=== block 1 ===
Fig. 1: block 1, metal 3
Scale bar: 20 µm.
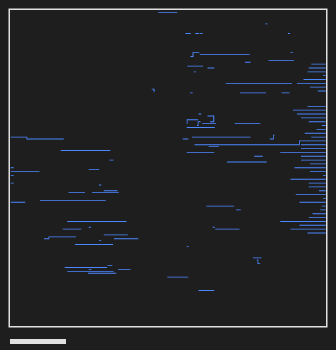

## src/rtl/gshare_branch_predictor_if.sv

```systemverilog
// Decode/MEM-side signal bundle for the gshare branch predictor.
// master drives the lookup and training inputs; slave is the predictor.
interface gshare_branch_predictor_if;
    logic        actual_branch_decision;
    logic        branch_decode_sig;
    logic        branch_mem_sig;
    logic [31:0] pc_branch_addr;
    logic [31:0] offset;
    logic [31:0] update_branch_addr;
    logic [31:0] out_branch_addr;
    logic        prediction;
    logic        ready;

    modport master (
        output actual_branch_decision,
        output branch_decode_sig,
        output branch_mem_sig,
        output pc_branch_addr,
        output offset,
        output update_branch_addr,
        input  out_branch_addr,
        input  prediction,
        input  ready
    );

    modport slave (
        input  actual_branch_decision,
        input  branch_decode_sig,
        input  branch_mem_sig,
        input  pc_branch_addr,
        input  offset,
        input  update_branch_addr,
        output out_branch_addr,
        output prediction,
        output ready
    );
endinterface

```

## src/rtl/gshare_branch_predictor.sv

```systemverilog
// Saturating-counter branch direction predictor with an init sweep after reset.
// Define GSHARE_HISTORY_EN for gshare (global history XOR) indexing; otherwise pure bimodal.
module gshare_branch_predictor #(
    parameter int INDEX_BITS   = 4,
    parameter int COUNTER_BITS = 2,
    parameter int HISTORY_BITS = 4
) (
    input  logic                    clk,
    input  logic                    reset,
    gshare_branch_predictor_if.slave bp
);
    localparam int ENTRIES = 1 << INDEX_BITS;
    localparam logic [COUNTER_BITS-1:0] CTR_WEAK = COUNTER_BITS'(1 << (COUNTER_BITS - 1));
    localparam logic [COUNTER_BITS-1:0] CTR_MAX  = '1;

    typedef enum logic {ST_INIT, ST_RUN} state_t;

    state_t                  state_reg;
    logic [INDEX_BITS-1:0]   init_idx_reg;
    logic                    ready_reg;
    logic                    branch_mem_sig_q;
    logic [COUNTER_BITS-1:0] ctr_reg [ENTRIES];

    logic [INDEX_BITS-1:0]   hist_ext;
    logic [INDEX_BITS-1:0]   idx_p;
    logic [INDEX_BITS-1:0]   idx_u;
    logic                    update_evt;
    logic [COUNTER_BITS-1:0] ctr_u;
    logic                    wr_en;
    logic [INDEX_BITS-1:0]   wr_idx;
    logic [COUNTER_BITS-1:0] wr_data;
    logic                    unused_bits;

    // Rising edge of the MEM flag so a stalled branch trains only once.
    assign update_evt = (state_reg == ST_RUN) && bp.branch_mem_sig && !branch_mem_sig_q;

`ifdef GSHARE_HISTORY_EN
    logic [HISTORY_BITS-1:0] ghr_reg;

    // Truncating {ghr, taken} keeps the newest HISTORY_BITS outcomes, including HISTORY_BITS=1.
    always_ff @(posedge clk) begin
        if (reset) begin
            ghr_reg <= '0;
        end else if (update_evt) begin
            ghr_reg <= HISTORY_BITS'({ghr_reg, bp.actual_branch_decision});
        end
    end

    assign hist_ext = INDEX_BITS'(ghr_reg);
`else
    assign hist_ext = '0;
`endif

    assign idx_p = bp.pc_branch_addr[INDEX_BITS-1:0] ^ hist_ext;
    assign idx_u = bp.update_branch_addr[INDEX_BITS-1:0] ^ hist_ext;

    // Lookup reads the pre-update value; no bypass from the same-cycle write.
    assign bp.prediction      = ctr_reg[idx_p][COUNTER_BITS-1] & bp.branch_decode_sig & ready_reg;
    assign bp.ready           = ready_reg;
    assign bp.out_branch_addr = bp.pc_branch_addr + bp.offset;

    assign unused_bits = ^{bp.pc_branch_addr[31:INDEX_BITS],
                           bp.update_branch_addr[31:INDEX_BITS],
                           1'(HISTORY_BITS)};

    always_comb begin
        ctr_u   = ctr_reg[idx_u];
        wr_en   = 1'b0;
        wr_idx  = idx_u;
        wr_data = ctr_u;
        if (!reset) begin
            if (state_reg == ST_INIT) begin
                wr_en   = 1'b1;
                wr_idx  = init_idx_reg;
                wr_data = CTR_WEAK;
            end else if (update_evt) begin
                wr_en = 1'b1;
                if (bp.actual_branch_decision) begin
                    wr_data = (ctr_u == CTR_MAX) ? ctr_u : ctr_u + COUNTER_BITS'(1);
                end else begin
                    wr_data = (ctr_u == '0) ? ctr_u : ctr_u - COUNTER_BITS'(1);
                end
            end
        end
    end

    always_ff @(posedge clk) begin
        if (wr_en) begin
            ctr_reg[wr_idx] <= wr_data;
        end
    end

    always_ff @(posedge clk) begin
        if (reset) begin
            state_reg        <= ST_INIT;
            init_idx_reg     <= '0;
            ready_reg        <= 1'b0;
            branch_mem_sig_q <= 1'b0;
        end else begin
            branch_mem_sig_q <= bp.branch_mem_sig;
            if (state_reg == ST_INIT) begin
                init_idx_reg <= init_idx_reg + INDEX_BITS'(1);
                if (init_idx_reg == INDEX_BITS'(ENTRIES - 1)) begin
                    ready_reg <= 1'b1;
                    state_reg <= ST_RUN;
                end
            end
        end
    end
endmodule
```

## src/flat_wrapper.sv

```systemverilog
// flat-port wrapper written by rule: the top's interface ports become plain ports
module gshare_branch_predictor_flat 
#(
    parameter int INDEX_BITS   = 4,
    parameter int COUNTER_BITS = 2,
    parameter int HISTORY_BITS = 4
)
  (clk, reset, bp_actual_branch_decision, bp_branch_decode_sig, bp_branch_mem_sig, bp_pc_branch_addr, bp_offset, bp_update_branch_addr, bp_out_branch_addr, bp_prediction, bp_ready);
  gshare_branch_predictor_if bp_i ();
  input  logic clk;
  input  logic reset;
  input wire logic [$bits(bp_i.actual_branch_decision)-1:0] bp_actual_branch_decision;
  input wire logic [$bits(bp_i.branch_decode_sig)-1:0] bp_branch_decode_sig;
  input wire logic [$bits(bp_i.branch_mem_sig)-1:0] bp_branch_mem_sig;
  input wire logic [$bits(bp_i.pc_branch_addr)-1:0] bp_pc_branch_addr;
  input wire logic [$bits(bp_i.offset)-1:0] bp_offset;
  input wire logic [$bits(bp_i.update_branch_addr)-1:0] bp_update_branch_addr;
  output wire logic [$bits(bp_i.out_branch_addr)-1:0] bp_out_branch_addr;
  output wire logic [$bits(bp_i.prediction)-1:0] bp_prediction;
  output wire logic [$bits(bp_i.ready)-1:0] bp_ready;
  assign bp_i.actual_branch_decision = bp_actual_branch_decision;
  assign bp_i.branch_decode_sig = bp_branch_decode_sig;
  assign bp_i.branch_mem_sig = bp_branch_mem_sig;
  assign bp_i.pc_branch_addr = bp_pc_branch_addr;
  assign bp_i.offset = bp_offset;
  assign bp_i.update_branch_addr = bp_update_branch_addr;
  assign bp_out_branch_addr = bp_i.out_branch_addr;
  assign bp_prediction = bp_i.prediction;
  assign bp_ready = bp_i.ready;
  gshare_branch_predictor #(.INDEX_BITS(INDEX_BITS), .COUNTER_BITS(COUNTER_BITS), .HISTORY_BITS(HISTORY_BITS)) u_core (.clk(clk), .reset(reset), .bp(bp_i));
endmodule
```

## config.mk

```make
export PLATFORM = sky130hd
export DESIGN_NAME = gshare_branch_predictor_flat
export DESIGN_NICKNAME = d
export VERILOG_FILES = /design/src/rtl/gshare_branch_predictor_if.sv /design/src/rtl/gshare_branch_predictor.sv /design/src/flat_wrapper.sv
export SDC_FILE = /design/constraint.sdc
export NUM_CORES = 1
export LEC_CHECK = 0
export ABC_CLOCK_PERIOD_IN_PS = 2900
export CELL_PAD_IN_SITES_DETAIL_PLACEMENT = 1
export CELL_PAD_IN_SITES_GLOBAL_PLACEMENT = 1
export CORE_MARGIN = 2
export CORE_UTILIZATION = 31
export CTS_BUF_LIST = sky130_fd_sc_hd__clkbuf_4
export CTS_CLUSTER_SIZE = 16
export DETAILED_ROUTE_END_ITERATION = 6
export GPL_TIMING_DRIVEN = 0
export HOLD_SLACK_MARGIN = 0.15
export PLACE_DENSITY = 0.82
export SYNTH_ARGS = -nofsm -noshare
export SYNTH_HDL_FRONTEND = slang
export SYNTH_SLANG_ARGS = --single-unit
```

## constraint.sdc

```tcl
create_clock -name clk -period 2.9 [get_ports clk]
set_clock_uncertainty 0.05 [all_clocks]
set_input_delay 0.435 -clock clk [delete_from_list [all_inputs] [get_ports clk]]
set_output_delay 0.435 -clock clk [all_outputs]
set_load 0.02 [all_outputs]
```

=== block 2 ===
File: src/rtl/mem_stage.sv
// LC-3b MEM stage: sequences single and indirect data-memory accesses and owns the MEM/WB latch.
// Control word bit map: [0] dmem_read, [1] dmem_write, [2] indirect, [3] byte_op; other bits pass through.
module mem_stage #(
    parameter bit IND_EN = 1'b1
) (
    input  logic        clk,
    input  logic        reset,
    input  logic        valid_in,
    input  logic [15:0] cw_in,
    input  logic [15:0] npc_in,
    input  logic [15:0] ir_in,
    input  logic [15:0] address_in,
    input  logic [15:0] result_in,
    input  logic [15:0] store_data_in,
    input  logic [2:0]  dr_in,
    input  logic [2:0]  cc_in,
    output logic [15:0] dmem_address,
    output logic        dmem_read,
    output logic        dmem_write,
    output logic [1:0]  dmem_wmask,
    output logic [15:0] dmem_wdata,
    input  logic [15:0] dmem_rdata,
    input  logic        dmem_resp,
    output logic        stall,
    output logic        valid,
    output logic [15:0] cw,
    output logic [15:0] npc,
    output logic [15:0] ir,
    output logic [2:0]  dr,
    output logic [2:0]  cc,
    output logic [15:0] result,
    output logic [15:0] mem_data
);

    localparam int CW_DMEM_READ  = 0;
    localparam int CW_DMEM_WRITE = 1;
    localparam int CW_INDIRECT   = 2;
    localparam int CW_BYTE_OP    = 3;

    typedef enum logic [1:0] {
        ST_IDLE   = 2'b00,
        ST_IND_RD = 2'b01,
        ST_ACCESS = 2'b10
    } state_t;

    state_t      state_r;
    state_t      state_nxt_s;
    logic [15:0] ptr_r;
    logic        memop_s;
    logic        ind_s;
    logic        done_s;
    logic [15:0] ea_s;
    logic [15:0] load_data_s;

    // Word load passes through; byte load picks the addressed half and sign-extends it.
    function automatic logic [15:0] load_value(input logic [15:0] rdata,
                                               input logic        byte_op,
                                               input logic        odd);
        logic [7:0] b;
        if (byte_op) begin
            b = odd ? rdata[15:8] : rdata[7:0];
            return {{8{b[7]}}, b};
        end else begin
            return rdata;
        end
    endfunction

    // Qualify the request, pick the effective address and form the write lanes.
    always_comb begin
        memop_s     = valid_in & (cw_in[CW_DMEM_READ] | cw_in[CW_DMEM_WRITE]);
        ind_s       = IND_EN & cw_in[CW_INDIRECT];
        ea_s        = ind_s ? ptr_r : address_in;
        done_s      = (state_r == ST_ACCESS) & dmem_resp & memop_s;
        stall       = memop_s & ~done_s;
        load_data_s = load_value(dmem_rdata, cw_in[CW_BYTE_OP], ea_s[0]);
        if (cw_in[CW_BYTE_OP]) begin
            dmem_wdata = {store_data_in[7:0], store_data_in[7:0]};
            dmem_wmask = ea_s[0] ? 2'b10 : 2'b01;
        end else begin
            dmem_wdata = store_data_in;
            dmem_wmask = 2'b11;
        end
    end

    // Access sequencer: next state and the data-memory request strobes.
    always_comb begin
        state_nxt_s  = state_r;
        dmem_read    = 1'b0;
        dmem_write   = 1'b0;
        dmem_address = {ea_s[15:1], 1'b0};
        case (state_r)
            ST_IDLE: begin
                if (memop_s) begin
                    state_nxt_s = ind_s ? ST_IND_RD : ST_ACCESS;
                end else begin
                    state_nxt_s = ST_IDLE;
                end
            end
            ST_IND_RD: begin
                // Losing the instruction mid-sequence abandons it rather than hanging.
                if (!memop_s) begin
                    state_nxt_s = ST_IDLE;
                end else begin
                    dmem_read    = 1'b1;
                    dmem_address = {address_in[15:1], 1'b0};
                    state_nxt_s  = dmem_resp ? ST_ACCESS : ST_IND_RD;
                end
            end
            ST_ACCESS: begin
                if (!memop_s) begin
                    state_nxt_s = ST_IDLE;
                end else begin
                    dmem_read   = cw_in[CW_DMEM_READ];
                    dmem_write  = cw_in[CW_DMEM_WRITE] & ~cw_in[CW_DMEM_READ];
                    state_nxt_s = dmem_resp ? ST_IDLE : ST_ACCESS;
                end
            end
            default: begin
                state_nxt_s = ST_IDLE;
            end
        endcase
    end

    // Sequencer state and the captured indirect pointer.
    always_ff @(posedge clk or posedge reset) begin
        if (reset) begin
            state_r <= ST_IDLE;
            ptr_r   <= 16'h0000;
        end else begin
            state_r <= state_nxt_s;
            if ((state_r == ST_IND_RD) && memop_s && dmem_resp) begin
                ptr_r <= dmem_rdata;
            end else begin
                ptr_r <= ptr_r;
            end
        end
    end

    // MEM/WB latch: inject a bubble while stalled, otherwise take the EX/MEM contents.
    always_ff @(posedge clk or posedge reset) begin
        if (reset) begin
            valid    <= 1'b0;
            cw       <= 16'h0000;
            npc      <= 16'h0000;
            ir       <= 16'h0000;
            dr       <= 3'b000;
            cc       <= 3'b000;
            result   <= 16'h0000;
            mem_data <= 16'h0000;
        end else if (stall) begin
            valid <= 1'b0;
        end else begin
            valid  <= valid_in;
            cw     <= cw_in;
            npc    <= npc_in;
            ir     <= ir_in;
            dr     <= dr_in;
            cc     <= cc_in;
            result <= result_in;
            if (done_s && cw_in[CW_DMEM_READ]) begin
                mem_data <= load_data_s;
            end else begin
                mem_data <= mem_data;
            end
        end
    end

endmodule
File: config.mk
export PLATFORM = sky130hd
export DESIGN_NAME = mem_stage
export DESIGN_NICKNAME = d
export VERILOG_FILES = /design/src/rtl/mem_stage.sv
export SDC_FILE = /design/constraint.sdc
export NUM_CORES = 1
export LEC_CHECK = 0
export ABC_CLOCK_PERIOD_IN_PS = 6200
export CAP_MARGIN = 25
export CORE_MARGIN = 4
export CORE_UTILIZATION = 42
export DETAILED_ROUTE_END_ITERATION = 16
export GPL_TIMING_DRIVEN = 0
export HOLD_SLACK_MARGIN = 0.05
export PLACE_DENSITY = 0.91
export REMOVE_ABC_BUFFERS = 1
export SETUP_SLACK_MARGIN = 0.1
export SYNTH_ARGS = -nofsm -noshare
export SYNTH_HDL_FRONTEND = slang
export SYNTH_SLANG_ARGS = --single-unit
File: constraint.sdc
create_clock -name clk -period 6.2 [get_ports clk]
set_input_delay 1.24 -clock clk [delete_from_list [all_inputs] [get_ports clk]]
set_output_delay 1.24 -clock clk [all_outputs]
set_load 0.005 [all_outputs]
=== block 3 ===
--- src/rtl/mem_arb_pkg.sv ---
// Shared types and constants for the instruction/data memory arbiter.
// Imported by the arbiter top and its watchdog.
package mem_arb_pkg;

  typedef enum logic [1:0] {
    ARB_IDLE    = 2'd0,
    ARB_BUSY    = 2'd1,
    ARB_RELEASE = 2'd2
  } arb_state_e;

  localparam logic PORT_FETCH = 1'b0;
  localparam logic PORT_LSU   = 1'b1;

  localparam logic [1:0] GRANT_NONE  = 2'b00;
  localparam logic [1:0] GRANT_FETCH = 2'b01;
  localparam logic [1:0] GRANT_LSU   = 2'b10;

  function automatic logic [1:0] port_grant(
    input logic port
  );
    return port ? GRANT_LSU : GRANT_FETCH;
  endfunction

endpackage

--- src/rtl/mem_watchdog.sv ---
// Busy-cycle counter that flags a hung memory transaction.
// TIMEOUT of zero disables the expiry flag entirely.
module mem_watchdog
  import mem_arb_pkg::*;
#(
  parameter int TIMEOUT = 255
) (
  input  logic clk,
  input  logic reset,
  input  logic clear,
  input  logic enable,
  output logic expired
);

  localparam logic [15:0] LIMIT = 16'(TIMEOUT);

  logic [15:0] count;

  // Saturate at the limit so a stuck enable never wraps around.
  always_ff @(posedge clk or posedge reset) begin
    if (reset) begin
      count <= '0;
    end else if (clear) begin
      count <= '0;
    end else if (enable && count != LIMIT) begin
      count <= count + 16'd1;
    end
  end

  assign expired = (TIMEOUT != 0) && (count == LIMIT);

endmodule

--- src/rtl/mem_arbiter.sv ---
// Round-robin arbiter sharing one memory port between fetch and LSU.
// All outputs are registered; a watchdog aborts hung transactions.
module mem_arbiter
  import mem_arb_pkg::*;
#(
  parameter int AW      = 32,
  parameter int DW      = 32,
  parameter int TIMEOUT = 255
) (
  input  logic          clk,
  input  logic          reset,
  input  logic          p0_en,
  input  logic [AW-1:0] p0_addr,
  output logic [DW-1:0] p0_do,
  output logic          p0_do_ack,
  output logic          p0_err,
  input  logic          p1_en,
  input  logic          p1_we,
  input  logic [AW-1:0] p1_addr,
  input  logic [DW-1:0] p1_di,
  output logic [DW-1:0] p1_do,
  output logic          p1_do_ack,
  output logic          p1_err,
  output logic          mem_en,
  output logic          mem_we,
  output logic [AW-1:0] mem_addr,
  output logic [DW-1:0] mem_di,
  input  logic [DW-1:0] mem_do,
  input  logic          mem_do_ack,
  output logic [1:0]    grant
);

  arb_state_e state;
  logic       last_grant;
  logic       pick;
  logic       wd_clear;
  logic       wd_enable;
  logic       wd_expired;
  logic       finish;

  assign wd_clear  = (state != ARB_BUSY);
  assign wd_enable = (state == ARB_BUSY);
  assign finish    = mem_do_ack || wd_expired;

  mem_watchdog #(
    .TIMEOUT(TIMEOUT)
  ) u_watchdog (
    .clk    (clk),
    .reset  (reset),
    .clear  (wd_clear),
    .enable (wd_enable),
    .expired(wd_expired)
  );

  // On a tie the port that did not win last time goes next.
  always_comb begin
    pick = PORT_FETCH;
    if (p0_en && p1_en) begin
      pick = ~last_grant;
    end else if (p1_en) begin
      pick = PORT_LSU;
    end
  end

  always_ff @(posedge clk or posedge reset) begin
    if (reset) begin
      state      <= ARB_IDLE;
      last_grant <= PORT_LSU;
      grant      <= GRANT_NONE;
      mem_en     <= 1'b0;
      mem_we     <= 1'b0;
      mem_addr   <= '0;
      mem_di     <= '0;
      p0_do      <= '0;
      p0_do_ack  <= 1'b0;
      p0_err     <= 1'b0;
      p1_do      <= '0;
      p1_do_ack  <= 1'b0;
      p1_err     <= 1'b0;
    end else begin
      p0_do_ack <= 1'b0;
      p0_err    <= 1'b0;
      p1_do_ack <= 1'b0;
      p1_err    <= 1'b0;
      unique case (state)
        ARB_IDLE: begin
          if (p0_en || p1_en) begin
            if (pick == PORT_LSU) begin
              mem_we   <= p1_we;
              mem_addr <= p1_addr;
              mem_di   <= p1_di;
            end else begin
              mem_we   <= 1'b0;
              mem_addr <= p0_addr;
              mem_di   <= '0;
            end
            grant      <= port_grant(pick);
            mem_en     <= 1'b1;
            last_grant <= pick;
            state      <= ARB_BUSY;
          end
        end
        ARB_BUSY: begin
          if (finish) begin
            mem_en <= 1'b0;
            mem_we <= 1'b0;
            state  <= ARB_RELEASE;
            // A real ack beats a simultaneous expiry.
            if (grant == GRANT_LSU) begin
              p1_do_ack <= 1'b1;
              p1_err    <= ~mem_do_ack;
              p1_do     <= mem_do_ack ? mem_do : '0;
            end else begin
              p0_do_ack <= 1'b1;
              p0_err    <= ~mem_do_ack;
              p0_do     <= mem_do_ack ? mem_do : '0;
            end
          end
        end
        ARB_RELEASE: begin
          grant <= GRANT_NONE;
          state <= ARB_IDLE;
        end
        default: begin
          grant  <= GRANT_NONE;
          mem_en <= 1'b0;
          mem_we <= 1'b0;
          state  <= ARB_IDLE;
        end
      endcase
    end
  end

endmodule

--- config.mk ---
export PLATFORM = sky130hd
export DESIGN_NAME = mem_arbiter
export DESIGN_NICKNAME = d
export VERILOG_FILES = /design/src/rtl/mem_arb_pkg.sv /design/src/rtl/mem_watchdog.sv /design/src/rtl/mem_arbiter.sv
export SDC_FILE = /design/constraint.sdc
export NUM_CORES = 1
export LEC_CHECK = 0
export CORE_ASPECT_RATIO = 1.1
export CORE_UTILIZATION = 30
export CTS_BUF_LIST = sky130_fd_sc_hd__clkbuf_4 sky130_fd_sc_hd__clkbuf_8 sky130_fd_sc_hd__clkbuf_16
export DETAILED_ROUTE_END_ITERATION = 8
export GPL_ROUTABILITY_DRIVEN = 0
export PLACE_DENSITY_LB_ADDON = 0.05
export SLEW_MARGIN = 20
export SYNTH_ARGS = -nofsm -noshare
export SYNTH_HDL_FRONTEND = slang
export SYNTH_SLANG_ARGS = --single-unit
--- constraint.sdc ---
create_clock -name clk -period 6.3 [get_ports clk]
set_input_delay 1.26 -clock clk [delete_from_list [all_inputs] [get_ports clk]]
set_output_delay 1.26 -clock clk [all_outputs]
set_load 0.05 [all_outputs]
=== block 4 ===
File: src/rtl/key_mode_ctrl.sv
// key_mode_ctrl: synchronised, debounced push-button that steps a 2-bit LED mode.
// Define LONG_PRESS_EN to enable long-press detection and timed auto-cycle mode.
module key_mode_ctrl #(
    parameter int DEB_CYCLES  = 1_000_000,
    parameter int LONG_CYCLES = 50_000_000,
    parameter int AUTO_CYCLES = 100_000_000
) (
    input  logic       clk,
    input  logic       rst,
    input  logic       key,
    output logic [1:0] ctrl,
    output logic       auto_on,
    output logic       mode_chg
);
    localparam int DEB_W = $clog2(DEB_CYCLES + 1);

    typedef enum logic [1:0] {IDLE, PRESS, LONG} state_t;

    logic             key_m;
    logic             key_s;
    logic             key_db;
    logic [DEB_W-1:0] deb_cnt;
    state_t           state;
    state_t           state_nxt;
    logic             short_press;
    logic             step;

    // Synchroniser and debouncer come out of reset at the released (high) level.
    always_ff @(posedge clk or posedge rst) begin
        if (rst) begin
            key_m   <= 1'b1;
            key_s   <= 1'b1;
            key_db  <= 1'b1;
            deb_cnt <= '0;
        end else begin
            // NOTE: registered state uses non-blocking assignments so every flop samples pre-edge values.
            key_m <= key;
            key_s <= key_m;
            if (key_s == key_db) begin
                deb_cnt <= '0;
            end else if (deb_cnt == DEB_W'(DEB_CYCLES - 1)) begin
                key_db  <= key_s;
                deb_cnt <= '0;
            end else begin
                deb_cnt <= deb_cnt + 1'b1;
            end
        end
    end

`ifdef LONG_PRESS_EN
    localparam int HOLD_W = $clog2(LONG_CYCLES + 1);
    localparam int AUTO_W = $clog2(AUTO_CYCLES + 1);

    logic [HOLD_W-1:0] hold_cnt;
    logic [AUTO_W-1:0] auto_cnt;
    logic              toggle;
    logic              auto_tick;

    always_comb begin
        // NOTE: every combinational output gets a default first, so no path can infer a latch.
        state_nxt   = state;
        short_press = 1'b0;
        toggle      = 1'b0;
        case (state)
            IDLE:  if (!key_db) state_nxt = PRESS;
            PRESS: begin
                if (key_db) begin
                    short_press = 1'b1;
                    state_nxt   = IDLE;
                end else if (hold_cnt == HOLD_W'(LONG_CYCLES - 1)) begin
                    toggle    = 1'b1;
                    state_nxt = LONG;
                end
            end
            LONG:  if (key_db) state_nxt = IDLE;
            default: state_nxt = IDLE;
        endcase
    end

    // A toggle in the same cycle as a would-be tick wins: the timer restarts instead.
    assign auto_tick = auto_on && !toggle && (auto_cnt == AUTO_W'(AUTO_CYCLES - 1));
    assign step      = short_press | auto_tick;

    always_ff @(posedge clk or posedge rst) begin
        if (rst) begin
            hold_cnt <= '0;
            auto_cnt <= '0;
            auto_on  <= 1'b0;
        end else begin
            if (state != PRESS) hold_cnt <= '0;
            else                hold_cnt <= hold_cnt + 1'b1;

            if (toggle) auto_on <= !auto_on;

            if (!auto_on || toggle || step) auto_cnt <= '0;
            else                            auto_cnt <= auto_cnt + 1'b1;
        end
    end
`else
    always_comb begin
        state_nxt   = state;
        short_press = 1'b0;
        case (state)
            IDLE:  if (!key_db) state_nxt = PRESS;
            PRESS: begin
                if (key_db) begin
                    short_press = 1'b1;
                    state_nxt   = IDLE;
                end
            end
            default: state_nxt = IDLE;
        endcase
    end

    assign step    = short_press;
    assign auto_on = 1'b0;
`endif

    always_ff @(posedge clk or posedge rst) begin
        if (rst) state <= IDLE;
        else     state <= state_nxt;
    end

    // Manual and auto steps share one incrementer, so a coincident pair advances once.
    always_ff @(posedge clk or posedge rst) begin
        if (rst) begin
            ctrl     <= 2'd0;
            mode_chg <= 1'b0;
        end else begin
            mode_chg <= step;
            if (step) ctrl <= ctrl + 2'd1;
        end
    end
endmodule
File: config.mk
export PLATFORM = sky130hd
export DESIGN_NAME = key_mode_ctrl
export DESIGN_NICKNAME = d
export VERILOG_FILES = /design/src/rtl/key_mode_ctrl.sv
export SDC_FILE = /design/constraint.sdc
export NUM_CORES = 1
export LEC_CHECK = 0
export CAP_MARGIN = 10
export CORE_ASPECT_RATIO = 1.2
export CORE_MARGIN = 2
export CORE_UTILIZATION = 56
export CTS_BUF_LIST = sky130_fd_sc_hd__clkbuf_2 sky130_fd_sc_hd__clkbuf_4 sky130_fd_sc_hd__clkbuf_8
export DETAILED_ROUTE_END_ITERATION = 6
export PLACE_DENSITY = 0.8
export RECOVER_POWER = 25
export SYNTH_ARGS = -nofsm -noshare
export SYNTH_HDL_FRONTEND = slang
export SYNTH_SLANG_ARGS = --single-unit
File: constraint.sdc
create_clock -name clk -period 3.1 [get_ports clk]
set_input_delay 0.465 -clock clk [delete_from_list [all_inputs] [get_ports clk]]
set_output_delay 0.465 -clock clk [all_outputs]
set_load 0.01 [all_outputs]
Fig. 2: block 2, M1 wires
Cells faint in the background.
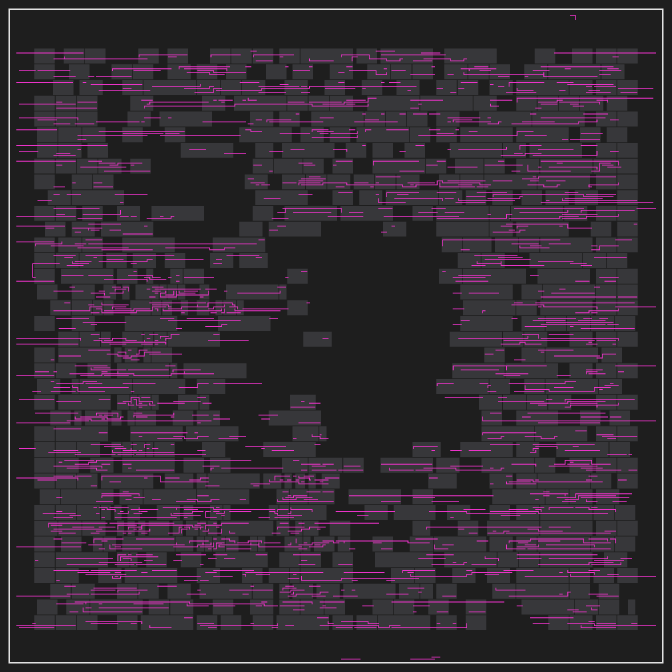
share of all routed wire	38%
nets with wire on the layer	580
wire length on this layer	4,820 µm
longest straight run	29.9 µm
main direction	horizontal
met1 layer usage reported by global route: 23.0%
routed wire length: 12.7 mm

Fig. 3: block 2, the metal 2 layer
Scale bar: 20 µm.
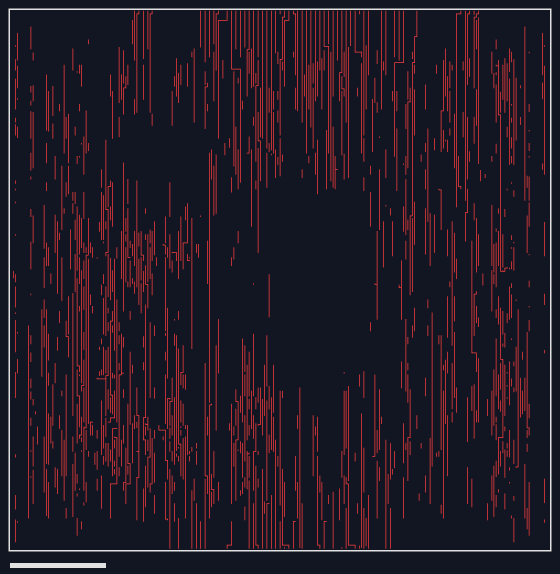
main direction	vertical
wire length on this layer	6,230 µm
longest straight run	52.0 µm
nets with wire on the layer	639
share of all routed wire	49%
met2 Use GR: 33.9%
vias: 3,574

==> results.sh, block 2 <==
# yosys + openroad results
export IMPL_cp_endpoint="dmem_address[5]"
export IMPL_synth_top_cell_area_share_pct=57.1
export IMPL_critPathMaxFanout=15
export IMPL_hold_buffers=0
export IMPL_path_depth=5
export IMPL_rr_endpoint="result[6]"
export IMPL_p_sw_share_pct=26.4
export IMPL_chip_area_um2=12700
export IMPL_synth_area_per_cell_um2=13.8
export IMPL_hold_viol=0
export IMPL_status="completed"
export IMPL_synth_flops=105
export IMPL_ys_cells=333
export IMPL_hpwlAfterDp_mm=9.84
export IMPL_fp_util_pct=43.8
export IMPL_yosysSeqAreaShare_pct=57.1
==> block 2: layout make-up <==
cell class / instances / area (µm²)
Inverter: 5 / 21.3
Tap cell: 136 / 170
Clock inverter: 7 / 109
Fill cell: 704 / 3200
Timing Repair Buffer: 247 / 2510
Sequential cell: 105 / 2630
Clock buffer: 9 / 124
Multi-Input combinational cell: 196 / 1740
==> block 2: layer usage <==
layer	global-route usage (%)	vias to the layer above	part of all wire [%]
met5	0	-	0
met4	6.81	0	1.8
met3	7.71	26	12
met2	33.9	209	49
met1	23.0	1716	38
li1	-	1623	-
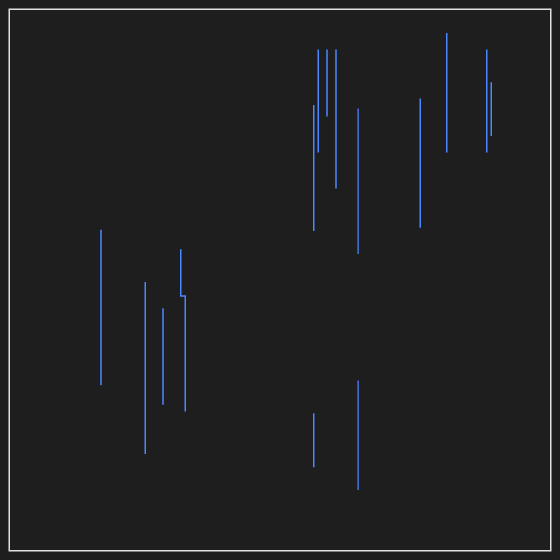
Fig. 4. The metal 4 layer (block 1).
nets with wire on the layer	15
main direction	vertical
wire length on this layer	357 µm
vias: 3,949
routed wire length: 15.6 mm

Fig. 5: block 1, the metal 2 layer
Scale bar: 20 µm.
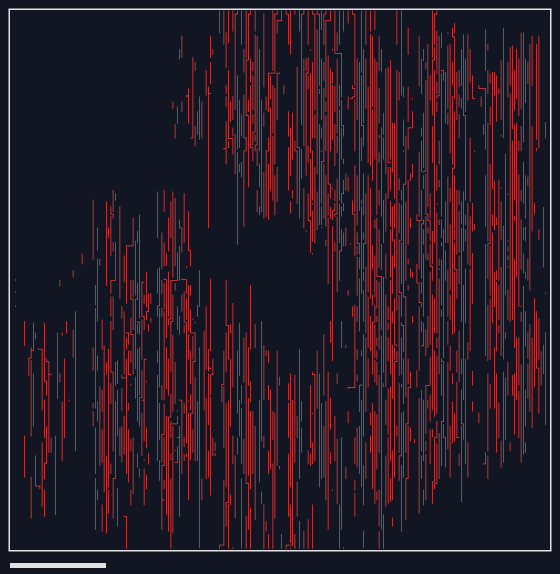
longest straight run	51.0 µm
main direction	vertical
nets with wire on the layer	639
met2 Use GR: 40.8%

Notes on Fig. 1 above:
wire length on this layer	752 µm
longest straight run	37.0 µm
share of all routed wire	4.8%
global routing usage on met3: 3.35%

==> results.sh, block 1 <==
# yosys + openroad results
export IMPL_status="finished, violations left"
export IMPL_violations="negative setup slack"
export IMPL_rows=39
export IMPL_ys_top_logic_family="AND-OR/OR-AND gates"
export IMPL_critPathKind="input port to primary output"
export IMPL_cp_endpoint="bp_out_branch_addr[27]"
export IMPL_finalMaxSlewViolations=0
export IMPL_power_leader="combinational cells"
export IMPL_final_setup_viol_count=17
export IMPL_powerSeq_mw=0.633
export IMPL_busiest_layer="met2"
export IMPL_synth_flops=39
export IMPL_cts_post_setup_buffers_inserted=64
export IMPL_worst_slack_ns=-0.327
export IMPL_drive_above_1_share_pct=45.2
export IMPL_p_int_mw=1.36
export IMPL_path_cells="clkdlybuf4s15_1, ha_4, nand2_4, nor2_4, o211ai_1, buf_4, a211oi_4, buf_4, buf_6, a21oi_4, o31ai_2, xor2_1, buf_4"
export IMPL_comb_power_mw=1.35
export IMPL_ys_sh_xor_pct=7.75
## block 1: cell type report
cell class                 count  area (µm²)  area share, %
clock inverter                 3        20.0          0.321
timing repair buffer         183        1590           25.5
inverter                       9        33.8          0.542
clock buffer                   5        37.5          0.602
sequential                    39        1100           17.7
buffer                        13        91.3           1.47
tap                          143         179           2.87
multi-input combinational    306        3180           51.1
## block 1: cells by family (layout without fill, tap and decap cells)
kind of cell,count (synthesis),after routing
compound gates,118,118
mux,17,17
xor+xnor,32,32
buf+inv,28,213
simple gates,106,106
fa+ha+maj,33,33
flops,39,39
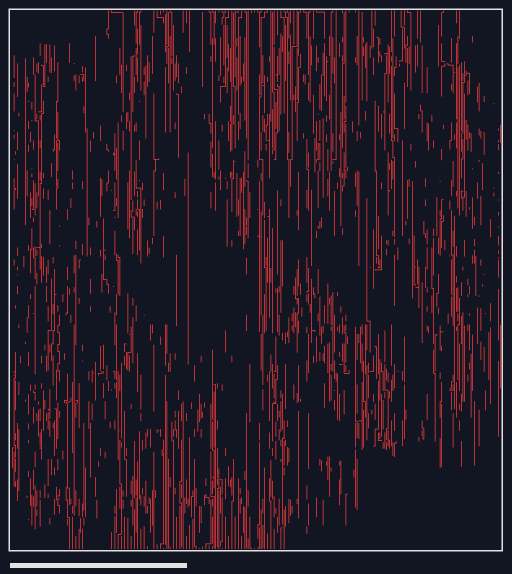
Fig. 6. The metal 2 layer (block 3).
Scale bar: 50 µm.
main direction	vertical
share of all routed wire	50%
wire length on this layer	9,400 µm
longest straight run	59.8 µm
met2 Use GR: 30.3%
vias: 5,184
routed wire length: 18.9 mm

==> results.sh, block 3 <==
# yosys + openroad results
export IMPL_dp_cells=978
export IMPL_status="finished, violations left"
export IMPL_syn_area_um2=6200
export IMPL_layout_top_cell="clkdlybuf4s50_1"
export IMPL_netlist_instances=494
export IMPL_cts_root_buf="clkbuf_16"
export IMPL_insertion_delay_ns=0.42
export IMPL_common_cells="dfrtp_1, nand2_1, a32o_1, a22o_1, a22oi_1"
export IMPL_worstMarginPinSlew_ns=1.04
export IMPL_drc_errors=13
export IMPL_worstPathRequired_ns=6.61
export IMPL_violations="design-rule violations"
export IMPL_hold_viol=0
export IMPL_comb_share_pct=21.3
export IMPL_final_area_um2=9610
export IMPL_rows=54
export IMPL_seq_cells=155
export IMPL_ys_sh_aoi_pct=22.6
export IMPL_cts_tree="done"
export IMPL_path_cells="clkdlybuf4s50_1, nor2_1, or3_2, buf_4, a22oi_1, nand2_1"
export IMPL_arrival_ns=3.23
export IMPL_viasPerCell=5.13
-- block 3: final timing paths --
path                                   start            to  slack [ns]  cells after the start
worst max register to register      state[1]     p1_do[31]        3.72                      5
worst min-delay path            mem_addr[31]  mem_addr[31]        0.49                      2
max in group asynchronous              reset     p0_do[20]        4.20                      3
worst min register to register  mem_addr[31]  mem_addr[31]        0.49                      2
worst max-delay path                   p0_en  mem_addr[26]        3.37                      6
min in group asynchronous              reset    mem_di[26]        1.13                      2
-- block 3: power by group --
group          internal, mW  switching (mW)
sequential             1.42           0.261
clock                 0.599           0.434
combinational          1.12            2.14
total                  3.14            2.84
Fig. 7: block 4, metal 3
Scale bar: 10 µm.
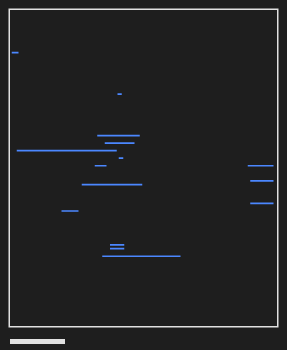
nets with wire on the layer	12
main direction	horizontal
wire length on this layer	77.3 µm
longest straight run	17.7 µm
global routing usage on met3: 1.90%
vias: 929

==> results.sh, block 4 <==
# yosys + openroad results
export IMPL_n_antenna_cell=0
export IMPL_ys_top_logic_family="simple AND/OR/NAND/NOR gates"
export IMPL_route_met2_wl_mm=1.16
export IMPL_power_density_nw_per_um2=384
export IMPL_ios=7
export IMPL_hold_depth=0
export IMPL_htreeDepth=1
export IMPL_final_net_count=140
export IMPL_cts_root_buf="clkbuf_4"
export IMPL_common_cells="dfrtp_1, nor2_1, xnor2_1, nand2_1"
export IMPL_fp_nets=133
export IMPL_seq_area_share_pct=48.4
export IMPL_drt_iter0_drc=25
export IMPL_comb_area_um2=592
export IMPL_status="completed"
export IMPL_worstPathRequired_ns=3.30
export IMPL_regArea_um2=679
export IMPL_overflow=0
export IMPL_antenna_found_initial=0
export IMPL_synth_area_per_cell_um2=10.2
export IMPL_synth_cell_type_count=26
export IMPL_yosysSeqAreaShare_pct=51.9
block 4: report_power, final:
group / switching [mW] / total (mW) / leakage, nW / internal (mW)
clock: 0.0943 / 0.153 / 0.0184 / 0.0590
sequential: 0.00532 / 0.363 / 0.359 / 0.358
combinational: 0.0164 / 0.0225 / 0.161 / 0.00609
block 4: flip-flops by register name, indices dropped and copies added (netlist names):
name / count
ctrl: 2
deb_cnt: 20
key_db: 1
key_m: 1
key_s: 1
mode_chg: 1
state: 1

## Gallery

Clock nets.
shot_01.png
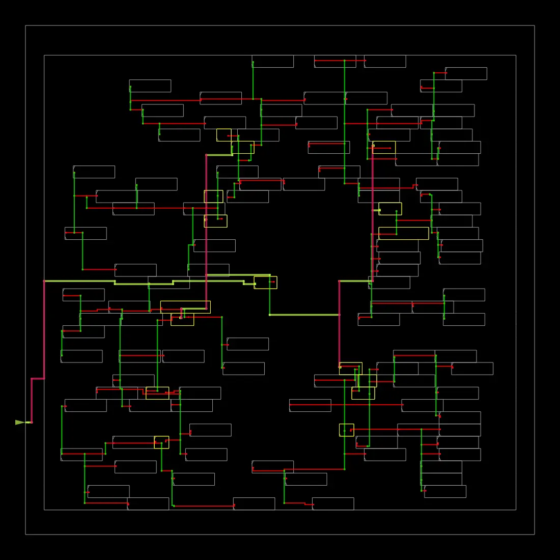
shot_02.png
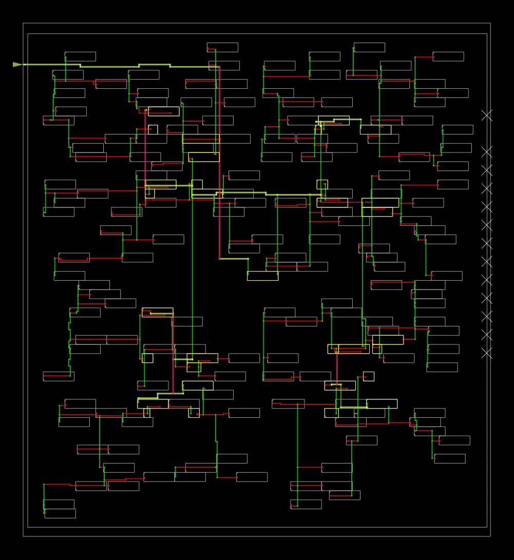
shot_03.png
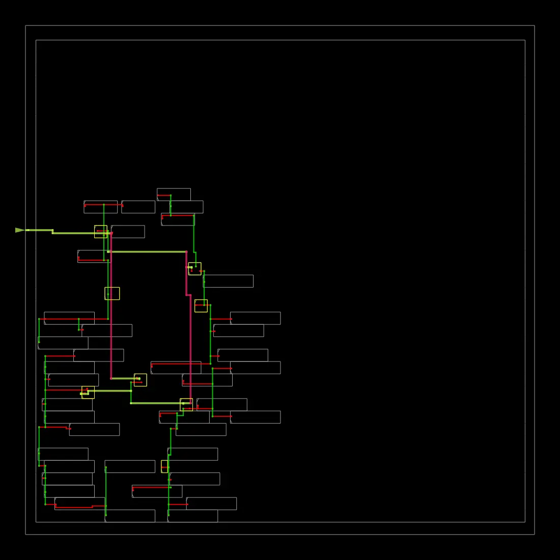
shot_04.png
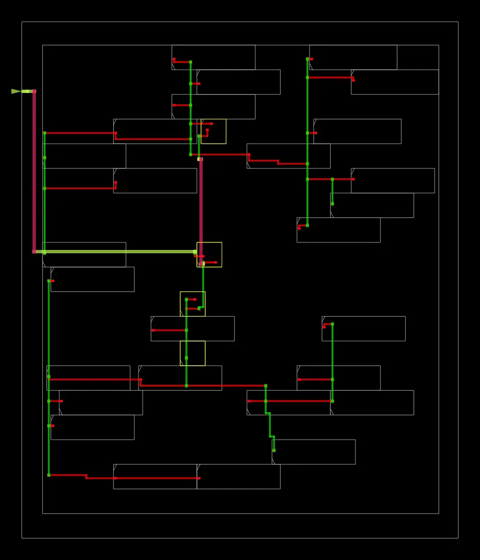
- block 2 = shot_01.png
- block 3 = shot_02.png
- block 1 = shot_03.png
- block 4 = shot_04.png


=== block 5 ===
Fig. 8: block 5, metal 3
Scale bar: 50 µm.
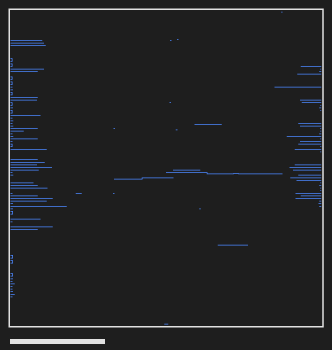

[src/rtl/mem_stage_if.sv]
// Request/ready data-memory bus between the MEM stage (master) and data memory (slave).
// The master drives the request, the direction, the word address and the store data. The slave returns read data and a ready strobe.
interface mem_stage_if;
    logic        bus_req;
    logic        bus_rw;
    logic [29:0] bus_addr;
    logic [31:0] bus_wr_data;
    logic [31:0] bus_rd_data;
    logic        bus_rdy;

    modport master (
        output bus_req, bus_rw, bus_addr, bus_wr_data,
        input  bus_rd_data, bus_rdy
    );

    modport slave (
        input  bus_req, bus_rw, bus_addr, bus_wr_data,
        output bus_rd_data, bus_rdy
    );
endinterface

[src/rtl/mem_stage.sv]
// MEM pipeline stage: performs word loads and stores over a request/ready bus and stalls upstream while an access is outstanding.
// It registers the MEM/WB values and an exception code for misaligned or timed-out accesses.
module mem_stage #(
    parameter logic [7:0] TIMEOUT = 8'd255
) (
    input  logic             clk,
    input  logic             rst,
    input  logic [31:0]      ex_out,
    input  logic [4:0]       ex_dst_address,
    input  logic             ex_gpr_we_,
    input  logic [1:0]       ex_mem_op,
    input  logic [31:0]      ex_mem_wr_data,
    input  logic             flush,
    mem_stage_if.master      bus,
    output logic             mem_busy,
    output logic [31:0]      mem_out,
    output logic [4:0]       mem_dst_address,
    output logic             mem_gpr_we_,
    output logic [1:0]       mem_exp_code
);

    localparam logic [1:0] OP_LOAD     = 2'b01;
    localparam logic [1:0] OP_STORE    = 2'b10;
    localparam logic [1:0] EXP_NONE    = 2'b00;
    localparam logic [1:0] EXP_MISALGN = 2'b01;
    localparam logic [1:0] EXP_TIMEOUT = 2'b10;

    typedef enum logic {
        IDLE = 1'b0,
        BUSY = 1'b1
    } state_t;

    state_t      state_q, state_d;
    logic [7:0]  tmo_cnt_q, tmo_cnt_d;
    logic        pending_flush_q, pending_flush_d;
    logic [31:0] mem_out_q, mem_out_d;
    logic [4:0]  mem_dst_address_q, mem_dst_address_d;
    logic        mem_gpr_we_q, mem_gpr_we_d;
    logic [1:0]  mem_exp_code_q, mem_exp_code_d;

    logic        is_mem;
    logic        aligned;
    logic        valid_access;
    logic        is_load;
    logic [31:0] res_out;
    logic        res_we;
    logic        kill;

    assign is_load      = (ex_mem_op == OP_LOAD);
    assign is_mem       = is_load || (ex_mem_op == OP_STORE);
    assign aligned      = (ex_out[1:0] == 2'b00);
    assign valid_access = is_mem && aligned && !flush;

    // While reset is asserted the request must drop at once, even if the ex_* inputs hold a valid access.
    assign bus.bus_req     = !rst && ((state_q == BUSY) || valid_access);
    assign bus.bus_rw      = (ex_mem_op != OP_STORE);
    assign bus.bus_addr    = ex_out[31:2];
    assign bus.bus_wr_data = ex_mem_wr_data;
    assign mem_busy        = bus.bus_req && !bus.bus_rdy;

    // On completion, a load returns bus data and its own write enable. A store never writes a GPR.
    assign res_out = is_load ? bus.bus_rd_data : ex_out;
    assign res_we  = is_load ? ex_gpr_we_ : 1'b1;

    assign mem_out         = mem_out_q;
    assign mem_dst_address = mem_dst_address_q;
    assign mem_gpr_we_     = mem_gpr_we_q;
    assign mem_exp_code    = mem_exp_code_q;

    always_comb begin
        state_d           = state_q;
        tmo_cnt_d         = tmo_cnt_q;
        pending_flush_d   = pending_flush_q;
        mem_out_d         = 32'd0;
        mem_dst_address_d = 5'd0;
        mem_gpr_we_d      = 1'b1;
        mem_exp_code_d    = EXP_NONE;
        kill              = 1'b0;

        case (state_q)
            IDLE: begin
                if (flush) begin
                    kill = 1'b1;
                end else if (is_mem && !aligned) begin
                    mem_out_d         = ex_out;
                    mem_dst_address_d = ex_dst_address;
                    mem_exp_code_d    = EXP_MISALGN;
                end else if (is_mem) begin
                    if (bus.bus_rdy) begin
                        mem_out_d         = res_out;
                        mem_dst_address_d = ex_dst_address;
                        mem_gpr_we_d      = res_we;
                    end else begin
                        state_d         = BUSY;
                        tmo_cnt_d       = 8'd1;
                        pending_flush_d = 1'b0;
                    end
                end else begin
                    mem_out_d         = ex_out;
                    mem_dst_address_d = ex_dst_address;
                    mem_gpr_we_d      = ex_gpr_we_;
                end
            end
            BUSY: begin
                kill = pending_flush_q || flush;
                // A ready strobe takes priority over a timeout that expires in the same cycle.
                if (bus.bus_rdy) begin
                    state_d         = IDLE;
                    pending_flush_d = 1'b0;
                    if (!kill) begin
                        mem_out_d         = res_out;
                        mem_dst_address_d = ex_dst_address;
                        mem_gpr_we_d      = res_we;
                    end
                end else if (tmo_cnt_q == TIMEOUT) begin
                    state_d         = IDLE;
                    pending_flush_d = 1'b0;
                    if (!kill) begin
                        mem_out_d         = ex_out;
                        mem_dst_address_d = ex_dst_address;
                        mem_exp_code_d    = EXP_TIMEOUT;
                    end
                end else begin
                    tmo_cnt_d       = tmo_cnt_q + 8'd1;
                    pending_flush_d = kill;
                end
            end
            default: begin
                state_d = IDLE;
            end
        endcase
    end

    always_ff @(posedge clk or posedge rst) begin
        if (rst) begin
            state_q           <= IDLE;
            tmo_cnt_q         <= 8'd0;
            pending_flush_q   <= 1'b0;
            mem_out_q         <= 32'd0;
            mem_dst_address_q <= 5'd0;
            mem_gpr_we_q      <= 1'b1;
            mem_exp_code_q    <= EXP_NONE;
        end else begin
            state_q           <= state_d;
            tmo_cnt_q         <= tmo_cnt_d;
            pending_flush_q   <= pending_flush_d;
            mem_out_q         <= mem_out_d;
            mem_dst_address_q <= mem_dst_address_d;
            mem_gpr_we_q      <= mem_gpr_we_d;
            mem_exp_code_q    <= mem_exp_code_d;
        end
    end

endmodule

[src/flat_wrapper.sv]
// flat-port wrapper written by rule: the top's interface ports become plain ports
module mem_stage_flat 
#(
    parameter logic [7:0] TIMEOUT = 8'd255
)
  (clk, rst, ex_out, ex_dst_address, ex_gpr_we_, ex_mem_op, ex_mem_wr_data, flush, mem_busy, mem_out, mem_dst_address, mem_gpr_we_, mem_exp_code, bus_bus_req, bus_bus_rw, bus_bus_addr, bus_bus_wr_data, bus_bus_rd_data, bus_bus_rdy);
  mem_stage_if bus_i ();
  input  logic clk;
  input  logic rst;
  input  logic [31:0] ex_out;
  input  logic [4:0] ex_dst_address;
  input  logic ex_gpr_we_;
  input  logic [1:0] ex_mem_op;
  input  logic [31:0] ex_mem_wr_data;
  input  logic flush;
  output logic mem_busy;
  output logic [31:0] mem_out;
  output logic [4:0] mem_dst_address;
  output logic mem_gpr_we_;
  output logic [1:0] mem_exp_code;
  output wire logic [$bits(bus_i.bus_req)-1:0] bus_bus_req;
  output wire logic [$bits(bus_i.bus_rw)-1:0] bus_bus_rw;
  output wire logic [$bits(bus_i.bus_addr)-1:0] bus_bus_addr;
  output wire logic [$bits(bus_i.bus_wr_data)-1:0] bus_bus_wr_data;
  input wire logic [$bits(bus_i.bus_rd_data)-1:0] bus_bus_rd_data;
  input wire logic [$bits(bus_i.bus_rdy)-1:0] bus_bus_rdy;
  assign bus_bus_req = bus_i.bus_req;
  assign bus_bus_rw = bus_i.bus_rw;
  assign bus_bus_addr = bus_i.bus_addr;
  assign bus_bus_wr_data = bus_i.bus_wr_data;
  assign bus_i.bus_rd_data = bus_bus_rd_data;
  assign bus_i.bus_rdy = bus_bus_rdy;
  mem_stage #(.TIMEOUT(TIMEOUT)) u_core (.clk(clk), .rst(rst), .ex_out(ex_out), .ex_dst_address(ex_dst_address), .ex_gpr_we_(ex_gpr_we_), .ex_mem_op(ex_mem_op), .ex_mem_wr_data(ex_mem_wr_data), .flush(flush), .bus(bus_i), .mem_busy(mem_busy), .mem_out(mem_out), .mem_dst_address(mem_dst_address), .mem_gpr_we_(mem_gpr_we_), .mem_exp_code(mem_exp_code));
endmodule
[config.mk]
export PLATFORM = sky130hd
export DESIGN_NAME = mem_stage_flat
export DESIGN_NICKNAME = d
export VERILOG_FILES = /design/src/rtl/mem_stage_if.sv /design/src/rtl/mem_stage.sv /design/src/flat_wrapper.sv
export SDC_FILE = /design/constraint.sdc
export NUM_CORES = 1
export LEC_CHECK = 0
export ABC_AREA = 1
export CELL_PAD_IN_SITES_DETAIL_PLACEMENT = 1
export CELL_PAD_IN_SITES_GLOBAL_PLACEMENT = 2
export CORE_AREA = 10 10 154 156
export DETAILED_ROUTE_END_ITERATION = 7
export DIE_AREA = 0 0 164 166
export PLACE_DENSITY_LB_ADDON = 0.1
export SLEW_MARGIN = 20
export SYNTH_ARGS = -nofsm -noshare
export SYNTH_HDL_FRONTEND = slang
export SYNTH_SLANG_ARGS = --single-unit
[constraint.sdc]
create_clock -name clk -period 1.92 [get_ports clk]
set_clock_uncertainty 0.15 [all_clocks]
set_input_delay 0.384 -clock clk [delete_from_list [all_inputs] [get_ports clk]]
set_output_delay 0.384 -clock clk [all_outputs]
set_load 0.005 [all_outputs]
=== block 6 ===
--- src/rtl/hazard_scoreboard.sv ---
// Register-file hazard scoreboard: per-register in-flight write counters drive
// RAW/full stalls, pending flags, a saturating stall counter and an underflow flag.
module hazard_scoreboard #(
    parameter int unsigned STALL_CNT_W = 16
) (
    input  logic                   clk,
    input  logic                   reset_n,
    input  logic                   id_valid,
    input  logic                   id_use1,
    input  logic                   id_use2,
    input  logic [1:0]             id_addr1,
    input  logic [1:0]             id_addr2,
    input  logic                   id_writes,
    input  logic [1:0]             id_addr3,
    input  logic                   id_flush,
    input  logic                   wb_write,
    input  logic [1:0]             wb_addr3,
    output logic                   stall,
    output logic                   issue,
    output logic [3:0]             pending,
    output logic [STALL_CNT_W-1:0] stall_count,
    output logic                   err_underflow
);

    logic [1:0]             cnt_q [4];
    logic [1:0]             cnt_d [4];
    logic [STALL_CNT_W-1:0] stall_count_q;
    logic                   err_q;
    logic                   err_d;
    logic                   inc;
    logic                   raw_hit;
    logic                   full_hit;

    // Hazards are judged on registered counts only, so a same-cycle retire
    // releases the stall one cycle later.
    always_comb begin
        raw_hit  = (id_use1 && (cnt_q[id_addr1] != 2'd0)) ||
                   (id_use2 && (cnt_q[id_addr2] != 2'd0));
        full_hit = id_writes && (cnt_q[id_addr3] == 2'd3);
        stall    = id_valid && !id_flush && (raw_hit || full_hit);
        issue    = id_valid && !id_flush && !stall;
        inc      = issue && id_writes;
    end

    always_comb begin
        err_d = err_q;
        for (int r = 0; r < 4; r++) begin
            cnt_d[r] = cnt_q[r];
            if (inc && (id_addr3 == 2'(r)) && wb_write && (wb_addr3 == 2'(r))) begin
                cnt_d[r] = cnt_q[r];
            end else if (inc && (id_addr3 == 2'(r))) begin
                cnt_d[r] = cnt_q[r] + 2'd1;
            end else if (wb_write && (wb_addr3 == 2'(r))) begin
                if (cnt_q[r] != 2'd0) begin
                    cnt_d[r] = cnt_q[r] - 2'd1;
                end else begin
                    err_d = 1'b1;
                end
            end
        end
    end

    always_ff @(posedge clk or negedge reset_n) begin
        if (!reset_n) begin
            for (int r = 0; r < 4; r++) begin
                cnt_q[r] <= 2'd0;
            end
            stall_count_q <= '0;
            err_q         <= 1'b0;
        end else begin
            for (int r = 0; r < 4; r++) begin
                cnt_q[r] <= cnt_d[r];
            end
            if (stall && !(&stall_count_q)) begin
                stall_count_q <= stall_count_q + STALL_CNT_W'(1);
            end
            err_q <= err_d;
        end
    end

    always_comb begin
        for (int r = 0; r < 4; r++) begin
            pending[r] = (cnt_q[r] != 2'd0);
        end
    end

    assign stall_count   = stall_count_q;
    assign err_underflow = err_q;

endmodule

--- config.mk ---
export PLATFORM = sky130hd
export DESIGN_NAME = hazard_scoreboard
export DESIGN_NICKNAME = d
export VERILOG_FILES = /design/src/rtl/hazard_scoreboard.sv
export SDC_FILE = /design/constraint.sdc
export NUM_CORES = 1
export LEC_CHECK = 0
export ABC_AREA = 0
export CORE_ASPECT_RATIO = 1.5
export CORE_MARGIN = 1.5
export CORE_UTILIZATION = 48
export DETAILED_ROUTE_END_ITERATION = 7
export PLACE_DENSITY = 0.77
export SYNTH_ARGS = -nofsm -noshare
export SYNTH_HDL_FRONTEND = slang
export SYNTH_SLANG_ARGS = --single-unit
export TNS_END_PERCENT = 20
--- constraint.sdc ---
create_clock -name clk -period 2.45 [get_ports clk]
set_clock_uncertainty 0.1 [all_clocks]
set_input_delay 0.245 -clock clk [delete_from_list [all_inputs] [get_ports clk]]
set_output_delay 0.245 -clock clk [all_outputs]
set_load 0.005 [all_outputs]
=== block 7 ===
[src/rtl/pipe_adder.sv]
// ============================================================================
// pipe_adder : pipelined add/subtract, one SEG-bit slice per stage, with a
//              valid/ready handshake on both sides.
// Revision   : 1.0  initial release
// ============================================================================
`default_nettype none

module pipe_adder #(
  parameter int WIDTH = 16,
  parameter int SEG   = 4
) (
  input  logic             clk,
  input  logic             rst_n,
  input  logic             in_valid,
  output logic             in_ready,
  input  logic [WIDTH-1:0] a,
  input  logic [WIDTH-1:0] b,
  input  logic             cin,
  input  logic             sub,
  output logic             out_valid,
  input  logic             out_ready,
  output logic [WIDTH-1:0] sum,
  output logic             carry,
  output logic             overflow
);

  localparam int STAGES = WIDTH / SEG;

  function automatic logic [SEG:0] slice_add(input logic [SEG-1:0] x,
                                             input logic [SEG-1:0] y,
                                             input logic           ci);
    return {1'b0, x} + {1'b0, y} + {{SEG{1'b0}}, ci};
  endfunction

  logic                adv;
  logic [WIDTH-1:0]    b_eff;
  logic                c0;

  logic [STAGES:1]     v_q, v_d;
  logic [STAGES:1]     c_q, c_d;
  logic                ov_q, ov_d;
  logic [WIDTH-1:0]    a_q [1:STAGES];
  logic [WIDTH-1:0]    a_d [1:STAGES];
  logic [WIDTH-1:0]    b_q [1:STAGES];
  logic [WIDTH-1:0]    b_d [1:STAGES];
  logic [WIDTH-1:0]    s_q [1:STAGES];
  logic [WIDTH-1:0]    s_d [1:STAGES];
  logic [SEG:0]        slice_r [1:STAGES];

  assign adv   = !v_q[STAGES] || out_ready;
  assign b_eff = sub ? ~b : b;
  assign c0    = sub | cin;

  // Stage k's slice result: stage 1 works on the live inputs, later stages on
  // the operands and carry held by the preceding stage.
  always_comb begin
    slice_r[1] = slice_add(a[SEG-1:0], b_eff[SEG-1:0], c0);
    for (int k = 2; k <= STAGES; k++) begin
      slice_r[k] = slice_add(a_q[k-1][(k-1)*SEG +: SEG],
                             b_q[k-1][(k-1)*SEG +: SEG],
                             c_q[k-1]);
    end
  end

  always_comb begin
    v_d  = v_q;
    c_d  = c_q;
    ov_d = ov_q;
    a_d  = a_q;
    b_d  = b_q;
    s_d  = s_q;
    if (adv) begin
      v_d[1]            = in_valid;
      a_d[1]            = a;
      b_d[1]            = b_eff;
      s_d[1]            = '0;
      s_d[1][SEG-1:0]   = slice_r[1][SEG-1:0];
      c_d[1]            = slice_r[1][SEG];
      for (int k = 2; k <= STAGES; k++) begin
        v_d[k]                      = v_q[k-1];
        a_d[k]                      = a_q[k-1];
        b_d[k]                      = b_q[k-1];
        s_d[k]                      = s_q[k-1];
        s_d[k][(k-1)*SEG +: SEG]    = slice_r[k][SEG-1:0];
        c_d[k]                      = slice_r[k][SEG];
      end
      // Overflow is judged on the operands entering the last stage.
      ov_d = (a_d[STAGES][WIDTH-1] == b_d[STAGES][WIDTH-1]) &&
             (s_d[STAGES][WIDTH-1] != a_d[STAGES][WIDTH-1]);
    end
  end

  always_ff @(posedge clk) begin
    if (!rst_n) begin
      v_q  <= '0;
      c_q  <= '0;
      ov_q <= 1'b0;
      a_q  <= '{default: '0};
      b_q  <= '{default: '0};
      s_q  <= '{default: '0};
    end else begin
      v_q  <= v_d;
      c_q  <= c_d;
      ov_q <= ov_d;
      a_q  <= a_d;
      b_q  <= b_d;
      s_q  <= s_d;
    end
  end

  assign in_ready  = adv;
  assign out_valid = v_q[STAGES];
  assign sum       = s_q[STAGES];
  assign carry     = c_q[STAGES];
  assign overflow  = ov_q;

endmodule

`default_nettype wire

[config.mk]
export PLATFORM = sky130hd
export DESIGN_NAME = pipe_adder
export DESIGN_NICKNAME = d
export VERILOG_FILES = /design/src/rtl/pipe_adder.sv
export SDC_FILE = /design/constraint.sdc
export NUM_CORES = 1
export LEC_CHECK = 0
export CORE_MARGIN = 5
export CORE_UTILIZATION = 30
export CTS_BUF_LIST = sky130_fd_sc_hd__clkbuf_8
export CTS_CLUSTER_SIZE = 30
export DETAILED_ROUTE_END_ITERATION = 12
export HOLD_SLACK_MARGIN = 0.05
export PLACE_DENSITY = 0.5
export SYNTH_ARGS = -nofsm -noshare
export SYNTH_HDL_FRONTEND = slang
export SYNTH_SLANG_ARGS = --single-unit
[constraint.sdc]
create_clock -name clk -period 6.6 [get_ports clk]
set_input_delay 1.32 -clock clk [delete_from_list [all_inputs] [get_ports clk]]
set_output_delay 1.32 -clock clk [all_outputs]
set_load 0.01 [all_outputs]
=== block 8 ===
## config.mk

```make
export PLATFORM = sky130hd
export DESIGN_NAME = gps_time_sequencer_flat
export DESIGN_NICKNAME = d
export VERILOG_FILES = /design/src/rtl/gps_time_sequencer_pkg.sv /design/src/rtl/gps_time_sequencer_if.sv /design/src/rtl/gps_time_sequencer_hms_counter.sv /design/src/rtl/gps_time_sequencer.sv /design/src/flat_wrapper.sv
export SDC_FILE = /design/constraint.sdc
export NUM_CORES = 1
export LEC_CHECK = 0
export ABC_AREA = 1
export CORE_AREA = 2 2 107 187
export CTS_CLUSTER_DIAMETER = 150
export DETAILED_ROUTE_END_ITERATION = 12
export DIE_AREA = 0 0 109 189
export GPL_TIMING_DRIVEN = 1
export SYNTH_ARGS = -nofsm -noshare
export SYNTH_HDL_FRONTEND = slang
export SYNTH_HIERARCHICAL = 1
export SYNTH_SLANG_ARGS = --single-unit
```

## constraint.sdc

```tcl
create_clock -name clk -period 3.4 [get_ports clk]
set_input_delay 0.34 -clock clk [delete_from_list [all_inputs] [get_ports clk]]
set_output_delay 0.34 -clock clk [all_outputs]
set_load 0.005 [all_outputs]
```

## src/rtl/gps_time_sequencer_pkg.sv

```systemverilog
// gps_time_sequencer_pkg: shared types, constants and digit conversions for the GPS time sequencer.
package gps_pkg;
    typedef enum logic [1:0] {IDLE, LOCKED, HOLDOVER} state_e;

    localparam logic [7:0]  ASCII_0   = 8'h30;
    localparam logic [23:0] BLANK_BCD = 24'hFFFFFF;

    function automatic logic is_digit(input logic [7:0] b);
        return b >= ASCII_0 && b <= ASCII_0 + 8'd9;
    endfunction

    // Only meaningful once both bytes pass is_digit; the low nibble of an ASCII digit is its value.
    function automatic logic [6:0] ascii2bin(input logic [15:0] pair);
        return 7'(pair[11:8]) * 7'd10 + 7'(pair[3:0]);
    endfunction

    function automatic logic [7:0] bin2bcd(input logic [5:0] v);
        logic [5:0] t;
        t = v / 6'd10;
        return {t[3:0], 4'(v - t * 6'd10)};
    endfunction
endpackage

```

## src/rtl/gps_time_sequencer_if.sv

```systemverilog
// gps_time_sequencer_if: decoded GPS frame input plus display handshake and status outputs.
interface gps_time_sequencer_if;
    logic        gps_valid;
    logic [15:0] hours;
    logic [15:0] minutes;
    logic [15:0] seconds;
    logic [23:0] disp_bcd;
    logic        disp_req;
    logic        disp_ack;
    logic        locked;
    logic        holdover;
    logic        fmt_err;

    modport master (
        input  gps_valid, hours, minutes, seconds, disp_ack,
        output disp_bcd, disp_req, locked, holdover, fmt_err
    );
    modport slave (
        output gps_valid, hours, minutes, seconds, disp_ack,
        input  disp_bcd, disp_req, locked, holdover, fmt_err
    );
endinterface

```

## src/rtl/gps_time_sequencer_hms_counter.sv

```systemverilog
// hms_counter: binary hh:mm:ss with sync load and one-second increment, wrapping at midnight.
module hms_counter (
    input  logic       clk,
    input  logic       rst,
    input  logic       load,
    input  logic       inc,
    input  logic [4:0] ld_hh,
    input  logic [5:0] ld_mm,
    input  logic [5:0] ld_ss,
    output logic [4:0] hh,
    output logic [5:0] mm,
    output logic [5:0] ss
);
    always_ff @(posedge clk) begin
        if (rst) begin
            hh <= '0;
            mm <= '0;
            ss <= '0;
        end else if (load) begin
            hh <= ld_hh;
            mm <= ld_mm;
            ss <= ld_ss;
        end else if (inc) begin
            ss <= ss == 6'd59 ? 6'd0 : ss + 6'd1;
            if (ss == 6'd59) begin
                mm <= mm == 6'd59 ? 6'd0 : mm + 6'd1;
                if (mm == 6'd59)
                    hh <= hh == 5'd23 ? 5'd0 : hh + 5'd1;
            end
        end
    end
endmodule

```

## src/rtl/gps_time_sequencer.sv

```systemverilog
// gps_time_sequencer: validates GPS UTC frames, keeps local time with holdover, feeds the display via req/ack.
module gps_time_sequencer
    import gps_pkg::*;
#(
    parameter int CLK_HZ     = 50_000_000,
    parameter int TZ_OFFSET  = 8,
    parameter int HOLDOVER_S = 3,
    parameter int LOST_S     = 60
) (
    input logic                  clk,
    input logic                  rst,
    gps_time_sequencer_if.master bus
);
    localparam int CW = $clog2(CLK_HZ);
    localparam int SW = $clog2(LOST_S + 1);

    state_e        state, state_next;
    logic [CW-1:0] tick_cnt;
    logic [SW-1:0] silence;
    logic          tick, fmt_ok, good, upd, pending, disp_req;
    logic [23:0]   disp_bcd, image;
    logic [6:0]    h_utc, m_bin, s_bin, h_sum;
    logic [4:0]    hh;
    logic [5:0]    mm, ss;
    logic          fmt_err;

    assign tick   = tick_cnt == CW'(CLK_HZ - 1);
    assign h_utc  = ascii2bin(bus.hours);
    assign m_bin  = ascii2bin(bus.minutes);
    assign s_bin  = ascii2bin(bus.seconds);
    assign fmt_ok = is_digit(bus.hours[15:8]) && is_digit(bus.hours[7:0]) &&
                    is_digit(bus.minutes[15:8]) && is_digit(bus.minutes[7:0]) &&
                    is_digit(bus.seconds[15:8]) && is_digit(bus.seconds[7:0]) &&
                    h_utc <= 7'd23 && m_bin <= 7'd59 && s_bin <= 7'd59;
    assign good   = bus.gps_valid && fmt_ok;
    assign h_sum  = h_utc + 7'(TZ_OFFSET);

    // A load takes priority over a tick landing in the same cycle.
    hms_counter u_hms (
        .clk  (clk),
        .rst  (rst),
        .load (good),
        .inc  (tick && state != IDLE),
        .ld_hh(5'(h_sum >= 7'd24 ? h_sum - 7'd24 : h_sum)),
        .ld_mm(6'(m_bin)),
        .ld_ss(6'(s_bin)),
        .hh   (hh),
        .mm   (mm),
        .ss   (ss)
    );

    always_comb begin
        state_next = good ? LOCKED :
                     state == LOCKED   && silence == SW'(HOLDOVER_S) ? HOLDOVER :
                     state == HOLDOVER && silence == SW'(LOST_S)     ? IDLE : state;
        image = state == IDLE ? BLANK_BCD : {bin2bcd({1'b0, hh}), bin2bcd(mm), bin2bcd(ss)};
        upd   = good || (tick && state != IDLE) || state_next != state;
    end

    always_ff @(posedge clk) begin
        if (rst) begin
            state    <= IDLE;
            tick_cnt <= '0;
            silence  <= '0;
            fmt_err  <= 1'b0;
            pending  <= 1'b0;
            disp_req <= 1'b0;
            disp_bcd <= BLANK_BCD;
        end else begin
            state    <= state_next;
            tick_cnt <= good || tick ? '0 : tick_cnt + 1'b1;
            silence  <= good ? '0 : tick && silence != SW'(LOST_S) ? silence + 1'b1 : silence;
            fmt_err  <= good ? 1'b0 : bus.gps_valid ? 1'b1 : fmt_err;
            // Updates arriving while a frame is in flight fold into one pending image.
            if (pending && !disp_req) begin
                disp_bcd <= image;
                disp_req <= 1'b1;
                pending  <= upd;
            end else begin
                pending <= pending || upd;
                if (bus.disp_ack)
                    disp_req <= 1'b0;
            end
        end
    end

    assign bus.disp_bcd = disp_bcd;
    assign bus.disp_req = disp_req;
    assign bus.locked   = state == LOCKED;
    assign bus.holdover = state == HOLDOVER;
    assign bus.fmt_err  = fmt_err;
endmodule

```

## src/flat_wrapper.sv

```systemverilog
// flat-port wrapper written by rule: the top's interface ports become plain ports
module gps_time_sequencer_flat import gps_pkg::*;
#(
    parameter int CLK_HZ     = 50_000_000,
    parameter int TZ_OFFSET  = 8,
    parameter int HOLDOVER_S = 3,
    parameter int LOST_S     = 60
)
  (clk, rst, bus_gps_valid, bus_hours, bus_minutes, bus_seconds, bus_disp_ack, bus_disp_bcd, bus_disp_req, bus_locked, bus_holdover, bus_fmt_err);
  gps_time_sequencer_if bus_i ();
  input logic clk;
  input logic rst;
  input wire logic [$bits(bus_i.gps_valid)-1:0] bus_gps_valid;
  input wire logic [$bits(bus_i.hours)-1:0] bus_hours;
  input wire logic [$bits(bus_i.minutes)-1:0] bus_minutes;
  input wire logic [$bits(bus_i.seconds)-1:0] bus_seconds;
  input wire logic [$bits(bus_i.disp_ack)-1:0] bus_disp_ack;
  output wire logic [$bits(bus_i.disp_bcd)-1:0] bus_disp_bcd;
  output wire logic [$bits(bus_i.disp_req)-1:0] bus_disp_req;
  output wire logic [$bits(bus_i.locked)-1:0] bus_locked;
  output wire logic [$bits(bus_i.holdover)-1:0] bus_holdover;
  output wire logic [$bits(bus_i.fmt_err)-1:0] bus_fmt_err;
  assign bus_i.gps_valid = bus_gps_valid;
  assign bus_i.hours = bus_hours;
  assign bus_i.minutes = bus_minutes;
  assign bus_i.seconds = bus_seconds;
  assign bus_i.disp_ack = bus_disp_ack;
  assign bus_disp_bcd = bus_i.disp_bcd;
  assign bus_disp_req = bus_i.disp_req;
  assign bus_locked = bus_i.locked;
  assign bus_holdover = bus_i.holdover;
  assign bus_fmt_err = bus_i.fmt_err;
  gps_time_sequencer #(.CLK_HZ(CLK_HZ), .TZ_OFFSET(TZ_OFFSET), .HOLDOVER_S(HOLDOVER_S), .LOST_S(LOST_S)) u_core (.clk(clk), .rst(rst), .bus(bus_i));
endmodule
```


==> layout pictures side by side <==
Clock nets.
image #1
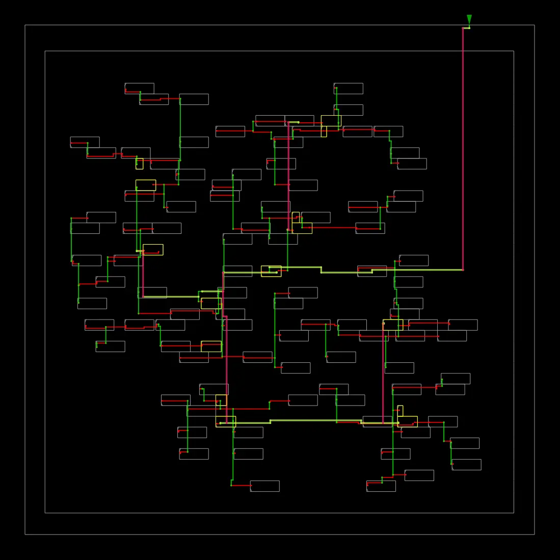
image #2
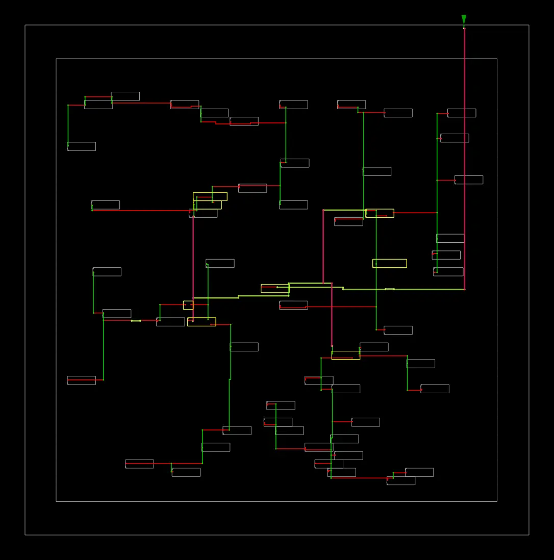
image #3
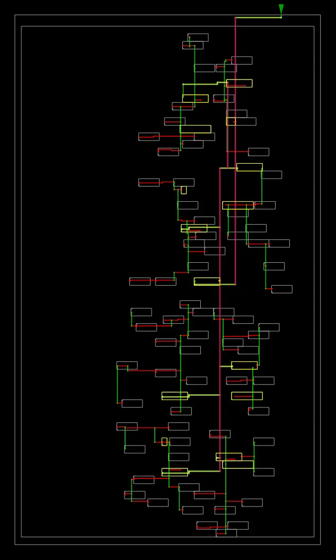
image #4
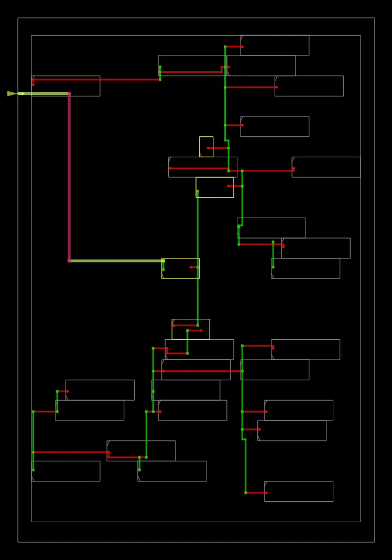
block 6: image #4
block 8: image #3
block 5: image #2
block 7: image #1
Of these, fewest sequential cells: image #4

Fig. 9: block 6, metal 3
Scale bar: 10 µm.
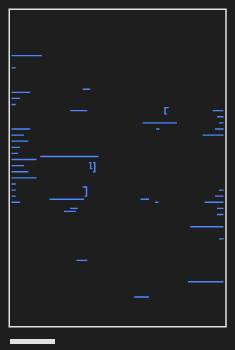
longest straight run	12.6 µm
main direction	horizontal
vias: 1,350
routed wire length: 3.51 mm
global routing usage on met3: 2.33%

Fig. 10: block 6, the metal 2 layer
Scale bar: 10 µm.
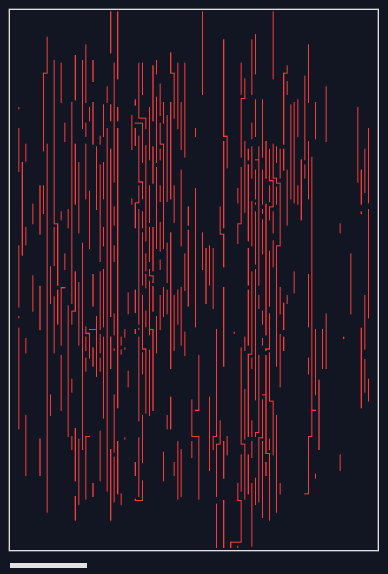
main direction	vertical
share of all routed wire	57%
nets with wire on the layer	212
met2 Use GR: 43.7%

==> results.sh, block 6 <==
# yosys + openroad results
export IMPL_status="completed"
export IMPL_busiest_layer="met2"
export IMPL_insertion_delay_ns=0.26
export IMPL_syn_area_um2=1450
export IMPL_arrival_ns=2.04
export IMPL_fp_dieW_um=47.9
export IMPL_warnings=28
export IMPL_synth_cell_type_count=38
export IMPL_path_depth=6
export IMPL_hold_viol=0
export IMPL_fp_nets=160
export IMPL_cts_root_buf="clkbuf_8"
export IMPL_cpPeakStageDelay_ns=0.51
export IMPL_instances_no_fill=243
export IMPL_reg2reg_from="cnt_q[1]"
export IMPL_critPathKind="flip-flop to primary output"
export IMPL_synth_area_per_cell_um2=10.1
export IMPL_placed_cell_area_um2=2040
export IMPL_ys_sh_aoi_pct=14.3
export IMPL_final_setup_viol_count=0
export IMPL_viasPerCell=5.56
export IMPL_layout_top_cell="clkdlybuf4s50_1"
block 6: report_power, final:
part,internal (mW),leakage (nW),switching (mW)
Combinational,0.370,0.613,0.248
Clock,0.113,0.0255,0.125
Sequential,0.495,0.313,0.0711
block 6: final cells by class:
type                    count  area share [%]
multi-input cells         111            39.0
inverters                   7            1.26
repair buffers             57            25.3
flip-flops and latches     25            29.9
clock buffers               3            1.97
well taps                  39            2.33
clock inverters             1           0.239
block 6: state kept, by name, summed over array words and instances, names as in the netlist:
signal,cells
err_underflow,1
cnt_q,8
stall_count,16
Fig. 11: block 5, the metal 2 layer
Scale bar: 50 µm.
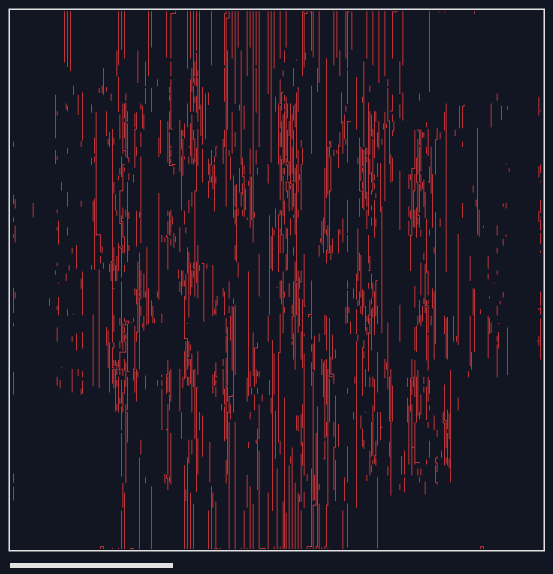
wire length on this layer	8,390 µm
main direction	vertical
vias: 4,195
met2 Use GR: 21.4%
routed wire length: 16.4 mm

Fig. 12: block 5, M1 wires
Cells faint in the background.
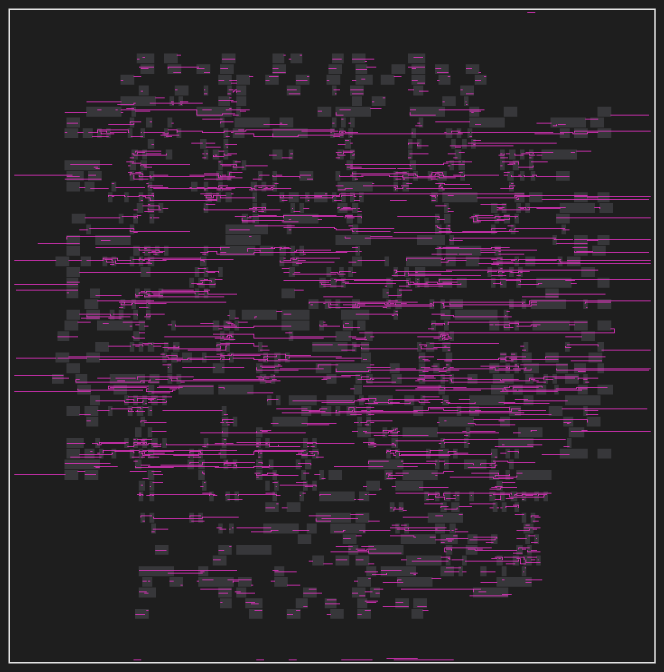
wire length on this layer	6,840 µm
nets with wire on the layer	738
share of all routed wire	42%
longest straight run	64.9 µm
main direction	horizontal
met1 layer usage reported by global route: 13.8%

Notes on Fig. 8 above:
longest straight run	29.2 µm
share of all routed wire	5.6%
global routing usage on met3: 3.12%

==> results.sh, block 5 <==
# yosys + openroad results
export IMPL_status="completed"
export IMPL_seq_area_share_pct=21.2
export IMPL_synth_top_cell_area_share_pct=31.8
export IMPL_fin_crit_sh_pct=98.9
export IMPL_cts_inserted_buffers=5
export IMPL_hp_class="flip-flop to flip-flop"
export IMPL_route_met2_wl_mm=8.39
export IMPL_insertion_delay_ns=0.31
export IMPL_cp_top_family="buffers and inverters"
export IMPL_ios=213
export IMPL_ys_chip_area_um2=3860
export IMPL_drive_above_1_share_pct=13.6
export IMPL_finalMaxSlewViolations=0
export IMPL_fa_ha_area_share_pct=1.30
export IMPL_grt_first_pass_wirelength_mm=26.3
export IMPL_fp_dieH_um=166
export IMPL_arrival_ns=1.36
export IMPL_reg2reg_from="u_core.tmo_cnt_q[1]"
export IMPL_taps=275
export IMPL_hold_depth=2
export IMPL_crit_top_cell="clkdlybuf4s50_1"
export IMPL_final_clk_cell_share_pct=3.28
export IMPL_grt_max_degree=51
export IMPL_syn_area_um2=3860
==> block 5: report_power, final <==
| part | total (mW) | internal [mW] | leakage (nW) | switching [mW] |
|---|---|---|---|---|
| Sequential | 1.17 | 1.14 | 0.651 | 0.0353 |
| Clock | 1.24 | 0.752 | 0.0940 | 0.486 |
| Combinational | 0.944 | 0.506 | 2.22 | 0.438 |
==> block 5: flip-flops by register name (all words and copies together) (netlist names) <==
signal                  count
u_core.mem_exp_code         2
u_core.tmo_cnt_q            8
u_core.mem_gpr_we_          1
u_core.mem_dst_address      5
u_core.pending_flush_q      1
u_core.state_q              1
u_core.mem_out             32
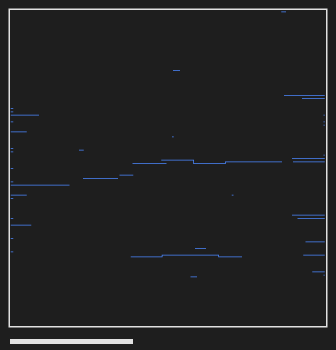
Fig. 13. Metal 3 (block 7).
Scale bar: 50 µm.
wire length on this layer	303 µm
share of all routed wire	3.6%
longest straight run	23.7 µm
main direction	horizontal
routed wire length: 8.42 mm
vias: 3,155
global routing usage on met3: 2.86%

==> results.sh, block 7 <==
# yosys + openroad results
export IMPL_status="completed"
export IMPL_seq_power_share_pct=57.5
export IMPL_lay_top_cells="nand2_1, dfxtp_1, a21oi_1"
export IMPL_final_setup_viol_count=0
export IMPL_hp_start="s_q[32]"
export IMPL_ys_cells=491
export IMPL_clkbuf_count=10
export IMPL_p_total_mw=1.12
export IMPL_reg2reg_from="v_q[4]"
export IMPL_path_cells="clkdlybuf4s50_1, nor2b_4, clkinv_2, clkdlybuf4s50_1"
export IMPL_power_frac_comb_pct=12.6
export IMPL_grt_usage_pct=10.7
export IMPL_fp_util_pct=30.6
export IMPL_rr_endpoint="c_q[1]"
export IMPL_hpwlAfterDp_mm=5.47
export IMPL_cts_post_setup_buffers_inserted=0
export IMPL_clock_sinks=97
export IMPL_rsz0062_at_grt="no"
export IMPL_flop_cell="dfxtp_1"
export IMPL_place_congestion=0.731
export IMPL_common_cells="nand2_1, dfxtp_1, a21oi_1, buf_2, buf_4"
export IMPL_crit_top_cell="clkdlybuf4s50_1"
export IMPL_cp_endpoint="in_ready"
export IMPL_netlist_instances=491
export IMPL_grt_first_pass_wirelength_mm=14.3
export IMPL_cts_path_max_buffers=2
export IMPL_seq_cells=97
export IMPL_fmax_mhz=224
export IMPL_fin_skew_ns=0.00842
export IMPL_final_area_um2=4920
## block 7: registers in the layout (all words and copies together), names as in the netlist
signal / flops
s_q: 24
a_q: 24
b_q: 24
overflow: 1
c_q: 4
v_q: 4
sum: 16
## block 7: worst max-delay path: cells and delay by family
kind | cells | cell delay (ns)
simple gates | 1 | 0.13
buf+inv | 3 | 1.67
## block 7: logic make-up (layout without fill, tap and decap cells)
group	count (synthesis)	count (layout)	synth area share [%]
compound gates	116	116	17.9
xor+xnor	20	20	4.12
fa+ha+maj	20	20	7.31
buf+inv	55	81	7.93
flops	97	97	45.7
simple gates	183	183	17.0
Fig. 14: block 8, the metal 4 layer
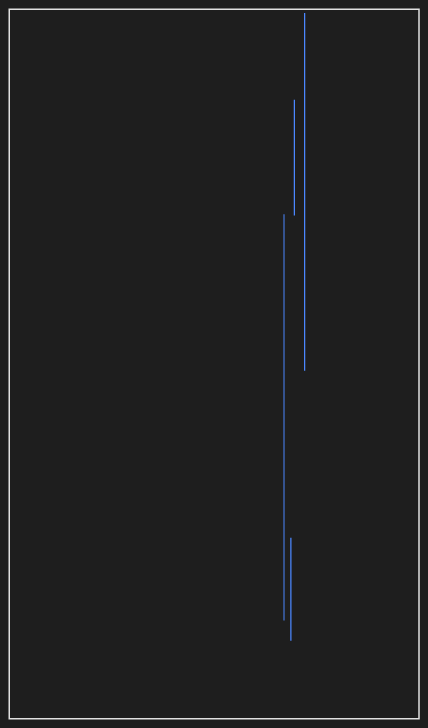
share of all routed wire	2.0%
longest straight run	108 µm
wire length on this layer	261 µm
main direction	vertical
nets with wire on the layer	3
vias: 5,320
routed wire length: 13.1 mm

Fig. 15: block 8, metal 3
Scale bar: 20 µm.
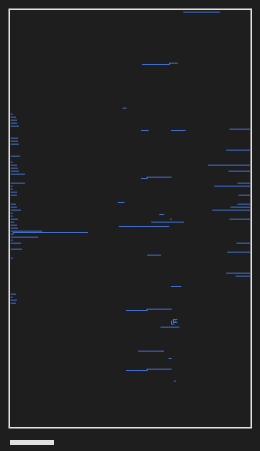
wire length on this layer	480 µm
longest straight run	33.8 µm
global routing usage on met3: 2.07%

==> results.sh, block 8 <==
# yosys + openroad results
export IMPL_htreeDepth=3
export IMPL_reg2reg_slack_ns=0.44
export IMPL_cts_path_max_buffers=2
export IMPL_final_net_count=1049
export IMPL_hp_start="u_core/tick_cnt[0]"
export IMPL_area_growth_synth_to_final_pct=30.3
export IMPL_dr_max_layer_used="met4"
export IMPL_top_cells_by_area="dfxtp_1, nand2_1, inv_1"
export IMPL_startpoint="bus_hours[8]"
export IMPL_coreArea_um2=19000
export IMPL_synth_area_mux_share_pct=0.182
export IMPL_fillerInstances=2051
export IMPL_rows=67
export IMPL_worstMarginPinSlew_ns=0.513
export IMPL_enable_flop_cells=0
export IMPL_crit_top_cell="inv_1"
export IMPL_firstDrtPassIters=5
export IMPL_critPathKind="input port to flip-flop"
export IMPL_status="completed"
export IMPL_largest_reg_flops=26
[block 8: power breakdown]
group / leakage (nW) / total [mW] / switching, mW / internal, mW
combinational: 2.40 / 0.396 / 0.206 / 0.190
sequential: 0.606 / 0.886 / 0.00317 / 0.883
clock: 0.180 / 1.17 / 0.379 / 0.791
total: 3.19 / 2.45 / 0.589 / 1.86
[block 8: what timing repair did]
item	in CTS	in global routing
endpoints found under the setup margin	0	12
resized	0	4
hold buffers	0	0

=== block 9 ===
--- config.mk ---
export PLATFORM = sky130hd
export DESIGN_NAME = latch_bank_sequencer
export DESIGN_NICKNAME = d
export VERILOG_FILES = /design/src/rtl/latch_bank_sequencer_pkg.sv /design/src/rtl/latch_bank_sequencer_rr_arbiter.sv /design/src/rtl/latch_bank_sequencer.sv
export SDC_FILE = /design/constraint.sdc
export NUM_CORES = 1
export LEC_CHECK = 0
export CORE_MARGIN = 2
export CORE_UTILIZATION = 53
export CTS_BUF_LIST = sky130_fd_sc_hd__clkbuf_8
export DETAILED_ROUTE_END_ITERATION = 6
export HOLD_SLACK_MARGIN = 0.06
export PLACE_DENSITY = 0.86
export SETUP_SLACK_MARGIN = 0.05
export SYNTH_ARGS = -nofsm -noshare
export SYNTH_HDL_FRONTEND = slang
export SYNTH_SLANG_ARGS = --single-unit
--- constraint.sdc ---
create_clock -name clk -period 8 [get_ports clk]
set_input_delay 2 -clock clk [delete_from_list [all_inputs] [get_ports clk]]
set_output_delay 2 -clock clk [all_outputs]
set_load 0.02 [all_outputs]
--- src/rtl/latch_bank_sequencer_pkg.sv ---
`default_nettype none
// ---------------------------------------------------------------------------
// latch_bank_sequencer_pkg -- state encodings and width helper for the
// latch bank write sequencer.  Rev 1.0
// ---------------------------------------------------------------------------
package latch_bank_sequencer_pkg;

   typedef enum logic [1:0] {
      IDLE   = 2'd0,
      SETUP  = 2'd1,
      ENABLE = 2'd2,
      HOLD   = 2'd3
   } state_e;

   function automatic int clog2(input int value);
      int r;
      int v;
      r = 0;
      v = value - 1;
      while (v > 0) begin
         r++;
         v = v >> 1;
      end
      return r;
   endfunction

endpackage
`default_nettype wire

--- src/rtl/latch_bank_sequencer_rr_arbiter.sv ---
`default_nettype none
// ---------------------------------------------------------------------------
// rr_arbiter -- combinational round-robin pick: first asserted request at or
// after ptr_i, wrapping NREQ-1 -> 0.  Rev 1.0
// ---------------------------------------------------------------------------
module rr_arbiter
   import latch_bank_sequencer_pkg::*;
#(
   parameter int NREQ = 4
) (
   input  logic [NREQ-1:0]          req_i,
   input  logic [clog2(NREQ)-1:0]   ptr_i,
   output logic [NREQ-1:0]          gnt_o
);

   localparam int PTR_W = clog2(NREQ);

   always_comb begin
      logic             found;
      logic [PTR_W-1:0] idx;
      gnt_o = '0;
      found = 1'b0;
      idx   = '0;
      for (int k = 0; k < NREQ; k++) begin
         idx = PTR_W'((int'(ptr_i) + k) % NREQ);
         if (!found && req_i[idx]) begin
            gnt_o[idx] = 1'b1;
            found      = 1'b1;
         end
      end
   end

endmodule
`default_nettype wire

--- src/rtl/latch_bank_sequencer.sv ---
`default_nettype none
// ---------------------------------------------------------------------------
// latch_bank_sequencer -- arbitrates NREQ writers onto one transparent latch
// bank with setup/pulse/hold sequencing.  Optional: LATCH_SEQ_READBACK_CHECK_EN.
// Rev 1.0
// ---------------------------------------------------------------------------
module latch_bank_sequencer
   import latch_bank_sequencer_pkg::*;
#(
   parameter int NREQ      = 4,
   parameter int W         = 8,
   parameter int SETUP_CYC = 1,
   parameter int PULSE_CYC = 2,
   parameter int HOLD_CYC  = 1
) (
   input  logic               clk,
   input  logic               rst_n,
   input  logic [NREQ-1:0]    req,
   input  logic [NREQ*W-1:0]  wdata,
   output logic [NREQ-1:0]    gnt,
   output logic [NREQ-1:0]    done,
   output logic               busy,
   output logic [W-1:0]       latch_d,
   output logic               latch_e,
   input  logic [W-1:0]       latch_q
`ifdef LATCH_SEQ_READBACK_CHECK_EN
   ,
   output logic               rb_err
`endif
);

   localparam int MAX_AB  = (SETUP_CYC > PULSE_CYC) ? SETUP_CYC : PULSE_CYC;
   localparam int MAX_CYC = (MAX_AB > HOLD_CYC) ? MAX_AB : HOLD_CYC;
   localparam int CNT_W   = clog2(MAX_CYC) + 1;
   localparam int PTR_W   = clog2(NREQ);

   localparam logic [CNT_W-1:0] SETUP_LOAD = CNT_W'(SETUP_CYC - 1);
   localparam logic [CNT_W-1:0] PULSE_LOAD = CNT_W'(PULSE_CYC - 1);
   localparam logic [CNT_W-1:0] HOLD_LOAD  = CNT_W'(HOLD_CYC - 1);

   state_e            state_q;
   logic [CNT_W-1:0]  cnt_q;
   logic [NREQ-1:0]   gnt_q;
   logic [NREQ-1:0]   done_q;
   logic [W-1:0]      latch_d_q;
   logic              latch_e_q;
   logic [PTR_W-1:0]  ptr_q;
   logic [PTR_W-1:0]  idx_q;

   logic [NREQ-1:0]   gnt_d;
   logic [PTR_W-1:0]  idx_d;
   logic [W-1:0]      data_d;

   rr_arbiter #(
      .NREQ (NREQ)
   ) u_rr_arbiter (
      .req_i (req),
      .ptr_i (ptr_q),
      .gnt_o (gnt_d)
   );

   always_comb begin
      idx_d  = '0;
      data_d = '0;
      for (int i = 0; i < NREQ; i++) begin
         if (gnt_d[i]) begin
            idx_d  = PTR_W'(i);
            data_d = wdata[i*W +: W];
         end
      end
   end

   // Counter holds remaining cycles minus one; reloaded on every state entry.
   always_ff @(posedge clk) begin
      if (!rst_n) begin
         state_q   <= IDLE;
         cnt_q     <= '0;
         gnt_q     <= '0;
         done_q    <= '0;
         latch_d_q <= '0;
         latch_e_q <= 1'b0;
         ptr_q     <= '0;
         idx_q     <= '0;
      end else begin
         unique case (state_q)
            IDLE: begin
               if (|req) begin
                  gnt_q     <= gnt_d;
                  idx_q     <= idx_d;
                  latch_d_q <= data_d;
                  cnt_q     <= SETUP_LOAD;
                  state_q   <= SETUP;
               end
            end
            SETUP: begin
               if (cnt_q == '0) begin
                  latch_e_q <= 1'b1;
                  cnt_q     <= PULSE_LOAD;
                  state_q   <= ENABLE;
               end else begin
                  cnt_q <= cnt_q - 1'b1;
               end
            end
            ENABLE: begin
               if (cnt_q == '0) begin
                  latch_e_q <= 1'b0;
                  cnt_q     <= HOLD_LOAD;
                  done_q    <= (HOLD_LOAD == '0) ? gnt_q : '0;
                  state_q   <= HOLD;
               end else begin
                  cnt_q <= cnt_q - 1'b1;
               end
            end
            HOLD: begin
               if (cnt_q == '0) begin
                  done_q  <= '0;
                  gnt_q   <= '0;
                  ptr_q   <= (idx_q == PTR_W'(NREQ - 1)) ? '0 : idx_q + 1'b1;
                  state_q <= IDLE;
               end else begin
                  cnt_q <= cnt_q - 1'b1;
                  if (cnt_q == CNT_W'(1)) begin
                     done_q <= gnt_q;
                  end
               end
            end
            default: state_q <= IDLE;
         endcase
      end
   end

   assign gnt     = gnt_q;
   assign done    = done_q;
   assign busy    = (state_q != IDLE);
   assign latch_d = latch_d_q;
   assign latch_e = latch_e_q;

`ifdef LATCH_SEQ_READBACK_CHECK_EN
   logic rb_err_q;

   always_ff @(posedge clk) begin
      if (!rst_n) begin
         rb_err_q <= 1'b0;
      end else if (state_q == HOLD && cnt_q == '0 && latch_q != latch_d_q) begin
         rb_err_q <= 1'b1;
      end
   end

   assign rb_err = rb_err_q;
`else
   logic unused_latch_q;
   assign unused_latch_q = ^latch_q;
`endif

endmodule
`default_nettype wire

=== block 10 ===
### src/rtl/rec2pol_pkg.sv
// rtl/rec2pol_pkg.sv - shared types and constant functions for the rec2pol CORDIC engine
package rec2pol_pkg;

    typedef enum logic [1:0] {IDLE, PRE, ITER, SCALE} state_t;

    // 1/K = 0.6072529350, kept as a decimal integer so any fraction width can be derived exactly
    localparam logic [127:0] KINV_E10 = 128'd6072529350;
    localparam logic [127:0] PI_E18   = 128'd3141592653589793238;

    function automatic logic [63:0] kinv_q(input int frac);
        logic [127:0] num;
        num = KINV_E10 << frac;
        return 64'(num / 128'd10000000000);
    endfunction

    function automatic logic [63:0] angle_90(input int frac);
        return 64'd90 << frac;
    endfunction

    function automatic logic [63:0] angle_180(input int frac);
        return 64'd180 << frac;
    endfunction

    // atan(2^-i) in degrees, rounded to frac bits; Taylor series in Q.60 radians, then scaled by 180/pi
    function automatic logic [63:0] atan_deg(input int i, input int frac);
        logic [127:0] rad;
        logic [127:0] term;
        logic [127:0] acc;
        if (i == 0) return 64'd45 << frac;
        rad = '0;
        for (int k = 0; k < 32; k++) begin
            int sh;
            sh = i * (2 * k + 1);
            if (sh <= 60) begin
                term = (128'd1 << (60 - sh)) / 128'(2 * k + 1);
                if (k % 2 == 0) rad = rad + term;
                else            rad = rad - term;
            end
        end
        acc = rad * 128'd180 * 128'd1000000000000000000 / PI_E18;
        acc = (acc + (128'd1 << (59 - frac))) >> (60 - frac);
        return acc[63:0];
    endfunction

endpackage

### src/rtl/rec2pol_if.sv
// rtl/rec2pol_if.sv - start/busy/done conversion handshake between front-end and rec2pol core
interface rec2pol_if #(
    parameter int DATA_W = 32
);
    logic                     enable;
    logic                     start;
    logic signed [DATA_W-1:0] x_in;
    logic signed [DATA_W-1:0] y_in;
    logic                     busy;
    logic                     done;
    logic signed [DATA_W-1:0] mod_res;
    logic signed [DATA_W-1:0] angle_res;

    modport master (
        output enable, start, x_in, y_in,
        input  busy, done, mod_res, angle_res
    );

    modport slave (
        input  enable, start, x_in, y_in,
        output busy, done, mod_res, angle_res
    );
endinterface

### src/rtl/rec2pol_atan_rom.sv
// rtl/rec2pol_atan_rom.sv - combinational atan(2^-i) table in degrees, ANG_FRAC fractional bits
module rec2pol_atan_rom #(
    parameter int ANG_FRAC = 22,
    parameter int N_ITER   = 24,
    parameter int OUT_W    = 32
) (
    input  logic [$clog2(N_ITER)-1:0] idx,
    output logic [OUT_W-1:0]          entry
);
    import rec2pol_pkg::*;

    logic [OUT_W-1:0] atan_tab [N_ITER];

    for (genvar g = 0; g < N_ITER; g++) begin : g_tab
        assign atan_tab[g] = OUT_W'(atan_deg(g, ANG_FRAC));
    end

    always_comb begin
        entry = '0;
        if (32'(idx) < N_ITER) entry = atan_tab[idx];
    end

endmodule

### src/rtl/rec2pol_cordic_param.sv
// rtl/rec2pol_cordic_param.sv - iterative four-quadrant CORDIC vectoring: (x,y) to modulus and angle in degrees
module rec2pol_cordic_param #(
    parameter int DATA_W    = 32,
    parameter int FRAC_W    = 16,
    parameter int ANG_FRAC  = 22,
    parameter int N_ITER    = 24,
    parameter int GUARD     = 2,
    parameter int COMP_GAIN = 1
) (
    input  logic     clock,
    input  logic     reset,
    rec2pol_if.slave bus
);
    import rec2pol_pkg::*;

    localparam int W     = DATA_W + GUARD;
    localparam int KW    = FRAC_W + 16;
    localparam int PW    = W + KW + 1;
    localparam int CNT_W = $clog2(N_ITER);

    localparam logic [KW-1:0]            KINV    = KW'(kinv_q(KW));
    localparam logic signed [DATA_W-1:0] Z90     = DATA_W'(angle_90(ANG_FRAC));
    localparam logic signed [DATA_W-1:0] Z180    = DATA_W'(angle_180(ANG_FRAC));
    localparam logic signed [PW-1:0]     MOD_MAX = PW'({1'b0, {(DATA_W-1){1'b1}}});

    state_t                   state_q, state_d;
    logic [CNT_W-1:0]         cnt_q, cnt_d;
    logic signed [W-1:0]      x_q, x_d, y_q, y_d;
    logic signed [DATA_W-1:0] z_q, z_d, ang_q, ang_d, mod_q, mod_d;
    logic                     axis_q, axis_d, done_q, done_d;
    logic [DATA_W-1:0]        atan_e;
    logic signed [PW-1:0]     prod, mag;

    rec2pol_atan_rom #(
        .ANG_FRAC (ANG_FRAC),
        .N_ITER   (N_ITER),
        .OUT_W    (DATA_W)
    ) u_atan_rom (
        .idx   (cnt_q),
        .entry (atan_e)
    );

    assign prod = PW'(x_q) * PW'($signed({1'b0, KINV}));

    always_comb begin
        state_d  = state_q;
        cnt_d    = cnt_q;
        x_d      = x_q;
        y_d      = y_q;
        z_d      = z_q;
        axis_d   = axis_q;
        mod_d    = mod_q;
        ang_d    = ang_q;
        done_d   = 1'b0;
        mag      = '0;
        bus.busy = (state_q != IDLE);
        case (state_q)
            IDLE: begin
                if (bus.start) begin
                    x_d     = W'(bus.x_in);
                    y_d     = W'(bus.y_in);
                    cnt_d   = '0;
                    state_d = PRE;
                end
            end
            PRE: begin
                state_d = ITER;
                axis_d  = 1'b0;
                z_d     = '0;
                // On the x axis the answer is exact: freeze x, y and z through ITER
                if (y_q == '0) begin
                    axis_d = 1'b1;
                    if (x_q[W-1]) begin
                        x_d = -x_q;
                        z_d = Z180;
                    end
                end else if (x_q[W-1]) begin
                    if (!y_q[W-1]) begin
                        x_d = y_q;
                        y_d = -x_q;
                        z_d = Z90;
                    end else begin
                        x_d = -y_q;
                        y_d = x_q;
                        z_d = -Z90;
                    end
                end
            end
            ITER: begin
                if (!axis_q) begin
                    if (!y_q[W-1]) begin
                        x_d = x_q + (y_q >>> cnt_q);
                        y_d = y_q - (x_q >>> cnt_q);
                        z_d = z_q + $signed(atan_e);
                    end else begin
                        x_d = x_q - (y_q >>> cnt_q);
                        y_d = y_q + (x_q >>> cnt_q);
                        z_d = z_q - $signed(atan_e);
                    end
                end
                if (cnt_q == CNT_W'(N_ITER - 1)) state_d = SCALE;
                else                             cnt_d   = cnt_q + 1'b1;
            end
            SCALE: begin
                if (axis_q || COMP_GAIN == 0) mag = PW'(x_q);
                else                          mag = prod >>> KW;
                if (mag[PW-1])          mod_d = '0;
                else if (mag > MOD_MAX) mod_d = MOD_MAX[DATA_W-1:0];
                else                    mod_d = mag[DATA_W-1:0];
                ang_d   = z_q;
                done_d  = 1'b1;
                cnt_d   = '0;
                state_d = IDLE;
            end
            default: state_d = IDLE;
        endcase
    end

    always_ff @(posedge clock or negedge reset) begin
        if (!reset) begin
            state_q <= IDLE;
            cnt_q   <= '0;
            x_q     <= '0;
            y_q     <= '0;
            z_q     <= '0;
            axis_q  <= 1'b0;
            mod_q   <= '0;
            ang_q   <= '0;
            done_q  <= 1'b0;
        end else if (bus.enable) begin
            state_q <= state_d;
            cnt_q   <= cnt_d;
            x_q     <= x_d;
            y_q     <= y_d;
            z_q     <= z_d;
            axis_q  <= axis_d;
            mod_q   <= mod_d;
            ang_q   <= ang_d;
            done_q  <= done_d;
        end
    end

    assign bus.done      = done_q;
    assign bus.mod_res   = mod_q;
    assign bus.angle_res = ang_q;

endmodule
### src/flat_wrapper.sv
// flat-port wrapper written by rule: the top's interface ports become plain ports
module rec2pol_cordic_param_flat import rec2pol_pkg::*;
#(
    parameter int DATA_W    = 32,
    parameter int FRAC_W    = 16,
    parameter int ANG_FRAC  = 22,
    parameter int N_ITER    = 24,
    parameter int GUARD     = 2,
    parameter int COMP_GAIN = 1
)
  (clock, reset, bus_enable, bus_start, bus_x_in, bus_y_in, bus_busy, bus_done, bus_mod_res, bus_angle_res);
  rec2pol_if #(.DATA_W(DATA_W)) bus_i ();
  input  logic clock;
  input  logic reset;
  input wire logic [$bits(bus_i.enable)-1:0] bus_enable;
  input wire logic [$bits(bus_i.start)-1:0] bus_start;
  input wire logic [$bits(bus_i.x_in)-1:0] bus_x_in;
  input wire logic [$bits(bus_i.y_in)-1:0] bus_y_in;
  output wire logic [$bits(bus_i.busy)-1:0] bus_busy;
  output wire logic [$bits(bus_i.done)-1:0] bus_done;
  output wire logic [$bits(bus_i.mod_res)-1:0] bus_mod_res;
  output wire logic [$bits(bus_i.angle_res)-1:0] bus_angle_res;
  assign bus_i.enable = bus_enable;
  assign bus_i.start = bus_start;
  assign bus_i.x_in = bus_x_in;
  assign bus_i.y_in = bus_y_in;
  assign bus_busy = bus_i.busy;
  assign bus_done = bus_i.done;
  assign bus_mod_res = bus_i.mod_res;
  assign bus_angle_res = bus_i.angle_res;
  rec2pol_cordic_param #(.DATA_W(DATA_W), .FRAC_W(FRAC_W), .ANG_FRAC(ANG_FRAC), .N_ITER(N_ITER), .GUARD(GUARD), .COMP_GAIN(COMP_GAIN)) u_core (.clock(clock), .reset(reset), .bus(bus_i));
endmodule
### config.mk
export PLATFORM = sky130hd
export DESIGN_NAME = rec2pol_cordic_param_flat
export DESIGN_NICKNAME = d
export VERILOG_FILES = /design/src/rtl/rec2pol_pkg.sv /design/src/rtl/rec2pol_if.sv /design/src/rtl/rec2pol_atan_rom.sv /design/src/rtl/rec2pol_cordic_param.sv /design/src/flat_wrapper.sv
export SDC_FILE = /design/constraint.sdc
export NUM_CORES = 2
export LEC_CHECK = 0
export ABC_AREA = 1
export CORE_MARGIN = 4
export CORE_UTILIZATION = 26
export CTS_BUF_LIST = sky130_fd_sc_hd__clkbuf_4 sky130_fd_sc_hd__clkbuf_8
export DETAILED_ROUTE_END_ITERATION = 7
export SKIP_CTS_REPAIR_TIMING = 1
export SLEW_MARGIN = 20
export SYNTH_ARGS = -nofsm -noshare
export SYNTH_HDL_FRONTEND = slang
export SYNTH_SLANG_ARGS = --single-unit
### constraint.sdc
create_clock -name clock -period 24.7 [get_ports clock]
set_input_delay 4.94 -clock clock [delete_from_list [all_inputs] [get_ports clock]]
set_output_delay 4.94 -clock clock [all_outputs]
set_load 0.05 [all_outputs]
=== block 11 ===
**src/rtl/wm_dct_pkg.sv**
```systemverilog
// Shared constants and width helpers for the 4x4 integer DCT used by the watermark embedder.
package wm_dct_pkg;

    localparam int CORE_PLAIN = 0;
    localparam int CORE_H264  = 1;

    // Both butterflies have an absolute gain of at most 6, so each pass needs 3 extra bits.
    function automatic int w1_of(input int width);
        return width + 4;
    endfunction

    function automatic int w2_of(input int width);
        return width + 7;
    endfunction

endpackage

```
**src/rtl/dct4x4_2d_stream_if.sv**
```systemverilog
// Row-in / coefficient-column-out stream bundle for dct4x4_2d_stream.
interface dct4x4_2d_stream_if #(
    parameter int WIDTH = 8
);
    import wm_dct_pkg::*;

    localparam int W2 = w2_of(WIDTH);

    logic                 in_valid;
    logic                 in_ready;
    logic [4*WIDTH-1:0]   in_row;
    logic                 out_valid;
    logic                 out_ready;
    logic [4*W2-1:0]      out_col;
    logic [1:0]           out_idx;
    logic                 out_last;

    modport slave (
        input  in_valid, in_row, out_ready,
        output in_ready, out_valid, out_col, out_idx, out_last
    );

    modport master (
        output in_valid, in_row, out_ready,
        input  in_ready, out_valid, out_col, out_idx, out_last
    );

endinterface

```
**src/rtl/dct4x4_2d_stream_dct4_1d.sv**
```systemverilog
// Combinational 4-point integer DCT butterfly; lanes are signed, lane 0 at the LSBs.
module dct4_1d
    import wm_dct_pkg::*;
#(
    parameter int IN_W      = 9,
    parameter int OUT_W     = 12,
    parameter int CORE_MODE = CORE_PLAIN
) (
    input  logic [4*IN_W-1:0]  din,
    output logic [4*OUT_W-1:0] dout
);

    logic signed [OUT_W-1:0] a [4];
    logic signed [OUT_W-1:0] s03, s12, d03, d12;
    logic signed [OUT_W-1:0] b0, b1, b2, b3;

    genvar gi;
    generate
        for (gi = 0; gi < 4; gi++) begin : g_ext
            assign a[gi] = {{(OUT_W-IN_W){din[gi*IN_W+IN_W-1]}}, din[gi*IN_W +: IN_W]};
        end
    endgenerate

    assign s03 = a[0] + a[3];
    assign s12 = a[1] + a[2];
    assign d03 = a[0] - a[3];
    assign d12 = a[1] - a[2];

    assign b0 = s03 + s12;
    assign b2 = s03 - s12;

    generate
        if (CORE_MODE == CORE_H264) begin : g_h264
            assign b1 = (d03 <<< 1) + d12;
            assign b3 = d03 - (d12 <<< 1);
        end else begin : g_plain
            // a2 - a1 is just the negated d12 term
            assign b1 = d03;
            assign b3 = -d12;
        end
    endgenerate

    assign dout = {b3, b2, b1, b0};

endmodule

```
**src/rtl/dct4x4_2d_stream.sv**
```systemverilog
// Streaming 2-D 4x4 DCT: row transform into a ping-pong transpose buffer, column transform on read.
module dct4x4_2d_stream
    import wm_dct_pkg::*;
#(
    parameter int WIDTH     = 8,
    parameter int CORE_MODE = CORE_PLAIN
) (
    input  logic               clk,
    input  logic               rst,
    dct4x4_2d_stream_if.slave  bus
);

    localparam int XW = WIDTH + 1;
    localparam int W1 = w1_of(WIDTH);
    localparam int W2 = w2_of(WIDTH);

    logic [4*XW-1:0] row_ext;
    logic [4*W1-1:0] row_res;
    logic [4*W1-1:0] col_in;
    logic [4*W2-1:0] col_res;

    logic [W1-1:0]   bank_reg [2][4][4];
    logic [1:0]      full_reg, full_next;
    logic            wr_bank_reg, wr_bank_next;
    logic [1:0]      wr_row_reg, wr_row_next;
    logic            rd_bank_reg, rd_bank_next;
    logic [1:0]      rd_col_reg, rd_col_next;

    logic            out_valid_reg;
    logic [4*W2-1:0] out_col_reg;
    logic [1:0]      out_idx_reg;
    logic            out_last_reg;

    logic            wr_fire;
    logic            rd_fire;

    // 8-bit inputs are pixels (unsigned); any other width is two's complement.
    genvar gi;
    generate
        for (gi = 0; gi < 4; gi++) begin : g_row_ext
            if (WIDTH == 8) begin : g_unsigned
                assign row_ext[gi*XW +: XW] = {1'b0, bus.in_row[gi*WIDTH +: WIDTH]};
            end else begin : g_signed
                assign row_ext[gi*XW +: XW] = {bus.in_row[gi*WIDTH+WIDTH-1],
                                               bus.in_row[gi*WIDTH +: WIDTH]};
            end
        end
    endgenerate

    dct4_1d #(
        .IN_W      (XW),
        .OUT_W     (W1),
        .CORE_MODE (CORE_MODE)
    ) u_row (
        .din  (row_ext),
        .dout (row_res)
    );

    // Column c of the read bank is the transpose read: element c of every stored row.
    generate
        for (gi = 0; gi < 4; gi++) begin : g_col_sel
            assign col_in[gi*W1 +: W1] = bank_reg[rd_bank_reg][gi][rd_col_reg];
        end
    endgenerate

    dct4_1d #(
        .IN_W      (W1),
        .OUT_W     (W2),
        .CORE_MODE (CORE_MODE)
    ) u_col (
        .din  (col_in),
        .dout (col_res)
    );

    assign bus.in_ready  = ~full_reg[wr_bank_reg];
    assign wr_fire       = bus.in_valid & ~full_reg[wr_bank_reg];
    assign rd_fire       = full_reg[rd_bank_reg] & (~out_valid_reg | bus.out_ready);

    assign bus.out_valid = out_valid_reg;
    assign bus.out_col   = out_col_reg;
    assign bus.out_idx   = out_idx_reg;
    assign bus.out_last  = out_last_reg;

    // A bank is only written while empty and only read while full, so the two sides never collide.
    always_comb begin
        full_next    = full_reg;
        wr_bank_next = wr_bank_reg;
        wr_row_next  = wr_row_reg;
        rd_bank_next = rd_bank_reg;
        rd_col_next  = rd_col_reg;
        if (wr_fire) begin
            wr_row_next = wr_row_reg + 2'd1;
            if (wr_row_reg == 2'd3) begin
                full_next[wr_bank_reg] = 1'b1;
                wr_bank_next           = ~wr_bank_reg;
            end
        end
        if (rd_fire) begin
            rd_col_next = rd_col_reg + 2'd1;
            if (rd_col_reg == 2'd3) begin
                full_next[rd_bank_reg] = 1'b0;
                rd_bank_next           = ~rd_bank_reg;
            end
        end
    end

    always_ff @(posedge clk) begin
        if (rst) begin
            full_reg    <= 2'b00;
            wr_bank_reg <= 1'b0;
            wr_row_reg  <= 2'd0;
            rd_bank_reg <= 1'b0;
            rd_col_reg  <= 2'd0;
        end else begin
            full_reg    <= full_next;
            wr_bank_reg <= wr_bank_next;
            wr_row_reg  <= wr_row_next;
            rd_bank_reg <= rd_bank_next;
            rd_col_reg  <= rd_col_next;
        end
    end

    always_ff @(posedge clk) begin
        if (wr_fire) begin
            for (int k = 0; k < 4; k++) begin
                bank_reg[wr_bank_reg][wr_row_reg][k] <= row_res[k*W1 +: W1];
            end
        end
    end

    always_ff @(posedge clk) begin
        if (rst) begin
            out_valid_reg <= 1'b0;
            out_col_reg   <= '0;
            out_idx_reg   <= 2'd0;
            out_last_reg  <= 1'b0;
        end else if (rd_fire) begin
            out_valid_reg <= 1'b1;
            out_col_reg   <= col_res;
            out_idx_reg   <= rd_col_reg;
            out_last_reg  <= (rd_col_reg == 2'd3);
        end else if (bus.out_ready) begin
            out_valid_reg <= 1'b0;
        end
    end

endmodule

```
**src/flat_wrapper.sv**
```systemverilog
// flat-port wrapper written by rule: the top's interface ports become plain ports
module dct4x4_2d_stream_flat import wm_dct_pkg::*;
#(
    parameter int WIDTH     = 8,
    parameter int CORE_MODE = CORE_PLAIN
)
  (clk, rst, bus_in_valid, bus_in_row, bus_out_ready, bus_in_ready, bus_out_valid, bus_out_col, bus_out_idx, bus_out_last);
  dct4x4_2d_stream_if #(.WIDTH(WIDTH)) bus_i ();
  input  logic clk;
  input  logic rst;
  input wire logic [$bits(bus_i.in_valid)-1:0] bus_in_valid;
  input wire logic [$bits(bus_i.in_row)-1:0] bus_in_row;
  input wire logic [$bits(bus_i.out_ready)-1:0] bus_out_ready;
  output wire logic [$bits(bus_i.in_ready)-1:0] bus_in_ready;
  output wire logic [$bits(bus_i.out_valid)-1:0] bus_out_valid;
  output wire logic [$bits(bus_i.out_col)-1:0] bus_out_col;
  output wire logic [$bits(bus_i.out_idx)-1:0] bus_out_idx;
  output wire logic [$bits(bus_i.out_last)-1:0] bus_out_last;
  assign bus_i.in_valid = bus_in_valid;
  assign bus_i.in_row = bus_in_row;
  assign bus_i.out_ready = bus_out_ready;
  assign bus_in_ready = bus_i.in_ready;
  assign bus_out_valid = bus_i.out_valid;
  assign bus_out_col = bus_i.out_col;
  assign bus_out_idx = bus_i.out_idx;
  assign bus_out_last = bus_i.out_last;
  dct4x4_2d_stream #(.WIDTH(WIDTH), .CORE_MODE(CORE_MODE)) u_core (.clk(clk), .rst(rst), .bus(bus_i));
endmodule
```
**config.mk**
```make
export PLATFORM = sky130hd
export DESIGN_NAME = dct4x4_2d_stream_flat
export DESIGN_NICKNAME = d
export VERILOG_FILES = /design/src/rtl/wm_dct_pkg.sv /design/src/rtl/dct4x4_2d_stream_if.sv /design/src/rtl/dct4x4_2d_stream_dct4_1d.sv /design/src/rtl/dct4x4_2d_stream.sv /design/src/flat_wrapper.sv
export SDC_FILE = /design/constraint.sdc
export NUM_CORES = 1
export LEC_CHECK = 0
export CAP_MARGIN = 20
export CORE_ASPECT_RATIO = 0.8
export CORE_MARGIN = 10
export CORE_UTILIZATION = 45
export DETAILED_ROUTE_END_ITERATION = 16
export PLACE_DENSITY = 0.67
export SLEW_MARGIN = 20
export SYNTH_ARGS = -nofsm -noshare
export SYNTH_HDL_FRONTEND = slang
export SYNTH_SLANG_ARGS = --single-unit
```
**constraint.sdc**
```tcl
create_clock -name clk -period 13 [get_ports clk]
set_input_delay 1.95 -clock clk [delete_from_list [all_inputs] [get_ports clk]]
set_output_delay 1.95 -clock clk [all_outputs]
set_load 0.1 [all_outputs]
```
=== block 12 ===
==> src/rtl/relu_grad_arr.sv <==
// relu_grad_arr: ReLU backward-pass mask array.
// The forward pass stores one activity-mask row per input row in a DEPTH-row FIFO.
// The backward pass pops the masks in arrival order and applies them to the
// gradient rows.
// Optional build macro: RELU_GRAD_LEAKY_EN. When it is defined, inactive lanes
// pass grad >>> 3 instead of zero.
module relu_grad_arr #(
    parameter int unsigned DATA_WIDTH = 16,
    parameter int unsigned ARR_INPUTS = 16,
    parameter int unsigned DEPTH      = 8
) (
    input  logic                             clk,
    input  logic                             rst_n,
    input  logic                             clear,
    input  logic                             fwd_valid,
    input  logic [DATA_WIDTH*ARR_INPUTS-1:0] fwd_in,
    output logic                             fwd_ready,
    input  logic                             grad_valid,
    input  logic [DATA_WIDTH*ARR_INPUTS-1:0] grad_in,
    output logic                             grad_ready,
    output logic [DATA_WIDTH*ARR_INPUTS-1:0] grad_out,
    output logic                             grad_out_valid,
    output logic [$clog2(DEPTH):0]           count,
    output logic                             full,
    output logic                             empty
);

    localparam int unsigned ARR_WIDTH = DATA_WIDTH * ARR_INPUTS;
    localparam int unsigned PTR_W     = $clog2(DEPTH);
    localparam int unsigned CNT_W     = $clog2(DEPTH) + 1;

    logic [ARR_INPUTS-1:0] mask_mem_q [DEPTH];
    logic [ARR_INPUTS-1:0] mask_mem_d [DEPTH];
    logic [PTR_W-1:0]      wr_ptr_q, wr_ptr_d;
    logic [PTR_W-1:0]      rd_ptr_q, rd_ptr_d;
    logic [CNT_W-1:0]      count_q, count_d;
    logic [ARR_WIDTH-1:0]  grad_out_q, grad_out_d;
    logic                  grad_out_valid_q, grad_out_valid_d;

    logic [ARR_INPUTS-1:0] fwd_mask_c;
    logic [ARR_INPUTS-1:0] rd_mask_c;
    logic [ARR_WIDTH-1:0]  grad_masked_c;
    logic                  push_c;
    logic                  pop_c;

    // Ready flags come only from the registered count.
    assign full           = (count_q == CNT_W'(DEPTH));
    assign empty          = (count_q == '0);
    assign fwd_ready      = !full;
    assign grad_ready     = !empty;
    assign count          = count_q;
    assign grad_out       = grad_out_q;
    assign grad_out_valid = grad_out_valid_q;

    // A lane is active when it is strictly positive: the sign bit is clear and the value is non-zero.
    always_comb begin
        fwd_mask_c = '0;
        for (int unsigned i = 0; i < ARR_INPUTS; i++) begin
            fwd_mask_c[i] = !fwd_in[i*DATA_WIDTH + DATA_WIDTH - 1]
                            && (|fwd_in[i*DATA_WIDTH +: DATA_WIDTH]);
        end
    end

    // Apply the mask at the head of the FIFO to the incoming gradient row.
    always_comb begin
        rd_mask_c     = mask_mem_q[rd_ptr_q];
        grad_masked_c = '0;
        for (int unsigned i = 0; i < ARR_INPUTS; i++) begin
            if (rd_mask_c[i]) begin
                grad_masked_c[i*DATA_WIDTH +: DATA_WIDTH] = grad_in[i*DATA_WIDTH +: DATA_WIDTH];
            end else begin
`ifdef RELU_GRAD_LEAKY_EN
                grad_masked_c[i*DATA_WIDTH +: DATA_WIDTH] =
                    DATA_WIDTH'($signed(grad_in[i*DATA_WIDTH +: DATA_WIDTH]) >>> 3);
`else
                grad_masked_c[i*DATA_WIDTH +: DATA_WIDTH] = '0;
`endif
            end
        end
    end

    // FIFO pointer, count and output next-state logic. A clear overrides push and pop.
    always_comb begin
        push_c           = fwd_valid && fwd_ready && !clear;
        pop_c            = grad_valid && grad_ready && !clear;
        mask_mem_d       = mask_mem_q;
        wr_ptr_d         = wr_ptr_q;
        rd_ptr_d         = rd_ptr_q;
        count_d          = count_q;
        grad_out_d       = grad_out_q;
        grad_out_valid_d = pop_c;

        if (clear) begin
            wr_ptr_d = '0;
            rd_ptr_d = '0;
            count_d  = '0;
        end else begin
            if (push_c) begin
                mask_mem_d[wr_ptr_q] = fwd_mask_c;
                wr_ptr_d             = wr_ptr_q + PTR_W'(1);
            end
            if (pop_c) begin
                rd_ptr_d   = rd_ptr_q + PTR_W'(1);
                grad_out_d = grad_masked_c;
            end
            if (push_c && !pop_c) begin
                count_d = count_q + CNT_W'(1);
            end else if (pop_c && !push_c) begin
                count_d = count_q - CNT_W'(1);
            end
        end
    end

    // State registers. An async reset discards all stored masks immediately.
    always_ff @(posedge clk or negedge rst_n) begin
        if (!rst_n) begin
            for (int unsigned i = 0; i < DEPTH; i++) begin
                mask_mem_q[i] <= '0;
            end
            wr_ptr_q         <= '0;
            rd_ptr_q         <= '0;
            count_q          <= '0;
            grad_out_q       <= '0;
            grad_out_valid_q <= 1'b0;
        end else begin
            mask_mem_q       <= mask_mem_d;
            wr_ptr_q         <= wr_ptr_d;
            rd_ptr_q         <= rd_ptr_d;
            count_q          <= count_d;
            grad_out_q       <= grad_out_d;
            grad_out_valid_q <= grad_out_valid_d;
        end
    end

endmodule

==> config.mk <==
export PLATFORM = sky130hd
export DESIGN_NAME = relu_grad_arr
export DESIGN_NICKNAME = d
export VERILOG_FILES = /design/src/rtl/relu_grad_arr.sv
export SDC_FILE = /design/constraint.sdc
export NUM_CORES = 1
export LEC_CHECK = 0
export CORE_AREA = 2 2 305 307
export DETAILED_ROUTE_END_ITERATION = 7
export DIE_AREA = 0 0 307 309
export PLACE_DENSITY = 0.38
export SYNTH_ARGS = -nofsm -noshare
export SYNTH_HDL_FRONTEND = slang
export SYNTH_SLANG_ARGS = --single-unit
==> constraint.sdc <==
create_clock -name clk -period 2.7 [get_ports clk]
set_input_delay 0.27 -clock clk [delete_from_list [all_inputs] [get_ports clk]]
set_output_delay 0.27 -clock clk [all_outputs]
set_load 0.005 [all_outputs]

==> notes/layouts.md <==
Pictures saved along the way, in no particular order.

The metal 2 layer.
picture 1
Scale bar: 20 µm.
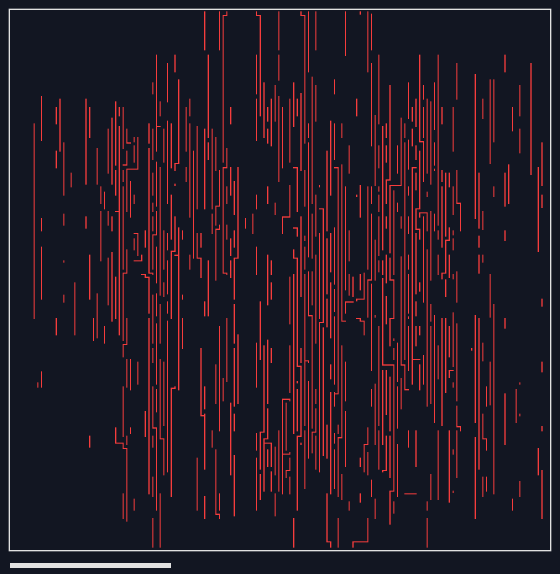
picture 2
Scale bar: 100 µm.
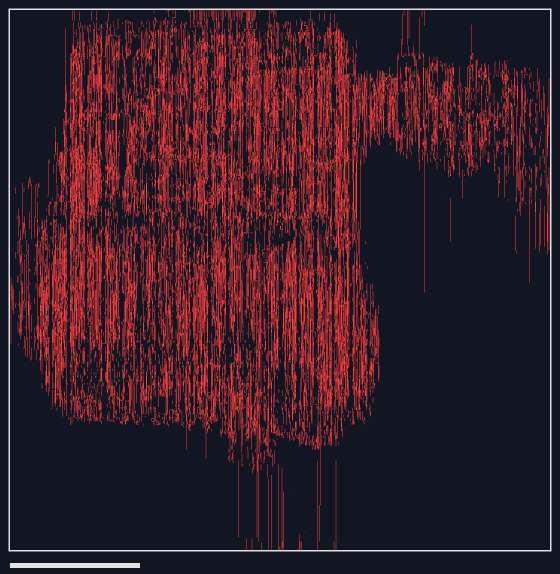
picture 3
Scale bar: 100 µm.
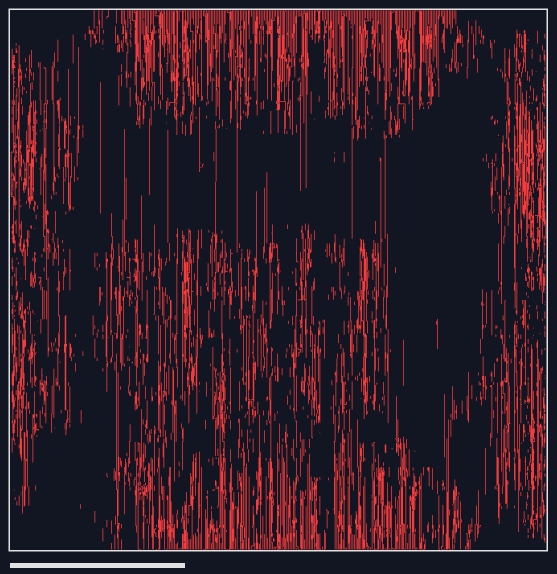
picture 4
Scale bar: 100 µm.
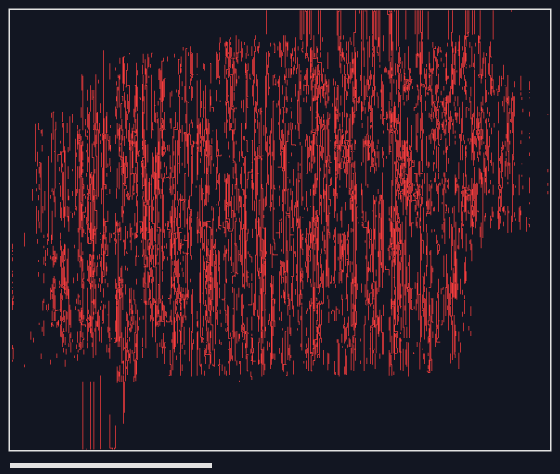
block 10 -> picture 2
block 11 -> picture 4
block 9 -> picture 1
block 12 -> picture 3
The one with the smallest die is picture 1.
The one with the largest die is picture 2.

Key to picture 2:
longest straight run	127 µm
share of all routed wire	43%
wire length on this layer	78.8 mm
main direction	vertical
nets with wire on the layer	5,839

Fig. 16: block 10, metal 3
Scale bar: 100 µm.
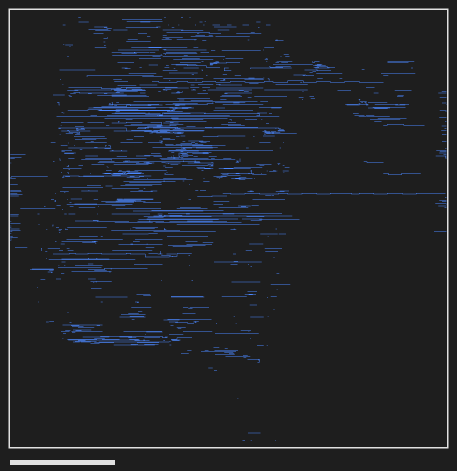
main direction	horizontal
wire length on this layer	14,000 µm
vias: 41,400
global routing usage on met3: 3.44%
routed wire length: 181 mm

==> results.sh, block 10 <==
# yosys + openroad results
export IMPL_startpoint="u_core.x_q[22]"
export IMPL_synth_top_cell_area_share_pct=24.4
export IMPL_ys_sh_aoi_pct=13.2
export IMPL_fa_ha_area_share_pct=37.5
export IMPL_synth_area_mux_share_pct=0
export IMPL_clock_sinks=173
export IMPL_cpPeakStageDelay_ns=0.87
export IMPL_grt_usage_pct=20.6
export IMPL_fp_dieW_um=415
export IMPL_arrival_ns=9.49
export IMPL_ios=134
export IMPL_status="completed"
export IMPL_cts_root_buf="clkbuf_8"
export IMPL_setup_tns_ns=0
export IMPL_common_cells="inv_1, nand2_1, fa_1, nand3_1, ha_1"
export IMPL_cts_tree="done"
export IMPL_cts_path_max_buffers=2
-- block 10: per-stage QoR --
step           area [µm²]  instances  util (%)  setup WS [ns]  hold slack (ns)
3_3_place_gp        46500       8201      28.2          15.97            0.466
4_1_cts             47000       8233      28.5          15.90            0.499
3_5_place_dp        46500       8201      28.2          15.93            0.464
5_1_grt             47000       8234      28.5          15.31            0.520
6_report            47000       8242      28.5          15.76            0.496
2_1_floorplan       43100       6016         -          16.85            0.471
-- block 10: per-layer routing --
layer / wire, µm / vias to the layer above
li1: - / 19100
met1: 79200 / 20300
met2: 78800 / 1758
met3: 14000 / 287
met4: 9380 / 0
met5: 0 / -
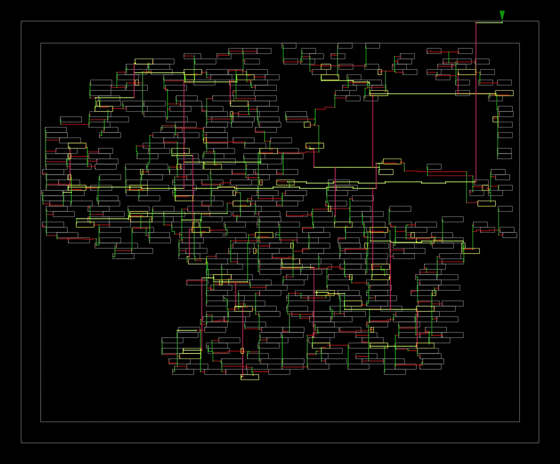
Fig. 17. Clock nets (block 11).
# clk buffers: 61
Clock Sinks: 420

==> results.sh, block 11 <==
# yosys + openroad results
export IMPL_status="completed"
export IMPL_htreeDepth=2
export IMPL_placed_cell_area_um2=23700
export IMPL_critPathMaxFanout=56
export IMPL_hold_depth=2
export IMPL_top_cells_by_area="edfxtp_1, mux4_2, ha_1"
export IMPL_rr_worst_depth=18
export IMPL_setup_tns_ns=0
export IMPL_n_antenna_cell=0
export IMPL_final_setup_viol_count=0
export IMPL_coreArea_um2=48500
export IMPL_max_slew_margin_pct=30.5
export IMPL_reg2reg_slack_ns=7.10
export IMPL_met3WireLength_mm=4.33
export IMPL_grtUsageMet1_pct=24.1
export IMPL_critPathKind="flip-flop to flip-flop"
export IMPL_fp_dieH_um=218
export IMPL_rr_endpoint="u_core.bus.out_col[12]"
export IMPL_place_congestion=0.924
export IMPL_area_growth_synth_to_final_pct=13.2
-- block 11: final cells by class --
type | instances | area, µm²
tap | 629 | 787
clock buffer | 61 | 1160
clock inverter | 13 | 144
sequential | 420 | 11900
timing repair buffer | 125 | 1180
inverter | 124 | 465
fill | 4120 | 23500
multi-input combinational | 1139 | 9300
-- block 11: logic make-up after synthesis --
| family | share of synthesized area [%] |
|---|---|
| simple gates | 7.53 |
| mux | 10.8 |
| fa+ha+maj | 8.46 |
| compound gates | 11.2 |
| buf+inv | 4.01 |
| xor+xnor | 3.93 |
| flops | 54.0 |
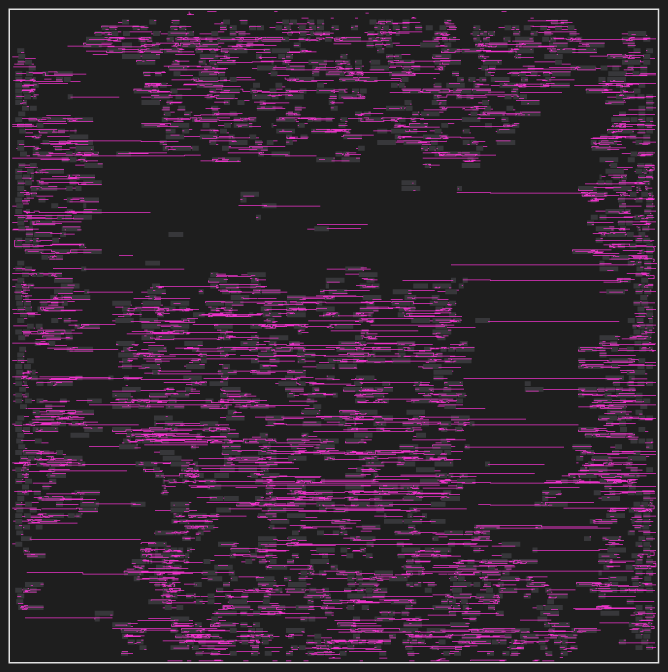
Fig. 18. M1 wires (block 12).
Cells faint in the background.
nets with wire on the layer	2,155
share of all routed wire	38%
main direction	horizontal
longest straight run	86.5 µm
wire length on this layer	24.1 mm
routed wire length: 63.8 mm
met1 layer usage reported by global route: 14.3%

==> results.sh, block 12 <==
# yosys + openroad results
export IMPL_met2_usage_pct=24.3
export IMPL_yosysMostFrequentCell="dfrtp_1"
export IMPL_grt_pass1_vias=14800
export IMPL_status="completed"
export IMPL_grt_use_met3_pct=3.28
export IMPL_fp_nets=1638
export IMPL_clkbuf_count=75
export IMPL_end_kind="primary output"
export IMPL_synth_area_mux_share_pct=13.7
export IMPL_rows=111
export IMPL_rsz0062_at_grt="no"
export IMPL_wl_per_cell_um=20.2
export IMPL_top_area_cell="dfrtp_1"
export IMPL_ys_sh_xor_pct=0.323
export IMPL_fp_dieH_um=309
export IMPL_layout_top_cell="clkdlybuf4s50_1"
export IMPL_ys_cells=1116
export IMPL_worst_slack_ns=0.194
export IMPL_hp_class="input port to asynchronous set/reset pin"
export IMPL_clock_sinks=395
export IMPL_ios=782
export IMPL_hpwlAfterDp_mm=46.4
[block 12: metrics by stage]
stage / util [%] / hold slack (ns) / cells
floorplan: - / -0.0256 / 1116
global placement: 28.4 / 0.259 / 3075
CTS: 30.2 / 0.197 / 3164
global route: 30.2 / 0.219 / 3164
detailed placement: 28.4 / 0.269 / 3075
finish: 30.2 / 0.217 / 3164
[block 12: registers in the layout, indices dropped and copies added, names as in the netlist]
signal          count
count               4
grad_out          256
mask_mem_q        128
rd_ptr_q            3
wr_ptr_q            3
grad_out_valid      1
Fig. 19: block 9, M1 wires
Cells faint in the background.
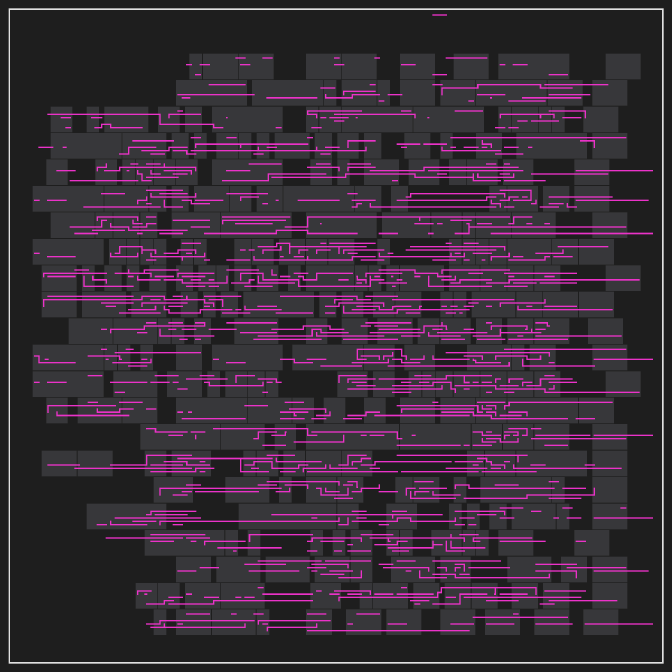
wire length on this layer	2,460 µm
nets with wire on the layer	312
main direction	horizontal
longest straight run	20.7 µm
share of all routed wire	44%
vias: 2,095
routed wire length: 5.54 mm
met1 layer usage reported by global route: 31.4%

==> results.sh, block 9 <==
# yosys + openroad results
export IMPL_ios=64
export IMPL_status="completed"
export IMPL_overflow=0
export IMPL_route_met2_wl_mm=2.66
export IMPL_yosys_area_share_simple_pct=18.0
export IMPL_fp_dieW_um=67.0
export IMPL_final_net_count=362
export IMPL_non_clock_buffer_area_share_pct=20.6
export IMPL_comb_area_um2=1460
export IMPL_fillerInstances=332
export IMPL_synth_area_mux_share_pct=6.19
export IMPL_grt_pass1_vias=1975
export IMPL_fp_dieH_um=67.0
export IMPL_path_cells="clkdlybuf4s50_1, mux4_2, nor2_2, o311a_1, or2_1, o211ai_2, o211ai_1"
export IMPL_layout_top_cell="clkdlybuf4s50_1"
export IMPL_syn_area_um2=2100
## block 9: flip-flops by register name, summed over array words and instances (netlist names)
| name | flops |
|---|---|
| ptr_q | 2 |
| idx_q | 2 |
| state_q | 2 |
| done | 4 |
| gnt | 4 |
| cnt_q | 2 |
| latch_e | 1 |
| latch_d | 8 |
## block 9: final timing paths
path / start / end / cells after the start
max: req[3] / latch_d[7] / 7
min: latch_d[2] / latch_d[2] / 2
max reg2reg: ptr_q[0] / latch_d[7] / 8
min reg2reg: latch_d[2] / latch_d[2] / 2


==> notes/layouts.md <==
Pictures saved along the way, in no particular order.

M1 wires.
Cells faint in the background.
panel A
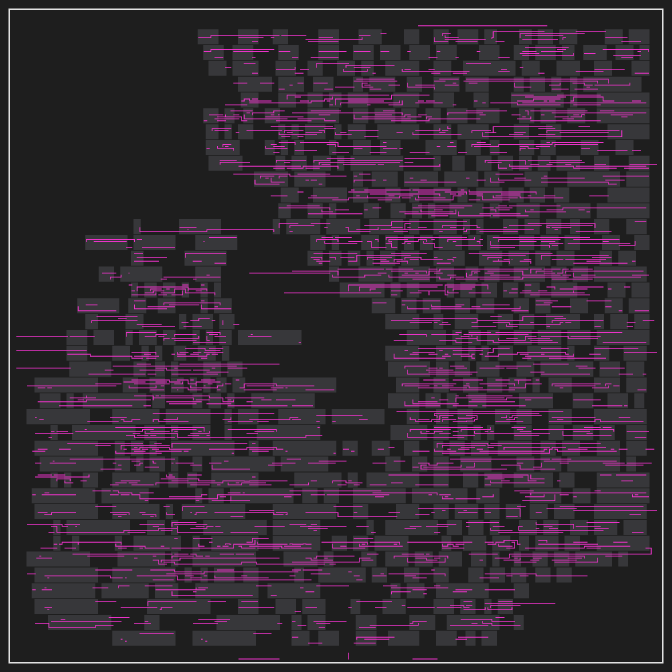
panel B
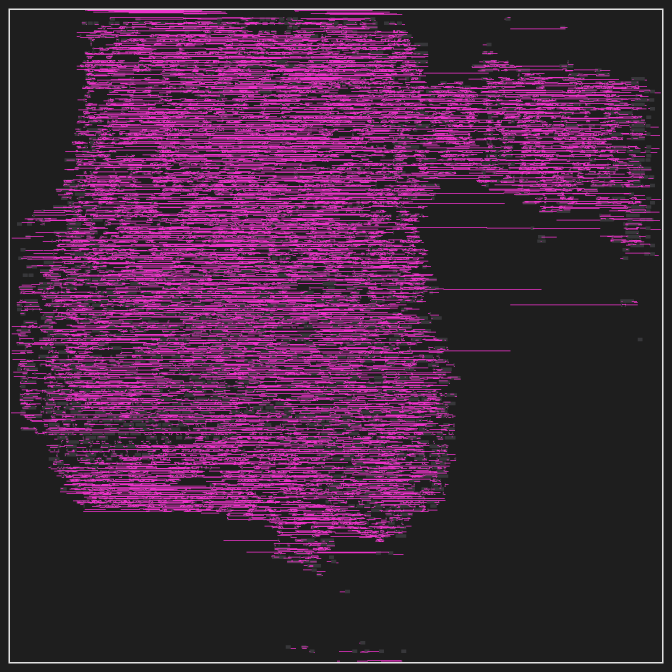
panel C
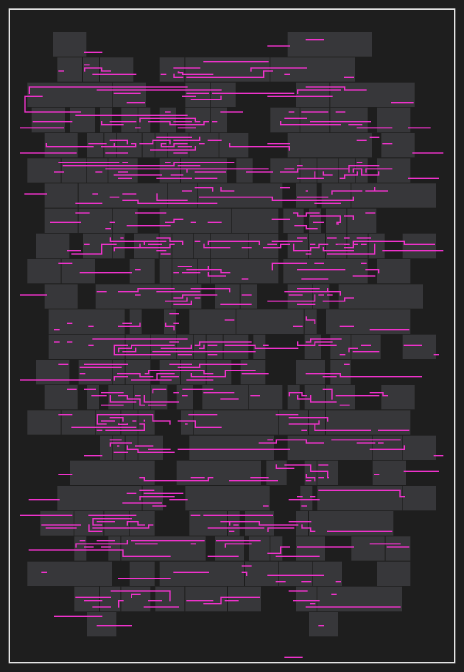
panel D
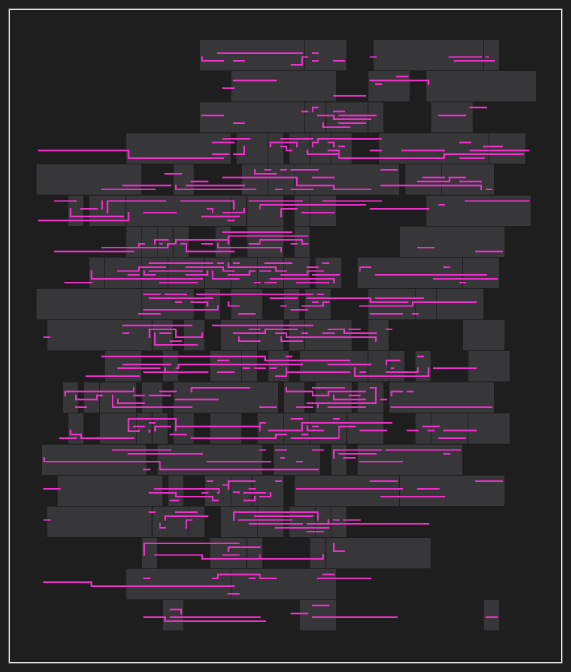
panel E
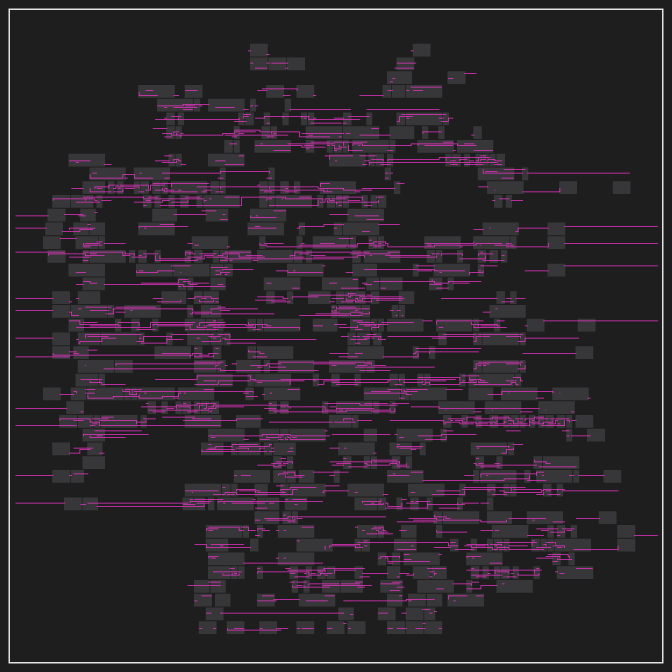
panel F
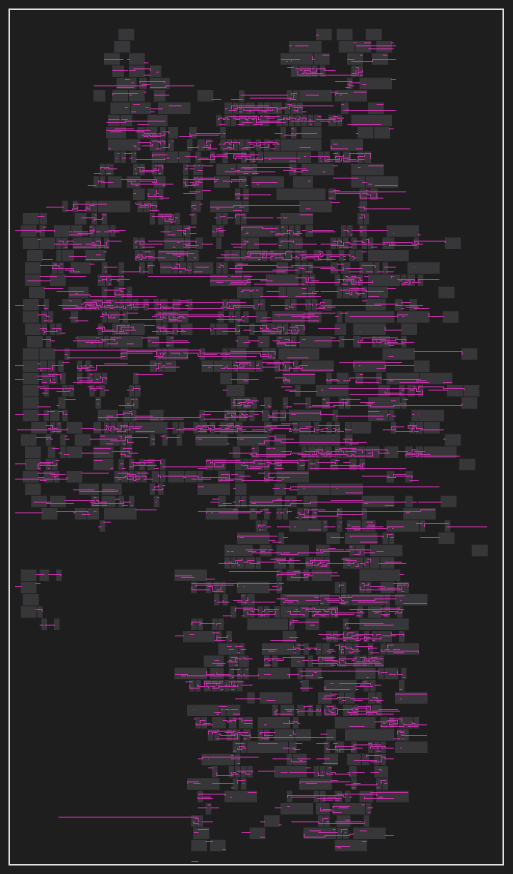
For block 7, see panel E.
For block 1, see panel A.
For block 4, see panel D.
For block 8, see panel F.
For block 6, see panel C.
For block 10, see panel B.

Key to panel A:
longest straight run	28.5 µm
wire length on this layer	5,850 µm
share of all routed wire	38%
nets with wire on the layer	621
main direction	horizontal


## Gallery

The metal 4 layer.
Plate I
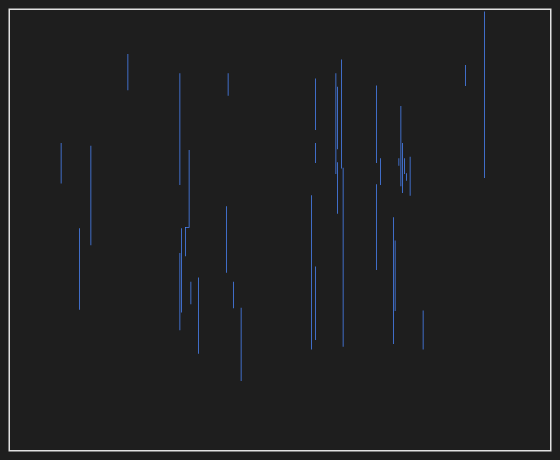
Plate II
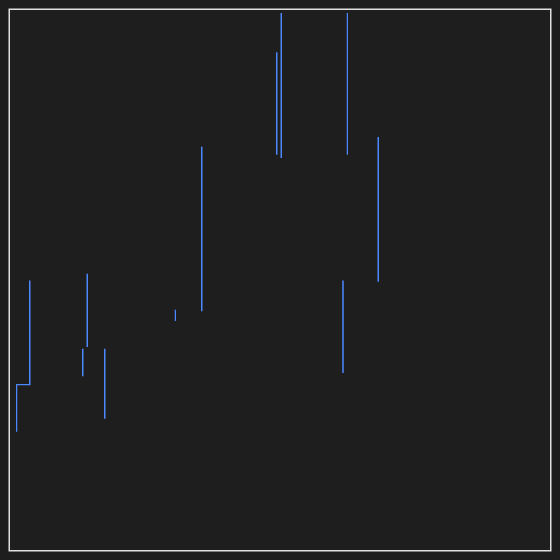
Plate III
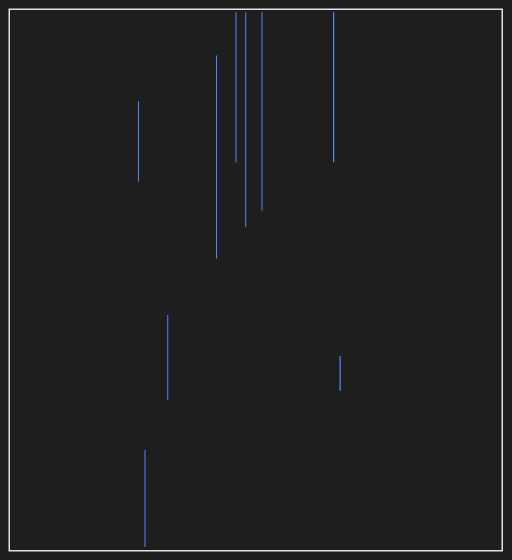
Plate IV
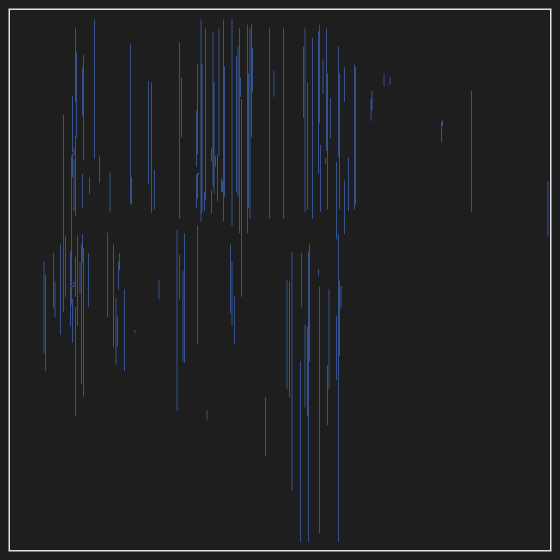
Plate V
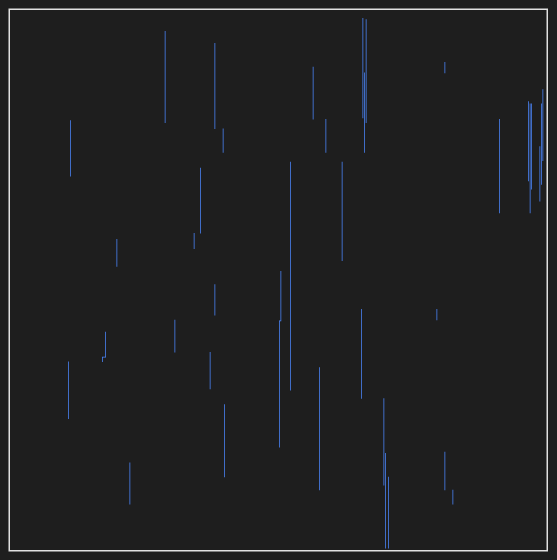
| picture | from |
|---|---|
| Plate III | block 3 |
| Plate IV | block 10 |
| Plate I | block 11 |
| Plate V | block 12 |
| Plate II | block 2 |

Key to Plate I:
main direction	vertical
nets with wire on the layer	25
wire length on this layer	1,250 µm
longest straight run	88.4 µm

No activity file was given, so power comes from the tool's default toggle rates.
